==================== block 1
===== config.mk =====
export PLATFORM = sky130hd
export DESIGN_NAME = forward_scoreboard
export DESIGN_NICKNAME = d
export VERILOG_FILES = /design/src/rtl/forward_pkg.sv /design/src/rtl/fwd_src_select.sv /design/src/rtl/forward_scoreboard.sv
export SDC_FILE = /design/constraint.sdc
export NUM_CORES = 1
export LEC_CHECK = 0
export CAP_MARGIN = 15
export CORE_ASPECT_RATIO = 0.7
export CORE_MARGIN = 2
export CORE_UTILIZATION = 34
export DETAILED_ROUTE_END_ITERATION = 10
export HOLD_SLACK_MARGIN = 0.05
export PLACE_DENSITY = 0.56
export SYNTH_ARGS = -nofsm -noshare
export SYNTH_HDL_FRONTEND = slang
export SYNTH_HIERARCHICAL = 1
export SYNTH_SLANG_ARGS = --single-unit

===== constraint.sdc =====
create_clock -name CLK -period 2.8 [get_ports CLK]
set_input_delay 0.42 -clock CLK [delete_from_list [all_inputs] [get_ports CLK]]
set_output_delay 0.42 -clock CLK [all_outputs]
set_load 0.005 [all_outputs]

===== src/rtl/forward_pkg.sv =====
// Shared types and helpers for the forwarding scoreboard: slot layout and
// clamping of the producer's forwardable-from stage.
package forward_pkg;

   // Slot fields are sized for the widest supported configuration
   // (REGW <= 8, DEPTH <= 15); narrower configurations zero-extend into them.
   localparam int FWD_DEST_W  = 8;
   localparam int FWD_AVAIL_W = 4;
   localparam int FWD_RF      = 0;

   typedef struct packed {
      logic                   valid;
      logic                   wen;
      logic [FWD_DEST_W-1:0]  dest;
      logic [FWD_AVAIL_W-1:0] avail;
   } fwd_slot_t;

   // A result can never be forwardable before slot 1 or after the last slot.
   function automatic logic [FWD_AVAIL_W-1:0] clamp_avail(
      input logic [FWD_AVAIL_W-1:0] avail,
      input int                     depth
   );
      if (avail == '0)
         return FWD_AVAIL_W'(1);
      if (avail > FWD_AVAIL_W'(depth))
         return FWD_AVAIL_W'(depth);
      return avail;
   endfunction

endpackage


===== src/rtl/fwd_src_select.sv =====
// Priority match of one source operand against every tracked slot; the
// youngest (lowest-index) matching producer decides forward vs. stall.
import forward_pkg::*;

module fwd_src_select #(
   parameter int DEPTH = 2,
   parameter int REGW  = 5,
   parameter int SELW  = 2
) (
   input  fwd_slot_t        slots [1:DEPTH],
   input  logic [REGW-1:0]  src_addr,
   input  logic             src_used,
   output logic [SELW-1:0]  sel,
   output logic             stall
);

   logic [DEPTH:1] match;
   logic [DEPTH:1] ready;

   generate
      for (genvar gi = 1; gi <= DEPTH; gi++) begin : g_slot
         assign match[gi] = src_used && slots[gi].valid && slots[gi].wen &&
                            (slots[gi].dest == FWD_DEST_W'(src_addr)) &&
                            (src_addr != '0);
         assign ready[gi] = (slots[gi].avail <= FWD_AVAIL_W'(gi));
      end
   endgenerate

   // Walk oldest to youngest so the youngest match overwrites older ones.
   always_comb begin
      sel   = SELW'(FWD_RF);
      stall = 1'b0;
      for (int k = DEPTH; k >= 1; k--) begin
         if (match[k]) begin
            if (ready[k]) begin
               sel   = SELW'(k);
               stall = 1'b0;
            end else begin
               sel   = SELW'(FWD_RF);
               stall = 1'b1;
            end
         end
      end
   end

endmodule


===== src/rtl/forward_scoreboard.sv =====
// Shift-register scoreboard of in-flight register writes past EX, producing
// per-operand forwarding selects, a load-use stall and a stall-cycle counter.
import forward_pkg::*;

module forward_scoreboard #(
   parameter  int DEPTH = 2,
   parameter  int NSRC  = 2,
   parameter  int REGW  = 5,
   parameter  int CNTW  = 32,
   localparam int SELW  = $clog2(DEPTH + 1)
) (
   input  logic                   CLK,
   input  logic                   nRST,
   input  logic                   ex_valid,
   input  logic                   ex_wen,
   input  logic [REGW-1:0]        ex_dest,
   input  logic [SELW-1:0]        ex_avail,
   input  logic [NSRC*REGW-1:0]   src_addr,
   input  logic [NSRC-1:0]        src_used,
   input  logic                   stall_in,
   input  logic                   flush,
   input  logic                   cnt_clr,
   output logic [NSRC*SELW-1:0]   fwd_sel,
   output logic                   hazard_stall,
   output logic [CNTW-1:0]        stall_cnt
);

   fwd_slot_t       slots_reg [1:DEPTH];
   fwd_slot_t       slot_in_next;
   logic [NSRC-1:0] src_stall;
   logic [CNTW-1:0] cnt_reg;

   generate
      for (genvar gi = 0; gi < NSRC; gi++) begin : g_src
         fwd_src_select #(
            .DEPTH (DEPTH),
            .REGW  (REGW),
            .SELW  (SELW)
         ) u_select (
            .slots    (slots_reg),
            .src_addr (src_addr[gi*REGW +: REGW]),
            .src_used (src_used[gi]),
            .sel      (fwd_sel[gi*SELW +: SELW]),
            .stall    (src_stall[gi])
         );
      end
   endgenerate

   assign hazard_stall = ex_valid & (|src_stall);

   // A stalled or squashed EX instruction enters the pipe as a bubble.
   always_comb begin
      slot_in_next.valid = ex_valid & ex_wen & ~hazard_stall & ~flush;
      slot_in_next.wen   = ex_wen;
      slot_in_next.dest  = FWD_DEST_W'(ex_dest);
      slot_in_next.avail = clamp_avail(FWD_AVAIL_W'(ex_avail), DEPTH);
   end

   always_ff @(posedge CLK or negedge nRST) begin
      if (!nRST) begin
         for (int k = 1; k <= DEPTH; k++)
            slots_reg[k] <= '0;
      end else if (!stall_in) begin
         slots_reg[1] <= slot_in_next;
         for (int k = 2; k <= DEPTH; k++)
            slots_reg[k] <= slots_reg[k-1];
      end
   end

   always_ff @(posedge CLK or negedge nRST) begin
      if (!nRST)
         cnt_reg <= '0;
      else if (cnt_clr)
         cnt_reg <= '0;
      else if (hazard_stall && !stall_in && (cnt_reg != '1))
         cnt_reg <= cnt_reg + 1'b1;
   end

   assign stall_cnt = cnt_reg;

endmodule


==================== block 2
### config.mk
export PLATFORM = sky130hd
export DESIGN_NAME = regfile_sb
export DESIGN_NICKNAME = d
export VERILOG_FILES = /design/src/rtl/regfile_sb.sv
export SDC_FILE = /design/constraint.sdc
export NUM_CORES = 1
export LEC_CHECK = 0
export CAP_MARGIN = 40
export CORE_ASPECT_RATIO = 2
export CORE_MARGIN = 2
export CORE_UTILIZATION = 50
export DETAILED_ROUTE_END_ITERATION = 12
export GPL_TIMING_DRIVEN = 0
export HOLD_SLACK_MARGIN = 0.05
export PLACE_DENSITY_LB_ADDON = 0.25
export REMOVE_ABC_BUFFERS = 1
export SLEW_MARGIN = 20
export SYNTH_ARGS = -nofsm -noshare
export SYNTH_HDL_FRONTEND = slang
export SYNTH_HIERARCHICAL = 1
export SYNTH_SLANG_ARGS = --single-unit
### constraint.sdc
create_clock -name clk -period 3.6 [get_ports clk]
set_input_delay 0.72 -clock clk [delete_from_list [all_inputs] [get_ports clk]]
set_output_delay 0.72 -clock clk [all_outputs]
set_load 0.02 [all_outputs]
### src/rtl/regfile_sb.sv
// LC-3 register file: 1 write / 2 combinational reads, N/Z/P codes, pending-write scoreboard.
// Optional same-cycle write-to-read bypass when REGFILE_BYPASS_EN is defined.
module regfile_sb_entry #(
   parameter int DATA_W = 16
) (
   input  logic              clk,
   input  logic              reset,
   input  logic              we,
   input  logic              rsv,
   input  logic [DATA_W-1:0] d,
   output logic [DATA_W-1:0] q,
   output logic              pend
);
   always_ff @(posedge clk or negedge reset) begin
      if (!reset) begin
         q    <= '0;
         pend <= 1'b0;
      end else begin
         if (we) q <= d;
         // A reserve on the same edge as the write means a new producer issued
         if (rsv)     pend <= 1'b1;
         else if (we) pend <= 1'b0;
      end
   end
endmodule

module regfile_sb #(
   parameter int DATA_W = 16,
   parameter int ADDR_W = 3
) (
   input  logic              clk,
   input  logic              reset,
   input  logic              regWE,
   input  logic [ADDR_W-1:0] DR,
   input  logic [DATA_W-1:0] Buss,
   input  logic [ADDR_W-1:0] SR1,
   input  logic [ADDR_W-1:0] SR2,
   output logic [DATA_W-1:0] Ra,
   output logic [DATA_W-1:0] Rb,
   input  logic              rsvWE,
   input  logic [ADDR_W-1:0] rsvDR,
   output logic              busy1,
   output logic              busy2,
   output logic              allIdle,
   output logic [2:0]        nzp
);
   localparam int NUM_REGS = 2**ADDR_W;

   logic [NUM_REGS-1:0][DATA_W-1:0] r;
   logic [NUM_REGS-1:0]             pend;

   for (genvar i = 0; i < NUM_REGS; i++) begin : g_reg
      regfile_sb_entry #(.DATA_W(DATA_W)) u_ent (
         .clk  (clk),
         .reset(reset),
         .we   (regWE && (DR == ADDR_W'(i))),
         .rsv  (rsvWE && (rsvDR == ADDR_W'(i))),
         .d    (Buss),
         .q    (r[i]),
         .pend (pend[i])
      );
   end

   always_ff @(posedge clk or negedge reset) begin
      if (!reset)              nzp <= 3'b010;
      else if (regWE) begin
         if (Buss[DATA_W-1])   nzp <= 3'b100;
         else if (Buss == '0)  nzp <= 3'b010;
         else                  nzp <= 3'b001;
      end
   end

   assign allIdle = ~|pend;

`ifdef REGFILE_BYPASS_EN
   logic byp1, byp2, rsv1, rsv2;
   assign byp1  = regWE && (DR == SR1);
   assign byp2  = regWE && (DR == SR2);
   assign rsv1  = rsvWE && (rsvDR == SR1);
   assign rsv2  = rsvWE && (rsvDR == SR2);
   assign Ra    = byp1 ? Buss : r[SR1];
   assign Rb    = byp2 ? Buss : r[SR2];
   // The in-flight write retires the pending bit unless a new producer reserves it
   assign busy1 = pend[SR1] & ~(byp1 & ~rsv1);
   assign busy2 = pend[SR2] & ~(byp2 & ~rsv2);
`else
   assign Ra    = r[SR1];
   assign Rb    = r[SR2];
   assign busy1 = pend[SR1];
   assign busy2 = pend[SR2];
`endif
endmodule

==> block_1/cell_density.png <==
The bar under the picture is 20 µm long. 11 x 8 tiles, from black (low) to pale yellow (high), 0 to 100% covered.
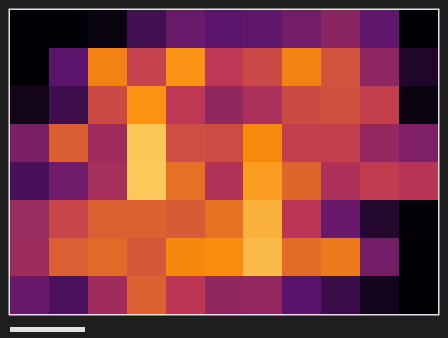
- fullest tile: 88%
- nearly empty tiles: 8.0%
- mean over tiles: 43%

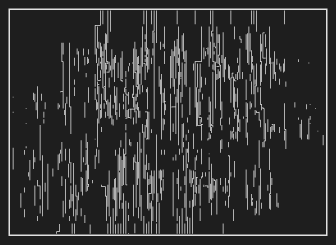
(block_1/layer_met2.png)
- wire length on this layer: 3250 µm
- longest straight run: 31.3 µm
- main direction: vertical
- nets with wire on the layer: 353

==> impl_metrics.ini, block 1 <==
; flow metrics
[run_status]
status = completed

[floorplanning]
dieArea_mm2 = 0.00916
die_x_um = 114

[layout]
inv_count = 5
antenna_cells = 0
fin_cells = 499
clkbuf_count = 6
sh_seq_area_pct = 30.6
layout.nets = 424

[final_timing]
rsz0062_at_grt = no
slew_viol_final = 0
finalHoldWorstSlack_ns = 0.146
tightest_slew_ns = 0.735

[pwr]
power_leader = registers
finalPower_mw = 1.61
p_leak_nw = 1.75
p_clk_uw = 618

[global_routing]
grt_max_degree = 33
use_met3_pct = 2.49

[worst_setup_path]
reg2reg_slack_ns = 0.20
crit_path_cell_trace = dlygate4sd2_1 -> or4_4 -> o21ai_4 -> nand4b_4 -> buf_4 -> and3_1 -> clkdlybuf4s50_1

[synth]
top_cell = dfrtp_1
yosysTopAreaCell = dfrtp_1
avgSynthCellArea_um2 = 9.68
ys_sh_simple_pct = 23.0
synthAoiAreaFrac_pct = 11.0

[clocking]
holdBufCountCts = 0
insertion_delay_ns = 0.29

[place]
dp_cells = 489
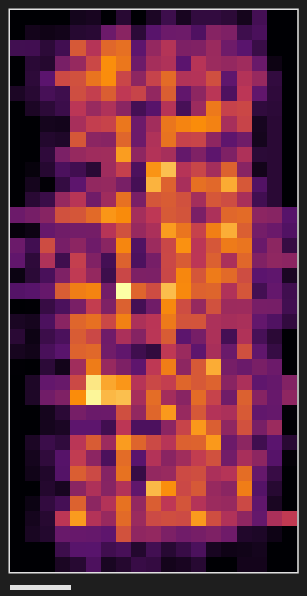
(block_2/metal_density.png)
The bar under the picture is 20 µm long. 19 x 37 tiles, from black (low) to pale yellow (high), scaled to the fullest tile. Values are wire area over tile area, all layers added.
- nearly empty tiles: 11%
- densest ninth of the die: center
- tiles over half the peak: 27%
- mean over tiles: 0.17
- fullest tile: 0.49

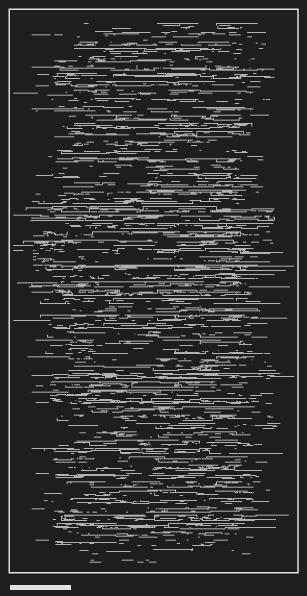
(block_2/layer_met1.png)
The bar under the picture is 20 µm long.
- longest straight run: 39.1 µm
- nets with wire on the layer: 505
- share of all routed wire: 42%
- main direction: horizontal
- wire length on this layer: 7750 µm

==> impl_metrics.ini, block 2 <==
; flow metrics
[synth]
avgSynthCellArea_um2 = 17.4
ys_sh_simple_pct = 2.16
yosys.area.top_type_share_pct = 42.9
yosysUniqueCellTypes = 23
ys_sh_mux_pct = 47.9
ys_chip_area_mm2 = 0.00804

[route]
ant_nets = 0
routed_via_density = 6.18

[layout]
sh_comb_area_pct = 44.0
layout.nets = 559
inv_count = 10

[pwr]
p_switching_mw = 1.47
p_sw_share_pct = 26.4

[run_status]
status = completed

[global_routing]
grtUsageMet2_pct = 39.2
grt.overflow.total = 0

[worst_setup_path]
max_stage_delay_ns = 0.67

[clocking]
cts_root_buffer = clkbuf_16
insertion_delay_ns = 0.41
clk_path_buf_depth = 2

[final_timing]
layout_setup_ws_ns = 0.109
slew_viol_final = 0

[floorplanning]
fp_util_pct = 51.0

[min_path]
hp-class = in -> async

## Gallery

Routing congestion.
shot_01.png
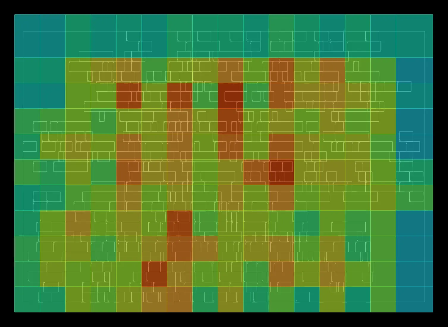
shot_02.png
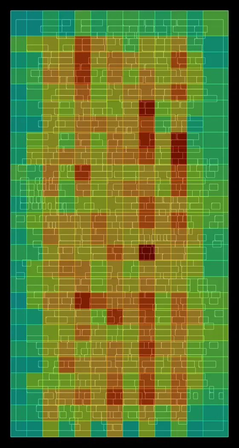
| picture | from |
|---|---|
| shot_01.png | block 1 |
| shot_02.png | block 2 |


==================== block 3
==> block_3/layer_met1.png <==
The bar under the picture is 20 µm long.
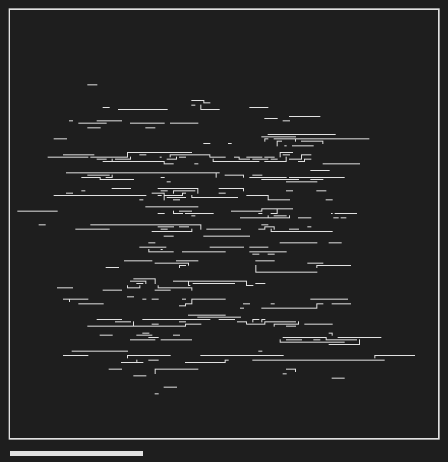

## src/rtl/updown_step_ctrl.sv

```systemverilog
// ---------------------------------------------------------------------------
// updown_step_ctrl
//
// Front-end controller for the mod-N up/down counter. It turns the raw UP and
// DOWN push-buttons into a direction level (ud) and a one-cycle step pulse
// that gates the counter's clock enable.
//
// Processing chain, per button:
//   raw -> 2-flop synchroniser -> debouncer -> shared press/hold FSM
//
// The FSM issues one step when a button becomes pressed. It auto-repeats
// after REPEAT_DELAY cycles and then every REPEAT_PERIOD cycles while the
// button stays held. Pressing both buttons locks stepping out until both are
// released.
//
// Parameters (all must be >= 2):
//   DEBOUNCE_CYCLES : consecutive synchronised cycles an input must disagree
//                     with its debounced value before that value flips
//   REPEAT_DELAY    : cycles from the first step of a hold to the first repeat
//   REPEAT_PERIOD   : cycles between successive repeat steps
//
// Ports:
//   clk    in  : rising-edge clock
//   reset  in  : asynchronous, active-low reset
//   btn_up in  : raw UP button (asynchronous, active-high)
//   btn_dn in  : raw DOWN button (asynchronous, active-high)
//   ud     out : direction, 0 = up, 1 = down; keeps the last direction issued
//   step   out : registered one-cycle step pulse
//   held   out : high while a single button is being held (UP_HELD/DN_HELD)
// ---------------------------------------------------------------------------
module updown_step_ctrl #(
  parameter int DEBOUNCE_CYCLES = 4,
  parameter int REPEAT_DELAY    = 16,
  parameter int REPEAT_PERIOD   = 8
) (
  input  logic clk,
  input  logic reset,
  input  logic btn_up,
  input  logic btn_dn,
  output logic ud,
  output logic step,
  output logic held
);

  // Timer is sized for the larger of the two reload values plus one spare
  // bit. It is reloaded on reaching zero, so it never wraps during a hold.
  localparam int RPT_MAX = (REPEAT_DELAY > REPEAT_PERIOD) ? REPEAT_DELAY : REPEAT_PERIOD;
  localparam int TMR_W   = $clog2(RPT_MAX) + 1;
  localparam int DBC_W   = $clog2(DEBOUNCE_CYCLES) + 1;

  // A timer loaded with N-1 reaches zero N cycles later. The step is issued
  // on that edge, which gives exactly N cycles between steps.
  localparam logic [TMR_W-1:0] TMR_DELAY  = TMR_W'(REPEAT_DELAY - 1);
  localparam logic [TMR_W-1:0] TMR_PERIOD = TMR_W'(REPEAT_PERIOD - 1);
  localparam logic [DBC_W-1:0] DBC_LAST   = DBC_W'(DEBOUNCE_CYCLES - 1);

  // Bit index of each button in the per-button vectors below.
  localparam int IDX_UP = 0;
  localparam int IDX_DN = 1;

  typedef enum logic [1:0] {
    S_IDLE    = 2'd0,
    S_UP_HELD = 2'd1,
    S_DN_HELD = 2'd2,
    S_LOCKOUT = 2'd3
  } state_t;

  // -------------------------------------------------------------------------
  // Synchroniser and debouncer state (one bit / one counter per button)
  // -------------------------------------------------------------------------
  logic [1:0]       btn_raw;
  logic [1:0]       sync1_q;
  logic [1:0]       sync2_q;
  logic [1:0]       deb_q;
  logic [1:0]       deb_d;
  logic [DBC_W-1:0] dbc_q [2];
  logic [DBC_W-1:0] dbc_d [2];

  assign btn_raw = {btn_dn, btn_up};

  // -------------------------------------------------------------------------
  // FSM state
  // -------------------------------------------------------------------------
  state_t           state_q;
  state_t           state_d;
  logic [TMR_W-1:0] tmr_q;
  logic [TMR_W-1:0] tmr_d;
  logic             ud_q;
  logic             ud_d;
  logic             step_q;
  logic             step_d;

  logic deb_up;
  logic deb_dn;
  logic own_btn;    // debounced button that owns the current hold
  logic other_btn;  // debounced opposite button

  assign deb_up = deb_q[IDX_UP];
  assign deb_dn = deb_q[IDX_DN];

  // In a HELD state, own/other select the holding and opposing buttons.
  // This lets both HELD states share one transition description.
  assign own_btn   = (state_q == S_DN_HELD) ? deb_dn : deb_up;
  assign other_btn = (state_q == S_DN_HELD) ? deb_up : deb_dn;

  // -------------------------------------------------------------------------
  // Debounce next-state.
  // The counter measures how long the synchronised input has disagreed with
  // the debounced value. Any agreement clears it, so a bounce shorter than
  // DEBOUNCE_CYCLES cycles can never flip the debounced value.
  // -------------------------------------------------------------------------
  always_comb begin
    deb_d    = deb_q;
    dbc_d[0] = '0;
    dbc_d[1] = '0;
    for (int i = 0; i < 2; i++) begin
      if (sync2_q[i] != deb_q[i]) begin
        if (dbc_q[i] == DBC_LAST) begin
          deb_d[i] = ~deb_q[i];
          dbc_d[i] = '0;
        end else begin
          dbc_d[i] = dbc_q[i] + DBC_W'(1);
        end
      end
    end
  end

  always_ff @(posedge clk or negedge reset) begin
    if (!reset) begin
      sync1_q  <= '0;
      sync2_q  <= '0;
      deb_q    <= '0;
      dbc_q[0] <= '0;
      dbc_q[1] <= '0;
    end else begin
      sync1_q  <= btn_raw;
      sync2_q  <= sync1_q;
      deb_q    <= deb_d;
      dbc_q[0] <= dbc_d[0];
      dbc_q[1] <= dbc_d[1];
    end
  end

  // -------------------------------------------------------------------------
  // Press / hold FSM next-state and outputs.
  // Only the entry from IDLE writes ud, so ud holds its value through
  // lockout and release.
  // -------------------------------------------------------------------------
  always_comb begin
    state_d = state_q;
    tmr_d   = tmr_q;
    ud_d    = ud_q;
    step_d  = 1'b0;

    case (state_q)
      S_IDLE: begin
        tmr_d = '0;
        if (deb_up && deb_dn) begin
          state_d = S_LOCKOUT;
        end else if (deb_up) begin
          step_d  = 1'b1;
          ud_d    = 1'b0;
          tmr_d   = TMR_DELAY;
          state_d = S_UP_HELD;
        end else if (deb_dn) begin
          step_d  = 1'b1;
          ud_d    = 1'b1;
          tmr_d   = TMR_DELAY;
          state_d = S_DN_HELD;
        end
      end

      S_UP_HELD, S_DN_HELD: begin
        // A press of the opposite button wins over a release of the
        // holding button.
        if (other_btn) begin
          state_d = S_LOCKOUT;
          tmr_d   = '0;
        end else if (!own_btn) begin
          state_d = S_IDLE;
          tmr_d   = '0;
        end else if (tmr_q == '0) begin
          step_d = 1'b1;
          tmr_d  = TMR_PERIOD;
        end else begin
          tmr_d = tmr_q - TMR_W'(1);
        end
      end

      S_LOCKOUT: begin
        tmr_d = '0;
        if (!deb_up && !deb_dn) begin
          state_d = S_IDLE;
        end
      end

      default: begin
        state_d = S_IDLE;
        tmr_d   = '0;
      end
    endcase
  end

  always_ff @(posedge clk or negedge reset) begin
    if (!reset) begin
      state_q <= S_IDLE;
      tmr_q   <= '0;
      ud_q    <= 1'b0;
      step_q  <= 1'b0;
    end else begin
      state_q <= state_d;
      tmr_q   <= tmr_d;
      ud_q    <= ud_d;
      step_q  <= step_d;
    end
  end

  assign ud   = ud_q;
  assign step = step_q;
  assign held = (state_q == S_UP_HELD) || (state_q == S_DN_HELD);

endmodule

```

## config.mk

```make
export PLATFORM = sky130hd
export DESIGN_NAME = updown_step_ctrl
export DESIGN_NICKNAME = d
export VERILOG_FILES = /design/src/rtl/updown_step_ctrl.sv
export SDC_FILE = /design/constraint.sdc
export NUM_CORES = 1
export LEC_CHECK = 0
export CORE_MARGIN = 3
export CORE_UTILIZATION = 30
export CTS_BUF_LIST = sky130_fd_sc_hd__clkbuf_8
export CTS_CLUSTER_DIAMETER = 50
export DETAILED_ROUTE_END_ITERATION = 12
export SLEW_MARGIN = 10
export SYNTH_ARGS = -nofsm -noshare
export SYNTH_HDL_FRONTEND = slang
export SYNTH_SLANG_ARGS = --single-unit
```

## constraint.sdc

```tcl
create_clock -name clk -period 1.4 [get_ports clk]
set_input_delay 0.42 -clock clk [delete_from_list [all_inputs] [get_ports clk]]
set_output_delay 0.42 -clock clk [all_outputs]
set_load 0.05 [all_outputs]
```

==================== block 4
## config.mk

```make
export PLATFORM = sky130hd
export DESIGN_NAME = lsu_bus_ctrl
export DESIGN_NICKNAME = d
export VERILOG_FILES = /design/src/rtl/lsu_bus_ctrl_pkg.sv /design/src/rtl/lsu_align.sv /design/src/rtl/lsu_bus_ctrl.sv
export SDC_FILE = /design/constraint.sdc
export NUM_CORES = 1
export LEC_CHECK = 0
export CAP_MARGIN = 20
export CORE_ASPECT_RATIO = 1.4
export CORE_MARGIN = 3
export CORE_UTILIZATION = 25
export DETAILED_ROUTE_END_ITERATION = 6
export SYNTH_ARGS = -nofsm -noshare
export SYNTH_HDL_FRONTEND = slang
export SYNTH_HIERARCHICAL = 1
export SYNTH_SLANG_ARGS = --single-unit
```

## constraint.sdc

```tcl
create_clock -name clk -period 1.85 [get_ports clk]
set_input_delay 0.4625 -clock clk [delete_from_list [all_inputs] [get_ports clk]]
set_output_delay 0.4625 -clock clk [all_outputs]
set_load 0.02 [all_outputs]
```

## src/rtl/lsu_bus_ctrl_pkg.sv

```systemverilog
// lsu_bus_ctrl shared definitions: RV32I load/store funct3 codes
// and controller FSM state encoding.
package lsu_bus_ctrl_pkg;

   localparam logic [2:0] F3_LB  = 3'b000;
   localparam logic [2:0] F3_LH  = 3'b001;
   localparam logic [2:0] F3_LW  = 3'b010;
   localparam logic [2:0] F3_LBU = 3'b100;
   localparam logic [2:0] F3_LHU = 3'b101;
   localparam logic [2:0] F3_SB  = 3'b000;
   localparam logic [2:0] F3_SH  = 3'b001;
   localparam logic [2:0] F3_SW  = 3'b010;

   typedef enum logic [1:0] {
      ST_IDLE = 2'd0,
      ST_BUS  = 2'd1,
      ST_RESP = 2'd2
   } state_t;

endpackage

```

## src/rtl/lsu_align.sv

```systemverilog
// lsu_align: byte enables, lane-replicated store data and
// illegal/misaligned detection for one load/store request.
module lsu_align
   import lsu_bus_ctrl_pkg::*;
(
   input  logic        i_we,
   input  logic [2:0]  i_funct3,
   input  logic [1:0]  i_addr_lo,
   input  logic [31:0] i_wdata,
   output logic [3:0]  o_be,
   output logic [31:0] o_wdata,
   output logic        o_misaligned,
   output logic        o_illegal
);

   // 0 = byte, 1 = half, 2 = word, 3 = not a legal encoding
   logic [1:0] w_size;

   // classify the access width from direction and funct3
   always_comb begin
      w_size = 2'd3;
      if (i_we) begin
         case (i_funct3)
            F3_SB:   w_size = 2'd0;
            F3_SH:   w_size = 2'd1;
            F3_SW:   w_size = 2'd2;
            default: w_size = 2'd3;
         endcase
      end else begin
         case (i_funct3)
            F3_LB, F3_LBU: w_size = 2'd0;
            F3_LH, F3_LHU: w_size = 2'd1;
            F3_LW:         w_size = 2'd2;
            default:       w_size = 2'd3;
         endcase
      end
   end

   // lane enables, data replication and alignment per width
   always_comb begin
      o_be         = 4'b0000;
      o_wdata      = i_wdata;
      o_misaligned = 1'b0;
      o_illegal    = 1'b0;
      case (w_size)
         2'd0: begin
            o_be    = 4'b0001 << i_addr_lo;
            o_wdata = {4{i_wdata[7:0]}};
         end
         2'd1: begin
            o_be         = 4'b0011 << i_addr_lo;
            o_wdata      = {2{i_wdata[15:0]}};
            o_misaligned = i_addr_lo[0];
         end
         2'd2: begin
            o_be         = 4'b1111;
            o_misaligned = |i_addr_lo;
         end
         default: o_illegal = 1'b1;
      endcase
   end

endmodule

```

## src/rtl/lsu_bus_ctrl.sv

```systemverilog
// lsu_bus_ctrl: pipeline load/store to single-beat data bus bridge.
// Optional bus-wait timeout abort enabled by macro LSU_TIMEOUT_EN.
module lsu_bus_ctrl
   import lsu_bus_ctrl_pkg::*;
#(
   parameter int TIMEOUT_CYCLES = 255
) (
   input  logic        clk,
   input  logic        rst_n,
   input  logic        req_valid,
   output logic        req_ready,
   input  logic        req_we,
   input  logic [2:0]  req_funct3,
   input  logic [31:0] req_addr,
   input  logic [31:0] req_wdata,
   output logic        bus_req,
   output logic        bus_we,
   output logic [31:0] bus_addr,
   output logic [3:0]  bus_be,
   output logic [31:0] bus_wdata,
   input  logic        bus_ack,
   input  logic [31:0] bus_rdata,
   output logic        rsp_valid,
   input  logic        rsp_ready,
   output logic [31:0] rsp_data,
   output logic [2:0]  rsp_funct3,
   output logic        rsp_load,
   output logic        rsp_err
);

   state_t      r_state;
   state_t      w_next;
   logic        r_we;
   logic [2:0]  r_funct3;
   logic [31:0] r_addr;
   logic [3:0]  r_be;
   logic [31:0] r_wdata;
   logic [31:0] r_rsp_data;
   logic        r_rsp_load;
   logic        r_rsp_err;

   logic [3:0]  w_be;
   logic [31:0] w_wdata;
   logic        w_mis;
   logic        w_ill;
   logic        w_bad;
   logic        w_accept;
   logic        w_ack;
   logic        w_timeout;

   lsu_align u_align (
      .i_we         (req_we),
      .i_funct3     (req_funct3),
      .i_addr_lo    (req_addr[1:0]),
      .i_wdata      (req_wdata),
      .o_be         (w_be),
      .o_wdata      (w_wdata),
      .o_misaligned (w_mis),
      .o_illegal    (w_ill)
   );

   assign w_bad    = w_mis | w_ill;
   assign w_accept = (r_state == ST_IDLE) && req_valid;
   assign w_ack    = (r_state == ST_BUS) && bus_ack;

`ifdef LSU_TIMEOUT_EN
   localparam int TW = $clog2(TIMEOUT_CYCLES + 1);
   logic [TW-1:0] r_tcnt;

   // count cycles spent in BUS waiting for ack
   always_ff @(posedge clk or negedge rst_n) begin
      if (!rst_n)                 r_tcnt <= '0;
      else if (r_state != ST_BUS) r_tcnt <= '0;
      else                        r_tcnt <= r_tcnt + 1'b1;
   end

   assign w_timeout = (r_state == ST_BUS) && !bus_ack &&
                      (r_tcnt == TW'(TIMEOUT_CYCLES - 1));
`else
   logic w_unused_timeout;
   assign w_unused_timeout = (TIMEOUT_CYCLES != 0);
   assign w_timeout        = 1'b0;
`endif

   // FSM state register
   always_ff @(posedge clk or negedge rst_n) begin
      if (!rst_n) r_state <= ST_IDLE;
      else        r_state <= w_next;
   end

   // FSM next-state
   always_comb begin
      w_next = r_state;
      unique case (r_state)
         ST_IDLE: if (req_valid) w_next = w_bad ? ST_RESP : ST_BUS;
         ST_BUS:  if (bus_ack || w_timeout) w_next = ST_RESP;
         ST_RESP: if (rsp_ready) w_next = ST_IDLE;
         default: w_next = ST_IDLE;
      endcase
   end

   // capture request on accept, build response on ack/abort
   always_ff @(posedge clk or negedge rst_n) begin
      if (!rst_n) begin
         r_we       <= 1'b0;
         r_funct3   <= 3'b000;
         r_addr     <= 32'd0;
         r_be       <= 4'b0000;
         r_wdata    <= 32'd0;
         r_rsp_data <= 32'd0;
         r_rsp_load <= 1'b0;
         r_rsp_err  <= 1'b0;
      end else if (w_accept) begin
         r_we       <= req_we;
         r_funct3   <= req_funct3;
         r_addr     <= req_addr;
         r_be       <= w_be;
         r_wdata    <= w_wdata;
         r_rsp_data <= 32'd0;
         r_rsp_load <= 1'b0;
         r_rsp_err  <= w_bad;
      end else if (w_ack) begin
         r_rsp_data <= r_we ? 32'd0 :
                       (bus_rdata >> {r_addr[1:0], 3'b000});
         r_rsp_load <= !r_we;
         r_rsp_err  <= 1'b0;
      end else if (w_timeout) begin
         r_rsp_data <= 32'd0;
         r_rsp_load <= 1'b0;
         r_rsp_err  <= 1'b1;
      end else if ((r_state == ST_RESP) && rsp_ready) begin
         r_rsp_load <= 1'b0;
         r_rsp_err  <= 1'b0;
      end
   end

   assign req_ready  = (r_state == ST_IDLE);
   assign bus_req    = (r_state == ST_BUS);
   assign bus_we     = (r_state == ST_BUS) && r_we;
   assign bus_be     = (r_state == ST_BUS) ? r_be : 4'b0000;
   assign bus_addr   = {r_addr[31:2], 2'b00};
   assign bus_wdata  = r_wdata;
   assign rsp_valid  = (r_state == ST_RESP);
   assign rsp_data   = r_rsp_data;
   assign rsp_funct3 = r_funct3;
   assign rsp_load   = r_rsp_load;
   assign rsp_err    = r_rsp_err;

endmodule

```


==> notes/layouts.md <==
Pictures saved along the way, in no particular order.

Wire density map.
image #1
The bar under the picture is 50 µm long. 26 x 36 tiles, from black (low) to pale yellow (high), scaled to the fullest tile. Values are wire area over tile area, all layers added.
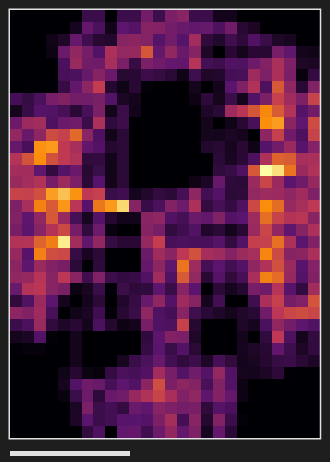
image #2
The bar under the picture is 20 µm long. 13 x 13 tiles, from black (low) to pale yellow (high), scaled to the fullest tile. Values are wire area over tile area, all layers added.
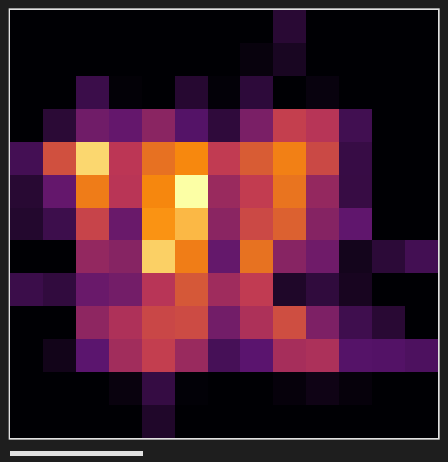
- largest die: image #1
| from | picture |
|---|---|
| block 4 | image #1 |
| block 3 | image #2 |

==> block_4/layer_met1.png <==
The bar under the picture is 50 µm long.
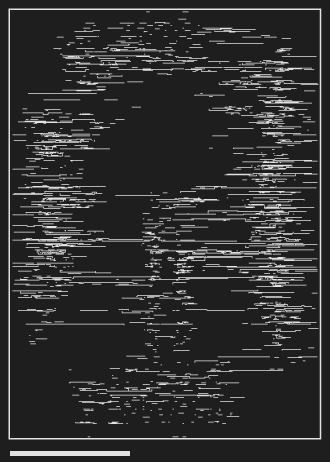
- main direction: horizontal
- share of all routed wire: 41%
- longest straight run: 40.9 µm
- wire length on this layer: 6270 µm
- nets with wire on the layer: 621
total vias in the final route: 4071
Routed WL: 15.3 mm
met1 usage: 15.5%

==> impl_metrics.ini, block 4 <==
; flow metrics
[layout]
area_delta_synth_final_pct = 49.4
sh_comb_area_pct = 27.8
nNonClkBuffers = 245
drive_gt1_share_pct = 23.9
inv_count = 4
logic_gate_count = 243
most-common-layout-cells = clkdlybuf4s50_1, dfrtp_1, mux2_2, buf_4, nand2_1

[floorplanning]
die_y_um = 178

[synth]
xor_share_pct = 0
synth_area_mm2 = 0.00531
ys_ff = 108
common_cells = dfrtp_1, mux2_2, buf_4, nand2_1, a22o_1
ys_seq_share_pct = 50.9

[route]
drt_first_pass_iters = 4
dr_wl_met2_mm = 7.70

[min_path]
hp-class = in -> async

[global_routing]
grtUsageMet2_pct = 22.8

[worst_setup_path]
crit_path_cell_trace = clkdlybuf4s50_1
critPathCapture = rsp_err
crit_path_start_kind = register
arrival_ns = 1.35

[run_status]
status = completed

[final_timing]
final.setup.tns_ns = 0
min_period_ns = 1.81

[clocking]
htree_levels = 3
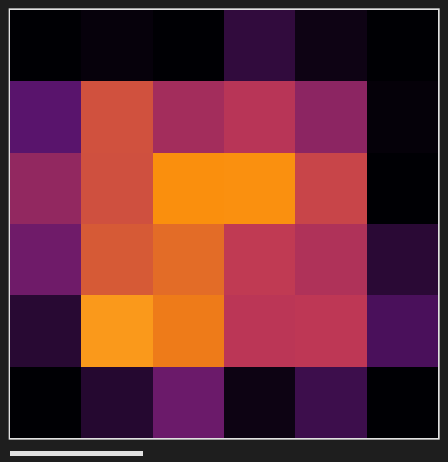
(block_3/cell_density.png)
The bar under the picture is 20 µm long. 6 x 6 tiles, from black (low) to pale yellow (high), 0 to 100% covered.
- nearly empty tiles: 22%
- mean over tiles: 32%
- tiles over 75% full: 8.3%
- fullest tile: 78%

## Picture notes: block_3/layer_met1.png
- main direction: horizontal
- nets with wire on the layer: 103
- longest straight run: 23.0 µm
- share of all routed wire: 46%
- wire length on this layer: 795 µm
met1 usage: 12.2%
Routed WL: 1.71 mm

==> impl_metrics.ini, block 3 <==
; flow metrics
[layout]
max_flop_register = dbc_q
area_delta_synth_final_pct = 33.3
fin_cells = 152
antenna_cells = 0
drive_gt1_share_pct = 32.4

[run_status]
failed_checks = negative setup slack
status = finished with violations

[final_timing]
layout_setup_ws_ns = -0.208
setup_violations = 8
slew_viol_final = 0

[floorplanning]
fp_util_pct = 32.5

[clocking]
clkTransAtPathRegs_ns = 0.08

[synth]
synth_area_mm2 = 0.00103
ys_sh_mux_pct = 5.24

[route]
dr_wl_met2_um = 855
vias = 693

[place]
placed_area_mm2 = 0.00127

[worst_setup_path]
arrival_ns = 1.19

[pwr]
p_sw_share_pct = 38.8

==================== block 5
==> src/rtl/karatsuba_seq_ctrl.sv <==
`default_nettype none
// ============================================================================
// karatsuba_seq_ctrl : 8x8 unsigned Karatsuba multiplier sharing one 5x5 ROM
// Revision: 1.0
// ============================================================================
module karatsuba_seq_ctrl #(
    parameter int ROM_LAT = 0
) (
    input  logic        clk,
    input  logic        rst_n,
    input  logic        start,
    input  logic [7:0]  X,
    input  logic [7:0]  Y,
    output logic [9:0]  rom_addr,
    input  logic [9:0]  rom_data,
    output logic        busy,
    output logic        done,
    output logic [15:0] P
);

    typedef enum logic [2:0] {
        IDLE    = 3'd0,
        LOOK_A  = 3'd1,
        LOOK_B  = 3'd2,
        LOOK_C  = 3'd3,
        COMBINE = 3'd4
    } state_t;

    state_t      state_q, state_d;
    logic        wait_q,  wait_d;
    logic [7:0]  xr_q,    xr_d;
    logic [7:0]  yr_q,    yr_d;
    logic [9:0]  a_q,     a_d;
    logic [9:0]  b_q,     b_d;
    logic [9:0]  c_q,     c_d;
    logic [15:0] p_q,     p_d;
    logic        done_q,  done_d;

    logic        last;
    logic [4:0]  xs;
    logic [4:0]  ys;
    logic [9:0]  m;

    // ROM data is stable on the final cycle of each lookup state
    assign last = (wait_q == 1'(ROM_LAT));
    assign xs   = {1'b0, xr_q[3:0]} + {1'b0, xr_q[7:4]};
    assign ys   = {1'b0, yr_q[3:0]} + {1'b0, yr_q[7:4]};
    assign m    = c_q - a_q - b_q;

    always_comb begin
        state_d  = state_q;
        wait_d   = wait_q;
        xr_d     = xr_q;
        yr_d     = yr_q;
        a_d      = a_q;
        b_d      = b_q;
        c_d      = c_q;
        p_d      = p_q;
        done_d   = 1'b0;
        rom_addr = 10'd0;
        case (state_q)
            IDLE: begin
                if (start) begin
                    xr_d    = X;
                    yr_d    = Y;
                    wait_d  = 1'b0;
                    state_d = LOOK_A;
                end
            end
            LOOK_A: begin
                rom_addr = {1'b0, xr_q[3:0], 1'b0, yr_q[3:0]};
                if (last) begin
                    a_d     = rom_data;
                    wait_d  = 1'b0;
                    state_d = LOOK_B;
                end else begin
                    wait_d  = 1'b1;
                end
            end
            LOOK_B: begin
                rom_addr = {1'b0, xr_q[7:4], 1'b0, yr_q[7:4]};
                if (last) begin
                    b_d     = rom_data;
                    wait_d  = 1'b0;
                    state_d = LOOK_C;
                end else begin
                    wait_d  = 1'b1;
                end
            end
            LOOK_C: begin
                rom_addr = {xs, ys};
                if (last) begin
                    c_d     = rom_data;
                    wait_d  = 1'b0;
                    state_d = COMBINE;
                end else begin
                    wait_d  = 1'b1;
                end
            end
            COMBINE: begin
                p_d     = (16'(b_q) << 8) + (16'(m) << 4) + 16'(a_q);
                done_d  = 1'b1;
                state_d = IDLE;
            end
            default: state_d = IDLE;
        endcase
    end

    always_ff @(posedge clk or negedge rst_n) begin
        if (!rst_n) begin
            state_q <= IDLE;
            wait_q  <= 1'b0;
            xr_q    <= 8'd0;
            yr_q    <= 8'd0;
            a_q     <= 10'd0;
            b_q     <= 10'd0;
            c_q     <= 10'd0;
            p_q     <= 16'd0;
            done_q  <= 1'b0;
        end else begin
            state_q <= state_d;
            wait_q  <= wait_d;
            xr_q    <= xr_d;
            yr_q    <= yr_d;
            a_q     <= a_d;
            b_q     <= b_d;
            c_q     <= c_d;
            p_q     <= p_d;
            done_q  <= done_d;
        end
    end

    assign busy = (state_q != IDLE);
    assign done = done_q;
    assign P    = p_q;

endmodule
`default_nettype wire
==> config.mk <==
export PLATFORM = sky130hd
export DESIGN_NAME = karatsuba_seq_ctrl
export DESIGN_NICKNAME = d
export VERILOG_FILES = /design/src/rtl/karatsuba_seq_ctrl.sv
export SDC_FILE = /design/constraint.sdc
export NUM_CORES = 1
export LEC_CHECK = 0
export ABC_CLOCK_PERIOD_IN_PS = 3600
export CAP_MARGIN = 15
export CELL_PAD_IN_SITES_DETAIL_PLACEMENT = 0
export CELL_PAD_IN_SITES_GLOBAL_PLACEMENT = 1
export CORE_ASPECT_RATIO = 0.8
export CORE_MARGIN = 8
export CORE_UTILIZATION = 40
export CTS_BUF_LIST = sky130_fd_sc_hd__clkbuf_4 sky130_fd_sc_hd__clkbuf_8
export CTS_CLUSTER_SIZE = 40
export DETAILED_ROUTE_END_ITERATION = 7
export GPL_ROUTABILITY_DRIVEN = 0
export GPL_TIMING_DRIVEN = 0
export PLACE_DENSITY = 0.87
export SLEW_MARGIN = 0
export SYNTH_ARGS = -nofsm -noshare
export SYNTH_HDL_FRONTEND = slang
export SYNTH_SLANG_ARGS = --single-unit
==> constraint.sdc <==
create_clock -name clk -period 3.6 [get_ports clk]
set_input_delay 1.08 -clock clk [delete_from_list [all_inputs] [get_ports clk]]
set_output_delay 1.08 -clock clk [all_outputs]
set_load 0.01 [all_outputs]
==================== block 6
==> src/rtl/alu_pkg.sv <==
// Shared ALU definitions: FSM state encoding, opcode values and a clog2 helper.
package alu_pkg;

   typedef enum logic [1:0] {
      ST_IDLE = 2'b00,
      ST_BUSY = 2'b01,
      ST_DONE = 2'b10
   } state_t;

   localparam logic OP_ADD = 1'b0;
   localparam logic OP_SUB = 1'b1;

   function automatic int clog2(input int v);
      int r;
      r = 0;
      while ((1 << r) < v) r++;
      return r;
   endfunction

endpackage

==> src/rtl/addsub_slice.sv <==
// K-bit combinational ripple adder built from full-adder cells; also exposes
// the carry into its MSB so the top can derive signed overflow on the last slice.
module addsub_slice #(
   parameter int K = 2
) (
   input  logic [K-1:0] a,
   input  logic [K-1:0] b,
   input  logic         cin,
   output logic [K-1:0] sum,
   output logic         cout,
   output logic         cmsb
);

   logic [K:0] c;

   assign c[0] = cin;

   for (genvar i = 0; i < K; i++) begin : g_fa
      assign sum[i]   = a[i] ^ b[i] ^ c[i];
      assign c[i+1]   = (a[i] & b[i]) | (c[i] & (a[i] ^ b[i]));
   end

   assign cout = c[K];
   assign cmsb = c[K-1];

endmodule

==> src/rtl/seq_adder_subtractor.sv <==
// Multi-cycle N-bit add/subtract processing one K-bit slice per clock through a
// single shared slice adder, with start/busy/done handshake and carry/overflow/zero flags.
module seq_adder_subtractor
   import alu_pkg::*;
#(
   parameter int N = 8,
   parameter int K = 2
) (
   input  logic         clk,
   input  logic         rst,
   input  logic         start,
   input  logic         sub,
   input  logic [N-1:0] X,
   input  logic [N-1:0] Y,
   output logic         busy,
   output logic         done,
   output logic [N-1:0] Result,
   output logic         carryOut,
   output logic         overflow,
   output logic         zero
);

   localparam int SLICES = N / K;
   localparam int CW     = (clog2(SLICES) < 1) ? 1 : clog2(SLICES);
   localparam logic [CW-1:0] LAST = CW'(SLICES - 1);

   if (N < 2 || K < 1 || K > N || (N % K) != 0) begin : g_bad_params
      $error("seq_adder_subtractor: illegal N/K combination");
   end

   state_t        state, nxt;
   logic [CW-1:0] cnt;
   logic [N-1:0]  op_a, op_b, acc, acc_nxt;
   logic          cy;
   logic [K-1:0]  a_sl, b_sl, s_sl;
   logic          c_out, c_msb;
   logic          accept, last;

   assign accept = start && (state != ST_BUSY);
   assign last   = (cnt == LAST);
   assign a_sl   = K'(op_a >> (int'(cnt) * K));
   assign b_sl   = K'(op_b >> (int'(cnt) * K));

   addsub_slice #(.K(K)) u_slice (
      .a    (a_sl),
      .b    (b_sl),
      .cin  (cy),
      .sum  (s_sl),
      .cout (c_out),
      .cmsb (c_msb)
   );

   // Shadow result with the current slice merged in, so the final slice can
   // be published on the same edge that enters DONE.
   always_comb begin
      acc_nxt = acc;
      acc_nxt[int'(cnt) * K +: K] = s_sl;
   end

   always_ff @(posedge clk or posedge rst) begin
      if (rst) state <= ST_IDLE;
      else     state <= nxt;
   end

   always_comb begin
      nxt = state;
      case (state)
         ST_IDLE: if (start) nxt = ST_BUSY;
         ST_BUSY: if (last)  nxt = ST_DONE;
         ST_DONE: nxt = start ? ST_BUSY : ST_IDLE;
         default: nxt = ST_IDLE;
      endcase
   end

   always_comb begin
      busy = (state == ST_BUSY);
      done = (state == ST_DONE);
   end

   always_ff @(posedge clk or posedge rst) begin
      if (rst) begin
         cnt      <= '0;
         op_a     <= '0;
         op_b     <= '0;
         cy       <= 1'b0;
         acc      <= '0;
         Result   <= '0;
         carryOut <= 1'b0;
         overflow <= 1'b0;
         zero     <= 1'b0;
      end else if (accept) begin
         op_a <= X;
         op_b <= Y ^ {N{sub}};
         cy   <= (sub == OP_SUB);
         cnt  <= '0;
      end else if (state == ST_BUSY) begin
         acc <= acc_nxt;
         cy  <= c_out;
         if (last) begin
            Result   <= acc_nxt;
            carryOut <= c_out;
            overflow <= c_out ^ c_msb;
            zero     <= ~|acc_nxt;
         end else begin
            cnt <= cnt + 1'b1;
         end
      end
   end

endmodule
==> config.mk <==
export PLATFORM = sky130hd
export DESIGN_NAME = seq_adder_subtractor
export DESIGN_NICKNAME = d
export VERILOG_FILES = /design/src/rtl/alu_pkg.sv /design/src/rtl/addsub_slice.sv /design/src/rtl/seq_adder_subtractor.sv
export SDC_FILE = /design/constraint.sdc
export NUM_CORES = 1
export LEC_CHECK = 0
export CORE_AREA = 3 3 71 73
export CTS_CLUSTER_DIAMETER = 150
export CTS_CLUSTER_SIZE = 25
export DETAILED_ROUTE_END_ITERATION = 12
export DIE_AREA = 0 0 74 76
export GPL_TIMING_DRIVEN = 0
export PLACE_DENSITY = 0.71
export SKIP_CTS_REPAIR_TIMING = 1
export SLEW_MARGIN = 0
export SYNTH_ARGS = -nofsm -noshare
export SYNTH_HDL_FRONTEND = slang
export SYNTH_SLANG_ARGS = --single-unit
==> constraint.sdc <==
create_clock -name clk -period 2.6 [get_ports clk]
set_input_delay 0.26 -clock clk [delete_from_list [all_inputs] [get_ports clk]]
set_output_delay 0.26 -clock clk [all_outputs]
set_load 0.005 [all_outputs]
==> block_5/layer_met2.png <==
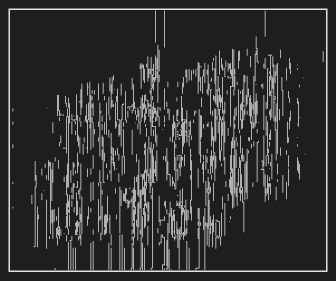
- main direction: vertical
- nets with wire on the layer: 497
- longest straight run: 37.4 µm
- share of all routed wire: 44%
routing usage on met2: 23.3%
total vias in the final route: 3330

==> impl_metrics.ini, block 5 <==
; flow metrics
[worst_setup_path]
cp_max_fo = 6
critPathCaptureType = register
crit_cells = 18
critPathBufInv = 3

[synth]
synth_stat.cells = 434
synthAoiAreaFrac_pct = 12.9
avgSynthCellArea_um2 = 9.62

[layout]
combGateArea_mm2 = 0.00243
clkbuf_count = 11
seq_area_mm2 = 0.00165

[final_timing]
min_period_ns = 4.04
layout_setup_ws_ns = -0.444
tightest_slew_ns = 0.841
final.setup.tns_ns = -2.38
rsz0062_at_grt = yes
setup_violations = 8
finalHoldWorstSlack_ns = 0.482

[clocking]
postCtsSetupBuffers = 3
cts_tree = done

[global_routing]
grt_pass1_wl_mm = 17.0

[run_status]
failed_checks = negative setup slack
status = finished with violations

[flow_run]
cap_violations = 0

[route]
drtIter0Drc = 187
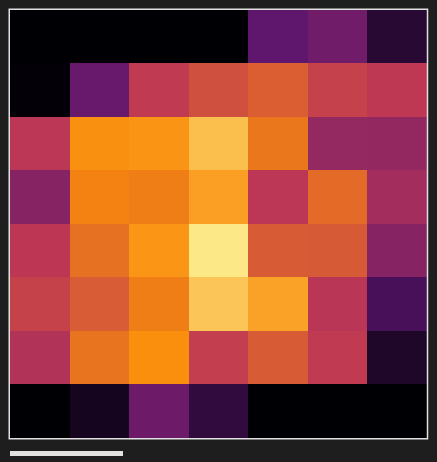
(block_6/cell_density.png)
The bar under the picture is 20 µm long. 7 x 8 tiles, from black (low) to pale yellow (high), 0 to 100% covered.
- fullest tile: 95%
- densest ninth of the die: center
- mean over tiles: 45%
- nearly empty tiles: 16%
- tiles over 75% full: 16%

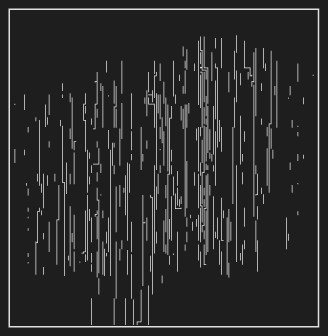
(block_6/layer_met2.png)
- nets with wire on the layer: 201
- main direction: vertical
- wire length on this layer: 1780 µm

==> impl_metrics.ini, block 6 <==
; flow metrics
[final_timing]
tightest_slew_ns = 0.810
slew_viol_final = 0
finalHoldWorstSlack_ns = 0.398
min_period_ns = 2.55

[place]
post-place-ws_ns = -0.261
placed_area_mm2 = 0.00237
routabilityCongestion = 0.746
dp_cells = 261

[global_routing]
grt_pass1_wl_mm = 6.40
grt_max_degree = 41
use_met3_pct = 3.83

[min_path]
hp-start = sub

[route]
wl_mm = 3.69
wl_per_cell_um = 13.5

[worst_setup_path]
worstReg2RegStart = cnt[0]

[synth]
synth-edff-count = 0
flop_cell = dfrtp_1

[layout]
clock_area_share_pct = 4.90
fillerInstances = 376
sh_comb_area_pct = 35.8

[floorplanning]
die_x_um = 74

[flow_run]
warnings = 32

[run_status]
status = completed

## Gallery

Wire density map.
panel A
The bar under the picture is 50 µm long. 26 x 21 tiles, from black (low) to pale yellow (high), scaled to the fullest tile. Values are wire area over tile area, all layers added.
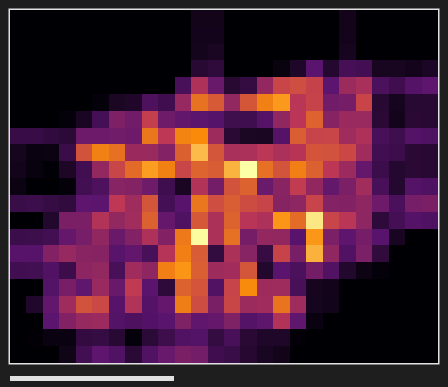
panel B
The bar under the picture is 20 µm long. 15 x 15 tiles, from black (low) to pale yellow (high), scaled to the fullest tile. Values are wire area over tile area, all layers added.
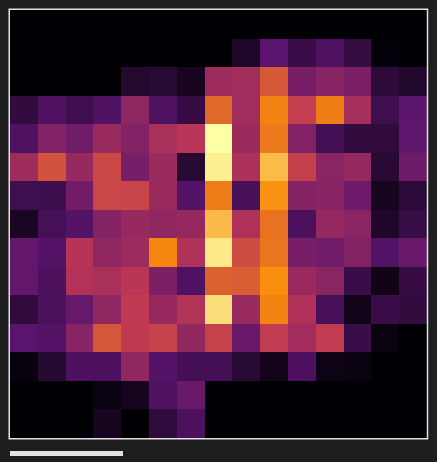
panel A: block 5
panel B: block 6
- largest die: panel A


==================== block 7
`config.mk`:
```
export PLATFORM = sky130hd
export DESIGN_NAME = request_arbiter
export DESIGN_NICKNAME = d
export VERILOG_FILES = /design/src/rtl/request_arbiter.sv
export SDC_FILE = /design/constraint.sdc
export NUM_CORES = 1
export LEC_CHECK = 0
export CAP_MARGIN = 20
export CORE_ASPECT_RATIO = 0.9
export CORE_UTILIZATION = 50
export DETAILED_ROUTE_END_ITERATION = 7
export GPL_ROUTABILITY_DRIVEN = 0
export HOLD_SLACK_MARGIN = 0.15
export PLACE_DENSITY = 0.85
export SYNTH_ARGS = -nofsm -noshare
export SYNTH_HDL_FRONTEND = slang
export SYNTH_SLANG_ARGS = --single-unit
```
`constraint.sdc`:
```
create_clock -name clk -period 3.93 [get_ports clk]
set_clock_uncertainty 0.2 [all_clocks]
set_input_delay 0.786 -clock clk [delete_from_list [all_inputs] [get_ports clk]]
set_output_delay 0.786 -clock clk [all_outputs]
set_load 0.02 [all_outputs]
```
`src/rtl/request_arbiter.sv`:
```
// Round-robin arbiter: one-entry holding slot per requester, drained into a shared FIFO.
// Optional macro REQ_ARB_STAMP_EN overwrites the top index bits of fifo_data with the granted source.
module request_arbiter #(
  parameter int N_REQ  = 4,
  parameter int DATA_W = 12
) (
  input  logic                     clk,
  input  logic                     reset,
  input  logic [N_REQ-1:0]         write_req,
  input  logic [N_REQ*DATA_W-1:0]  dataIn_req,
  output logic [N_REQ-1:0]         full_req,
  output logic [N_REQ-1:0]         almost_full_req,
  output logic [N_REQ-1:0]         ovf_req,
  input  logic                     fifo_full,
  input  logic                     fifo_almost_full,
  output logic [DATA_W-1:0]        fifo_data,
  output logic                     fifo_write
);

  localparam int IDX_W = $clog2(N_REQ);

  logic [N_REQ-1:0]  slot_v;
  logic [DATA_W-1:0] slot_d [N_REQ];
  logic [N_REQ-1:0]  slot_clr;

  logic [IDX_W-1:0]  rr_ptr_q, rr_ptr_d;
  logic [DATA_W-1:0] fifo_data_q, fifo_data_d;
  logic              fifo_write_q, fifo_write_d;

  logic [IDX_W-1:0]  gnt_idx;
  logic              gnt_v;
  logic              grant_en;
  logic              grant_fire;

  // Hold off while the FIFO could be filled by the write already issued last cycle.
  assign grant_en   = !fifo_full && !(fifo_almost_full && fifo_write_q);
  assign grant_fire = grant_en && gnt_v;

  generate
    for (genvar gi = 0; gi < N_REQ; gi++) begin : gen_slot
      logic              valid_q;
      logic [DATA_W-1:0] data_q;
      logic              ovf_q;

      assign slot_clr[gi] = grant_fire && (gnt_idx == IDX_W'(gi));

      always_ff @(posedge clk or posedge reset) begin
        if (reset) begin
          valid_q <= 1'b0;
          data_q  <= '0;
          ovf_q   <= 1'b0;
        end else begin
          if (write_req[gi] && !valid_q) begin
            valid_q <= 1'b1;
            data_q  <= dataIn_req[gi*DATA_W +: DATA_W];
          end else if (slot_clr[gi]) begin
            valid_q <= 1'b0;
          end
          if (write_req[gi] && valid_q) begin
            ovf_q <= 1'b1;
          end
        end
      end

      assign slot_v[gi]          = valid_q;
      assign slot_d[gi]          = data_q;
      assign ovf_req[gi]         = ovf_q;
      assign full_req[gi]        = valid_q;
      assign almost_full_req[gi] = valid_q | fifo_almost_full;
    end
  endgenerate

  // First occupied slot scanning upward from rr_ptr, wrapping modulo N_REQ.
  always_comb begin
    logic [IDX_W:0] cand;
    gnt_idx = '0;
    gnt_v   = 1'b0;
    cand    = '0;
    for (int k = 0; k < N_REQ; k++) begin
      cand = {1'b0, rr_ptr_q} + (IDX_W+1)'(k);
      if (cand >= (IDX_W+1)'(N_REQ)) begin
        cand = cand - (IDX_W+1)'(N_REQ);
      end
      if (!gnt_v && slot_v[cand[IDX_W-1:0]]) begin
        gnt_v   = 1'b1;
        gnt_idx = cand[IDX_W-1:0];
      end
    end
  end

  always_comb begin
    rr_ptr_d     = rr_ptr_q;
    fifo_data_d  = fifo_data_q;
    fifo_write_d = 1'b0;
    if (grant_fire) begin
      fifo_write_d = 1'b1;
      fifo_data_d  = slot_d[gnt_idx];
`ifdef REQ_ARB_STAMP_EN
      fifo_data_d[DATA_W-1 -: IDX_W] = gnt_idx;
`endif
      rr_ptr_d = (gnt_idx == IDX_W'(N_REQ-1)) ? '0 : gnt_idx + 1'b1;
    end
  end

  always_ff @(posedge clk or posedge reset) begin
    if (reset) begin
      rr_ptr_q     <= '0;
      fifo_data_q  <= '0;
      fifo_write_q <= 1'b0;
    end else begin
      rr_ptr_q     <= rr_ptr_d;
      fifo_data_q  <= fifo_data_d;
      fifo_write_q <= fifo_write_d;
    end
  end

  assign fifo_data  = fifo_data_q;
  assign fifo_write = fifo_write_q;

endmodule
```
==================== block 8
File: config.mk
export PLATFORM = sky130hd
export DESIGN_NAME = op_issue_queue
export DESIGN_NICKNAME = d
export VERILOG_FILES = /design/src/rtl/op_issue_queue_pkg.sv /design/src/rtl/op_issue_queue_sync_fifo.sv /design/src/rtl/op_issue_queue.sv
export SDC_FILE = /design/constraint.sdc
export NUM_CORES = 1
export LEC_CHECK = 0
export CORE_MARGIN = 2
export CORE_UTILIZATION = 60
export CTS_BUF_LIST = sky130_fd_sc_hd__clkbuf_8
export DETAILED_ROUTE_END_ITERATION = 10
export GPL_TIMING_DRIVEN = 0
export PLACE_DENSITY = 0.88
export SYNTH_ARGS = -nofsm -noshare
export SYNTH_HDL_FRONTEND = slang
export SYNTH_SLANG_ARGS = --single-unit
File: constraint.sdc
create_clock -name clk -period 5.9 [get_ports clk]
set_input_delay 0.885 -clock clk [delete_from_list [all_inputs] [get_ports clk]]
set_output_delay 0.885 -clock clk [all_outputs]
set_load 0.1 [all_outputs]
File: src/rtl/op_issue_queue_pkg.sv
// rtl/op_issue_queue_pkg.sv - operation word, opcode enum and issue FSM states
package op_issue_queue_pkg;

   localparam int IDX_W = 4;

   typedef enum logic [2:0] {
      NO_OP     = 3'd0,
      CT_CT_ADD = 3'd1,
      CT_PT_ADD = 3'd2,
      CT_PT_MUL = 3'd3,
      CT_CT_MUL = 3'd4,
      RESCALE   = 3'd5
   } op_e;

   typedef struct packed {
      op_e              mode;
      logic [IDX_W-1:0] idx1_a;
      logic [IDX_W-1:0] idx1_b;
      logic [IDX_W-1:0] idx2_a;
      logic [IDX_W-1:0] idx2_b;
      logic [IDX_W-1:0] out_a;
      logic [IDX_W-1:0] out_b;
   } operation;

   localparam operation NO_OP_WORD = '{
      mode:   NO_OP,
      idx1_a: '0,
      idx1_b: '0,
      idx2_a: '0,
      idx2_b: '0,
      out_a:  '0,
      out_b:  '0
   };

   typedef enum logic [1:0] {
      ST_IDLE  = 2'd0,
      ST_ISSUE = 2'd1,
      ST_DRAIN = 2'd2
   } issue_state_e;

endpackage

File: src/rtl/op_issue_queue_sync_fifo.sv
// rtl/op_issue_queue_sync_fifo.sv - synchronous FIFO with occupancy count
module sync_fifo #(
   parameter int WIDTH = 8,
   parameter int DEPTH = 8
) (
   input  logic                     clk,
   input  logic                     resetn,
   input  logic                     push,
   input  logic [WIDTH-1:0]         push_data,
   input  logic                     pop,
   output logic [WIDTH-1:0]         pop_data,
   output logic                     full,
   output logic                     empty,
   output logic [$clog2(DEPTH):0]   count
);

   localparam int PW = $clog2(DEPTH);

   logic [WIDTH-1:0] mem_q [DEPTH];
   logic [PW-1:0]    wr_ptr_q, wr_ptr_d;
   logic [PW-1:0]    rd_ptr_q, rd_ptr_d;
   logic [PW:0]      count_q, count_d;
   logic             wr_en, rd_en;

   assign full     = (count_q == (PW+1)'(DEPTH));
   assign empty    = (count_q == '0);
   assign count    = count_q;
   assign pop_data = mem_q[rd_ptr_q];

   // A full FIFO refuses the push even when a pop frees a slot this cycle.
   always_comb begin
      wr_en    = push && !full;
      rd_en    = pop && !empty;
      wr_ptr_d = wr_ptr_q;
      rd_ptr_d = rd_ptr_q;
      count_d  = count_q;
      if (wr_en) begin
         wr_ptr_d = wr_ptr_q + 1'b1;
      end
      if (rd_en) begin
         rd_ptr_d = rd_ptr_q + 1'b1;
      end
      case ({wr_en, rd_en})
         2'b10:   count_d = count_q + 1'b1;
         2'b01:   count_d = count_q - 1'b1;
         default: count_d = count_q;
      endcase
   end

   always_ff @(posedge clk) begin
      if (!resetn) begin
         wr_ptr_q <= '0;
         rd_ptr_q <= '0;
         count_q  <= '0;
      end else begin
         wr_ptr_q <= wr_ptr_d;
         rd_ptr_q <= rd_ptr_d;
         count_q  <= count_d;
      end
   end

   always_ff @(posedge clk) begin
      if (resetn && wr_en) begin
         mem_q[wr_ptr_q] <= push_data;
      end
   end

endmodule

File: src/rtl/op_issue_queue.sv
// rtl/op_issue_queue.sv - buffers operations and issues them one at a time to the core
module op_issue_queue
   import op_issue_queue_pkg::*;
#(
   parameter int DEPTH          = 8,
   parameter int DRAIN_CYCLES   = 2,
   parameter int TIMEOUT_CYCLES = 4096,
   parameter int CNT_W          = 16
) (
   input  logic                     clk,
   input  logic                     reset,
   input  logic                     push_valid,
   input  operation                 push_op,
   output logic                     push_ready,
   output operation                 core_op,
   input  logic                     core_done,
   output logic                     busy,
   output logic [CNT_W-1:0]         retired_cnt,
   output logic                     timeout_err,
   output logic [$clog2(DEPTH):0]   fifo_count
);

   localparam int OP_W = $bits(operation);
   localparam int WD_W = $clog2(TIMEOUT_CYCLES + 1);
   localparam int DR_W = $clog2(DRAIN_CYCLES + 1);

   issue_state_e     state_q, state_d;
   operation         core_op_q, core_op_d;
   logic [WD_W-1:0]  wd_cnt_q, wd_cnt_d;
   logic [DR_W-1:0]  drain_cnt_q, drain_cnt_d;
   logic [CNT_W-1:0] retired_cnt_q, retired_cnt_d;
   logic             timeout_err_q, timeout_err_d;

   logic             fifo_pop;
   logic             fifo_full;
   logic             fifo_empty;
   logic [OP_W-1:0]  fifo_rdata;

   sync_fifo #(
      .WIDTH (OP_W),
      .DEPTH (DEPTH)
   ) u_fifo (
      .clk       (clk),
      .resetn    (reset),
      .push      (push_valid),
      .push_data (push_op),
      .pop       (fifo_pop),
      .pop_data  (fifo_rdata),
      .full      (fifo_full),
      .empty     (fifo_empty),
      .count     (fifo_count)
   );

   assign push_ready  = !fifo_full;
   assign core_op     = core_op_q;
   assign retired_cnt = retired_cnt_q;
   assign timeout_err = timeout_err_q;
   assign busy        = (state_q != ST_IDLE) || !fifo_empty;

   always_comb begin
      state_d       = state_q;
      core_op_d     = core_op_q;
      wd_cnt_d      = wd_cnt_q;
      drain_cnt_d   = drain_cnt_q;
      retired_cnt_d = retired_cnt_q;
      timeout_err_d = timeout_err_q;
      fifo_pop      = 1'b0;

      case (state_q)
         ST_IDLE: begin
            core_op_d = NO_OP_WORD;
            if (!fifo_empty) begin
               core_op_d = operation'(fifo_rdata);
               fifo_pop  = 1'b1;
               wd_cnt_d  = '0;
               state_d   = ST_ISSUE;
            end
         end

         ST_ISSUE: begin
            wd_cnt_d = wd_cnt_q + 1'b1;
            // done on the final watchdog cycle still counts as a clean retire
            if (core_done) begin
               retired_cnt_d = retired_cnt_q + 1'b1;
               core_op_d     = NO_OP_WORD;
               drain_cnt_d   = DR_W'(DRAIN_CYCLES - 1);
               state_d       = ST_DRAIN;
            end else if (wd_cnt_q == WD_W'(TIMEOUT_CYCLES - 1)) begin
               timeout_err_d = 1'b1;
               core_op_d     = NO_OP_WORD;
               drain_cnt_d   = DR_W'(DRAIN_CYCLES - 1);
               state_d       = ST_DRAIN;
            end
         end

         ST_DRAIN: begin
            core_op_d = NO_OP_WORD;
            if (drain_cnt_q == '0) begin
               if (!fifo_empty) begin
                  core_op_d = operation'(fifo_rdata);
                  fifo_pop  = 1'b1;
                  wd_cnt_d  = '0;
                  state_d   = ST_ISSUE;
               end else begin
                  state_d = ST_IDLE;
               end
            end else begin
               drain_cnt_d = drain_cnt_q - 1'b1;
            end
         end

         default: begin
            core_op_d = NO_OP_WORD;
            state_d   = ST_IDLE;
         end
      endcase
   end

   always_ff @(posedge clk) begin
      if (!reset) begin
         state_q       <= ST_IDLE;
         core_op_q     <= NO_OP_WORD;
         wd_cnt_q      <= '0;
         drain_cnt_q   <= '0;
         retired_cnt_q <= '0;
         timeout_err_q <= 1'b0;
      end else begin
         state_q       <= state_d;
         core_op_q     <= core_op_d;
         wd_cnt_q      <= wd_cnt_d;
         drain_cnt_q   <= drain_cnt_d;
         retired_cnt_q <= retired_cnt_d;
         timeout_err_q <= timeout_err_d;
      end
   end

endmodule

==================== block 9
===== src/rtl/eightbit_mem.sv =====
// 256 x 8 program/data memory for an 8-bit CPU: optional fill on reset, a byte-stream
// loader, then single-cycle CPU reads/writes once the program is in place.
//
//   state    | meaning
//   ---------+-----------------------------------------------------------
//   ST_CLEAR | writing FILL_BYTE to bytes 0..255, one per cycle
//   ST_LOAD  | accepting loader bytes into consecutive addresses
//   ST_RUN   | CPU owns the memory; left only by rst
module eightbit_mem #(
    parameter bit          CLEAR_ON_RESET = 1'b1,
    parameter logic [7:0]  FILL_BYTE      = 8'h00
) (
    input  logic        clk,
    input  logic        rst,
    input  logic [7:0]  addr,
    input  logic [7:0]  wdata,
    input  logic        write_en,
    input  logic        memclk,
    output logic [7:0]  rdata,
    input  logic        load_valid,
    input  logic [7:0]  load_data,
    input  logic        load_last,
    output logic        load_ready,
    output logic        cpu_run,
    output logic [8:0]  load_count,
    output logic        load_err
);

    typedef enum logic [1:0] {
        ST_CLEAR = 2'd0,
        ST_LOAD  = 2'd1,
        ST_RUN   = 2'd2
    } state_t;

    state_t      state;
    logic [7:0]  clear_ptr;
    logic [7:0]  load_ptr;
    logic [7:0]  mem [256];

    logic        xfer;
    logic        mem_we;
    logic [7:0]  mem_waddr;
    logic [7:0]  mem_wdata;

    assign xfer = (state == ST_LOAD) && load_valid && load_ready;

    // Single write port shared by the clear sweep, the loader and the CPU.
    always_comb begin
        mem_we    = 1'b0;
        mem_waddr = addr;
        mem_wdata = wdata;
        if (!rst) begin
            case (state)
                ST_CLEAR: begin
                    mem_we    = 1'b1;
                    mem_waddr = clear_ptr;
                    mem_wdata = FILL_BYTE;
                end
                ST_LOAD: begin
                    mem_we    = xfer;
                    mem_waddr = load_ptr;
                    mem_wdata = load_data;
                end
                ST_RUN: begin
                    mem_we    = memclk && write_en;
                    mem_waddr = addr;
                    mem_wdata = wdata;
                end
                default: mem_we = 1'b0;
            endcase
        end
    end

    always_ff @(posedge clk) begin
        if (mem_we)
            mem[mem_waddr] <= mem_wdata;
    end

    always_ff @(posedge clk) begin
        if (rst) begin
            if (CLEAR_ON_RESET)
                state <= ST_CLEAR;
            else
                state <= ST_LOAD;
            clear_ptr  <= 8'h00;
            load_ptr   <= 8'h00;
            load_count <= 9'd0;
            load_err   <= 1'b0;
            rdata      <= 8'h00;
            load_ready <= 1'b0;
            cpu_run    <= 1'b0;
        end else begin
            case (state)
                ST_CLEAR: begin
                    clear_ptr <= clear_ptr + 8'd1;
                    if (clear_ptr == 8'hFF) begin
                        state      <= ST_LOAD;
                        load_ready <= 1'b1;
                    end
                end
                ST_LOAD: begin
                    load_ready <= 1'b1;
                    if (xfer) begin
                        if (load_ptr != 8'hFF)
                            load_ptr <= load_ptr + 8'd1;
                        if (load_count != 9'd256)
                            load_count <= load_count + 9'd1;
                        // The final byte slot ends loading even without load_last.
                        if (load_last || load_ptr == 8'hFF) begin
                            state      <= ST_RUN;
                            load_ready <= 1'b0;
                            cpu_run    <= 1'b1;
                            if (!load_last)
                                load_err <= 1'b1;
                        end
                    end
                end
                ST_RUN: begin
                    load_ready <= 1'b0;
                    cpu_run    <= 1'b1;
                    if (memclk)
                        rdata <= mem[addr];
                end
                default: begin
                    state      <= ST_LOAD;
                    load_ready <= 1'b0;
                    cpu_run    <= 1'b0;
                    rdata      <= 8'h00;
                end
            endcase
        end
    end

endmodule


===== config.mk =====
export PLATFORM = sky130hd
export DESIGN_NAME = eightbit_mem
export DESIGN_NICKNAME = d
export VERILOG_FILES = /design/src/rtl/eightbit_mem.sv
export SDC_FILE = /design/constraint.sdc
export NUM_CORES = 2
export LEC_CHECK = 0
export ABC_AREA = 1
export CAP_MARGIN = 25
export CORE_ASPECT_RATIO = 1.4
export CORE_MARGIN = 1.5
export CORE_UTILIZATION = 40
export DETAILED_ROUTE_END_ITERATION = 10
export DONT_BUFFER_PORTS = 1
export PLACE_DENSITY_LB_ADDON = 0.05
export SLEW_MARGIN = 20
export SYNTH_ARGS = -nofsm -noshare
export SYNTH_HDL_FRONTEND = slang
export SYNTH_SLANG_ARGS = --single-unit

===== constraint.sdc =====
create_clock -name clk -period 7.4 [get_ports clk]
set_input_delay 1.11 -clock clk [delete_from_list [all_inputs] [get_ports clk]]
set_output_delay 1.11 -clock clk [all_outputs]
set_load 0.01 [all_outputs]

==================== block 10
`src/rtl/aes128_host_ctrl.sv`:
```
`default_nettype none
// ============================================================================
// Module      : aes128_host_ctrl
// Description : Register-mapped host controller for the aes128_fsm core.
//               Software loads key, data block and operation as 32-bit words,
//               then starts the core. The controller issues a single-cycle
//               start once the core is ready, captures the 128-bit result,
//               raises a done interrupt and aborts a hung operation with a
//               completion watchdog.
// Ports       : clk_i, rst_n_i            - clock, async active-low reset
//               addr_i/wr_en_i/rd_en_i    - word-addressed register bus
//               wdata_i/rdata_o           - write data / registered read data
//               irq_o                     - irq_pending & irq_en
//               core_start_o/core_op_o    - start pulse and operation to core
//               core_key_o/core_data_o    - key and data block to core
//               core_result_i/valid_i     - result and level valid from core
//               core_ready_i              - core waiting for a command
// Revision    : 1.0 - initial release
// ============================================================================
module aes128_host_ctrl #(
    parameter int unsigned TIMEOUT_CYCLES = 4095
) (
    input  logic         clk_i,
    input  logic         rst_n_i,
    input  logic [3:0]   addr_i,
    input  logic         wr_en_i,
    input  logic         rd_en_i,
    input  logic [31:0]  wdata_i,
    output logic [31:0]  rdata_o,
    output logic         irq_o,
    output logic         core_start_o,
    output logic [1:0]   core_op_o,
    output logic [127:0] core_key_o,
    output logic [127:0] core_data_o,
    input  logic [127:0] core_result_i,
    input  logic         core_valid_i,
    input  logic         core_ready_i
);

    localparam logic [1:0]  c_st_idle   = 2'd0;
    localparam logic [1:0]  c_st_launch = 2'd1;
    localparam logic [1:0]  c_st_busy   = 2'd2;

    localparam logic [3:0]  c_addr_ctrl = 4'hC;
    localparam logic [3:0]  c_addr_stat = 4'hD;

    localparam logic [15:0] c_timeout   = 16'(TIMEOUT_CYCLES);
    localparam logic        c_wdog_en   = (TIMEOUT_CYCLES != 0);

    logic [1:0]   r_state;
    logic [127:0] r_key;
    logic [127:0] r_data;
    logic [127:0] r_result;
    logic [1:0]   r_core_op;
    logic         r_ctrl_op;
    logic         r_irq_en;
    logic         r_irq_pending;
    logic         r_done;
    logic         r_error;
    logic         r_timeout;
    logic [15:0]  r_wdog;
    logic [31:0]  r_rdata;

    logic         w_idle;
    logic         w_active;
    logic [15:0]  w_wdog_next;
    logic         w_complete;
    logic         w_abort;
    logic         w_launch;
    logic         w_wr_block;
    logic         w_wr_ctrl;
    logic         w_start_req;
    logic         w_reject;
    logic [6:0]   w_word_lsb;
    logic [31:0]  w_status;
    logic [31:0]  w_rd_data;

    assign w_idle      = (r_state == c_st_idle);
    assign w_active    = (r_state == c_st_launch) || (r_state == c_st_busy);
    assign w_wdog_next = r_wdog + 16'd1;

    // Expiry is judged on the incremented count so the block spends exactly
    // TIMEOUT_CYCLES cycles in LAUNCH/BUSY before returning to IDLE.
    assign w_complete  = (r_state == c_st_busy) && core_valid_i;
    assign w_abort     = c_wdog_en && w_active && (w_wdog_next == c_timeout)
                         && !w_complete;
    assign w_launch    = (r_state == c_st_launch) && core_ready_i && !w_abort;

    // Word 0 is the most-significant word: word n lives at bit 32*(3-n).
    assign w_word_lsb  = {~addr_i[1:0], 5'b00000};

    assign w_wr_block  = wr_en_i && !addr_i[3];
    assign w_wr_ctrl   = wr_en_i && (addr_i == c_addr_ctrl);
    assign w_start_req = w_wr_ctrl && wdata_i[0];
    assign w_reject    = !w_idle && (w_wr_block || w_start_req);

    assign w_status    = {26'd0, r_timeout, r_error, r_irq_pending,
                          core_ready_i, r_done, !w_idle};

    always_comb begin
        w_rd_data = 32'd0;
        case (addr_i)
            4'h8, 4'h9, 4'hA, 4'hB: w_rd_data = r_result[w_word_lsb +: 32];
            c_addr_ctrl:            w_rd_data = {29'd0, r_irq_en, r_ctrl_op, 1'b0};
            c_addr_stat:            w_rd_data = w_status;
            default:                w_rd_data = 32'd0;
        endcase
    end

    always_ff @(posedge clk_i or negedge rst_n_i) begin
        if (!rst_n_i) begin
            r_state       <= c_st_idle;
            r_key         <= 128'd0;
            r_data        <= 128'd0;
            r_result      <= 128'd0;
            r_core_op     <= 2'b00;
            r_ctrl_op     <= 1'b0;
            r_irq_en      <= 1'b0;
            r_irq_pending <= 1'b0;
            r_done        <= 1'b0;
            r_error       <= 1'b0;
            r_timeout     <= 1'b0;
            r_wdog        <= 16'd0;
            r_rdata       <= 32'd0;
        end else begin
            // Key/data only change in IDLE, which keeps the core inputs
            // stable for the whole operation.
            if (w_wr_block && w_idle) begin
                if (!addr_i[2]) begin
                    r_key[w_word_lsb +: 32] <= wdata_i;
                end else begin
                    r_data[w_word_lsb +: 32] <= wdata_i;
                end
            end

            // Clears are applied first; any set later in this block for the
            // same cycle overrides them.
            if (w_wr_ctrl) begin
                r_ctrl_op <= wdata_i[1];
                r_irq_en  <= wdata_i[2];
                if (wdata_i[3]) begin
                    r_irq_pending <= 1'b0;
                end
                if (wdata_i[4]) begin
                    r_error <= 1'b0;
                end
            end

            if (w_reject) begin
                r_error <= 1'b1;
            end

            if (rd_en_i) begin
                r_rdata <= w_rd_data;
            end

            case (r_state)
                c_st_idle: begin
                    if (w_start_req) begin
                        r_done    <= 1'b0;
                        r_timeout <= 1'b0;
                        r_wdog    <= 16'd0;
                        r_core_op <= {1'b0, wdata_i[1]};
                        r_state   <= c_st_launch;
                    end
                end
                c_st_launch, c_st_busy: begin
                    r_wdog <= w_wdog_next;
                    if (w_complete) begin
                        r_result      <= core_result_i;
                        r_done        <= 1'b1;
                        r_irq_pending <= 1'b1;
                        r_state       <= c_st_idle;
                    end else if (w_abort) begin
                        r_timeout     <= 1'b1;
                        r_error       <= 1'b1;
                        r_irq_pending <= 1'b1;
                        r_state       <= c_st_idle;
                    end else if (w_launch) begin
                        r_state <= c_st_busy;
                    end
                end
                default: begin
                    r_state <= c_st_idle;
                end
            endcase
        end
    end

    // The start pulse follows core_ready_i within the LAUNCH cycle so the
    // core sees it on the very cycle it becomes ready; it also drops as soon
    // as reset forces the state back to IDLE.
    assign core_start_o = w_launch;
    assign core_op_o    = r_core_op;
    assign core_key_o   = r_key;
    assign core_data_o  = r_data;
    assign rdata_o      = r_rdata;
    assign irq_o        = r_irq_pending & r_irq_en;

endmodule
`default_nettype wire

```
`config.mk`:
```
export PLATFORM = sky130hd
export DESIGN_NAME = aes128_host_ctrl
export DESIGN_NICKNAME = d
export VERILOG_FILES = /design/src/rtl/aes128_host_ctrl.sv
export SDC_FILE = /design/constraint.sdc
export NUM_CORES = 1
export LEC_CHECK = 0
export CORE_ASPECT_RATIO = 2
export CORE_MARGIN = 1.5
export CORE_UTILIZATION = 41
export DETAILED_ROUTE_END_ITERATION = 7
export HOLD_SLACK_MARGIN = 0.12
export PLACE_DENSITY_LB_ADDON = 0.05
export SYNTH_ARGS = -nofsm -noshare
export SYNTH_HDL_FRONTEND = slang
export SYNTH_SLANG_ARGS = --single-unit
```
`constraint.sdc`:
```
create_clock -name clk_i -period 2 [get_ports clk_i]
set_input_delay 0.5 -clock clk_i [delete_from_list [all_inputs] [get_ports clk_i]]
set_output_delay 0.5 -clock clk_i [all_outputs]
set_load 0.05 [all_outputs]
```

==> notes/layouts.md <==
Pictures saved along the way, in no particular order.

Signal wires on met2.
picture 1
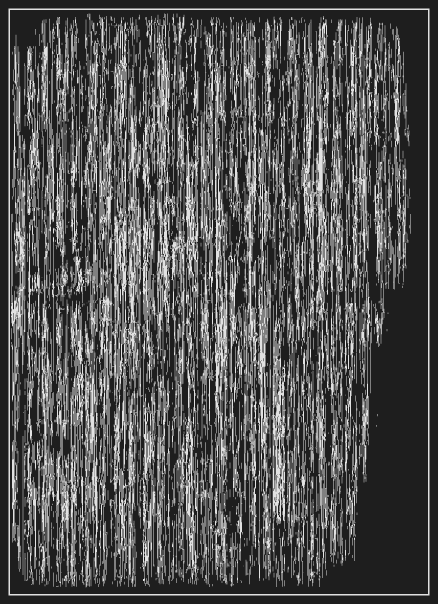
picture 2
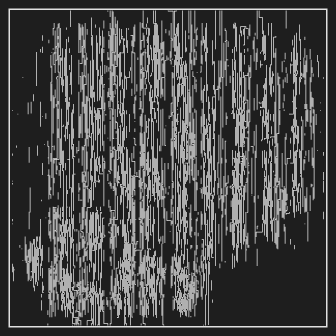
picture 3
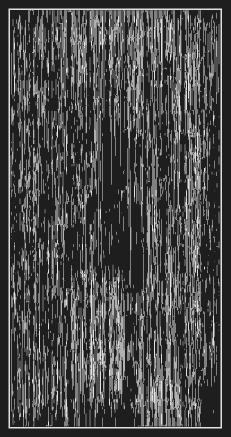
picture 4
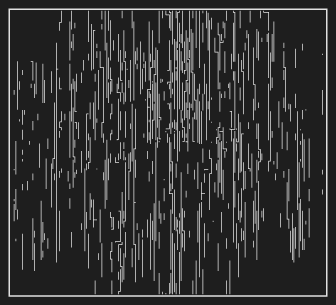
Picture 1 comes from block 9.
Picture 4 comes from block 7.
Picture 3 comes from block 10.
Picture 2 comes from block 8.

==> block_10/layer_met1.png <==
The bar under the picture is 50 µm long.
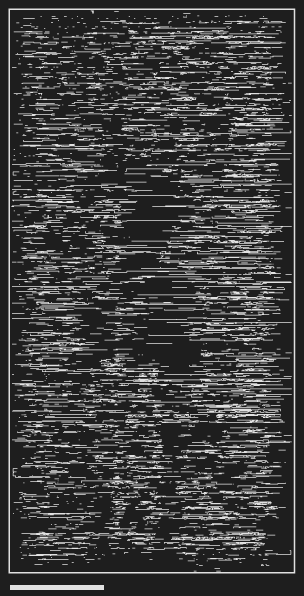
- longest straight run: 45.1 µm
- wire length on this layer: 19500 µm
met1 usage: 26.7%
total vias in the final route: 13900
Routed WL: 55.3 mm

==> impl_metrics.ini, block 10 <==
; flow metrics
[pwr]
p_sw_share_pct = 31.8
p_seq_mw = 10.2
finalPower_mw = 24.1
p_comb_mw = 5.61

[clocking]
cts_buffers = 41
htree_levels = 2

[synth]
async_flop_share_pct = 100

[worst_setup_path]
max_stage_delay_ns = 0.37

[final_timing]
setup_violations = 4
layout_setup_ws_ns = -0.808
tightest_slew_ns = 0.580
finalHoldWorstSlack_ns = 0.363

[run_status]
status = finished with violations
failed_checks = negative setup slack

[layout]
sh_comb_area_pct = 25.9
fin_cells = 2723
utilization_pct = 58.2
seq_area_mm2 = 0.0110

[place]
post-place-ws_ns = -0.267
hpwl_mm = 40.8

[global_routing]
grt_pass1_vias = 14500
grt_max_degree = 99

[floorplanning]
fp_util_pct = 41.5
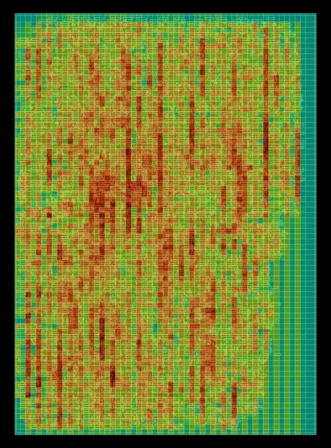
(block_9/congestion.png)
Most Crowded Layer GR: met2
met3 Usage GRT: 3.38%
met1 usage: 31.1%
routing usage on met2: 40.8%
routed len/inst: 25.9 µm

==> impl_metrics.ini, block 9 <==
; flow metrics
[pwr]
powerDensity_mw_per_mm2 = 279
p_sw_share_pct = 24.4
p_clk_mw = 10.5
pwr-share-seq_pct = 51.4

[min_path]
hold_path_end = load_ready
hp-class = in -> reg

[clocking]
htree_levels = 4
cts_tree = done

[run_status]
status = completed

[worst_setup_path]
r2r_cells = 8
worstReg2RegStart = state[1]
slowest_stage = inv_1
crit_start = state[1]

[synth]
adder_share_pct = 0.117
common_cells = nand2_1, edfxtp_1, nand3_1, buf_2, nor2_1
ys_sh_simple_pct = 23.0

[global_routing]
grt.overflow.total = 0
grt_pass1_wl_mm = 377

[place]
port_buffers = 0

[layout]
most-common-layout-cells = nand2_1, edfxtp_1, nand3_1, nor2_1, clkbuf_16
nNonClkBuffers = 69

[floorplanning]
ios = 50
num_tap_cells = 2828

[final_timing]
hold_viol = 0
clock_skew_ns = 0.0239

[route]
wl_met3_mm = 13.3
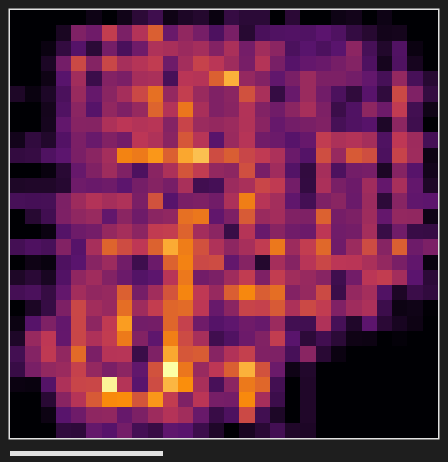
(block_8/metal_density.png)
The bar under the picture is 50 µm long. 28 x 28 tiles, from black (low) to pale yellow (high), scaled to the fullest tile. Values are wire area over tile area, all layers added.
- fullest tile: 0.68
- emptiest ninth of the die: lower right
- mean over tiles: 0.21
- nearly empty tiles: 13%
- tiles over half the peak: 17%
Routed WL: 25.1 mm
routed len/inst: 23.9 µm
total vias in the final route: 6768
gr usage total: 25.7%

==> impl_metrics.ini, block 8 <==
; flow metrics
[synth]
async_flop_share_pct = 0
ys_warn_count = 0
ys_sh_simple_pct = 7.91
synth-edff-count = 216
ys_seq_share_pct = 71.5

[layout]
fin_cells = 1051
clock_area_share_pct = 6.87
post-route-cell-area_mm2 = 0.0134
buf_share_pct = 8.67

[pwr]
pwr-share-seq_pct = 42.0
p_int_mw = 3.86

[run_status]
status = completed

[worst_setup_path]
crit_cells = 4

[global_routing]
met1_usage_pct = 33.9
grt.overflow.total = 0

[flow_run]
warnings = 29

[final_timing]
layout_setup_ws_ns = 2.17

[route]
dr_wl_met2_mm = 12.8
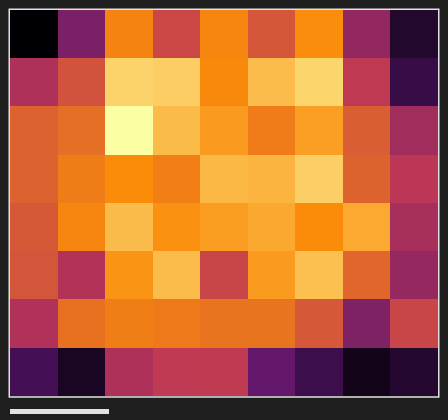
(block_7/cell_density.png)
The bar under the picture is 20 µm long. 9 x 8 tiles, from black (low) to pale yellow (high), 0 to 100% covered.
- nearly empty tiles: 1.4%
- fullest tile: 100%
- tiles over 75% full: 31%
- emptiest ninth of the die: lower right
- mean over tiles: 60%
core footprint: 0.00615 mm²
initial core utilization: 52.0%
final design utilization: 67.4%

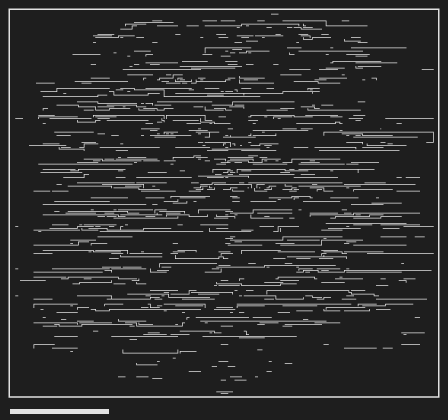
(block_7/layer_met1.png)
The bar under the picture is 20 µm long.
- wire length on this layer: 3030 µm
- nets with wire on the layer: 312
- longest straight run: 25.3 µm
- main direction: horizontal
- share of all routed wire: 46%
Routed WL: 6.61 mm
met1 usage: 29.5%
total vias in the final route: 2093

==> impl_metrics.ini, block 7 <==
; flow metrics
[layout]
lay_top_count = clkdlybuf4s50_1
nNonClkBuffers = 87
drive_gt1_share_pct = 30.6
clkbuf_count = 12

[pwr]
p_switching_mw = 1.18
p_int_mw = 2.14
worst_ir_drop_vdd_v = 0.000384
p_comb_mw = 1.53
powerDensity_mw_per_mm2 = 803
finalPower_mw = 3.33

[flow_run]
cap_violations = 0

[final_timing]
rsz0062_at_grt = no
min_period_over_period_pct = 78.1

[synth]
ys_chip_area_mm2 = 0.00319
synth_area_mm2 = 0.00319

[clocking]
cts_root_buffer = clkbuf_8
insertion_delay_ns = 0.34

[route]
wl_per_cell_um = 16.6
dr_wl_met2_mm = 3.12

[run_status]
status = completed

[worst_setup_path]
path_class = in -> out

[global_routing]
grt.overflow.total = 0

==================== block 11
===== src/rtl/alu_exec_unit_pkg.sv =====
// Shared constants and types for the execute-stage ALU slice:
// control codes, main-control op classes, R-type funct codes.
package alu_exec_unit_pkg;

    typedef logic [31:0] word_t;
    typedef logic [2:0]  alu_ctl_t;

    localparam alu_ctl_t CTL_AND = 3'b000;
    localparam alu_ctl_t CTL_OR  = 3'b001;
    localparam alu_ctl_t CTL_ADD = 3'b010;
    localparam alu_ctl_t CTL_NOR = 3'b100;
    localparam alu_ctl_t CTL_SUB = 3'b110;
    localparam alu_ctl_t CTL_SLT = 3'b111;

    localparam logic [2:0] ALUOP_ADD   = 3'b000;
    localparam logic [2:0] ALUOP_SUB   = 3'b001;
    localparam logic [2:0] ALUOP_RTYPE = 3'b010;
    localparam logic [2:0] ALUOP_AND   = 3'b011;
    localparam logic [2:0] ALUOP_OR    = 3'b100;
    localparam logic [2:0] ALUOP_SLT   = 3'b101;

    localparam logic [5:0] FUNCT_ADD = 6'b100000;
    localparam logic [5:0] FUNCT_SUB = 6'b100010;
    localparam logic [5:0] FUNCT_AND = 6'b100100;
    localparam logic [5:0] FUNCT_OR  = 6'b100101;
    localparam logic [5:0] FUNCT_NOR = 6'b100111;
    localparam logic [5:0] FUNCT_SLT = 6'b101010;

    typedef struct packed {
        word_t    result;
        logic     zero;
        word_t    branch_addr;
        alu_ctl_t alu_ctl;
    } exec_rsp_t;

    localparam exec_rsp_t EXEC_RSP_RST = '{result: '0, zero: 1'b0, branch_addr: '0, alu_ctl: CTL_ADD};

endpackage


===== src/rtl/alu_exec_unit_alu_core.sv =====
// Combinational 32-bit ALU: result and zero flag for one control code.
module alu_core
    import alu_exec_unit_pkg::*;
(
    input  word_t    a,
    input  word_t    b,
    input  alu_ctl_t ctl,
    output word_t    y,
    output logic     zero
);

    always_comb begin
        y = a + b;
        case (ctl)
            CTL_AND: y = a & b;
            CTL_OR:  y = a | b;
            CTL_ADD: y = a + b;
            CTL_SUB: y = a - b;
            CTL_NOR: y = ~(a | b);
            CTL_SLT: y = {31'd0, $signed(a) < $signed(b)};
            default: y = a + b;
        endcase
    end

    assign zero = (y == '0);

endmodule


===== src/rtl/alu_exec_unit.sv =====
// Execute stage: ALU control decode, operand-B mux, branch adder and
// one register stage on all outputs.
module alu_exec_unit
    import alu_exec_unit_pkg::*;
(
    input  logic        clk,
    input  logic        reset,
    input  logic [2:0]  alu_op,
    input  logic [5:0]  funct,
    input  logic [31:0] operand_a,
    input  logic [31:0] reg_b,
    input  logic [31:0] imm_ext,
    input  logic        alu_src,
    input  logic [31:0] pc_plus4,
    output logic [31:0] result,
    output logic        zero,
    output logic [31:0] branch_addr,
    output logic [2:0]  alu_ctl
);

    alu_ctl_t  ctl_d;
    word_t     op_b;
    word_t     alu_y;
    logic      alu_z;
    exec_rsp_t rsp_d, rsp_q;

    // Unknown op classes and unknown functs fall back to ADD.
    always_comb begin
        ctl_d = CTL_ADD;
        case (alu_op)
            ALUOP_ADD: ctl_d = CTL_ADD;
            ALUOP_SUB: ctl_d = CTL_SUB;
            ALUOP_AND: ctl_d = CTL_AND;
            ALUOP_OR:  ctl_d = CTL_OR;
            ALUOP_SLT: ctl_d = CTL_SLT;
            ALUOP_RTYPE: begin
                case (funct)
                    FUNCT_ADD: ctl_d = CTL_ADD;
                    FUNCT_SUB: ctl_d = CTL_SUB;
                    FUNCT_AND: ctl_d = CTL_AND;
                    FUNCT_OR:  ctl_d = CTL_OR;
                    FUNCT_NOR: ctl_d = CTL_NOR;
                    FUNCT_SLT: ctl_d = CTL_SLT;
                    default:   ctl_d = CTL_ADD;
                endcase
            end
            default: ctl_d = CTL_ADD;
        endcase
    end

    assign op_b = alu_src ? imm_ext : reg_b;

    alu_core u_alu_core (
        .a    (operand_a),
        .b    (op_b),
        .ctl  (ctl_d),
        .y    (alu_y),
        .zero (alu_z)
    );

    always_comb begin
        rsp_d             = EXEC_RSP_RST;
        rsp_d.result      = alu_y;
        rsp_d.zero        = alu_z;
        rsp_d.branch_addr = pc_plus4 + {imm_ext[29:0], 2'b00};
        rsp_d.alu_ctl     = ctl_d;
    end

    always_ff @(posedge clk) begin
        if (reset) rsp_q <= EXEC_RSP_RST;
        else       rsp_q <= rsp_d;
    end

    assign result      = rsp_q.result;
    assign zero        = rsp_q.zero;
    assign branch_addr = rsp_q.branch_addr;
    assign alu_ctl     = rsp_q.alu_ctl;

endmodule


===== config.mk =====
export PLATFORM = sky130hd
export DESIGN_NAME = alu_exec_unit
export DESIGN_NICKNAME = d
export VERILOG_FILES = /design/src/rtl/alu_exec_unit_pkg.sv /design/src/rtl/alu_exec_unit_alu_core.sv /design/src/rtl/alu_exec_unit.sv
export SDC_FILE = /design/constraint.sdc
export NUM_CORES = 1
export LEC_CHECK = 0
export CAP_MARGIN = 20
export CORE_UTILIZATION = 57
export CTS_BUF_LIST = sky130_fd_sc_hd__clkbuf_4 sky130_fd_sc_hd__clkbuf_8 sky130_fd_sc_hd__clkbuf_16
export CTS_CLUSTER_SIZE = 14
export DETAILED_ROUTE_END_ITERATION = 7
export MAX_ROUTING_LAYER = met4
export PLACE_DENSITY = 0.89
export SKIP_CTS_REPAIR_TIMING = 1
export SLEW_MARGIN = 10
export SYNTH_ARGS = -nofsm -noshare
export SYNTH_HDL_FRONTEND = slang
export SYNTH_HIERARCHICAL = 1
export SYNTH_SLANG_ARGS = --single-unit

===== constraint.sdc =====
create_clock -name clk -period 7.6 [get_ports clk]
set_input_delay 1.14 -clock clk [delete_from_list [all_inputs] [get_ports clk]]
set_output_delay 1.14 -clock clk [all_outputs]
set_load 0.05 [all_outputs]

==================== block 12
### src/rtl/multicycle_control_pkg.sv
// Shared definitions for the multicycle controller: opcodes, PC/writeback select codes,
// ALU operation, FSM state and instruction class encodings.
package multicycle_control_pkg;

  // RV32I base opcodes handled by the controller
  localparam logic [6:0] OPC_LUI    = 7'b0110111;
  localparam logic [6:0] OPC_AUIPC  = 7'b0010111;
  localparam logic [6:0] OPC_JAL    = 7'b1101111;
  localparam logic [6:0] OPC_JALR   = 7'b1100111;
  localparam logic [6:0] OPC_BRANCH = 7'b1100011;
  localparam logic [6:0] OPC_LOAD   = 7'b0000011;
  localparam logic [6:0] OPC_STORE  = 7'b0100011;
  localparam logic [6:0] OPC_OPIMM  = 7'b0010011;
  localparam logic [6:0] OPC_OP     = 7'b0110011;

  // PC source select
  localparam logic [1:0] CTL_PCSEL_PCPLUS4   = 2'd0;
  localparam logic [1:0] CTL_PCSEL_PCPLUSIMM = 2'd1;
  localparam logic [1:0] CTL_PCSEL_RPLUSIMM  = 2'd2;

  // Writeback select
  localparam logic [2:0] CTL_MTR_ALU  = 3'b000;
  localparam logic [2:0] CTL_MTR_LOAD = 3'b001;
  localparam logic [2:0] CTL_MTR_PC4  = 3'b010;
  localparam logic [2:0] CTL_MTR_IMM  = 3'b011;

  // ALUOP_FUNCT hands the choice to the ALU's own funct3/funct7 decode
  typedef enum logic [1:0] {
    ALUOP_ADD   = 2'd0,
    ALUOP_SUB   = 2'd1,
    ALUOP_FUNCT = 2'd2
  } aluop_t;

  typedef enum logic [2:0] {
    StFetch  = 3'd0,
    StDecode = 3'd1,
    StExec   = 3'd2,
    StMem    = 3'd3,
    StWb     = 3'd4,
    StTrap   = 3'd5
  } state_t;

  typedef enum logic [3:0] {
    ClsAlu,
    ClsAluImm,
    ClsLoad,
    ClsStore,
    ClsBranch,
    ClsJal,
    ClsJalr,
    ClsLui,
    ClsAuipc
  } inst_class_t;

endpackage

### src/rtl/multicycle_control_if.sv
// Controller <-> datapath/memory signal bundle.
interface multicycle_control_if;
  import multicycle_control_pkg::*;

  logic [6:0] inst_opc;
  logic       take_branch;
  logic       mem_ready;

  logic       CTL_RegWrite;
  logic       CTL_AluSrc;
  logic       CTL_BranchEnable;
  logic       CTL_MemRead;
  logic       CTL_MemWrite;
  aluop_t     CTL_AluOp;
  logic [1:0] CTL_PcSel;
  logic [2:0] CTL_MemToReg;
  logic       CTL_PcWrite;
  logic       CTL_IrWrite;
  logic       CTL_Trap;
  logic [2:0] CTL_State;

  // Controller side
  modport master (
    input  inst_opc, take_branch, mem_ready,
    output CTL_RegWrite, CTL_AluSrc, CTL_BranchEnable, CTL_MemRead, CTL_MemWrite,
           CTL_AluOp, CTL_PcSel, CTL_MemToReg, CTL_PcWrite, CTL_IrWrite, CTL_Trap, CTL_State
  );

  // Datapath side
  modport slave (
    output inst_opc, take_branch, mem_ready,
    input  CTL_RegWrite, CTL_AluSrc, CTL_BranchEnable, CTL_MemRead, CTL_MemWrite,
           CTL_AluOp, CTL_PcSel, CTL_MemToReg, CTL_PcWrite, CTL_IrWrite, CTL_Trap, CTL_State
  );
endinterface

### src/rtl/ctl_opc_decode.sv
// Maps a latched opcode to an instruction class; unsupported opcodes clear legal.
module ctl_opc_decode
  import multicycle_control_pkg::*;
(
  input  logic [6:0]  opc,
  output inst_class_t instClass,
  output logic        legal
);

  // Opcode to class lookup
  always_comb begin
    instClass = ClsAlu;
    legal     = 1'b1;
    case (opc)
      OPC_OP:     instClass = ClsAlu;
      OPC_OPIMM:  instClass = ClsAluImm;
      OPC_LOAD:   instClass = ClsLoad;
      OPC_STORE:  instClass = ClsStore;
      OPC_BRANCH: instClass = ClsBranch;
      OPC_JAL:    instClass = ClsJal;
      OPC_JALR:   instClass = ClsJalr;
      OPC_LUI:    instClass = ClsLui;
      OPC_AUIPC:  instClass = ClsAuipc;
      default:    legal     = 1'b0;
    endcase
  end

endmodule

### src/rtl/multicycle_control.sv
// Multicycle RV32I control FSM: FETCH/DECODE/EXEC/MEM/WB with a sticky TRAP on
// illegal opcodes or memory handshake timeout.
module multicycle_control
  import multicycle_control_pkg::*;
#(
  parameter int unsigned MEM_TIMEOUT = 16,
  parameter int unsigned TIMEOUT_W   = 5
) (
  input logic                 clk,
  input logic                 rst_n,
  multicycle_control_if.master bus
);

  state_t                 state;
  state_t                 stateNext;
  logic [6:0]             opcQ;
  logic [TIMEOUT_W-1:0]   waitCnt;
  inst_class_t            cls;
  logic                   legal;
  logic                   timedOut;
  logic                   memDone;

  ctl_opc_decode u_decode (
    .opc       (opcQ),
    .instClass (cls),
    .legal     (legal)
  );

  // A ready arriving in the timeout cycle is ignored, so no strobe may act on it.
  assign timedOut = (MEM_TIMEOUT != 0) && (waitCnt == TIMEOUT_W'(MEM_TIMEOUT));
  assign memDone  = bus.mem_ready && !timedOut;

  // Next-state selection
  always_comb begin
    stateNext = state;
    case (state)
      StFetch: begin
        if (timedOut)     stateNext = StTrap;
        else if (memDone) stateNext = StDecode;
      end
      StDecode: stateNext = legal ? StExec : StTrap;
      StExec: begin
        case (cls)
          ClsLoad, ClsStore: stateNext = StMem;
          ClsBranch:         stateNext = StFetch;
          default:           stateNext = StWb;
        endcase
      end
      StMem: begin
        if (timedOut)     stateNext = StTrap;
        else if (memDone) stateNext = (cls == ClsLoad) ? StWb : StFetch;
      end
      StWb:    stateNext = StFetch;
      StTrap:  stateNext = StTrap;
      default: stateNext = StTrap;
    endcase
  end

  // State, opcode latch and saturating wait counter
  always_ff @(posedge clk or negedge rst_n) begin
    if (!rst_n) begin
      state   <= StFetch;
      opcQ    <= '0;
      waitCnt <= '0;
    end else begin
      state <= stateNext;
      if (state == StFetch && memDone) begin
        opcQ <= bus.inst_opc;
      end
      if (stateNext != state) begin
        waitCnt <= '0;
      end else if ((state == StFetch || state == StMem) && !bus.mem_ready &&
                   (waitCnt != '1)) begin
        waitCnt <= waitCnt + TIMEOUT_W'(1);
      end
    end
  end

  // Datapath strobes decoded from state, class and handshake inputs
  always_comb begin
    bus.CTL_RegWrite     = 1'b0;
    bus.CTL_AluSrc       = 1'b0;
    bus.CTL_BranchEnable = 1'b0;
    bus.CTL_MemRead      = 1'b0;
    bus.CTL_MemWrite     = 1'b0;
    bus.CTL_AluOp        = ALUOP_ADD;
    bus.CTL_PcSel        = CTL_PCSEL_PCPLUS4;
    bus.CTL_MemToReg     = CTL_MTR_ALU;
    bus.CTL_PcWrite      = 1'b0;
    bus.CTL_IrWrite      = 1'b0;
    case (state)
      StFetch: begin
        bus.CTL_MemRead = 1'b1;
        bus.CTL_IrWrite = memDone;
      end
      StExec: begin
        bus.CTL_AluSrc = cls inside {ClsAluImm, ClsLoad, ClsStore, ClsJalr, ClsLui, ClsAuipc};
        case (cls)
          ClsLoad, ClsStore, ClsJal, ClsJalr, ClsAuipc: bus.CTL_AluOp = ALUOP_ADD;
          ClsBranch:                                    bus.CTL_AluOp = ALUOP_SUB;
          default:                                      bus.CTL_AluOp = ALUOP_FUNCT;
        endcase
        if (cls == ClsBranch) begin
          bus.CTL_BranchEnable = 1'b1;
          bus.CTL_PcWrite      = 1'b1;
          bus.CTL_PcSel        = bus.take_branch ? CTL_PCSEL_PCPLUSIMM : CTL_PCSEL_PCPLUS4;
        end
      end
      StMem: begin
        bus.CTL_MemRead  = (cls == ClsLoad);
        bus.CTL_MemWrite = (cls == ClsStore);
        bus.CTL_PcWrite  = (cls == ClsStore) && memDone;
      end
      StWb: begin
        bus.CTL_RegWrite = 1'b1;
        bus.CTL_PcWrite  = 1'b1;
        case (cls)
          ClsJal:  bus.CTL_PcSel = CTL_PCSEL_PCPLUSIMM;
          ClsJalr: bus.CTL_PcSel = CTL_PCSEL_RPLUSIMM;
          default: bus.CTL_PcSel = CTL_PCSEL_PCPLUS4;
        endcase
        case (cls)
          ClsLoad:         bus.CTL_MemToReg = CTL_MTR_LOAD;
          ClsJal, ClsJalr: bus.CTL_MemToReg = CTL_MTR_PC4;
          ClsLui:          bus.CTL_MemToReg = CTL_MTR_IMM;
          default:         bus.CTL_MemToReg = CTL_MTR_ALU;
        endcase
      end
      default: ;
    endcase
  end

  assign bus.CTL_Trap  = (state == StTrap);
  assign bus.CTL_State = state;

endmodule
### src/flat_wrapper.sv
// flat-port wrapper written by rule: the top's interface ports become plain ports
module multicycle_control_flat import multicycle_control_pkg::*;
#(
  parameter int unsigned MEM_TIMEOUT = 16,
  parameter int unsigned TIMEOUT_W   = 5
)
  (clk, rst_n, bus_inst_opc, bus_take_branch, bus_mem_ready, bus_CTL_RegWrite, bus_CTL_AluSrc, bus_CTL_BranchEnable, bus_CTL_MemRead, bus_CTL_MemWrite, bus_CTL_AluOp, bus_CTL_PcSel, bus_CTL_MemToReg, bus_CTL_PcWrite, bus_CTL_IrWrite, bus_CTL_Trap, bus_CTL_State);
  multicycle_control_if bus_i ();
  input logic clk;
  input logic rst_n;
  input wire logic [$bits(bus_i.inst_opc)-1:0] bus_inst_opc;
  input wire logic [$bits(bus_i.take_branch)-1:0] bus_take_branch;
  input wire logic [$bits(bus_i.mem_ready)-1:0] bus_mem_ready;
  output wire logic [$bits(bus_i.CTL_RegWrite)-1:0] bus_CTL_RegWrite;
  output wire logic [$bits(bus_i.CTL_AluSrc)-1:0] bus_CTL_AluSrc;
  output wire logic [$bits(bus_i.CTL_BranchEnable)-1:0] bus_CTL_BranchEnable;
  output wire logic [$bits(bus_i.CTL_MemRead)-1:0] bus_CTL_MemRead;
  output wire logic [$bits(bus_i.CTL_MemWrite)-1:0] bus_CTL_MemWrite;
  output wire logic [$bits(bus_i.CTL_AluOp)-1:0] bus_CTL_AluOp;
  output wire logic [$bits(bus_i.CTL_PcSel)-1:0] bus_CTL_PcSel;
  output wire logic [$bits(bus_i.CTL_MemToReg)-1:0] bus_CTL_MemToReg;
  output wire logic [$bits(bus_i.CTL_PcWrite)-1:0] bus_CTL_PcWrite;
  output wire logic [$bits(bus_i.CTL_IrWrite)-1:0] bus_CTL_IrWrite;
  output wire logic [$bits(bus_i.CTL_Trap)-1:0] bus_CTL_Trap;
  output wire logic [$bits(bus_i.CTL_State)-1:0] bus_CTL_State;
  assign bus_i.inst_opc = bus_inst_opc;
  assign bus_i.take_branch = bus_take_branch;
  assign bus_i.mem_ready = bus_mem_ready;
  assign bus_CTL_RegWrite = bus_i.CTL_RegWrite;
  assign bus_CTL_AluSrc = bus_i.CTL_AluSrc;
  assign bus_CTL_BranchEnable = bus_i.CTL_BranchEnable;
  assign bus_CTL_MemRead = bus_i.CTL_MemRead;
  assign bus_CTL_MemWrite = bus_i.CTL_MemWrite;
  assign bus_CTL_AluOp = bus_i.CTL_AluOp;
  assign bus_CTL_PcSel = bus_i.CTL_PcSel;
  assign bus_CTL_MemToReg = bus_i.CTL_MemToReg;
  assign bus_CTL_PcWrite = bus_i.CTL_PcWrite;
  assign bus_CTL_IrWrite = bus_i.CTL_IrWrite;
  assign bus_CTL_Trap = bus_i.CTL_Trap;
  assign bus_CTL_State = bus_i.CTL_State;
  multicycle_control #(.MEM_TIMEOUT(MEM_TIMEOUT), .TIMEOUT_W(TIMEOUT_W)) u_core (.clk(clk), .rst_n(rst_n), .bus(bus_i));
endmodule
### config.mk
export PLATFORM = sky130hd
export DESIGN_NAME = multicycle_control_flat
export DESIGN_NICKNAME = d
export VERILOG_FILES = /design/src/rtl/multicycle_control_pkg.sv /design/src/rtl/multicycle_control_if.sv /design/src/rtl/ctl_opc_decode.sv /design/src/rtl/multicycle_control.sv /design/src/flat_wrapper.sv
export SDC_FILE = /design/constraint.sdc
export NUM_CORES = 1
export LEC_CHECK = 0
export CORE_ASPECT_RATIO = 1.1
export CORE_MARGIN = 4
export CORE_UTILIZATION = 49
export CTS_BUF_LIST = sky130_fd_sc_hd__clkbuf_8 sky130_fd_sc_hd__clkbuf_16
export DETAILED_ROUTE_END_ITERATION = 6
export PLACE_DENSITY = 0.79
export SLEW_MARGIN = 20
export SYNTH_ARGS = -nofsm -noshare
export SYNTH_HDL_FRONTEND = slang
export SYNTH_SLANG_ARGS = --single-unit
### constraint.sdc
create_clock -name clk -period 2.1 [get_ports clk]
set_input_delay 0.42 -clock clk [delete_from_list [all_inputs] [get_ports clk]]
set_output_delay 0.42 -clock clk [all_outputs]
set_load 0.1 [all_outputs]
==================== block 13
`src/rtl/fetch_stage.sv`:
```
// fetch_stage: instruction-fetch stage with a one-entry skid buffer.
// A three-state FSM (RUN / WAIT / HALT) issues requests to instruction memory
// and writes the returned instructions into the IF/ID register.
// Ports:
//   clk, rst          clock; asynchronous active-low reset
//   stall             hold the PC and the IF/ID outputs
//   redirect,
//   redirect_pc       taken branch/jump: flush and refetch from redirect_pc
//   halt_in           HALT decoded downstream: stop fetching
//   imem_en/addr      instruction-memory request (combinational from state)
//   imem_data/done    returned instruction and its valid strobe
//   instr, pc_plus2,
//   valid             IF/ID register contents
//   align_err_i       the fetch address was odd (sticky until HALT is left)
//   halted            fetch has stopped
module fetch_stage #(
  parameter logic [15:0] RESET_PC  = 16'h0000,
  parameter logic [15:0] NOP_INSTR = 16'h0800
) (
  input  logic        clk,
  input  logic        rst,
  input  logic        stall,
  input  logic        redirect,
  input  logic [15:0] redirect_pc,
  input  logic        halt_in,
  output logic        imem_en,
  output logic [15:0] imem_addr,
  input  logic [15:0] imem_data,
  input  logic        imem_done,
  output logic [15:0] instr,
  output logic [15:0] pc_plus2,
  output logic        valid,
  output logic        align_err_i,
  output logic        halted
);

  localparam int unsigned XLEN = 16;

  typedef enum logic [1:0] {
    S_RUN  = 2'd0,
    S_WAIT = 2'd1,
    S_HALT = 2'd2
  } state_t;

  state_t            r_state;
  state_t            w_next_state;

  logic [XLEN-1:0]   r_pc;
  logic [XLEN-1:0]   r_req_addr;
  logic [XLEN-1:0]   r_instr;
  logic [XLEN-1:0]   r_pc_plus2;
  logic              r_valid;
  logic              r_align_err;
  logic              r_halted;
  logic              r_skid_vld;
  logic [XLEN-1:0]   r_skid_instr;
  logic [XLEN-1:0]   r_skid_pc2;
  logic              r_squash;
  logic              r_halt_pend;

  logic              w_en;
  logic              w_issue;
  logic              w_capture;
  logic              w_to_skid;
  logic              w_drain;
  logic              w_misalign;
  logic              w_enter_halt;
  logic              w_squash_nxt;
  logic              w_halt_pend_nxt;
  logic [XLEN-1:0]   w_pc_inc;

  assign w_pc_inc = r_pc + XLEN'(2);

  // Request port: new requests come from RUN, WAIT holds the original address
  // even after a redirect has moved the PC.
  assign imem_en     = rst & w_en;
  assign imem_addr   = (r_state == S_WAIT) ? r_req_addr : r_pc;
  assign instr       = r_instr;
  assign pc_plus2    = r_pc_plus2;
  assign valid       = r_valid;
  assign align_err_i = r_align_err;
  assign halted      = r_halted;

  // State register
  always_ff @(posedge clk or negedge rst) begin
    if (!rst) r_state <= S_RUN;
    else      r_state <= w_next_state;
  end

  // Next state and datapath controls; priority redirect > halt_in > stall > fetch
  always_comb begin
    w_next_state    = r_state;
    w_en            = 1'b0;
    w_issue         = 1'b0;
    w_capture       = 1'b0;
    w_to_skid       = 1'b0;
    w_drain         = 1'b0;
    w_misalign      = 1'b0;
    w_enter_halt    = 1'b0;
    w_squash_nxt    = r_squash;
    w_halt_pend_nxt = r_halt_pend;
    unique case (r_state)
      S_RUN: begin
        if (redirect) begin
          w_next_state = S_RUN;
        end else if (halt_in) begin
          w_next_state = S_HALT;
          w_enter_halt = 1'b1;
        end else if (stall) begin
          w_next_state = S_RUN;
        end else if (r_skid_vld) begin
          // Buffered instruction goes out first; the port stays idle this cycle.
          w_drain = 1'b1;
        end else if (r_pc[0]) begin
          w_misalign   = 1'b1;
          w_next_state = S_HALT;
        end else begin
          w_en    = 1'b1;
          w_issue = 1'b1;
          if (imem_done) w_capture    = 1'b1;
          else           w_next_state = S_WAIT;
        end
      end
      S_WAIT: begin
        w_en = 1'b1;
        if (redirect) begin
          // Response still owed for the old address: drop it when it arrives.
          w_halt_pend_nxt = 1'b0;
          if (imem_done) begin
            w_next_state = S_RUN;
            w_squash_nxt = 1'b0;
          end else begin
            w_squash_nxt = 1'b1;
          end
        end else if (imem_done) begin
          w_squash_nxt    = 1'b0;
          w_halt_pend_nxt = 1'b0;
          if (halt_in || r_halt_pend) begin
            w_next_state = S_HALT;
            w_enter_halt = 1'b1;
          end else begin
            w_next_state = S_RUN;
            if (!r_squash) begin
              if (stall) w_to_skid = 1'b1;
              else       w_capture = 1'b1;
            end
          end
        end else if (halt_in) begin
          w_halt_pend_nxt = 1'b1;
        end
      end
      S_HALT: begin
        if (redirect) w_next_state = S_RUN;
      end
      default: w_next_state = S_RUN;
    endcase
  end

  // PC, IF/ID register, skid buffer and side flags
  always_ff @(posedge clk or negedge rst) begin
    if (!rst) begin
      r_pc         <= RESET_PC;
      r_req_addr   <= RESET_PC;
      r_instr      <= NOP_INSTR;
      r_pc_plus2   <= '0;
      r_valid      <= 1'b0;
      r_align_err  <= 1'b0;
      r_halted     <= 1'b0;
      r_skid_vld   <= 1'b0;
      r_skid_instr <= NOP_INSTR;
      r_skid_pc2   <= '0;
      r_squash     <= 1'b0;
      r_halt_pend  <= 1'b0;
    end else begin
      r_squash    <= w_squash_nxt;
      r_halt_pend <= w_halt_pend_nxt;
      if (w_issue) r_req_addr <= r_pc;
      if (redirect) begin
        r_pc        <= redirect_pc;
        r_instr     <= NOP_INSTR;
        r_valid     <= 1'b0;
        r_skid_vld  <= 1'b0;
        r_align_err <= 1'b0;
        r_halted    <= 1'b0;
      end else begin
        if (w_capture) begin
          r_instr    <= imem_data;
          r_pc_plus2 <= w_pc_inc;
          r_valid    <= 1'b1;
          r_pc       <= w_pc_inc;
        end
        if (w_to_skid) begin
          r_skid_vld   <= 1'b1;
          r_skid_instr <= imem_data;
          r_skid_pc2   <= w_pc_inc;
          r_pc         <= w_pc_inc;
        end
        if (w_drain) begin
          r_instr    <= r_skid_instr;
          r_pc_plus2 <= r_skid_pc2;
          r_valid    <= 1'b1;
          r_skid_vld <= 1'b0;
        end
        if (w_misalign) begin
          r_instr     <= NOP_INSTR;
          r_valid     <= 1'b1;
          r_align_err <= 1'b1;
          r_halted    <= 1'b1;
        end
        if (w_enter_halt) begin
          r_halted   <= 1'b1;
          r_skid_vld <= 1'b0;
        end
        // Once halted, nothing further is presented to decode.
        if (r_state == S_HALT) r_valid <= 1'b0;
      end
    end
  end

endmodule

```
`config.mk`:
```
export PLATFORM = sky130hd
export DESIGN_NAME = fetch_stage
export DESIGN_NICKNAME = d
export VERILOG_FILES = /design/src/rtl/fetch_stage.sv
export SDC_FILE = /design/constraint.sdc
export NUM_CORES = 1
export LEC_CHECK = 0
export CORE_UTILIZATION = 55
export DETAILED_ROUTE_END_ITERATION = 7
export PLACE_DENSITY = 0.9
export SYNTH_ARGS = -nofsm -noshare
export SYNTH_HDL_FRONTEND = slang
export SYNTH_SLANG_ARGS = --single-unit
```
`constraint.sdc`:
```
create_clock -name clk -period 5.4 [get_ports clk]
set_clock_uncertainty 0.05 [all_clocks]
set_input_delay 0.54 -clock clk [delete_from_list [all_inputs] [get_ports clk]]
set_output_delay 0.54 -clock clk [all_outputs]
set_load 0.005 [all_outputs]
```
==================== block 14
### config.mk
export PLATFORM = sky130hd
export DESIGN_NAME = reg_bus_arbiter
export DESIGN_NICKNAME = d
export VERILOG_FILES = /design/src/rtl/reg_bus_arbiter.sv
export SDC_FILE = /design/constraint.sdc
export NUM_CORES = 1
export LEC_CHECK = 0
export ABC_AREA = 1
export CORE_MARGIN = 3
export CORE_UTILIZATION = 38
export DETAILED_ROUTE_END_ITERATION = 16
export PLACE_DENSITY = 0.79
export SYNTH_ARGS = -nofsm -noshare
export SYNTH_HDL_FRONTEND = slang
export SYNTH_SLANG_ARGS = --single-unit
### constraint.sdc
create_clock -name clk -period 1.4 [get_ports clk]
set_input_delay 0.21 -clock clk [delete_from_list [all_inputs] [get_ports clk]]
set_output_delay 0.21 -clock clk [all_outputs]
set_load 0.02 [all_outputs]
### src/rtl/reg_bus_arbiter.sv
// Two-master arbiter for the register-file access port: I2C slave (A, priority/lock) vs internal engine (B).
// Optional B low-address write protection under ARB_WRITE_PROTECT_EN.
module reg_bus_arbiter #(
  parameter int unsigned READ_LAT = 1,
  parameter int unsigned MAX_WAIT = 15,
  parameter logic [7:0]  B_WR_MIN = 8'h40
) (
  input  logic       clk,
  input  logic       rst,
  input  logic       a_req,
  input  logic       a_we,
  input  logic [7:0] a_addr,
  input  logic [7:0] a_wdata,
  input  logic       a_lock,
  output logic       a_ack,
  output logic [7:0] a_rdata,
  input  logic       b_req,
  input  logic       b_we,
  input  logic [7:0] b_addr,
  input  logic [7:0] b_wdata,
  output logic       b_ack,
  output logic [7:0] b_rdata,
  output logic       b_err,
  output logic       ram_write,
  output logic       ram_read,
  output logic [7:0] ram_index,
  output logic [7:0] ram_wdata,
  input  logic [7:0] ram_rdata,
  output logic       owner
);

  localparam int unsigned CNT_W = $clog2(MAX_WAIT + 1);
  localparam int unsigned LAT_W = (READ_LAT > 1) ? $clog2(READ_LAT) : 1;

  typedef enum logic [1:0] {IDLE, ISSUE, WAIT_RD, DONE_RD} state_t;

  state_t           state;
  logic [CNT_W-1:0] starve_cnt;
  logic [LAT_W-1:0] lat_cnt;
  logic             is_read;

  logic       b_ok, starved, grant_a, grant_b, b_serviced, wp_block;
  logic       sel_we;
  logic [7:0] sel_addr, sel_wdata;

  always_comb begin
    b_ok       = b_req && !a_lock;
    starved    = (starve_cnt == CNT_W'(MAX_WAIT));
    grant_b    = (state == IDLE) && b_ok && (starved || !a_req);
    grant_a    = (state == IDLE) && a_req && !grant_b;
    b_serviced = grant_b || ((state != IDLE) && owner);
    sel_we     = grant_b ? b_we    : a_we;
    sel_addr   = grant_b ? b_addr  : a_addr;
    sel_wdata  = grant_b ? b_wdata : a_wdata;
`ifdef ARB_WRITE_PROTECT_EN
    wp_block   = b_we && (b_addr < B_WR_MIN);
`else
    // floor stays referenced so both builds share one parameter set
    wp_block   = 1'b0 && (b_addr < B_WR_MIN);
`endif
  end

  always_ff @(posedge clk or negedge rst) begin
    if (!rst) begin
      starve_cnt <= '0;
    end else if (grant_b) begin
      starve_cnt <= '0;
    end else if (b_ok && !b_serviced && !starved) begin
      starve_cnt <= starve_cnt + CNT_W'(1);
    end
  end

  always_ff @(posedge clk or negedge rst) begin
    if (!rst) begin
      state     <= IDLE;
      lat_cnt   <= '0;
      is_read   <= 1'b0;
      owner     <= 1'b0;
      a_ack     <= 1'b0;
      b_ack     <= 1'b0;
      b_err     <= 1'b0;
      a_rdata   <= '0;
      b_rdata   <= '0;
      ram_write <= 1'b0;
      ram_read  <= 1'b0;
      ram_index <= '0;
      ram_wdata <= '0;
    end else begin
      ram_write <= 1'b0;
      ram_read  <= 1'b0;
      a_ack     <= 1'b0;
      b_ack     <= 1'b0;
      b_err     <= 1'b0;
      case (state)
        IDLE: begin
          if (grant_a || grant_b) begin
            owner   <= grant_b;
            is_read <= !sel_we;
            state   <= ISSUE;
            if (grant_b && wp_block) begin
              b_ack <= 1'b1;
              b_err <= 1'b1;
            end else begin
              ram_index <= sel_addr;
              ram_write <= sel_we;
              ram_read  <= !sel_we;
              if (sel_we) begin
                ram_wdata <= sel_wdata;
                a_ack     <= !grant_b;
                b_ack     <= grant_b;
              end
            end
          end
        end
        ISSUE: begin
          if (is_read) begin
            lat_cnt <= '0;
            state   <= WAIT_RD;
          end else begin
            state <= IDLE;
          end
        end
        WAIT_RD: begin
          // capture on the last wait cycle so data and ack appear together in DONE_RD
          if (lat_cnt == LAT_W'(READ_LAT - 1)) begin
            state <= DONE_RD;
            if (owner) begin
              b_rdata <= ram_rdata;
              b_ack   <= 1'b1;
            end else begin
              a_rdata <= ram_rdata;
              a_ack   <= 1'b1;
            end
          end else begin
            lat_cnt <= lat_cnt + LAT_W'(1);
          end
        end
        DONE_RD: state <= IDLE;
        default: state <= IDLE;
      endcase
    end
  end

endmodule

==> block_14/congestion.png <==
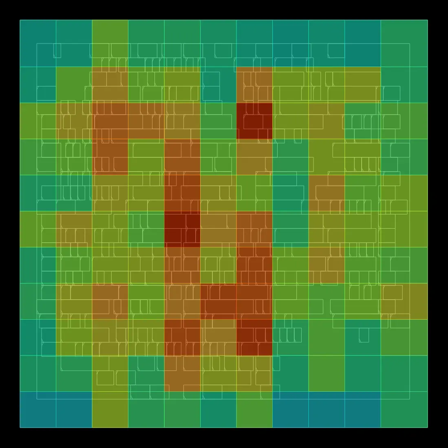
met1 usage: 19.0%
gr usage total: 16.2%
routing usage on met2: 28.1%
routed len/inst: 12.3 µm
final design utilization: 66.5%

==> impl_metrics.ini, block 14 <==
; flow metrics
[clocking]
htree_levels = 2
ctsResizeCount = 42
cts_root_buffer = clkbuf_8
cts_buffers = 5
cts_tree = done
postCtsSetupBuffers = 0

[final_timing]
slew_viol_final = 0
min_period_ns = 1.39
setup_violations = 0
hold_viol = 0

[pwr]
pwr-share-seq_pct = 34.7
finalPower_mw = 6.36
p_leak_nw = 1.60

[route]
wl_mm = 5.00
highest_layer = met4
routed_via_density = 4.59

[layout]
sh_seq_area_pct = 34.2
logic_gate_count = 159

[synth]
ys_seq_share_pct = 56.0
yosysTopAreaCell = dfrtp_1

[floorplanning]
num_tap_cells = 67

[global_routing]
grt_pass1_vias = 1747
use_met3_pct = 5.34

[run_status]
status = completed

[flow_run]
cap_violations = 0
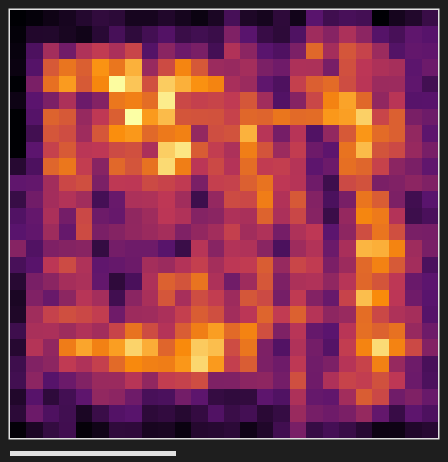
(block_11/metal_density.png)
The bar under the picture is 50 µm long. 26 x 26 tiles, from black (low) to pale yellow (high), scaled to the fullest tile. Values are wire area over tile area, all layers added.
- tiles over half the peak: 34%
- densest ninth of the die: center
- mean over tiles: 0.37
- nearly empty tiles: 1.5%
- fullest tile: 0.89

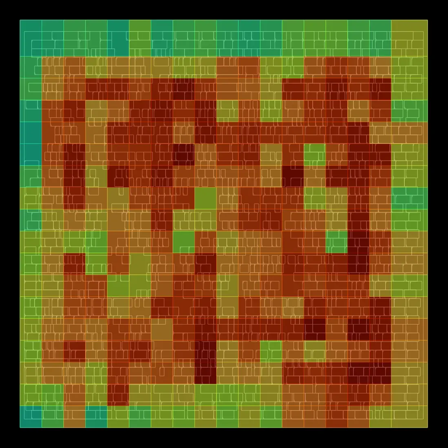
(block_11/congestion.png)
met3 Usage GRT: 10.7%
routed len/inst: 21.7 µm
routing usage on met2: 67.7%
met1 usage: 49.5%
final design utilization: 75.7%

==> impl_metrics.ini, block 11 <==
; flow metrics
[run_status]
status = completed

[worst_setup_path]
crit_cells = 17
slowest_stage = clkdlybuf4s50_1

[layout]
most-common-layout-cells = clkdlybuf4s50_1, ha_1, inv_1, a21oi_1, nor2_1
antenna_cells = 1
nNonClkBuffers = 220
largestClassByArea = combinational gates
combGateArea_mm2 = 0.00712

[clocking]
cts_buffers = 9
cts_sinks = 68
cts_tree = done

[route]
highest_layer = met4
ant_nets = 0

[synth]
ys_chip_area_mm2 = 0.00916
top_cell = ha_1
yosys.area.top_type_share_pct = 17.1
ys_seq_share_pct = 14.9

[pwr]
p_seq_uw = 418

[place]
placed_area_mm2 = 0.0113
hpwl_mm = 26.7

[flow_run]
warnings = 90

[floorplanning]
dieArea_mm2 = 0.0166
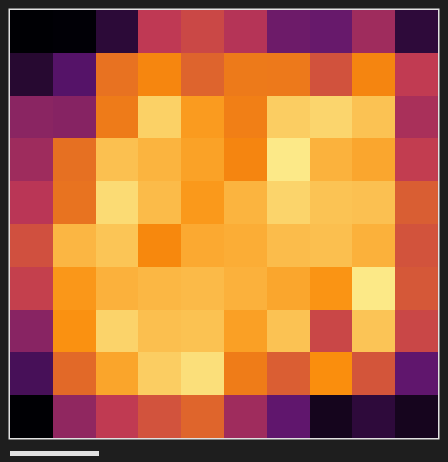
(block_13/cell_density.png)
The bar under the picture is 20 µm long. 10 x 10 tiles, from black (low) to pale yellow (high), 0 to 100% covered.
- emptiest ninth of the die: upper left
- fullest tile: 95%
- nearly empty tiles: 3.0%
initial core utilization: 56.5%
core footprint: 0.00868 mm²
final design utilization: 69.0%

==> impl_metrics.ini, block 13 <==
; flow metrics
[run_status]
status = completed

[flow_run]
warnings = 26

[floorplanning]
rows = 34

[final_timing]
slew_viol_final = 0

[pwr]
pwr-share-seq_pct = 54.8
p_clk_share_pct = 25.8
p_int_mw = 1.26

[synth]
synth_cells = 410
ys_sh_mux_pct = 15.1
yosysUniqueCellTypes = 44

[route]
highest_layer = met4
ant_nets = 0
vias = 3548
wl_per_cell_um = 17.8
m1WireLength_mm = 4.82
drt_first_pass_iters = 4

[clocking]
clk_path_buf_depth = 2

[layout]
logic_gate_count = 271
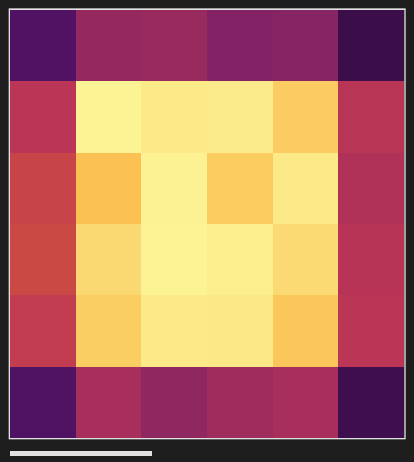
(block_12/cell_density.png)
The bar under the picture is 20 µm long. 6 x 6 tiles, from black (low) to pale yellow (high), 0 to 100% covered.
- fullest tile: 97%
- tiles over 75% full: 44%
- densest ninth of the die: center
- mean over tiles: 64%

==> impl_metrics.ini, block 12 <==
; flow metrics
[run_status]
status = finished with violations
failed_checks = negative setup slack

[pwr]
p_leak_nw = 0.891
p_comb_uw = 43.7
p_clk_share_pct = 44.1
pwr-share-seq_pct = 48.5
powerDensity_mw_per_mm2 = 275

[route]
wl_met3_um = 214
highest_layer = met4

[final_timing]
layout_setup_ws_ns = -0.274
setup_violations = 13
clock_skew_ns = 0.00140

[synth]
synth-edff-count = 0

[worst_setup_path]
critPathCaptureType = output port
crit_cells = 6

[floorplanning]
num_tap_cells = 30

[layout]
combGateArea_um2 = 985

==================== block 15
==> block_15/layer_met1.png <==
The bar under the picture is 20 µm long.
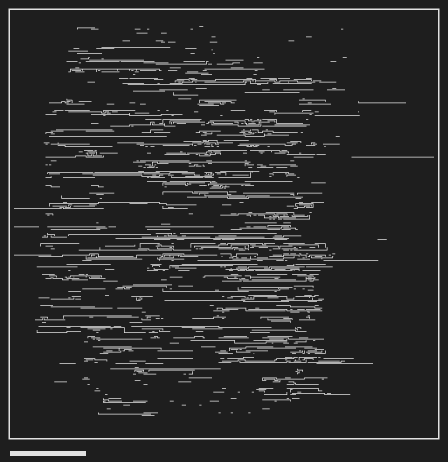

[src/rtl/sqrt_pkg.sv]
// sqrt_pkg: shared definitions for the sqrt result packer.
//   state_e        FSM state encoding.
//   EXP_*          binary16 exponent constants.
//   QNAN_NEG/PINF  fixed encodings for the special-class outputs.
package sqrt_pkg;

  typedef enum logic [1:0] {
    ST_IDLE = 2'd0,
    ST_NORM = 2'd1,
    ST_PACK = 2'd2,
    ST_HOLD = 2'd3
  } state_e;

  localparam int EXP_BIAS      = 15;
  localparam int EXP_MIN_NORM  = -14;
  localparam int EXP_FIELD_MAX = 31;

  localparam logic [15:0] QNAN_NEG = 16'hFE00;
  localparam logic [15:0] PINF     = 16'h7C00;

endpackage

[src/rtl/sqrt_pack_if.sv]
// sqrt_pack_if: iterator-side inputs and packed-result outputs of sqrt_pack.
//   master  drives the iterator beats and out_ready, observes results/status.
//   slave   the packer itself.
interface sqrt_pack_if;
  logic              it_valid;
  logic              result;
  logic              sign_in;
  logic signed [6:0] exp_in;
  logic [10:0]       mant_in;
  logic              is_nan_in;
  logic              is_pinf_in;
  logic              is_ninf_in;
  logic              out_ready;
  logic              out_valid;
  logic [15:0]       out_data;
  logic              busy;
  logic [3:0]        beat_cnt;
  logic              drop_sticky;

  modport master (
    output it_valid, result, sign_in, exp_in, mant_in,
           is_nan_in, is_pinf_in, is_ninf_in, out_ready,
    input  out_valid, out_data, busy, beat_cnt, drop_sticky
  );

  modport slave (
    input  it_valid, result, sign_in, exp_in, mant_in,
           is_nan_in, is_pinf_in, is_ninf_in, out_ready,
    output out_valid, out_data, busy, beat_cnt, drop_sticky
  );
endinterface

[src/rtl/sqrt_pack_fmt.sv]
// sqrt_pack_fmt: combinational binary16 encoder for a normalised operand.
//   sign_i/exp_i/mant_i  operand, value = mant_i/1024 * 2^exp_i
//   nan_i/pinf_i/ninf_i  special-class flags
//   data_o               binary16 encoding, truncated (no rounding)
module sqrt_pack_fmt
  import sqrt_pkg::*;
(
  input  logic              sign_i,
  input  logic signed [6:0] exp_i,
  input  logic [10:0]       mant_i,
  input  logic              nan_i,
  input  logic              pinf_i,
  input  logic              ninf_i,
  output logic [15:0]       data_o
);

  logic signed [8:0] exp_ext;
  logic signed [8:0] biased;
  logic signed [8:0] shift;
  logic [10:0]       sub_mant;

  always_comb begin
    exp_ext  = {{2{exp_i[6]}}, exp_i};
    biased   = exp_ext + 9'(EXP_BIAS);
    shift    = 9'sd1 - biased;
    // Subnormal fraction: right shift by (1 - biased); shifting 11 or more
    // places leaves nothing. A non-positive shift only occurs for biased==1
    // with a clear integer bit, where the mantissa is already the fraction.
    sub_mant = '0;
    if (shift <= 9'sd0)
      sub_mant = mant_i;
    else if (shift < 9'sd11)
      sub_mant = mant_i >> shift[3:0];

    if (nan_i || ninf_i)
      data_o = QNAN_NEG;
    else if (pinf_i)
      data_o = PINF;
    else if (mant_i == '0)
      data_o = {sign_i, 15'b0};
    else if (biased >= 9'(EXP_FIELD_MAX))
      data_o = {sign_i, PINF[14:0]};
    else if ((biased >= 9'sd1) && mant_i[10])
      data_o = {sign_i, biased[4:0], mant_i[9:0]};
    else
      data_o = {sign_i, 5'b0, sub_mant[9:0]};
  end

endmodule

[src/rtl/sqrt_pack.sv]
// sqrt_pack: captures the final beat of the sqrt iterator, normalises the
// mantissa one bit per cycle, packs it to binary16 and holds it until taken.
//   clk, rst_n  clock, asynchronous active-low reset
//   bus         sqrt_pack_if.slave (iterator beats in, packed result out)
// Build option: SQRT_PACK_STATS_EN enables beat_cnt and drop_sticky;
// without it both outputs are tied low.
//
//   state | meaning
//   IDLE  | waiting for a final beat, counting non-final beats
//   NORM  | shifting mantissa left until normalised or exponent floor hit
//   PACK  | register the encoded result
//   HOLD  | result presented until out_ready
module sqrt_pack
  import sqrt_pkg::*;
(
  input  logic        clk,
  input  logic        rst_n,
  sqrt_pack_if.slave  bus
);

  state_e            state_q, state_d;
  logic              sign_q;
  logic signed [6:0] exp_q;
  logic [10:0]       mant_q;
  logic              nan_q, pinf_q, ninf_q;
  logic [15:0]       out_data_q;
  logic              out_valid_q;
  logic [15:0]       fmt_data;
  logic              capture;
  logic              norm_done;

  assign capture   = (state_q == ST_IDLE) && bus.it_valid && bus.result;
  assign norm_done = nan_q || pinf_q || ninf_q || (mant_q == '0) || mant_q[10] ||
                     (exp_q <= 7'(EXP_MIN_NORM));

  always_ff @(posedge clk or negedge rst_n) begin
    if (!rst_n) state_q <= ST_IDLE;
    else        state_q <= state_d;
  end

  always_comb begin
    state_d = state_q;
    case (state_q)
      ST_IDLE: if (capture) state_d = ST_NORM;
      ST_NORM: if (norm_done) state_d = ST_PACK;
      ST_PACK: state_d = ST_HOLD;
      ST_HOLD: if (bus.out_ready) state_d = ST_IDLE;
      default: state_d = ST_IDLE;
    endcase
  end

  always_comb begin
    bus.busy = (state_q != ST_IDLE);
  end

  always_ff @(posedge clk or negedge rst_n) begin
    if (!rst_n) begin
      sign_q      <= 1'b0;
      exp_q       <= '0;
      mant_q      <= '0;
      nan_q       <= 1'b0;
      pinf_q      <= 1'b0;
      ninf_q      <= 1'b0;
      out_data_q  <= '0;
      out_valid_q <= 1'b0;
    end else begin
      if (capture) begin
        sign_q <= bus.sign_in;
        exp_q  <= bus.exp_in;
        mant_q <= bus.mant_in;
        nan_q  <= bus.is_nan_in;
        pinf_q <= bus.is_pinf_in;
        ninf_q <= bus.is_ninf_in;
      end
      if ((state_q == ST_NORM) && !norm_done) begin
        mant_q <= mant_q << 1;
        exp_q  <= exp_q - 7'sd1;
      end
      if (state_q == ST_PACK) begin
        out_data_q  <= fmt_data;
        out_valid_q <= 1'b1;
      end
      if ((state_q == ST_HOLD) && bus.out_ready)
        out_valid_q <= 1'b0;
    end
  end

  sqrt_pack_fmt u_fmt (
    .sign_i (sign_q),
    .exp_i  (exp_q),
    .mant_i (mant_q),
    .nan_i  (nan_q),
    .pinf_i (pinf_q),
    .ninf_i (ninf_q),
    .data_o (fmt_data)
  );

  assign bus.out_data  = out_data_q;
  assign bus.out_valid = out_valid_q;

`ifdef SQRT_PACK_STATS_EN
  logic [3:0] beat_cnt_q;
  logic       drop_q;

  always_ff @(posedge clk or negedge rst_n) begin
    if (!rst_n) begin
      beat_cnt_q <= '0;
      drop_q     <= 1'b0;
    end else begin
      if (capture)
        beat_cnt_q <= '0;
      else if ((state_q == ST_IDLE) && bus.it_valid && !bus.result && (beat_cnt_q != 4'hF))
        beat_cnt_q <= beat_cnt_q + 4'd1;
      if ((state_q != ST_IDLE) && bus.it_valid && bus.result)
        drop_q <= 1'b1;
    end
  end

  assign bus.beat_cnt    = beat_cnt_q;
  assign bus.drop_sticky = drop_q;
`else
  assign bus.beat_cnt    = 4'd0;
  assign bus.drop_sticky = 1'b0;
`endif

endmodule

[src/flat_wrapper.sv]
// flat-port wrapper written by rule: the top's interface ports become plain ports
module sqrt_pack_flat import sqrt_pkg::*;
  (clk, rst_n, bus_it_valid, bus_result, bus_sign_in, bus_exp_in, bus_mant_in, bus_is_nan_in, bus_is_pinf_in, bus_is_ninf_in, bus_out_ready, bus_out_valid, bus_out_data, bus_busy, bus_beat_cnt, bus_drop_sticky);
  sqrt_pack_if bus_i ();
  input  logic clk;
  input  logic rst_n;
  input wire logic [$bits(bus_i.it_valid)-1:0] bus_it_valid;
  input wire logic [$bits(bus_i.result)-1:0] bus_result;
  input wire logic [$bits(bus_i.sign_in)-1:0] bus_sign_in;
  input wire logic [$bits(bus_i.exp_in)-1:0] bus_exp_in;
  input wire logic [$bits(bus_i.mant_in)-1:0] bus_mant_in;
  input wire logic [$bits(bus_i.is_nan_in)-1:0] bus_is_nan_in;
  input wire logic [$bits(bus_i.is_pinf_in)-1:0] bus_is_pinf_in;
  input wire logic [$bits(bus_i.is_ninf_in)-1:0] bus_is_ninf_in;
  input wire logic [$bits(bus_i.out_ready)-1:0] bus_out_ready;
  output wire logic [$bits(bus_i.out_valid)-1:0] bus_out_valid;
  output wire logic [$bits(bus_i.out_data)-1:0] bus_out_data;
  output wire logic [$bits(bus_i.busy)-1:0] bus_busy;
  output wire logic [$bits(bus_i.beat_cnt)-1:0] bus_beat_cnt;
  output wire logic [$bits(bus_i.drop_sticky)-1:0] bus_drop_sticky;
  assign bus_i.it_valid = bus_it_valid;
  assign bus_i.result = bus_result;
  assign bus_i.sign_in = bus_sign_in;
  assign bus_i.exp_in = bus_exp_in;
  assign bus_i.mant_in = bus_mant_in;
  assign bus_i.is_nan_in = bus_is_nan_in;
  assign bus_i.is_pinf_in = bus_is_pinf_in;
  assign bus_i.is_ninf_in = bus_is_ninf_in;
  assign bus_i.out_ready = bus_out_ready;
  assign bus_out_valid = bus_i.out_valid;
  assign bus_out_data = bus_i.out_data;
  assign bus_busy = bus_i.busy;
  assign bus_beat_cnt = bus_i.beat_cnt;
  assign bus_drop_sticky = bus_i.drop_sticky;
  sqrt_pack u_core (.clk(clk), .rst_n(rst_n), .bus(bus_i));
endmodule
[config.mk]
export PLATFORM = sky130hd
export DESIGN_NAME = sqrt_pack_flat
export DESIGN_NICKNAME = d
export VERILOG_FILES = /design/src/rtl/sqrt_pkg.sv /design/src/rtl/sqrt_pack_if.sv /design/src/rtl/sqrt_pack_fmt.sv /design/src/rtl/sqrt_pack.sv /design/src/flat_wrapper.sv
export SDC_FILE = /design/constraint.sdc
export NUM_CORES = 1
export LEC_CHECK = 0
export CORE_MARGIN = 3
export CORE_UTILIZATION = 27
export DETAILED_ROUTE_END_ITERATION = 10
export GPL_TIMING_DRIVEN = 1
export PLACE_DENSITY_LB_ADDON = 0.12
export SKIP_LAST_GASP = 1
export SYNTH_ARGS = -nofsm -noshare
export SYNTH_HDL_FRONTEND = slang
export SYNTH_SLANG_ARGS = --single-unit
[constraint.sdc]
create_clock -name clk -period 6.5 [get_ports clk]
set_input_delay 1.3 -clock clk [delete_from_list [all_inputs] [get_ports clk]]
set_output_delay 1.3 -clock clk [all_outputs]
set_load 0.005 [all_outputs]
==================== block 16
## src/rtl/wt_mem_pkg.sv

```systemverilog
// Shared types and constants for the weight-memory burst scheduler.
package wt_mem_pkg;

  localparam int unsigned FIFO_DEPTH = 2;
  localparam int unsigned OCC_W      = $clog2(FIFO_DEPTH + 1);

  typedef enum logic [1:0] {
    ST_IDLE  = 2'd0,
    ST_RUN   = 2'd1,
    ST_DRAIN = 2'd2
  } sched_state_e;

endpackage

```

## src/rtl/wt_pair_fifo.sv

```systemverilog
// Two-entry FIFO of ROM word pairs; entry 0 is the registered head seen downstream.
module wt_pair_fifo
  import wt_mem_pkg::*;
#(
  parameter int unsigned DATA_WIDTH = 144
) (
  input  logic                  clk,
  input  logic                  rst,
  input  logic                  push,
  input  logic [DATA_WIDTH-1:0] push_a,
  input  logic [DATA_WIDTH-1:0] push_b,
  input  logic                  push_bv,
  input  logic                  pop,
  output logic                  head_valid,
  output logic [DATA_WIDTH-1:0] head_a,
  output logic [DATA_WIDTH-1:0] head_b,
  output logic                  head_bv,
  output logic [OCC_W-1:0]      occ
);

  logic [DATA_WIDTH-1:0] tail_a, tail_b;
  logic                  tail_bv;
  logic [DATA_WIDTH-1:0] head_a_n, head_b_n, tail_a_n, tail_b_n;
  logic                  head_bv_n, tail_bv_n;
  logic [OCC_W-1:0]      occ_n;

  // Pop shifts the tail forward, then a push fills the first free slot.
  always_comb begin
    head_a_n  = head_a;
    head_b_n  = head_b;
    head_bv_n = head_bv;
    tail_a_n  = tail_a;
    tail_b_n  = tail_b;
    tail_bv_n = tail_bv;
    occ_n     = occ;
    if (pop && occ != '0) begin
      head_a_n  = tail_a;
      head_b_n  = tail_b;
      head_bv_n = tail_bv;
      occ_n     = occ - OCC_W'(1);
    end
    if (push && occ_n != OCC_W'(FIFO_DEPTH)) begin
      if (occ_n == '0) begin
        head_a_n  = push_a;
        head_b_n  = push_b;
        head_bv_n = push_bv;
      end else begin
        tail_a_n  = push_a;
        tail_b_n  = push_b;
        tail_bv_n = push_bv;
      end
      occ_n = occ_n + OCC_W'(1);
    end
  end

  always_ff @(posedge clk or posedge rst) begin
    if (rst) begin
      head_a     <= '0;
      head_b     <= '0;
      head_bv    <= 1'b0;
      tail_a     <= '0;
      tail_b     <= '0;
      tail_bv    <= 1'b0;
      occ        <= '0;
      head_valid <= 1'b0;
    end else begin
      head_a     <= head_a_n;
      head_b     <= head_b_n;
      head_bv    <= head_bv_n;
      tail_a     <= tail_a_n;
      tail_b     <= tail_b_n;
      tail_bv    <= tail_bv_n;
      occ        <= occ_n;
      head_valid <= (occ_n != '0);
    end
  end

endmodule

```

## src/rtl/wt_mem_sched.sv

```systemverilog
// Burst scheduler fetching word pairs from a dual-port weight ROM into a 2-deep FIFO.
// Optional WT_MEM_SCHED_STALL_CNT_EN adds a saturating downstream stall counter.
module wt_mem_sched
  import wt_mem_pkg::*;
#(
  parameter int unsigned ADDR_WIDTH = 7,
  parameter int unsigned DATA_WIDTH = 144,
  parameter int unsigned DEPTH      = 76
) (
  input  logic                  clk,
  input  logic                  rst,
  input  logic                  start,
  input  logic [ADDR_WIDTH-1:0] base,
  input  logic [ADDR_WIDTH-1:0] count,
  output logic                  busy,
  output logic                  done,
  output logic                  err,
  output logic [ADDR_WIDTH-1:0] rom_addr_a,
  output logic [ADDR_WIDTH-1:0] rom_addr_b,
  input  logic [DATA_WIDTH-1:0] rom_q_a,
  input  logic [DATA_WIDTH-1:0] rom_q_b,
  output logic                  out_valid,
  input  logic                  out_ready,
  output logic [DATA_WIDTH-1:0] out_a,
  output logic [DATA_WIDTH-1:0] out_b,
`ifdef WT_MEM_SCHED_STALL_CNT_EN
  output logic [15:0]           stall_cnt,
`endif
  output logic                  out_b_valid
);

  localparam int unsigned SUM_W  = ADDR_WIDTH + 1;
  localparam int unsigned FILL_W = OCC_W + 1;

  // Modular increment at DEPTH, not at 2^ADDR_WIDTH.
  function automatic logic [ADDR_WIDTH-1:0] wrap_inc(input logic [ADDR_WIDTH-1:0] a,
                                                      input logic [1:0] inc);
    logic [SUM_W-1:0] s;
    s = SUM_W'(a) + SUM_W'(inc);
    if (s >= SUM_W'(DEPTH)) s = s - SUM_W'(DEPTH);
    return s[ADDR_WIDTH-1:0];
  endfunction

  sched_state_e          state, state_n;
  logic [ADDR_WIDTH-1:0] next_a, next_a_n;
  logic [ADDR_WIDTH-1:0] beats_left, beats_left_n;
  logic [ADDR_WIDTH-1:0] beats_total;
  logic [ADDR_WIDTH-1:0] addr_a_n, addr_b_n;
  logic                  odd, odd_n;
  logic                  inflight, inflight_bv;
  logic                  issue, issue_bv;
  logic                  accept, reject, pop, room;
  logic                  busy_n, done_n, err_n;
  logic [OCC_W-1:0]      occ, occ_after;

  always_comb begin
    pop         = out_valid & out_ready;
    occ_after   = occ - OCC_W'(pop);
    // Free slots account for this cycle's pop so back-to-back beats keep flowing.
    room        = (FILL_W'(occ_after) + FILL_W'(inflight)) < FILL_W'(FIFO_DEPTH);
    accept      = start && (state == ST_IDLE) && (32'(base) < DEPTH);
    reject      = start && (state == ST_IDLE) && !(32'(base) < DEPTH);
    beats_total = ADDR_WIDTH'((SUM_W'(count) + SUM_W'(1)) >> 1);
  end

  // Next-state, address generation and pulse outputs.
  always_comb begin
    state_n      = state;
    next_a_n     = next_a;
    beats_left_n = beats_left;
    odd_n        = odd;
    addr_a_n     = rom_addr_a;
    addr_b_n     = rom_addr_b;
    issue        = 1'b0;
    issue_bv     = 1'b0;
    done_n       = 1'b0;
    err_n        = 1'b0;
    case (state)
      ST_IDLE: begin
        if (reject) begin
          err_n = 1'b1;
        end else if (accept) begin
          if (count == '0) begin
            done_n = 1'b1;
          end else begin
            issue        = 1'b1;
            issue_bv     = !(count[0] && beats_total == ADDR_WIDTH'(1));
            addr_a_n     = base;
            addr_b_n     = wrap_inc(base, 2'd1);
            next_a_n     = wrap_inc(base, 2'd2);
            beats_left_n = beats_total - ADDR_WIDTH'(1);
            odd_n        = count[0];
            state_n      = (beats_total == ADDR_WIDTH'(1)) ? ST_DRAIN : ST_RUN;
          end
        end
      end
      ST_RUN: begin
        if (room) begin
          issue        = 1'b1;
          issue_bv     = !(odd && beats_left == ADDR_WIDTH'(1));
          addr_a_n     = next_a;
          addr_b_n     = wrap_inc(next_a, 2'd1);
          next_a_n     = wrap_inc(next_a, 2'd2);
          beats_left_n = beats_left - ADDR_WIDTH'(1);
          if (beats_left == ADDR_WIDTH'(1)) state_n = ST_DRAIN;
        end
      end
      ST_DRAIN: begin
        if (!inflight && occ_after == '0) begin
          state_n = ST_IDLE;
          done_n  = 1'b1;
        end
      end
      default: state_n = ST_IDLE;
    endcase
    busy_n = (state_n != ST_IDLE);
  end

  always_ff @(posedge clk or posedge rst) begin
    if (rst) begin
      state       <= ST_IDLE;
      next_a      <= '0;
      beats_left  <= '0;
      odd         <= 1'b0;
      inflight    <= 1'b0;
      inflight_bv <= 1'b0;
      rom_addr_a  <= '0;
      rom_addr_b  <= '0;
      busy        <= 1'b0;
      done        <= 1'b0;
      err         <= 1'b0;
    end else begin
      state       <= state_n;
      next_a      <= next_a_n;
      beats_left  <= beats_left_n;
      odd         <= odd_n;
      inflight    <= issue;
      inflight_bv <= issue_bv;
      rom_addr_a  <= addr_a_n;
      rom_addr_b  <= addr_b_n;
      busy        <= busy_n;
      done        <= done_n;
      err         <= err_n;
    end
  end

  // ROM data settles during the issue cycle and is captured on the following edge.
  wt_pair_fifo #(.DATA_WIDTH(DATA_WIDTH)) u_fifo (
    .clk       (clk),
    .rst       (rst),
    .push      (inflight),
    .push_a    (rom_q_a),
    .push_b    (rom_q_b),
    .push_bv   (inflight_bv),
    .pop       (pop),
    .head_valid(out_valid),
    .head_a    (out_a),
    .head_b    (out_b),
    .head_bv   (out_b_valid),
    .occ       (occ)
  );

`ifdef WT_MEM_SCHED_STALL_CNT_EN
  always_ff @(posedge clk or posedge rst) begin
    if (rst) begin
      stall_cnt <= '0;
    end else if (accept) begin
      stall_cnt <= '0;
    end else if (busy && out_valid && !out_ready && stall_cnt != 16'hFFFF) begin
      stall_cnt <= stall_cnt + 16'd1;
    end
  end
`endif

endmodule

```

## config.mk

```make
export PLATFORM = sky130hd
export DESIGN_NAME = wt_mem_sched
export DESIGN_NICKNAME = d
export VERILOG_FILES = /design/src/rtl/wt_mem_pkg.sv /design/src/rtl/wt_pair_fifo.sv /design/src/rtl/wt_mem_sched.sv
export SDC_FILE = /design/constraint.sdc
export NUM_CORES = 1
export LEC_CHECK = 0
export ABC_AREA = 1
export CAP_MARGIN = 20
export CORE_MARGIN = 8
export CORE_UTILIZATION = 52
export CTS_BUF_LIST = sky130_fd_sc_hd__clkbuf_4 sky130_fd_sc_hd__clkbuf_8
export DETAILED_ROUTE_END_ITERATION = 10
export PLACE_DENSITY = 0.82
export SYNTH_ARGS = -nofsm -noshare
export SYNTH_HDL_FRONTEND = slang
export SYNTH_SLANG_ARGS = --single-unit
```

## constraint.sdc

```tcl
create_clock -name clk -period 25.8 [get_ports clk]
set_input_delay 5.16 -clock clk [delete_from_list [all_inputs] [get_ports clk]]
set_output_delay 5.16 -clock clk [all_outputs]
set_load 0.05 [all_outputs]
```

==================== block 17
--- src/rtl/accel_pkg.sv ---
// ============================================================================
// Module      : accel_pkg
// Description : Shared constants and accelerator ID encoding for the
//               router and its accelerator FIFOs.
// Revision    : 1.0 - initial release
// ============================================================================
`default_nettype none

package accel_pkg;

    localparam int ACC_WIDTH      = 32;
    localparam int ACC_FIFO_DEPTH = 16;
    localparam int ACC_FIFO_AW    = 4;

    typedef enum logic [1:0] {
        ACC_FFT = 2'd0,
        ACC_FIR = 2'd1,
        ACC_IIR = 2'd2
    } acc_id_t;

    function automatic logic acc_id_is_valid(input logic [1:0] id);
        return (id == ACC_FFT) || (id == ACC_FIR) || (id == ACC_IIR);
    endfunction

endpackage

`default_nettype wire

--- src/rtl/accel_fifo_mem.sv ---
// ============================================================================
// Module      : accel_fifo_mem
// Description : DEPTH x WIDTH register file, one synchronous write port and
//               one asynchronous read port. Contents are never reset.
// Revision    : 1.0 - initial release
// ============================================================================
`default_nettype none

module accel_fifo_mem
    import accel_pkg::*;
#(
    parameter int WIDTH = ACC_WIDTH,
    parameter int DEPTH = ACC_FIFO_DEPTH,
    parameter int AW    = ACC_FIFO_AW
) (
    input  logic             clk,
    input  logic             i_we,
    input  logic [AW-1:0]    i_waddr,
    input  logic [WIDTH-1:0] i_wdata,
    input  logic [AW-1:0]    i_raddr,
    output logic [WIDTH-1:0] o_rdata
);

    logic [WIDTH-1:0] r_mem [DEPTH];

    always_ff @(posedge clk) begin
        if (i_we) begin
            r_mem[i_waddr] <= i_wdata;
        end
    end

    assign o_rdata = r_mem[i_raddr];

endmodule

`default_nettype wire

--- src/rtl/accel_fifo.sv ---
// ============================================================================
// Module      : accel_fifo
// Description : Synchronous FIFO between the router and one accelerator, with
//               registered read data. Define ACCEL_FIFO_ERR_EN to add sticky
//               overflow/underflow flags.
// Revision    : 1.0 - initial release
// ============================================================================
`default_nettype none

module accel_fifo
    import accel_pkg::*;
#(
    parameter int WIDTH = ACC_WIDTH,
    parameter int DEPTH = ACC_FIFO_DEPTH,
    parameter int AW    = ACC_FIFO_AW
) (
    input  logic             clk,
    input  logic             reset,
    input  logic             put_req,
    input  logic [WIDTH-1:0] data_in,
    input  logic             get_req,
    output logic [WIDTH-1:0] data_out,
    output logic             full,
    output logic             empty,
    output logic [AW:0]      count
`ifdef ACCEL_FIFO_ERR_EN
    ,
    output logic             overflow,
    output logic             underflow
`endif
);

    localparam logic [AW:0] c_DEPTH_CNT = (AW+1)'(DEPTH);

    logic [AW-1:0]    r_wr_ptr;
    logic [AW-1:0]    r_rd_ptr;
    logic [AW:0]      r_count;
    logic [WIDTH-1:0] r_data_out;

    logic             w_full;
    logic             w_empty;
    logic             w_get_acc;
    logic             w_put_acc;
    logic [WIDTH-1:0] w_rdata;

    // Flags come only from the registered count, never from the strobes.
    assign w_full    = (r_count == c_DEPTH_CNT);
    assign w_empty   = (r_count == '0);
    assign w_get_acc = get_req & ~w_empty;
    // A full FIFO still takes a put when the same edge frees a slot.
    assign w_put_acc = put_req & (~w_full | w_get_acc);

    accel_fifo_mem #(
        .WIDTH (WIDTH),
        .DEPTH (DEPTH),
        .AW    (AW)
    ) u_mem (
        .clk     (clk),
        .i_we    (w_put_acc),
        .i_waddr (r_wr_ptr),
        .i_wdata (data_in),
        .i_raddr (r_rd_ptr),
        .o_rdata (w_rdata)
    );

    always_ff @(posedge clk or negedge reset) begin
        if (!reset) begin
            r_wr_ptr   <= '0;
            r_rd_ptr   <= '0;
            r_count    <= '0;
            r_data_out <= '0;
        end else begin
            if (w_put_acc) begin
                r_wr_ptr <= r_wr_ptr + 1'b1;
            end
            if (w_get_acc) begin
                r_rd_ptr   <= r_rd_ptr + 1'b1;
                r_data_out <= w_rdata;
            end
            case ({w_put_acc, w_get_acc})
                2'b10:   r_count <= r_count + 1'b1;
                2'b01:   r_count <= r_count - 1'b1;
                default: r_count <= r_count;
            endcase
        end
    end

`ifdef ACCEL_FIFO_ERR_EN
    logic r_overflow;
    logic r_underflow;

    always_ff @(posedge clk or negedge reset) begin
        if (!reset) begin
            r_overflow  <= 1'b0;
            r_underflow <= 1'b0;
        end else begin
            if (put_req & w_full & ~w_get_acc) begin
                r_overflow <= 1'b1;
            end
            if (get_req & w_empty) begin
                r_underflow <= 1'b1;
            end
        end
    end

    assign overflow  = r_overflow;
    assign underflow = r_underflow;
`endif

    assign data_out = r_data_out;
    assign full     = w_full;
    assign empty    = w_empty;
    assign count    = r_count;

endmodule

`default_nettype wire

--- config.mk ---
export PLATFORM = sky130hd
export DESIGN_NAME = accel_fifo
export DESIGN_NICKNAME = d
export VERILOG_FILES = /design/src/rtl/accel_pkg.sv /design/src/rtl/accel_fifo_mem.sv /design/src/rtl/accel_fifo.sv
export SDC_FILE = /design/constraint.sdc
export NUM_CORES = 1
export LEC_CHECK = 0
export ABC_AREA = 1
export CAP_MARGIN = 20
export CORE_MARGIN = 2
export CORE_UTILIZATION = 55
export CTS_CLUSTER_DIAMETER = 120
export DETAILED_ROUTE_END_ITERATION = 7
export GPL_TIMING_DRIVEN = 1
export PLACE_DENSITY = 0.74
export SYNTH_ARGS = -nofsm -noshare
export SYNTH_HDL_FRONTEND = slang
export SYNTH_SLANG_ARGS = --single-unit
--- constraint.sdc ---
create_clock -name clk -period 3.5 [get_ports clk]
set_clock_uncertainty 0.2 [all_clocks]
set_input_delay 0.875 -clock clk [delete_from_list [all_inputs] [get_ports clk]]
set_output_delay 0.875 -clock clk [all_outputs]
set_load 0.1 [all_outputs]
==> block_16/layer_met1.png <==
The bar under the picture is 50 µm long.
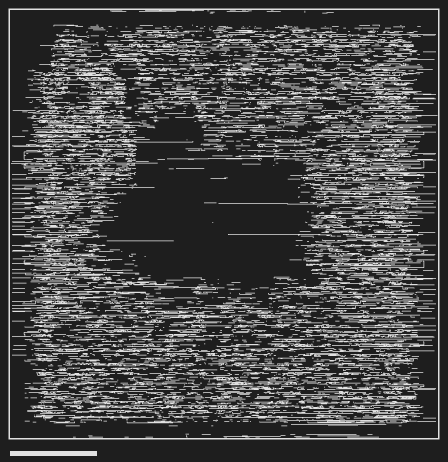
- wire length on this layer: 32.4 mm
- nets with wire on the layer: 3433
- share of all routed wire: 38%
- main direction: horizontal
met1 usage: 33.8%
Routed WL: 85.6 mm
total vias in the final route: 23400

==> impl_metrics.ini, block 16 <==
; flow metrics
[synth]
xor_share_pct = 0.483
synthAoiAreaFrac_pct = 13.1
ys_top_cells_by_area = dfrtp_1, nand2_1, mux2_4
adder_share_pct = 0.919

[run_status]
status = completed

[final_timing]
min_period_over_period_pct = 38.2
tightest_slew_ns = 1.27
hold_viol = 0

[place]
hpwl_mm = 57.6

[worst_setup_path]
worstPathRequired_ns = 26.38
cp_max_fo = 116
crit_top_cell = buf_4
r2r_cells = 12

[route]
ant_nets = 0

[layout]
lay_top_count = dfrtp_1
seq_area_mm2 = 0.0154

[clocking]
insertion_delay_ns = 0.70

[min_path]
hp-class = reg -> reg
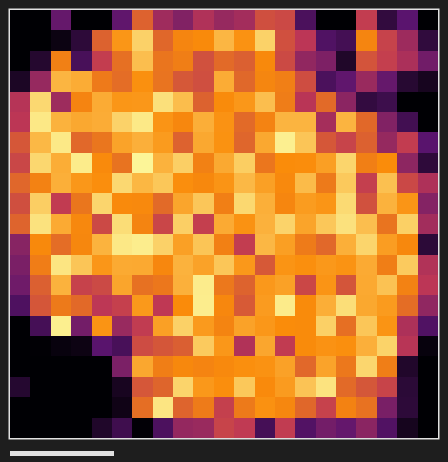
(block_17/cell_density.png)
The bar under the picture is 50 µm long. 21 x 21 tiles, from black (low) to pale yellow (high), 0 to 100% covered.
- fullest tile: 98%
- emptiest ninth of the die: lower left
- tiles over 75% full: 37%
- mean over tiles: 59%
- nearly empty tiles: 8.8%

==> impl_metrics.ini, block 17 <==
; flow metrics
[route]
vias = 14800
drt_first_pass_iters = 6

[floorplanning]
fp_util_pct = 55.5
num_tap_cells = 532
rows = 74

[min_path]
hp-class = in -> async

[synth]
yosys.area.top_type_share_pct = 68.1
synth_area_mm2 = 0.0226
xor_share_pct = 0.349

[run_status]
status = completed

[worst_setup_path]
critPathCapture = full
crit_path_cell_trace = nor2_1 -> nand3_1 -> inv_1 -> buf_4

[clocking]
holdBufCountCts = 0

[place]
port_buffers = 74

[layout]
layout.nets = 2027
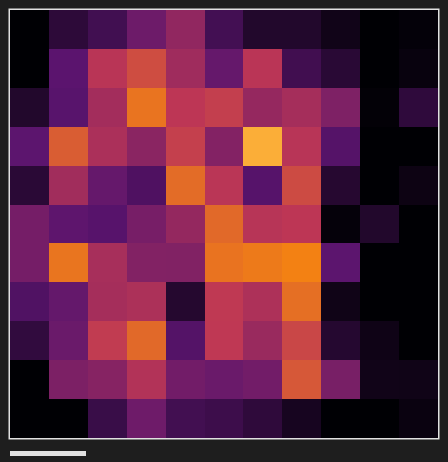
(block_15/cell_density.png)
The bar under the picture is 20 µm long. 11 x 11 tiles, from black (low) to pale yellow (high), 0 to 100% covered.
- tiles over 75% full: 0.80%
- nearly empty tiles: 17%
- emptiest ninth of the die: upper right
- mean over tiles: 28%
- fullest tile: 82%
- densest ninth of the die: center

## Picture notes: block_15/layer_met1.png
- share of all routed wire: 46%
- main direction: horizontal
- nets with wire on the layer: 378
- wire length on this layer: 3960 µm
- longest straight run: 45.5 µm

==> impl_metrics.ini, block 15 <==
; flow metrics
[worst_setup_path]
arrival_ns = 4.51
reg2reg_slack_ns = 2.21
crit_top_cell = ha_1
crit_path_start_kind = register

[pwr]
worst_ir_drop_vdd_v = 0.000200

[route]
wl_mm = 8.57

[floorplanning]
core_area_mm2 = 0.0110
rows = 38
num_tap_cells = 140

[global_routing]
grt_pass1_vias = 2852
met1_usage_pct = 19.0

[layout]
largest_register_ffs = 16
sh_comb_area_pct = 49.8
area_delta_synth_final_pct = 20.9

[synth]
adder_share_pct = 4.48
ys_warn_count = 0

[clocking]
holdBufCountCts = 0

[run_status]
status = completed

[final_timing]
final.setup.tns_ns = 0

==> layout pictures side by side <==
Routing congestion.
Plate I
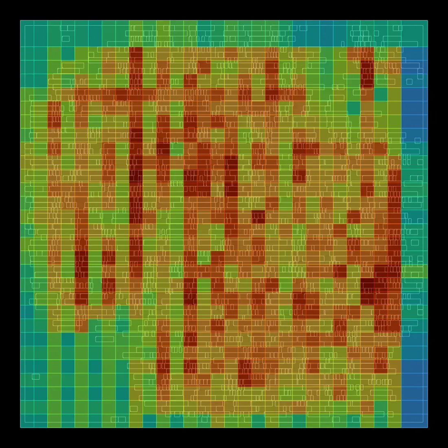
Plate II
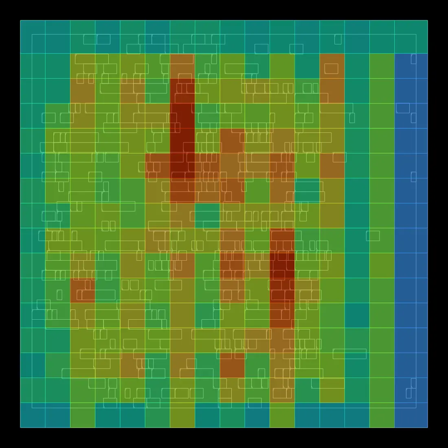
Plate III
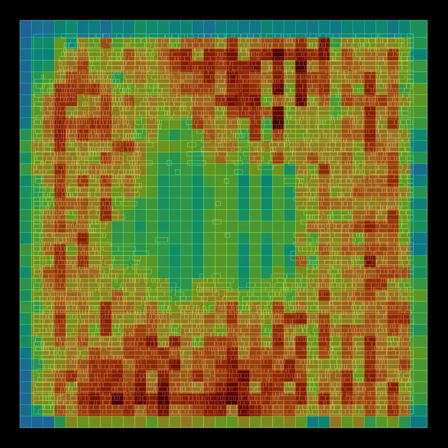
| from | picture |
|---|---|
| block 17 | Plate I |
| block 15 | Plate II |
| block 16 | Plate III |
Of these, lowest track usage: Plate II
Of these, least wire per cell: Plate II


==================== block 18
<file path="config.mk">
export PLATFORM = sky130hd
export DESIGN_NAME = i2s_target
export DESIGN_NICKNAME = d
export VERILOG_FILES = /design/src/rtl/i2s_target.sv
export SDC_FILE = /design/constraint.sdc
export NUM_CORES = 1
export LEC_CHECK = 0
export CORE_ASPECT_RATIO = 2
export CORE_MARGIN = 8
export CORE_UTILIZATION = 35
export CTS_BUF_LIST = sky130_fd_sc_hd__clkbuf_2
export CTS_CLUSTER_SIZE = 28
export DETAILED_ROUTE_END_ITERATION = 16
export MAX_ROUTING_LAYER = met4
export SETUP_SLACK_MARGIN = 0.1
export SYNTH_ARGS = -nofsm -noshare
export SYNTH_HDL_FRONTEND = slang
export SYNTH_SLANG_ARGS = --single-unit
</file>
<file path="constraint.sdc">
create_clock -name mclk -period 3.3 [get_ports mclk]
set_clock_uncertainty 0.2 [all_clocks]
set_input_delay 0.66 -clock mclk [delete_from_list [all_inputs] [get_ports mclk]]
set_output_delay 0.66 -clock mclk [all_outputs]
set_load 0.01 [all_outputs]
</file>
<file path="src/rtl/i2s_target.sv">
// I2S target endpoint: all logic on mclk, with sclk/lrck/sdi oversampled.
// It deserialises sdi into stereo frames and serialises stereo frames onto sdo.
package sample_pkg;
    typedef struct packed {
        logic [23:0] lc;
        logic [23:0] rc;
    } sample_t;
endpackage

module i2s_target
    import sample_pkg::*;
#(
    parameter int unsigned SYNC_STAGES = 2,
    parameter int unsigned MIN_SLOT    = 24,
    parameter int unsigned MAX_SLOT    = 32
) (
    input  logic    mclk,
    input  logic    rst_n,
    input  logic    sclk,
    input  logic    lrck,
    input  logic    sdi,
    output logic    sdo,
    output sample_t rx_data,
    output logic    rx_vld,
    input  sample_t tx_data,
    input  logic    tx_vld,
    output logic    frame_err,
    output logic    tx_urun
);

    localparam int unsigned CW = $clog2(MAX_SLOT + 2);
    localparam logic [CW-1:0] CNT_SAT  = CW'(MAX_SLOT + 1);
    localparam logic [CW-1:0] CNT_MIN  = CW'(MIN_SLOT);
    localparam logic [CW-1:0] CNT_MAX  = CW'(MAX_SLOT);
    localparam logic [CW-1:0] CNT_WORD = CW'(24);

    typedef enum logic [0:0] {StSync, StRun} state_t;

    // Synchronisers are left unreset so a reset never creates a false sclk edge.
    logic [SYNC_STAGES-1:0] sclk_sync, lrck_sync, sdi_sync;
    logic                   sclk_prev;

    always_ff @(posedge mclk) begin
        sclk_sync <= {sclk_sync[SYNC_STAGES-2:0], sclk};
        lrck_sync <= {lrck_sync[SYNC_STAGES-2:0], lrck};
        sdi_sync  <= {sdi_sync[SYNC_STAGES-2:0], sdi};
        sclk_prev <= sclk_sync[SYNC_STAGES-1];
    end

    logic sclk_s, ws_now, bit_s, rise, fall;
    assign sclk_s = sclk_sync[SYNC_STAGES-1];
    assign ws_now = lrck_sync[SYNC_STAGES-1];
    assign bit_s  = sdi_sync[SYNC_STAGES-1];
    assign rise   = sclk_s & ~sclk_prev;
    assign fall   = ~sclk_s & sclk_prev;

    state_t          state_q;
    logic            ws_prev_q;
    logic [CW-1:0]   cnt_l_q, cnt_r_q;
    logic [23:0]     word_l_q, word_r_q;
    logic            ok_l_q;
    sample_t         hold_q, frame_q;
    logic            pend_q;
    logic [4:0]      tx_idx_q;
    logic            tx_ch_q;

    logic            ch_end, frame_start, slot_ok, sdo_next;
    logic [CW-1:0]   cnt_cur, cnt_inc;
    logic [23:0]     word_cur, word_inc, tx_word;

    always_comb begin
        ch_end      = (ws_now != ws_prev_q);
        frame_start = ws_prev_q & ~ws_now;
        cnt_cur     = ws_prev_q ? cnt_r_q : cnt_l_q;
        cnt_inc     = (cnt_cur == CNT_SAT) ? cnt_cur : cnt_cur + CW'(1);
        slot_ok     = (cnt_inc >= CNT_MIN) && (cnt_inc <= CNT_MAX);
        word_cur    = ws_prev_q ? word_r_q : word_l_q;
        word_inc    = (cnt_cur < CNT_WORD) ? {word_cur[22:0], bit_s} : word_cur;
        tx_word     = tx_ch_q ? frame_q.rc : frame_q.lc;
        sdo_next    = 1'b0;
        if (tx_idx_q < 5'd24) begin
            sdo_next = tx_word[5'd23 - tx_idx_q];
        end
    end

    always_ff @(posedge mclk) begin
        if (!rst_n) begin
            state_q   <= StSync;
            ws_prev_q <= 1'b0;
            cnt_l_q   <= '0;
            cnt_r_q   <= '0;
            word_l_q  <= '0;
            word_r_q  <= '0;
            ok_l_q    <= 1'b0;
            rx_data   <= '0;
            rx_vld    <= 1'b0;
            frame_err <= 1'b0;
            tx_urun   <= 1'b0;
            hold_q    <= '0;
            frame_q   <= '0;
            pend_q    <= 1'b0;
            tx_idx_q  <= '0;
            tx_ch_q   <= 1'b0;
            sdo       <= 1'b0;
        end else begin
            rx_vld    <= 1'b0;
            frame_err <= 1'b0;
            tx_urun   <= 1'b0;
            if (tx_vld) begin
                hold_q <= tx_data;
                pend_q <= 1'b1;
            end
            if (rise) begin
                ws_prev_q <= ws_now;
                if (ch_end) begin
                    tx_idx_q <= '0;
                    tx_ch_q  <= ws_now;
                end
                unique case (state_q)
                    StSync: begin
                        if (frame_start) begin
                            state_q <= StRun;
                            cnt_l_q <= '0;
                            cnt_r_q <= '0;
                            ok_l_q  <= 1'b0;
                        end
                    end
                    StRun: begin
                        if (ws_prev_q) word_r_q <= word_inc;
                        else           word_l_q <= word_inc;
                        if (ch_end) begin
                            cnt_l_q <= '0;
                            cnt_r_q <= '0;
                            if (!ws_prev_q) begin
                                ok_l_q <= slot_ok;
                            end else begin
                                // Right-channel end closes the frame.
                                ok_l_q <= 1'b0;
                                if (ok_l_q && slot_ok) begin
                                    rx_data <= '{lc: word_l_q, rc: word_inc};
                                    rx_vld  <= 1'b1;
                                end else begin
                                    frame_err <= 1'b1;
                                end
                            end
                        end else if (ws_prev_q) begin
                            cnt_r_q <= cnt_inc;
                        end else begin
                            cnt_l_q <= cnt_inc;
                        end
                        if (frame_start) begin
                            if (tx_vld) begin
                                frame_q <= tx_data;
                                pend_q  <= 1'b0;
                            end else if (pend_q) begin
                                frame_q <= hold_q;
                                pend_q  <= 1'b0;
                            end else begin
                                tx_urun <= 1'b1;
                            end
                        end
                    end
                    default: state_q <= StSync;
                endcase
            end
            if (fall) begin
                if (state_q == StRun) begin
                    sdo <= sdo_next;
                    if (tx_idx_q != 5'd24) tx_idx_q <= tx_idx_q + 5'd1;
                end else begin
                    sdo <= 1'b0;
                end
            end
        end
    end

endmodule

</file>
==================== block 19
[config.mk]
export PLATFORM = sky130hd
export DESIGN_NAME = elevator_ctrl_n
export DESIGN_NICKNAME = d
export VERILOG_FILES = /design/src/rtl/elevator_ctrl_n.sv
export SDC_FILE = /design/constraint.sdc
export NUM_CORES = 1
export LEC_CHECK = 0
export CELL_PAD_IN_SITES_DETAIL_PLACEMENT = 0
export CELL_PAD_IN_SITES_GLOBAL_PLACEMENT = 1
export CORE_ASPECT_RATIO = 0.8
export CORE_UTILIZATION = 42
export DETAILED_ROUTE_END_ITERATION = 8
export DONT_BUFFER_PORTS = 1
export GPL_TIMING_DRIVEN = 0
export HOLD_SLACK_MARGIN = 0.05
export PLACE_DENSITY_LB_ADDON = 0.05
export SYNTH_ARGS = -nofsm -noshare
export SYNTH_HDL_FRONTEND = slang
export SYNTH_SLANG_ARGS = --single-unit
[constraint.sdc]
create_clock -name clk -period 2.7 [get_ports clk]
set_clock_uncertainty 0.05 [all_clocks]
set_input_delay 0.27 -clock clk [delete_from_list [all_inputs] [get_ports clk]]
set_output_delay 0.27 -clock clk [all_outputs]
set_load 0.02 [all_outputs]
[src/rtl/elevator_ctrl_n.sv]
// N-floor elevator controller: latches floor calls, serves them with a SCAN
// (keep-direction) policy, and times per-floor travel and door opening.
module elevator_ctrl_n #(
  parameter int N_FLOORS      = 8,
  parameter int TRAVEL_CYCLES = 4,
  parameter int DOOR_CYCLES   = 3,
  localparam int FW           = $clog2(N_FLOORS)
) (
  input  logic                clk,
  input  logic                rst,
  input  logic [N_FLOORS-1:0] req,
  output logic [N_FLOORS-1:0] pending,
  output logic [FW-1:0]       floor,
  output logic                up,
  output logic                down,
  output logic                open,
  output logic                dir_up
);
  localparam int TW = $clog2(TRAVEL_CYCLES + 1);
  localparam int DW = $clog2(DOOR_CYCLES + 1);

  typedef enum logic [1:0] {IDLE, MOVE_UP, MOVE_DOWN, DOOR_OPEN} state_t;

  state_t              state_q, state_d;
  logic [N_FLOORS-1:0] pending_q, pending_d;
  logic [FW-1:0]       floor_q, floor_d;
  logic                dir_q, dir_d;
  logic [TW-1:0]       tcnt_q, tcnt_d;
  logic [DW-1:0]       dcnt_q, dcnt_d;

  logic [N_FLOORS-1:0] served, door_mask;
  logic [FW-1:0]       nf;
  logic [DW-1:0]       deff;

  function automatic logic any_above(input logic [N_FLOORS-1:0] p, input logic [FW-1:0] f);
    any_above = 1'b0;
    for (int i = 0; i < N_FLOORS; i++)
      if (i > int'(f)) any_above = any_above | p[i];
  endfunction

  function automatic logic any_below(input logic [N_FLOORS-1:0] p, input logic [FW-1:0] f);
    any_below = 1'b0;
    for (int i = 0; i < N_FLOORS; i++)
      if (i < int'(f)) any_below = any_below | p[i];
  endfunction

  always_comb begin
    state_d   = state_q;
    floor_d   = floor_q;
    dir_d     = dir_q;
    tcnt_d    = tcnt_q;
    dcnt_d    = dcnt_q;
    served    = '0;
    door_mask = '0;
    nf        = floor_q;
    deff      = dcnt_q;
    case (state_q)
      IDLE: begin
        tcnt_d = '0;
        dcnt_d = '0;
        if (pending_q[floor_q]) begin
          state_d         = DOOR_OPEN;
          served[floor_q] = 1'b1;
        end else if (dir_q && any_above(pending_q, floor_q)) begin
          state_d = MOVE_UP;
        end else if (any_below(pending_q, floor_q)) begin
          state_d = MOVE_DOWN;
          dir_d   = 1'b0;
        end else if (any_above(pending_q, floor_q)) begin
          state_d = MOVE_UP;
          dir_d   = 1'b1;
        end
      end
      MOVE_UP, MOVE_DOWN: begin
        if (tcnt_q == TW'(TRAVEL_CYCLES - 1)) begin
          tcnt_d = '0;
          // Guards keep floor in range even if the target were lost.
          if (state_q == MOVE_UP && int'(floor_q) < N_FLOORS - 1) nf = floor_q + 1'b1;
          if (state_q == MOVE_DOWN && floor_q != '0)              nf = floor_q - 1'b1;
          floor_d = nf;
          if (pending_q[nf]) begin
            state_d    = DOOR_OPEN;
            served[nf] = 1'b1;
          end else if (state_q == MOVE_UP ? !any_above(pending_q, nf)
                                          : !any_below(pending_q, nf)) begin
            state_d = IDLE;
          end
        end else begin
          tcnt_d = tcnt_q + 1'b1;
        end
      end
      DOOR_OPEN: begin
        // A call for this floor while open restarts the window; the reload
        // cycle itself counts as the first cycle of the new window.
        door_mask[floor_q] = 1'b1;
        if (req[floor_q]) deff = '0;
        if (deff == DW'(DOOR_CYCLES - 1)) begin
          state_d = IDLE;
          dcnt_d  = '0;
        end else begin
          dcnt_d = deff + 1'b1;
        end
      end
      default: state_d = IDLE;
    endcase
    pending_d = (pending_q | (req & ~door_mask)) & ~served;
  end

  always_ff @(posedge clk) begin
    if (rst) begin
      state_q   <= IDLE;
      pending_q <= '0;
      floor_q   <= '0;
      dir_q     <= 1'b1;
      tcnt_q    <= '0;
      dcnt_q    <= '0;
    end else begin
      state_q   <= state_d;
      pending_q <= pending_d;
      floor_q   <= floor_d;
      dir_q     <= dir_d;
      tcnt_q    <= tcnt_d;
      dcnt_q    <= dcnt_d;
    end
  end

  assign pending = pending_q;
  assign floor   = floor_q;
  assign dir_up  = dir_q;
  assign up      = (state_q == MOVE_UP);
  assign down    = (state_q == MOVE_DOWN);
  assign open    = (state_q == DOOR_OPEN);
endmodule


==> notes/layouts.md <==
Pictures saved along the way, in no particular order.

Wire density map.
(a)
The bar under the picture is 20 µm long. 16 x 13 tiles, from black (low) to pale yellow (high), scaled to the fullest tile. Values are wire area over tile area, all layers added.
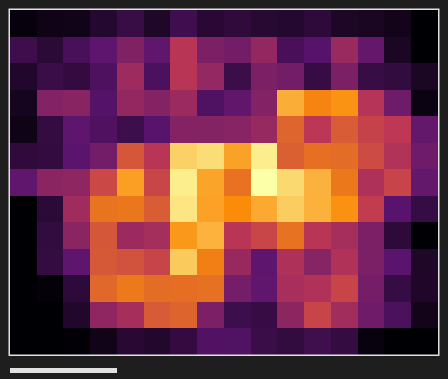
(b)
The bar under the picture is 50 µm long. 13 x 25 tiles, from black (low) to pale yellow (high), scaled to the fullest tile. Values are wire area over tile area, all layers added.
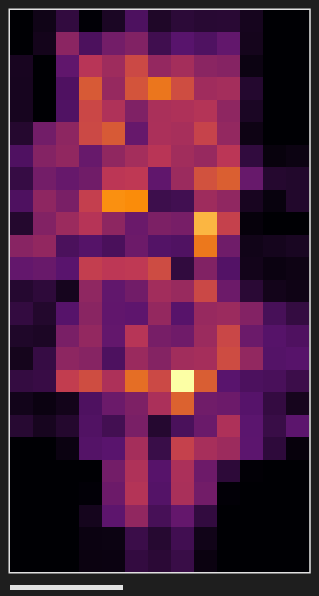
block 18: (b)
block 19: (a)

Key to (b):
- nearly empty tiles: 19%
- fullest tile: 0.46
- mean over tiles: 0.11
- emptiest ninth of the die: lower left
- tiles over half the peak: 9.8%

==> block_18/cell_density.png <==
The bar under the picture is 50 µm long. 13 x 25 tiles, from black (low) to pale yellow (high), 0 to 100% covered.
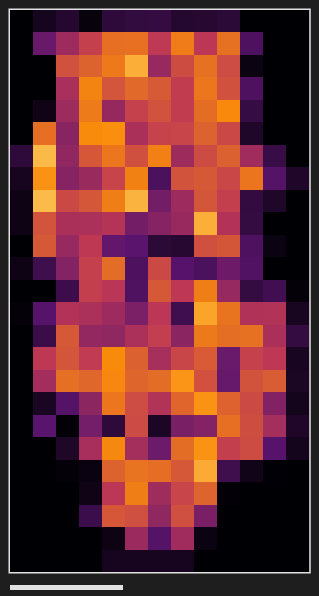
- fullest tile: 85%
- densest ninth of the die: top center
- nearly empty tiles: 24%
- tiles over 75% full: 3.7%
- mean over tiles: 33%

==> impl_metrics.ini, block 18 <==
; flow metrics
[synth]
ys_sh_simple_pct = 16.6
synthTopLogicFamily = multiplexers
common_cells = dfxtp_1, nand2_1, nor2_1, mux2i_1, a21oi_1
async_flop_share_pct = 0
flop_cell = dfxtp_1
yosys.area.top_type_share_pct = 48.0

[layout]
sh_comb_area_pct = 40.3
flops = 225
most-common-layout-cells = dfxtp_1, nand2_1, nor2_1, mux2i_1, clkdlybuf4s50_1
fillerInstances = 2618
drive_gt1_share_pct = 13.0

[route]
m1WireLength_mm = 10.7
wl_mm = 22.5
ant_nets = 0
drtIter0Drc = 382

[pwr]
p_sw_share_pct = 25.5
p_seq_mw = 2.77

[clocking]
holdBufCountCts = 0

[worst_setup_path]
crit_path_cell_trace = mux2i_1 -> ha_1 -> o2111ai_2 -> or2_1 -> a22oi_2 -> a41o_2 -> buf_12 -> mux2i_1

[min_path]
min_path_cells = 3
hold_path_end = rx_data[36]

[run_status]
status = completed

[floorplanning]
die_x_um = 132
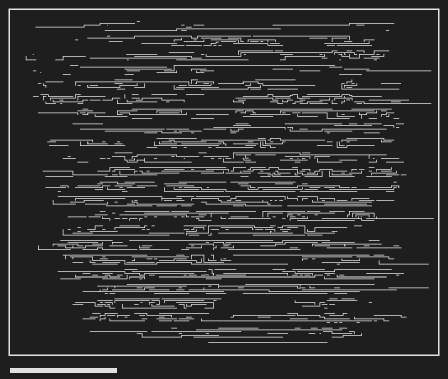
(block_19/layer_met1.png)
The bar under the picture is 20 µm long.
- wire length on this layer: 3420 µm
- share of all routed wire: 47%
- main direction: horizontal
- nets with wire on the layer: 294
- longest straight run: 37.3 µm
total vias in the final route: 2316
met1 usage: 45.7%
Routed WL: 7.28 mm

==> impl_metrics.ini, block 19 <==
; flow metrics
[worst_setup_path]
r2r_cells = 14
crit_path_start_kind = register
crit_cells = 14
worst_r2r_endpoint = state_q[0]
worstPathRequired_ns = 2.85
critPathCapture = state_q[0]

[place]
routabilityCongestion = 0.875
placed_area_mm2 = 0.00218
hpwl_mm = 5.27

[synth]
yosysUniqueCellTypes = 69
async_flop_share_pct = 0
fp_nets = 296
avgSynthCellArea_um2 = 7.39
adder_share_pct = 6.77

[run_status]
status = completed

[layout]
seq_area_um2 = 392
inv_count = 21
largest_register_ffs = 8
lay_top_count = nor2_1
sh_seq_area_pct = 15.2

[global_routing]
use_met3_pct = 5.14
top_usage_layer = met1

[clocking]
cts_root_buffer = clkbuf_8
cts_tree = done
ctsResizeCount = 28

[final_timing]
tightest_slew_ns = 0.614

[floorplanning]
dieArea_mm2 = 0.00512

==================== block 20
--- src/rtl/display_7s_scan_pkg.sv ---
// Shared definitions for the 8-digit 7-segment scanner: digit field layout,
// digit geometry and the named glyph codes above the hex range.
package display_7s_scan_pkg;

   localparam int DIGIT_W      = 10;
   localparam int N_DIGITS     = 8;
   localparam int DATA_W       = DIGIT_W * N_DIGITS;
   localparam int IDX_W        = $clog2(N_DIGITS);

   localparam int GLYPH_LSB    = 0;
   localparam int GLYPH_MSB    = 4;
   localparam int DP_BIT       = 5;
   localparam int BLANK_BIT    = 6;
   localparam int BLINK_BIT    = 7;
   localparam int FIELD_USED_W = BLINK_BIT + 1;

   localparam logic [4:0] GLYPH_DASH  = 5'd16;
   localparam logic [4:0] GLYPH_OFF   = 5'd17;
   localparam logic [4:0] GLYPH_P     = 5'd18;
   localparam logic [4:0] GLYPH_U     = 5'd19;
   localparam logic [4:0] GLYPH_L     = 5'd20;
   localparam logic [4:0] GLYPH_S     = 5'd21;
   localparam logic [4:0] GLYPH_E     = 5'd22;
   localparam logic [4:0] GLYPH_R     = 5'd23;
   localparam logic [4:0] GLYPH_N     = 5'd24;
   localparam logic [4:0] GLYPH_O     = 5'd25;
   localparam logic [4:0] GLYPH_H     = 5'd26;
   localparam logic [4:0] GLYPH_J     = 5'd27;
   localparam logic [4:0] GLYPH_T     = 5'd28;
   localparam logic [4:0] GLYPH_Y     = 5'd29;
   localparam logic [4:0] GLYPH_UNDER = 5'd30;
   localparam logic [4:0] GLYPH_DEG   = 5'd31;

   typedef struct packed {
      logic       blink;
      logic       blank;
      logic       dp;
      logic [4:0] glyph;
   } digit_t;

   // Reserved bits [9:8] of each field are never looked at.
   function automatic digit_t digit_field(input logic [DATA_W-1:0] word,
                                          input logic [IDX_W-1:0]  i);
      logic [FIELD_USED_W-1:0] f;
      digit_t                  d;
      f       = word[int'(i) * DIGIT_W +: FIELD_USED_W];
      d.glyph = f[GLYPH_MSB:GLYPH_LSB];
      d.dp    = f[DP_BIT];
      d.blank = f[BLANK_BIT];
      d.blink = f[BLINK_BIT];
      return d;
   endfunction

endpackage

--- src/rtl/display_7s_scan_if.sv ---
// Content-side and pin-side signals of the 7-segment scanner in one bundle.
interface display_7s_scan_if;
   import display_7s_scan_pkg::*;

   // No valid/ready handshake: dis_data is sampled level-style once per frame,
   // and frame_start is a one-cycle strobe marking the cycle after that sample.
   logic [DATA_W-1:0] dis_data;
   logic              enable;
   logic [7:0]        an;
   logic [6:0]        seg;
   logic              dp;
   logic              frame_start;

   modport master (
      output dis_data, enable,
      input  an, seg, dp, frame_start
   );

   modport slave (
      input  dis_data, enable,
      output an, seg, dp, frame_start
   );

endinterface

--- src/rtl/seg7_glyph_decode.sv ---
// Glyph code to active-high segment pattern, bit order {g,f,e,d,c,b,a}.
module seg7_glyph_decode
   import display_7s_scan_pkg::*;
(
   input  logic [4:0] code,
   output logic [6:0] pattern
);

   always_comb begin
      pattern = 7'h00;
      case (code)
         5'd0:        pattern = 7'h3F;
         5'd1:        pattern = 7'h06;
         5'd2:        pattern = 7'h5B;
         5'd3:        pattern = 7'h4F;
         5'd4:        pattern = 7'h66;
         5'd5:        pattern = 7'h6D;
         5'd6:        pattern = 7'h7D;
         5'd7:        pattern = 7'h07;
         5'd8:        pattern = 7'h7F;
         5'd9:        pattern = 7'h6F;
         5'd10:       pattern = 7'h77;
         5'd11:       pattern = 7'h7C;
         5'd12:       pattern = 7'h39;
         5'd13:       pattern = 7'h5E;
         5'd14:       pattern = 7'h79;
         5'd15:       pattern = 7'h71;
         GLYPH_DASH:  pattern = 7'h40;
         GLYPH_OFF:   pattern = 7'h00;
         GLYPH_P:     pattern = 7'h73;
         GLYPH_U:     pattern = 7'h3E;
         GLYPH_L:     pattern = 7'h38;
         GLYPH_S:     pattern = 7'h6D;
         GLYPH_E:     pattern = 7'h79;
         GLYPH_R:     pattern = 7'h50;
         GLYPH_N:     pattern = 7'h54;
         GLYPH_O:     pattern = 7'h5C;
         GLYPH_H:     pattern = 7'h76;
         GLYPH_J:     pattern = 7'h1E;
         GLYPH_T:     pattern = 7'h78;
         GLYPH_Y:     pattern = 7'h6E;
         GLYPH_UNDER: pattern = 7'h08;
         GLYPH_DEG:   pattern = 7'h63;
         default:     pattern = 7'h00;
      endcase
   end

endmodule

--- src/rtl/display_7s_scan.sv ---
// Time-multiplexed driver for an 8-digit common-anode 7-segment display with
// per-frame content snapshot, ghost blanking at slot start and per-digit blink.
module display_7s_scan
   import display_7s_scan_pkg::*;
#(
   parameter int DIV          = 100000,
   parameter int BLANK        = 1000,
   parameter int BLINK_FRAMES = 64
) (
   input  logic             clk,
   input  logic             reset_n,
   display_7s_scan_if.slave bus
);

   localparam int               CNT_W    = $clog2(DIV);
   localparam int               FC_W     = (BLINK_FRAMES > 1) ? $clog2(BLINK_FRAMES) : 1;
   localparam logic [CNT_W-1:0] CNT_LAST = CNT_W'(DIV - 1);
   localparam logic [CNT_W-1:0] CNT_LIT  = CNT_W'(BLANK);
   localparam logic [FC_W-1:0]  FC_LAST  = FC_W'(BLINK_FRAMES - 1);

   logic [CNT_W-1:0]  cnt;
   logic [IDX_W-1:0]  idx;
   logic [FC_W-1:0]   fcnt;
   logic              blink_phase;
   logic [DATA_W-1:0] snap;

   logic [7:0]        an_q;
   logic [6:0]        seg_q;
   logic              dp_q;
   logic              fs_q;

   logic              frame_load;
   logic              slot_end;
   logic              frame_end;
   logic [DATA_W-1:0] view;
   digit_t            cur;
   logic [6:0]        pattern;
   logic [7:0]        an_next;

   assign frame_load = (idx == '0) && (cnt == '0);
   assign slot_end   = (cnt == CNT_LAST);
   assign frame_end  = slot_end && (idx == IDX_W'(N_DIGITS - 1));

   // On the load cycle the word being captured is already the one shown, so
   // slot 0 never shows one cycle of the previous frame's content.
   assign view = frame_load ? bus.dis_data : snap;
   assign cur  = digit_field(view, idx);

   seg7_glyph_decode u_decode (
      .code    (cur.glyph),
      .pattern (pattern)
   );

   always_comb begin
      an_next = 8'hFF;
      if ((cnt >= CNT_LIT) && bus.enable && !cur.blank && !(cur.blink && blink_phase))
         an_next[idx] = 1'b0;
   end

   always_ff @(posedge clk or negedge reset_n) begin
      if (!reset_n) begin
         cnt         <= '0;
         idx         <= '0;
         fcnt        <= '0;
         blink_phase <= 1'b0;
         snap        <= '0;
         an_q        <= 8'hFF;
         seg_q       <= 7'h7F;
         dp_q        <= 1'b1;
         fs_q        <= 1'b0;
      end else begin
         an_q  <= an_next;
         seg_q <= ~pattern;
         dp_q  <= ~cur.dp;
         fs_q  <= frame_load;

         if (frame_load)
            snap <= bus.dis_data;

         if (slot_end) begin
            cnt <= '0;
            idx <= idx + IDX_W'(1);
         end else begin
            cnt <= cnt + CNT_W'(1);
         end

         // Blink state advances as each new frame begins, so the frame right
         // after reset always starts a full visible half-period.
         if (frame_end) begin
            if (fcnt == FC_LAST) begin
               fcnt        <= '0;
               blink_phase <= ~blink_phase;
            end else begin
               fcnt <= fcnt + FC_W'(1);
            end
         end
      end
   end

   assign bus.an          = an_q;
   assign bus.seg         = seg_q;
   assign bus.dp          = dp_q;
   assign bus.frame_start = fs_q;

endmodule

--- src/flat_wrapper.sv ---
// flat-port wrapper written by rule: the top's interface ports become plain ports
module display_7s_scan_flat import display_7s_scan_pkg::*;
#(
   parameter int DIV          = 100000,
   parameter int BLANK        = 1000,
   parameter int BLINK_FRAMES = 64
)
  (clk, reset_n, bus_dis_data, bus_enable, bus_an, bus_seg, bus_dp, bus_frame_start);
  display_7s_scan_if bus_i ();
  input  logic clk;
  input  logic reset_n;
  input wire logic [$bits(bus_i.dis_data)-1:0] bus_dis_data;
  input wire logic [$bits(bus_i.enable)-1:0] bus_enable;
  output wire logic [$bits(bus_i.an)-1:0] bus_an;
  output wire logic [$bits(bus_i.seg)-1:0] bus_seg;
  output wire logic [$bits(bus_i.dp)-1:0] bus_dp;
  output wire logic [$bits(bus_i.frame_start)-1:0] bus_frame_start;
  assign bus_i.dis_data = bus_dis_data;
  assign bus_i.enable = bus_enable;
  assign bus_an = bus_i.an;
  assign bus_seg = bus_i.seg;
  assign bus_dp = bus_i.dp;
  assign bus_frame_start = bus_i.frame_start;
  display_7s_scan #(.DIV(DIV), .BLANK(BLANK), .BLINK_FRAMES(BLINK_FRAMES)) u_core (.clk(clk), .reset_n(reset_n), .bus(bus_i));
endmodule
--- config.mk ---
export PLATFORM = sky130hd
export DESIGN_NAME = display_7s_scan_flat
export DESIGN_NICKNAME = d
export VERILOG_FILES = /design/src/rtl/display_7s_scan_pkg.sv /design/src/rtl/display_7s_scan_if.sv /design/src/rtl/seg7_glyph_decode.sv /design/src/rtl/display_7s_scan.sv /design/src/flat_wrapper.sv
export SDC_FILE = /design/constraint.sdc
export NUM_CORES = 1
export LEC_CHECK = 0
export CAP_MARGIN = 20
export CORE_MARGIN = 5
export CORE_UTILIZATION = 30
export CTS_CLUSTER_SIZE = 30
export DETAILED_ROUTE_END_ITERATION = 10
export HOLD_SLACK_MARGIN = 0.08
export PLACE_DENSITY = 0.57
export SKIP_LAST_GASP = 1
export SYNTH_ARGS = -nofsm -noshare
export SYNTH_HDL_FRONTEND = slang
export SYNTH_HIERARCHICAL = 1
export SYNTH_SLANG_ARGS = --single-unit
--- constraint.sdc ---
create_clock -name clk -period 8.3 [get_ports clk]
set_clock_uncertainty 0.05 [all_clocks]
set_input_delay 1.245 -clock clk [delete_from_list [all_inputs] [get_ports clk]]
set_output_delay 1.245 -clock clk [all_outputs]
set_load 0.02 [all_outputs]
==================== block 21
`config.mk`:
```
export PLATFORM = sky130hd
export DESIGN_NAME = tlb_csr_group_flat
export DESIGN_NICKNAME = d
export VERILOG_FILES = /design/src/rtl/tlb_csr_pkg.sv /design/src/rtl/tlb_csr_group_if.sv /design/src/rtl/tlb_fill_cnt.sv /design/src/rtl/tlb_csr_group.sv /design/src/flat_wrapper.sv
export SDC_FILE = /design/constraint.sdc
export NUM_CORES = 1
export LEC_CHECK = 0
export ABC_CLOCK_PERIOD_IN_PS = 1420
export CAP_MARGIN = 20
export CORE_AREA = 2 2 151 153
export DETAILED_ROUTE_END_ITERATION = 16
export DIE_AREA = 0 0 153 155
export PLACE_DENSITY = 0.71
export SLEW_MARGIN = 20
export SYNTH_ARGS = -nofsm -noshare
export SYNTH_HDL_FRONTEND = slang
export SYNTH_SLANG_ARGS = --single-unit
export TNS_END_PERCENT = 50
```
`constraint.sdc`:
```
create_clock -name clk -period 1.42 [get_ports clk]
set_input_delay 0.213 -clock clk [delete_from_list [all_inputs] [get_ports clk]]
set_output_delay 0.213 -clock clk [all_outputs]
set_load 0.02 [all_outputs]
```
`src/rtl/tlb_csr_pkg.sv`:
```
`default_nettype none
// ============================================================================
// Module   : tlb_csr_pkg
// Purpose  : Shared definitions for the TLB CSR group: register select codes,
//            field positions, writable-bit masks, the ELO field struct and
//            small helpers for masked CSR merges and ELO sanitising.
// Ports    : none (package)
// Revision : 1.0 - initial release
// ============================================================================
package tlb_csr_pkg;

  // Register select codes on csr_addr; 5..7 are unmapped.
  localparam logic [2:0] C_ADDR_EHI  = 3'd0;
  localparam logic [2:0] C_ADDR_ELO0 = 3'd1;
  localparam logic [2:0] C_ADDR_ELO1 = 3'd2;
  localparam logic [2:0] C_ADDR_IDX  = 3'd3;
  localparam logic [2:0] C_ADDR_ASID = 3'd4;

  // Field positions
  localparam int C_EHI_VPPN_LSB = 13;
  localparam int C_IDX_PS_LSB   = 24;
  localparam int C_IDX_NE_BIT   = 31;
  localparam int C_ASID_W       = 10;

  // ASIDBITS is hard-wired and read-only.
  localparam logic [7:0] C_ASIDBITS = 8'd10;

  // Writable-bit masks for the fixed-layout registers.
  localparam logic [31:0] C_EHI_WMASK  = 32'hFFFF_E000;
  localparam logic [31:0] C_ASID_WMASK = 32'h0000_03FF;

  // ELO layout. The PPN slot spans bits 31:8; only [PALEN-5:8] is backed.
  typedef struct packed {
    logic [23:0] ppn;
    logic        rsv;
    logic        g;
    logic [1:0]  mat;
    logic [1:0]  plv;
    logic        d;
    logic        v;
  } elo_t;

  // TLBIDX writable bits: NE, PS and the low idx_w bits of Index.
  function automatic logic [31:0] idx_wmask(input int idx_w);
    return 32'h8000_0000 | 32'h3F00_0000 | ((32'd1 << idx_w) - 32'd1);
  endfunction

  // Classic CSR masked merge.
  function automatic logic [31:0] wmerge(input logic [31:0] old_val,
                                         input logic [31:0] wdata,
                                         input logic [31:0] wmask);
    return (old_val & ~wmask) | (wdata & wmask);
  endfunction

  // Drops the reserved bit and the PPN bits above the physical address width.
  function automatic logic [31:0] elo_sanitize(input logic [31:0] raw,
                                               input int          palen);
    elo_t        f;
    logic [23:0] ppn_keep;
    ppn_keep = 24'((64'd1 << (palen - 12)) - 64'd1);
    f        = elo_t'(raw);
    f.rsv    = 1'b0;
    f.ppn    = f.ppn & ppn_keep;
    return 32'(f);
  endfunction

endpackage
`default_nettype wire

```
`src/rtl/tlb_csr_group_if.sv`:
```
`default_nettype none
// ============================================================================
// Module   : tlb_csr_group_if
// Purpose  : Bus bundle into the TLB CSR group: CSR-instruction write/read
//            port, TLBRD and TLBSRCH result ports and the exception commit.
// Modports : master - CSR/TLB/exception side (drives requests, reads rdata)
//            slave  - tlb_csr_group (consumes requests, drives csr_rdata)
// Revision : 1.0 - initial release
// ============================================================================
interface tlb_csr_group_if #(
  parameter  int TLB_NUM = 16,
  localparam int IDX_W   = $clog2(TLB_NUM)
);
  logic             csr_we;
  logic [2:0]       csr_addr;
  logic [31:0]      csr_wdata;
  logic [31:0]      csr_wmask;
  logic [31:0]      csr_rdata;
  logic             tlbrd_en;
  logic             tlbrd_e;
  logic [18:0]      tlbrd_vppn;
  logic [5:0]       tlbrd_ps;
  logic [9:0]       tlbrd_asid;
  logic [31:0]      tlbrd_elo0;
  logic [31:0]      tlbrd_elo1;
  logic             tlbsrch_en;
  logic             tlbsrch_hit;
  logic [IDX_W-1:0] tlbsrch_idx;
  logic             exc_vld;
  logic [18:0]      exc_vppn;

  modport master (
    output csr_we, csr_addr, csr_wdata, csr_wmask,
    output tlbrd_en, tlbrd_e, tlbrd_vppn, tlbrd_ps, tlbrd_asid, tlbrd_elo0, tlbrd_elo1,
    output tlbsrch_en, tlbsrch_hit, tlbsrch_idx,
    output exc_vld, exc_vppn,
    input  csr_rdata
  );

  modport slave (
    input  csr_we, csr_addr, csr_wdata, csr_wmask,
    input  tlbrd_en, tlbrd_e, tlbrd_vppn, tlbrd_ps, tlbrd_asid, tlbrd_elo0, tlbrd_elo1,
    input  tlbsrch_en, tlbsrch_hit, tlbsrch_idx,
    input  exc_vld, exc_vppn,
    output csr_rdata
  );
endinterface
`default_nettype wire

```
`src/rtl/tlb_fill_cnt.sv`:
```
`default_nettype none
// ============================================================================
// Module   : tlb_fill_cnt
// Purpose  : Free-running modulo-TLB_NUM counter used as the TLBFILL index.
//            TLB_NUM need not be a power of two, so the wrap is explicit.
// Ports    : clk, rst_n (async, active-low), cnt (current index)
// Revision : 1.0 - initial release
// ============================================================================
module tlb_fill_cnt #(
  parameter  int TLB_NUM = 16,
  localparam int IDX_W   = $clog2(TLB_NUM)
) (
  input  wire logic             clk,
  input  wire logic             rst_n,
  output logic      [IDX_W-1:0] cnt
);

  localparam logic [IDX_W-1:0] C_LAST = IDX_W'(TLB_NUM - 1);

  logic [IDX_W-1:0] r_cnt;

  always_ff @(posedge clk or negedge rst_n) begin
    if (!rst_n) begin
      r_cnt <= '0;
    end else if (r_cnt == C_LAST) begin
      r_cnt <= '0;
    end else begin
      r_cnt <= r_cnt + 1'b1;
    end
  end

  assign cnt = r_cnt;

endmodule
`default_nettype wire

```
`src/rtl/tlb_csr_group.sv`:
```
`default_nettype none
// ============================================================================
// Module   : tlb_csr_group
// Purpose  : TLB-interface CSRs (TLBEHI, TLBELO0, TLBELO1, TLBIDX, ASID) with
//            per-register update priority exc > TLBRD > TLBSRCH > CSR write,
//            plus the wrapping TLBFILL random index.
// Ports    : clk, rst_n (async, active-low)
//            bus      - tlb_csr_group_if.slave (CSR port, TLBRD/TLBSRCH, exc)
//            fill_idx - TLBFILL index
//            tlbehi, tlbelo0, tlbelo1, tlbidx, asid - register images
// Options  : TLB_CSR_RDATA_REG_EN - registered csr_rdata showing the
//            post-update register contents (write-then-read forwarding).
// Revision : 1.0 - initial release
// ============================================================================
module tlb_csr_group
  import tlb_csr_pkg::*;
#(
  parameter  int TLB_NUM = 16,
  parameter  int PALEN   = 32,
  localparam int IDX_W   = $clog2(TLB_NUM)
) (
  input  wire logic             clk,
  input  wire logic             rst_n,
  tlb_csr_group_if.slave        bus,
  output logic      [IDX_W-1:0] fill_idx,
  output logic      [31:0]      tlbehi,
  output logic      [31:0]      tlbelo0,
  output logic      [31:0]      tlbelo1,
  output logic      [31:0]      tlbidx,
  output logic      [31:0]      asid
);

  localparam logic [31:0] C_IDX_WMASK = idx_wmask(IDX_W);

  logic [31:0]         r_ehi, r_elo0, r_elo1, r_idx;
  logic [C_ASID_W-1:0] r_asid;

  logic [31:0]         w_ehi_nxt, w_elo0_nxt, w_elo1_nxt, w_idx_nxt;
  logic [C_ASID_W-1:0] w_asid_nxt;
  logic [31:0]         w_asid_img, w_asid_merge;
  logic                w_we_ehi, w_we_elo0, w_we_elo1, w_we_idx, w_we_asid;

  function automatic logic [31:0] asid_image(input logic [C_ASID_W-1:0] a);
    return {8'd0, C_ASIDBITS, 6'd0, a};
  endfunction

  function automatic logic [31:0] rd_mux(input logic [2:0]  addr,
                                         input logic [31:0] ehi,
                                         input logic [31:0] elo0,
                                         input logic [31:0] elo1,
                                         input logic [31:0] idx,
                                         input logic [31:0] asid_img);
    case (addr)
      C_ADDR_EHI:  return ehi;
      C_ADDR_ELO0: return elo0;
      C_ADDR_ELO1: return elo1;
      C_ADDR_IDX:  return idx;
      C_ADDR_ASID: return asid_img;
      default:     return 32'd0;
    endcase
  endfunction

  assign w_we_ehi  = bus.csr_we && (bus.csr_addr == C_ADDR_EHI);
  assign w_we_elo0 = bus.csr_we && (bus.csr_addr == C_ADDR_ELO0);
  assign w_we_elo1 = bus.csr_we && (bus.csr_addr == C_ADDR_ELO1);
  assign w_we_idx  = bus.csr_we && (bus.csr_addr == C_ADDR_IDX);
  assign w_we_asid = bus.csr_we && (bus.csr_addr == C_ADDR_ASID);

  assign w_asid_img   = asid_image(r_asid);
  assign w_asid_merge = wmerge(w_asid_img, bus.csr_wdata, bus.csr_wmask) & C_ASID_WMASK;

  // Each register resolves its own winner, so a lower-priority source still
  // lands on registers the higher-priority source does not touch.
  always_comb begin
    w_ehi_nxt  = r_ehi;
    w_elo0_nxt = r_elo0;
    w_elo1_nxt = r_elo1;
    w_idx_nxt  = r_idx;
    w_asid_nxt = r_asid;

    if (bus.exc_vld) begin
      w_ehi_nxt = {bus.exc_vppn, 13'd0};
    end else if (bus.tlbrd_en) begin
      w_ehi_nxt = bus.tlbrd_e ? {bus.tlbrd_vppn, 13'd0} : 32'd0;
    end else if (w_we_ehi) begin
      w_ehi_nxt = wmerge(r_ehi, bus.csr_wdata, bus.csr_wmask) & C_EHI_WMASK;
    end

    if (bus.tlbrd_en) begin
      w_elo0_nxt = bus.tlbrd_e ? elo_sanitize(bus.tlbrd_elo0, PALEN) : 32'd0;
      w_elo1_nxt = bus.tlbrd_e ? elo_sanitize(bus.tlbrd_elo1, PALEN) : 32'd0;
    end else begin
      if (w_we_elo0) begin
        w_elo0_nxt = elo_sanitize(wmerge(r_elo0, bus.csr_wdata, bus.csr_wmask), PALEN);
      end
      if (w_we_elo1) begin
        w_elo1_nxt = elo_sanitize(wmerge(r_elo1, bus.csr_wdata, bus.csr_wmask), PALEN);
      end
    end

    // TLBRD owns TLBIDX outright (also over an illegal concurrent TLBSRCH);
    // it rewrites NE/PS and leaves Index in place.
    if (bus.tlbrd_en) begin
      w_idx_nxt = {~bus.tlbrd_e, 1'b0, (bus.tlbrd_e ? bus.tlbrd_ps : 6'd0), r_idx[23:0]};
    end else if (bus.tlbsrch_en) begin
      w_idx_nxt = bus.tlbsrch_hit ? {1'b0, r_idx[30:IDX_W], bus.tlbsrch_idx}
                                  : {1'b1, r_idx[30:0]};
    end else if (w_we_idx) begin
      w_idx_nxt = wmerge(r_idx, bus.csr_wdata, bus.csr_wmask) & C_IDX_WMASK;
    end

    if (bus.tlbrd_en) begin
      w_asid_nxt = bus.tlbrd_e ? bus.tlbrd_asid : '0;
    end else if (w_we_asid) begin
      w_asid_nxt = w_asid_merge[C_ASID_W-1:0];
    end
  end

  always_ff @(posedge clk or negedge rst_n) begin
    if (!rst_n) begin
      r_ehi  <= '0;
      r_elo0 <= '0;
      r_elo1 <= '0;
      r_idx  <= '0;
      r_asid <= '0;
    end else begin
      r_ehi  <= w_ehi_nxt;
      r_elo0 <= w_elo0_nxt;
      r_elo1 <= w_elo1_nxt;
      r_idx  <= w_idx_nxt;
      r_asid <= w_asid_nxt;
    end
  end

`ifdef TLB_CSR_RDATA_REG_EN
  // Read from the next-state values so a same-cycle write is returned.
  logic [31:0] r_rdata;

  always_ff @(posedge clk or negedge rst_n) begin
    if (!rst_n) begin
      r_rdata <= '0;
    end else begin
      r_rdata <= rd_mux(bus.csr_addr, w_ehi_nxt, w_elo0_nxt, w_elo1_nxt,
                        w_idx_nxt, asid_image(w_asid_nxt));
    end
  end

  assign bus.csr_rdata = r_rdata;
`else
  assign bus.csr_rdata = rd_mux(bus.csr_addr, r_ehi, r_elo0, r_elo1, r_idx, w_asid_img);
`endif

  tlb_fill_cnt #(
    .TLB_NUM (TLB_NUM)
  ) u_fill_cnt (
    .clk   (clk),
    .rst_n (rst_n),
    .cnt   (fill_idx)
  );

  assign tlbehi  = r_ehi;
  assign tlbelo0 = r_elo0;
  assign tlbelo1 = r_elo1;
  assign tlbidx  = r_idx;
  assign asid    = w_asid_img;

endmodule
`default_nettype wire

```
`src/flat_wrapper.sv`:
```
// flat-port wrapper written by rule: the top's interface ports become plain ports
module tlb_csr_group_flat import tlb_csr_pkg::*;
#(
  parameter  int TLB_NUM = 16,
  parameter  int PALEN   = 32,
  localparam int IDX_W   = $clog2(TLB_NUM)
)
  (clk, rst_n, fill_idx, tlbehi, tlbelo0, tlbelo1, tlbidx, asid, bus_csr_we, bus_csr_addr, bus_csr_wdata, bus_csr_wmask, bus_tlbrd_en, bus_tlbrd_e, bus_tlbrd_vppn, bus_tlbrd_ps, bus_tlbrd_asid, bus_tlbrd_elo0, bus_tlbrd_elo1, bus_tlbsrch_en, bus_tlbsrch_hit, bus_tlbsrch_idx, bus_exc_vld, bus_exc_vppn, bus_csr_rdata);
  tlb_csr_group_if #(.TLB_NUM(TLB_NUM)) bus_i ();
  input  wire logic clk;
  input  wire logic rst_n;
  output logic      [IDX_W-1:0] fill_idx;
  output logic      [31:0] tlbehi;
  output logic      [31:0] tlbelo0;
  output logic      [31:0] tlbelo1;
  output logic      [31:0] tlbidx;
  output logic      [31:0] asid;
  input wire logic [$bits(bus_i.csr_we)-1:0] bus_csr_we;
  input wire logic [$bits(bus_i.csr_addr)-1:0] bus_csr_addr;
  input wire logic [$bits(bus_i.csr_wdata)-1:0] bus_csr_wdata;
  input wire logic [$bits(bus_i.csr_wmask)-1:0] bus_csr_wmask;
  input wire logic [$bits(bus_i.tlbrd_en)-1:0] bus_tlbrd_en;
  input wire logic [$bits(bus_i.tlbrd_e)-1:0] bus_tlbrd_e;
  input wire logic [$bits(bus_i.tlbrd_vppn)-1:0] bus_tlbrd_vppn;
  input wire logic [$bits(bus_i.tlbrd_ps)-1:0] bus_tlbrd_ps;
  input wire logic [$bits(bus_i.tlbrd_asid)-1:0] bus_tlbrd_asid;
  input wire logic [$bits(bus_i.tlbrd_elo0)-1:0] bus_tlbrd_elo0;
  input wire logic [$bits(bus_i.tlbrd_elo1)-1:0] bus_tlbrd_elo1;
  input wire logic [$bits(bus_i.tlbsrch_en)-1:0] bus_tlbsrch_en;
  input wire logic [$bits(bus_i.tlbsrch_hit)-1:0] bus_tlbsrch_hit;
  input wire logic [$bits(bus_i.tlbsrch_idx)-1:0] bus_tlbsrch_idx;
  input wire logic [$bits(bus_i.exc_vld)-1:0] bus_exc_vld;
  input wire logic [$bits(bus_i.exc_vppn)-1:0] bus_exc_vppn;
  output wire logic [$bits(bus_i.csr_rdata)-1:0] bus_csr_rdata;
  assign bus_i.csr_we = bus_csr_we;
  assign bus_i.csr_addr = bus_csr_addr;
  assign bus_i.csr_wdata = bus_csr_wdata;
  assign bus_i.csr_wmask = bus_csr_wmask;
  assign bus_i.tlbrd_en = bus_tlbrd_en;
  assign bus_i.tlbrd_e = bus_tlbrd_e;
  assign bus_i.tlbrd_vppn = bus_tlbrd_vppn;
  assign bus_i.tlbrd_ps = bus_tlbrd_ps;
  assign bus_i.tlbrd_asid = bus_tlbrd_asid;
  assign bus_i.tlbrd_elo0 = bus_tlbrd_elo0;
  assign bus_i.tlbrd_elo1 = bus_tlbrd_elo1;
  assign bus_i.tlbsrch_en = bus_tlbsrch_en;
  assign bus_i.tlbsrch_hit = bus_tlbsrch_hit;
  assign bus_i.tlbsrch_idx = bus_tlbsrch_idx;
  assign bus_i.exc_vld = bus_exc_vld;
  assign bus_i.exc_vppn = bus_exc_vppn;
  assign bus_csr_rdata = bus_i.csr_rdata;
  tlb_csr_group #(.TLB_NUM(TLB_NUM), .PALEN(PALEN)) u_core (.clk(clk), .rst_n(rst_n), .bus(bus_i), .fill_idx(fill_idx), .tlbehi(tlbehi), .tlbelo0(tlbelo0), .tlbelo1(tlbelo1), .tlbidx(tlbidx), .asid(asid));
endmodule
```
==================== block 22
### src/rtl/regfile_wb_responder.sv
// Integer register file answering the write-back stage's write handshake.
// Two bypassed read ports and a per-register busy scoreboard for decode.
module regfile_wb_responder #(
    parameter int XLEN  = 64,
    parameter int NREGS = 32,
    localparam int AW   = $clog2(NREGS)
) (
    input  logic            clk,
    input  logic            reset,
    input  logic            wr_enable,
    input  logic [AW-1:0]   wr_addr,
    input  logic [XLEN-1:0] wr_data,
    output logic            wr_complete,
    input  logic [AW-1:0]   rs1_addr,
    input  logic [AW-1:0]   rs2_addr,
    output logic [XLEN-1:0] rs1_data,
    output logic [XLEN-1:0] rs2_data,
    input  logic            sb_set,
    input  logic [AW-1:0]   sb_set_addr,
    output logic            rs1_busy,
    output logic            rs2_busy
);

    typedef enum logic [1:0] {
        IDLE  = 2'd0,
        WRITE = 2'd1,
        DONE  = 2'd2
    } state_t;

    state_t            state;
    state_t            state_next;
    logic              latch_en;
    logic              commit;
    logic [AW-1:0]     lat_addr;
    logic [XLEN-1:0]   lat_data;
    logic [XLEN-1:0]   regs [NREGS];
    logic [NREGS-1:0]  busy;
    logic [NREGS-1:0]  busy_next;
    logic              in_write;

    always_ff @(posedge clk) begin
        if (reset) begin
            state <= IDLE;
        end else begin
            state <= state_next;
        end
    end

    always_comb begin
        state_next = state;
        latch_en   = 1'b0;
        commit     = 1'b0;
        unique case (state)
            IDLE: begin
                if (wr_enable) begin
                    latch_en   = 1'b1;
                    state_next = WRITE;
                end
            end
            WRITE: begin
                commit     = (lat_addr != '0);
                state_next = DONE;
            end
            DONE: begin
                if (!wr_enable) begin
                    state_next = IDLE;
                end
            end
            default: begin
                state_next = IDLE;
            end
        endcase
    end

    assign wr_complete = (state == DONE);
    assign in_write    = (state == WRITE);

    always_ff @(posedge clk) begin
        if (reset) begin
            lat_addr <= '0;
            lat_data <= '0;
        end else if (latch_en) begin
            lat_addr <= wr_addr;
            lat_data <= wr_data;
        end
    end

    always_ff @(posedge clk) begin
        if (reset) begin
            for (int i = 0; i < NREGS; i++) begin
                regs[i] <= '0;
            end
        end else if (commit) begin
            regs[lat_addr] <= lat_data;
        end
    end

    // Set is applied after the commit clear so a newly issued producer keeps ownership.
    always_comb begin
        busy_next = busy;
        if (commit) begin
            busy_next[lat_addr] = 1'b0;
        end
        if (sb_set && (sb_set_addr != '0)) begin
            busy_next[sb_set_addr] = 1'b1;
        end
        busy_next[0] = 1'b0;
    end

    always_ff @(posedge clk) begin
        if (reset) begin
            busy <= '0;
        end else begin
            busy <= busy_next;
        end
    end

    always_comb begin
        rs1_data = regs[rs1_addr];
        rs1_busy = busy[rs1_addr];
        if (rs1_addr == '0) begin
            rs1_data = '0;
            rs1_busy = 1'b0;
        end else if (in_write && (lat_addr == rs1_addr)) begin
            rs1_data = lat_data;
            rs1_busy = 1'b0;
        end
    end

    always_comb begin
        rs2_data = regs[rs2_addr];
        rs2_busy = busy[rs2_addr];
        if (rs2_addr == '0) begin
            rs2_data = '0;
            rs2_busy = 1'b0;
        end else if (in_write && (lat_addr == rs2_addr)) begin
            rs2_data = lat_data;
            rs2_busy = 1'b0;
        end
    end

endmodule
### config.mk
export PLATFORM = sky130hd
export DESIGN_NAME = regfile_wb_responder
export DESIGN_NICKNAME = d
export VERILOG_FILES = /design/src/rtl/regfile_wb_responder.sv
export SDC_FILE = /design/constraint.sdc
export NUM_CORES = 2
export LEC_CHECK = 0
export CELL_PAD_IN_SITES_DETAIL_PLACEMENT = 0
export CELL_PAD_IN_SITES_GLOBAL_PLACEMENT = 1
export CORE_ASPECT_RATIO = 0.5
export CORE_UTILIZATION = 48
export CTS_CLUSTER_SIZE = 40
export DETAILED_ROUTE_END_ITERATION = 8
export HOLD_SLACK_MARGIN = 0.03
export PLACE_DENSITY = 0.82
export RECOVER_POWER = 50
export SLEW_MARGIN = 20
export SYNTH_ARGS = -nofsm -noshare
export SYNTH_HDL_FRONTEND = slang
export SYNTH_SLANG_ARGS = --single-unit
### constraint.sdc
create_clock -name clk -period 4.9 [get_ports clk]
set_clock_uncertainty 0.05 [all_clocks]
set_input_delay 0.735 -clock clk [delete_from_list [all_inputs] [get_ports clk]]
set_output_delay 0.735 -clock clk [all_outputs]
set_load 0.01 [all_outputs]
==> block_20/layer_met1.png <==
The bar under the picture is 50 µm long.
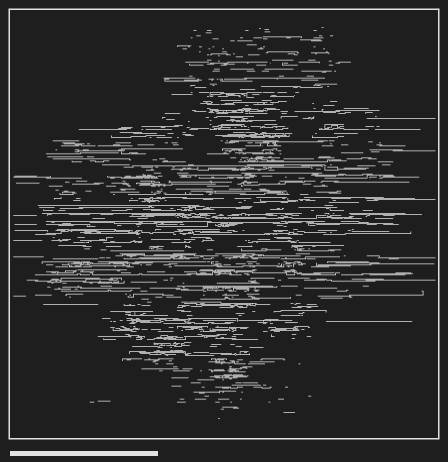
- wire length on this layer: 6420 µm
- main direction: horizontal
- share of all routed wire: 48%

==> impl_metrics.ini, block 20 <==
; flow metrics
[final_timing]
hold_viol = 0
slew_viol_final = 0

[clocking]
cts_buffers = 9
cts_root_buffer = clkbuf_16
postCtsSetupBuffers = 0
ctsResizeCount = 0

[floorplanning]
fp_util_pct = 30.3
die_y_um = 144

[min_path]
hp-start = u_core/fcnt[2]
hp-class = reg -> reg

[synth]
synthTopLogicFamily = multiplexers
ys_chip_area_mm2 = 0.00540

[layout]
area_delta_synth_final_pct = 24.9
fin_cells = 780
logic_gate_count = 322
clock_area_share_pct = 4.54
clkbuf_count = 13
utilization_pct = 37.8

[worst_setup_path]
critPathCaptureType = register
crit_start = u_core/idx[0]

[pwr]
powerDensity_mw_per_mm2 = 164

[run_status]
status = completed

[flow_run]
cap_violations = 0

[place]
hpwl_mm = 9.70
dp_cells = 763
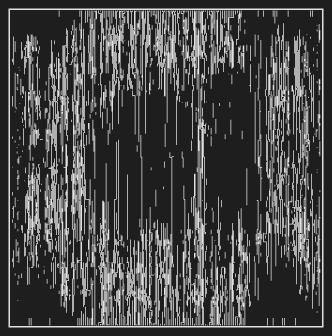
(block_21/layer_met2.png)
- nets with wire on the layer: 1239
- main direction: vertical
- wire length on this layer: 14000 µm
- share of all routed wire: 49%

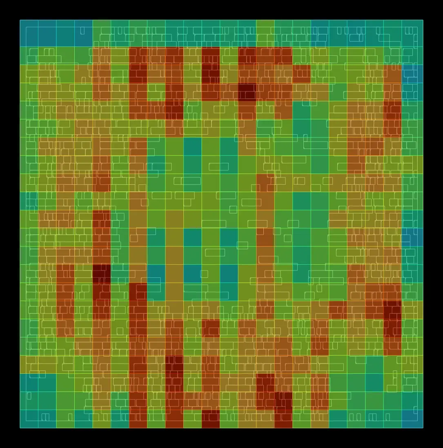
(block_21/congestion.png)
met1 usage: 28.4%
routing usage on met2: 40.0%
gr usage total: 23.0%
met3 Usage GRT: 5.15%

==> impl_metrics.ini, block 21 <==
; flow metrics
[clocking]
cts_buffers = 9
insertion_delay_ns = 0.35
cts_root_buffer = clkbuf_16

[layout]
nNonClkBuffers = 501
utilization_pct = 54.7

[pwr]
power_leader = combinational cells
p_seq_mw = 3.28
p_comb_mw = 3.85
comb_power_share_pct = 39.7

[final_timing]
final.setup.tns_ns = -2.58
layout_setup_ws_ns = -0.278
setup_violations = 22

[global_routing]
grt_pass1_vias = 7514

[route]
ant_nets = 0
wl_mm = 28.5

[worst_setup_path]
crit_start = u_core.tlbidx[24]
cp_max_fo = 2

[floorplanning]
num_tap_cells = 285

[synth]
avgSynthCellArea_um2 = 8.87
synth_area_mm2 = 0.00694
synth-edff-count = 0

[place]
hpwl_mm = 21.7

[min_path]
hold_path_end = u_core.tlbehi[28]

[run_status]
status = finished with violations
failed_checks = negative setup slack
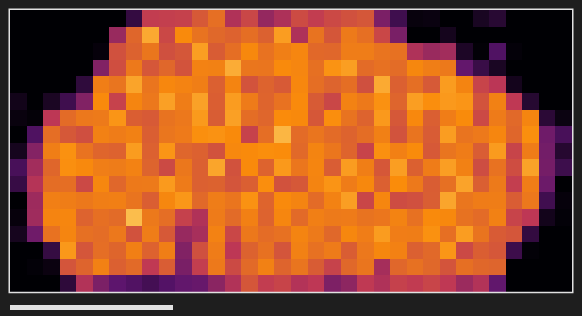
(block_22/cell_density.png)
The bar under the picture is 200 µm long. 34 x 17 tiles, from black (low) to pale yellow (high), 0 to 100% covered.
- tiles over 75% full: 9.5%
- fullest tile: 86%
- nearly empty tiles: 15%
- mean over tiles: 51%

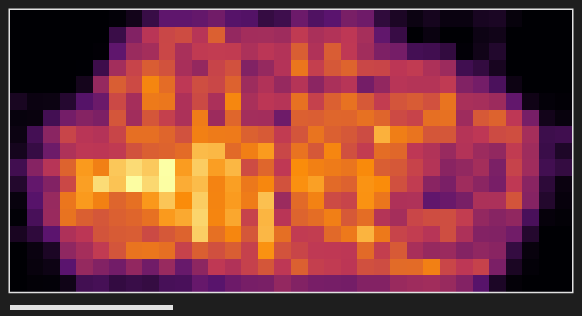
(block_22/metal_density.png)
The bar under the picture is 200 µm long. 34 x 17 tiles, from black (low) to pale yellow (high), scaled to the fullest tile. Values are wire area over tile area, all layers added.
- densest ninth of the die: center
- fullest tile: 0.76
- emptiest ninth of the die: upper right
- mean over tiles: 0.32
- nearly empty tiles: 13%

==> impl_metrics.ini, block 22 <==
; flow metrics
[run_status]
failed_checks = max-capacitance violations, max-slew violations, negative setup slack
status = finished with violations

[final_timing]
setup_violations = 64
rsz0062_at_grt = no
slew_viol_final = 2067
layout_setup_ws_ns = -0.199
finalHoldWorstSlack_ns = 0.238

[worst_setup_path]
cp_max_fo = 51
max_stage_delay_ns = 1.89

[layout]
combGateArea_mm2 = 0.0463
antenna_cells = 27
area_delta_synth_final_pct = 11.3
fin_cells = 11300

[clocking]
clk_path_buf_depth = 4
clkTransAtPathRegs_ns = 0.06

[flow_run]
cap_violations = 63

[synth]
xor_share_pct = 0.0774


## Gallery

Wire density map.
(a)
The bar under the picture is 50 µm long. 24 x 24 tiles, from black (low) to pale yellow (high), scaled to the fullest tile. Values are wire area over tile area, all layers added.
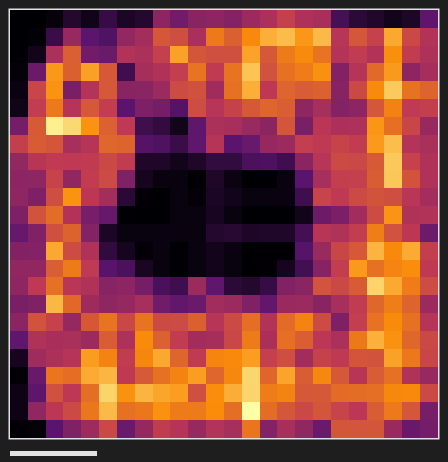
(b)
The bar under the picture is 100 µm long. 20 x 27 tiles, from black (low) to pale yellow (high), scaled to the fullest tile. Values are wire area over tile area, all layers added.
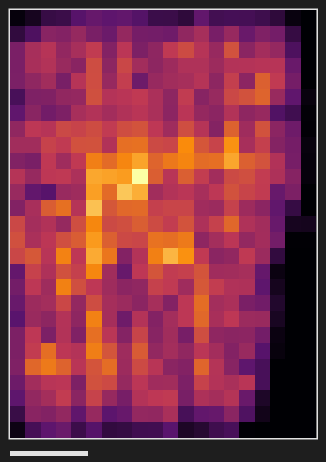
(c)
The bar under the picture is 20 µm long. 11 x 12 tiles, from black (low) to pale yellow (high), scaled to the fullest tile. Values are wire area over tile area, all layers added.
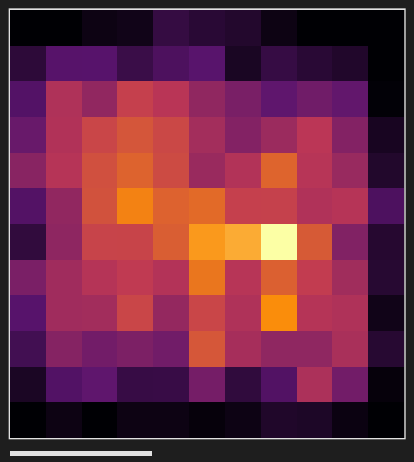
(d)
The bar under the picture is 20 µm long. 23 x 16 tiles, from black (low) to pale yellow (high), scaled to the fullest tile. Values are wire area over tile area, all layers added.
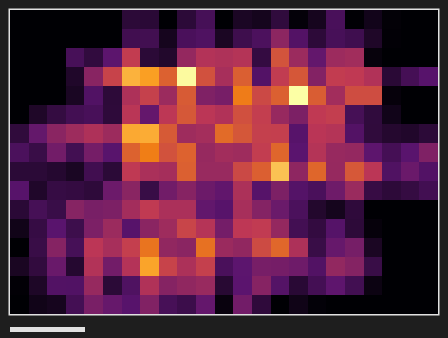
(e)
The bar under the picture is 50 µm long. 31 x 31 tiles, from black (low) to pale yellow (high), scaled to the fullest tile. Values are wire area over tile area, all layers added.
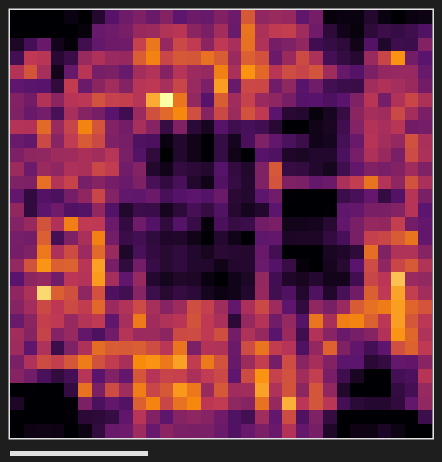
(f)
The bar under the picture is 20 µm long. 23 x 23 tiles, from black (low) to pale yellow (high), scaled to the fullest tile. Values are wire area over tile area, all layers added.
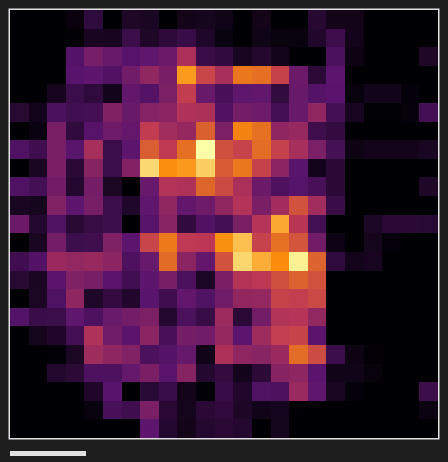
(f) -> block 15
(c) -> block 12
(b) -> block 9
(d) -> block 1
(e) -> block 21
(a) -> block 16


==> gallery <==
Wire density map.
image #1
The bar under the picture is 20 µm long. 16 x 16 tiles, from black (low) to pale yellow (high), scaled to the fullest tile. Values are wire area over tile area, all layers added.
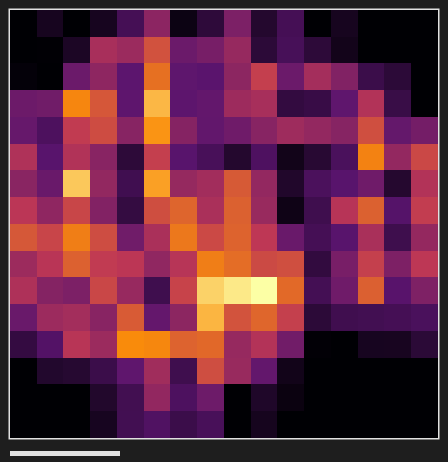
image #2
The bar under the picture is 20 µm long. 19 x 19 tiles, from black (low) to pale yellow (high), scaled to the fullest tile. Values are wire area over tile area, all layers added.
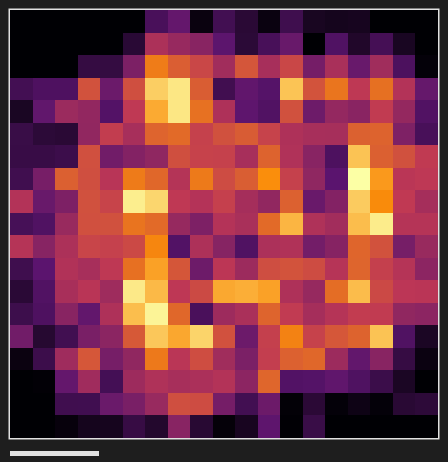
image #3
The bar under the picture is 20 µm long. 17 x 16 tiles, from black (low) to pale yellow (high), scaled to the fullest tile. Values are wire area over tile area, all layers added.
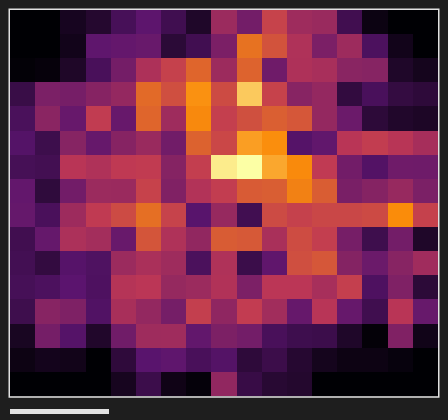
image #4
The bar under the picture is 50 µm long. 29 x 29 tiles, from black (low) to pale yellow (high), scaled to the fullest tile. Values are wire area over tile area, all layers added.
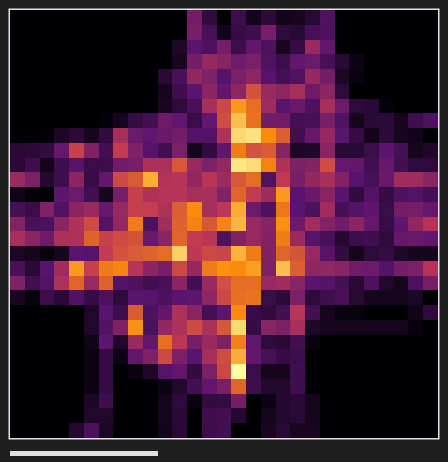
image #5
The bar under the picture is 50 µm long. 21 x 21 tiles, from black (low) to pale yellow (high), scaled to the fullest tile. Values are wire area over tile area, all layers added.
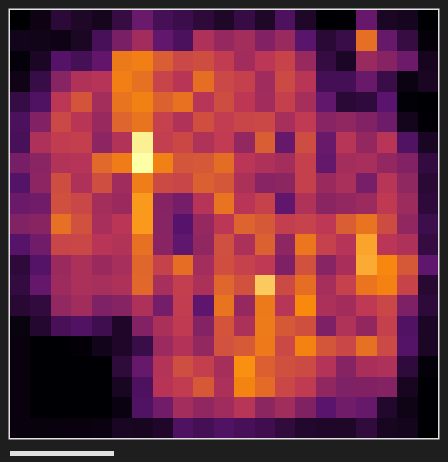
image #6
The bar under the picture is 50 µm long. 15 x 30 tiles, from black (low) to pale yellow (high), scaled to the fullest tile. Values are wire area over tile area, all layers added.
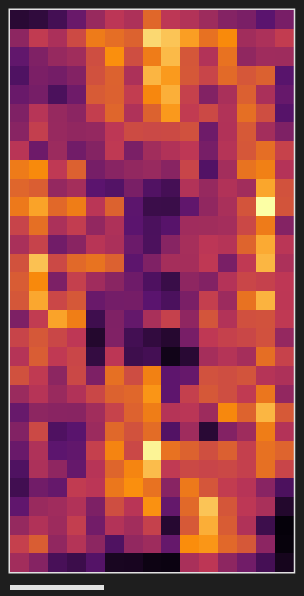
- image #4 = block 20
- image #6 = block 10
- image #5 = block 17
- image #1 = block 14
- image #2 = block 13
- image #3 = block 7

Key to image #3:
- fullest tile: 0.47
- mean over tiles: 0.16
- tiles over half the peak: 22%
- nearly empty tiles: 8.1%

Power figures rest on the tool's default switching activity, not on a simulated workload.
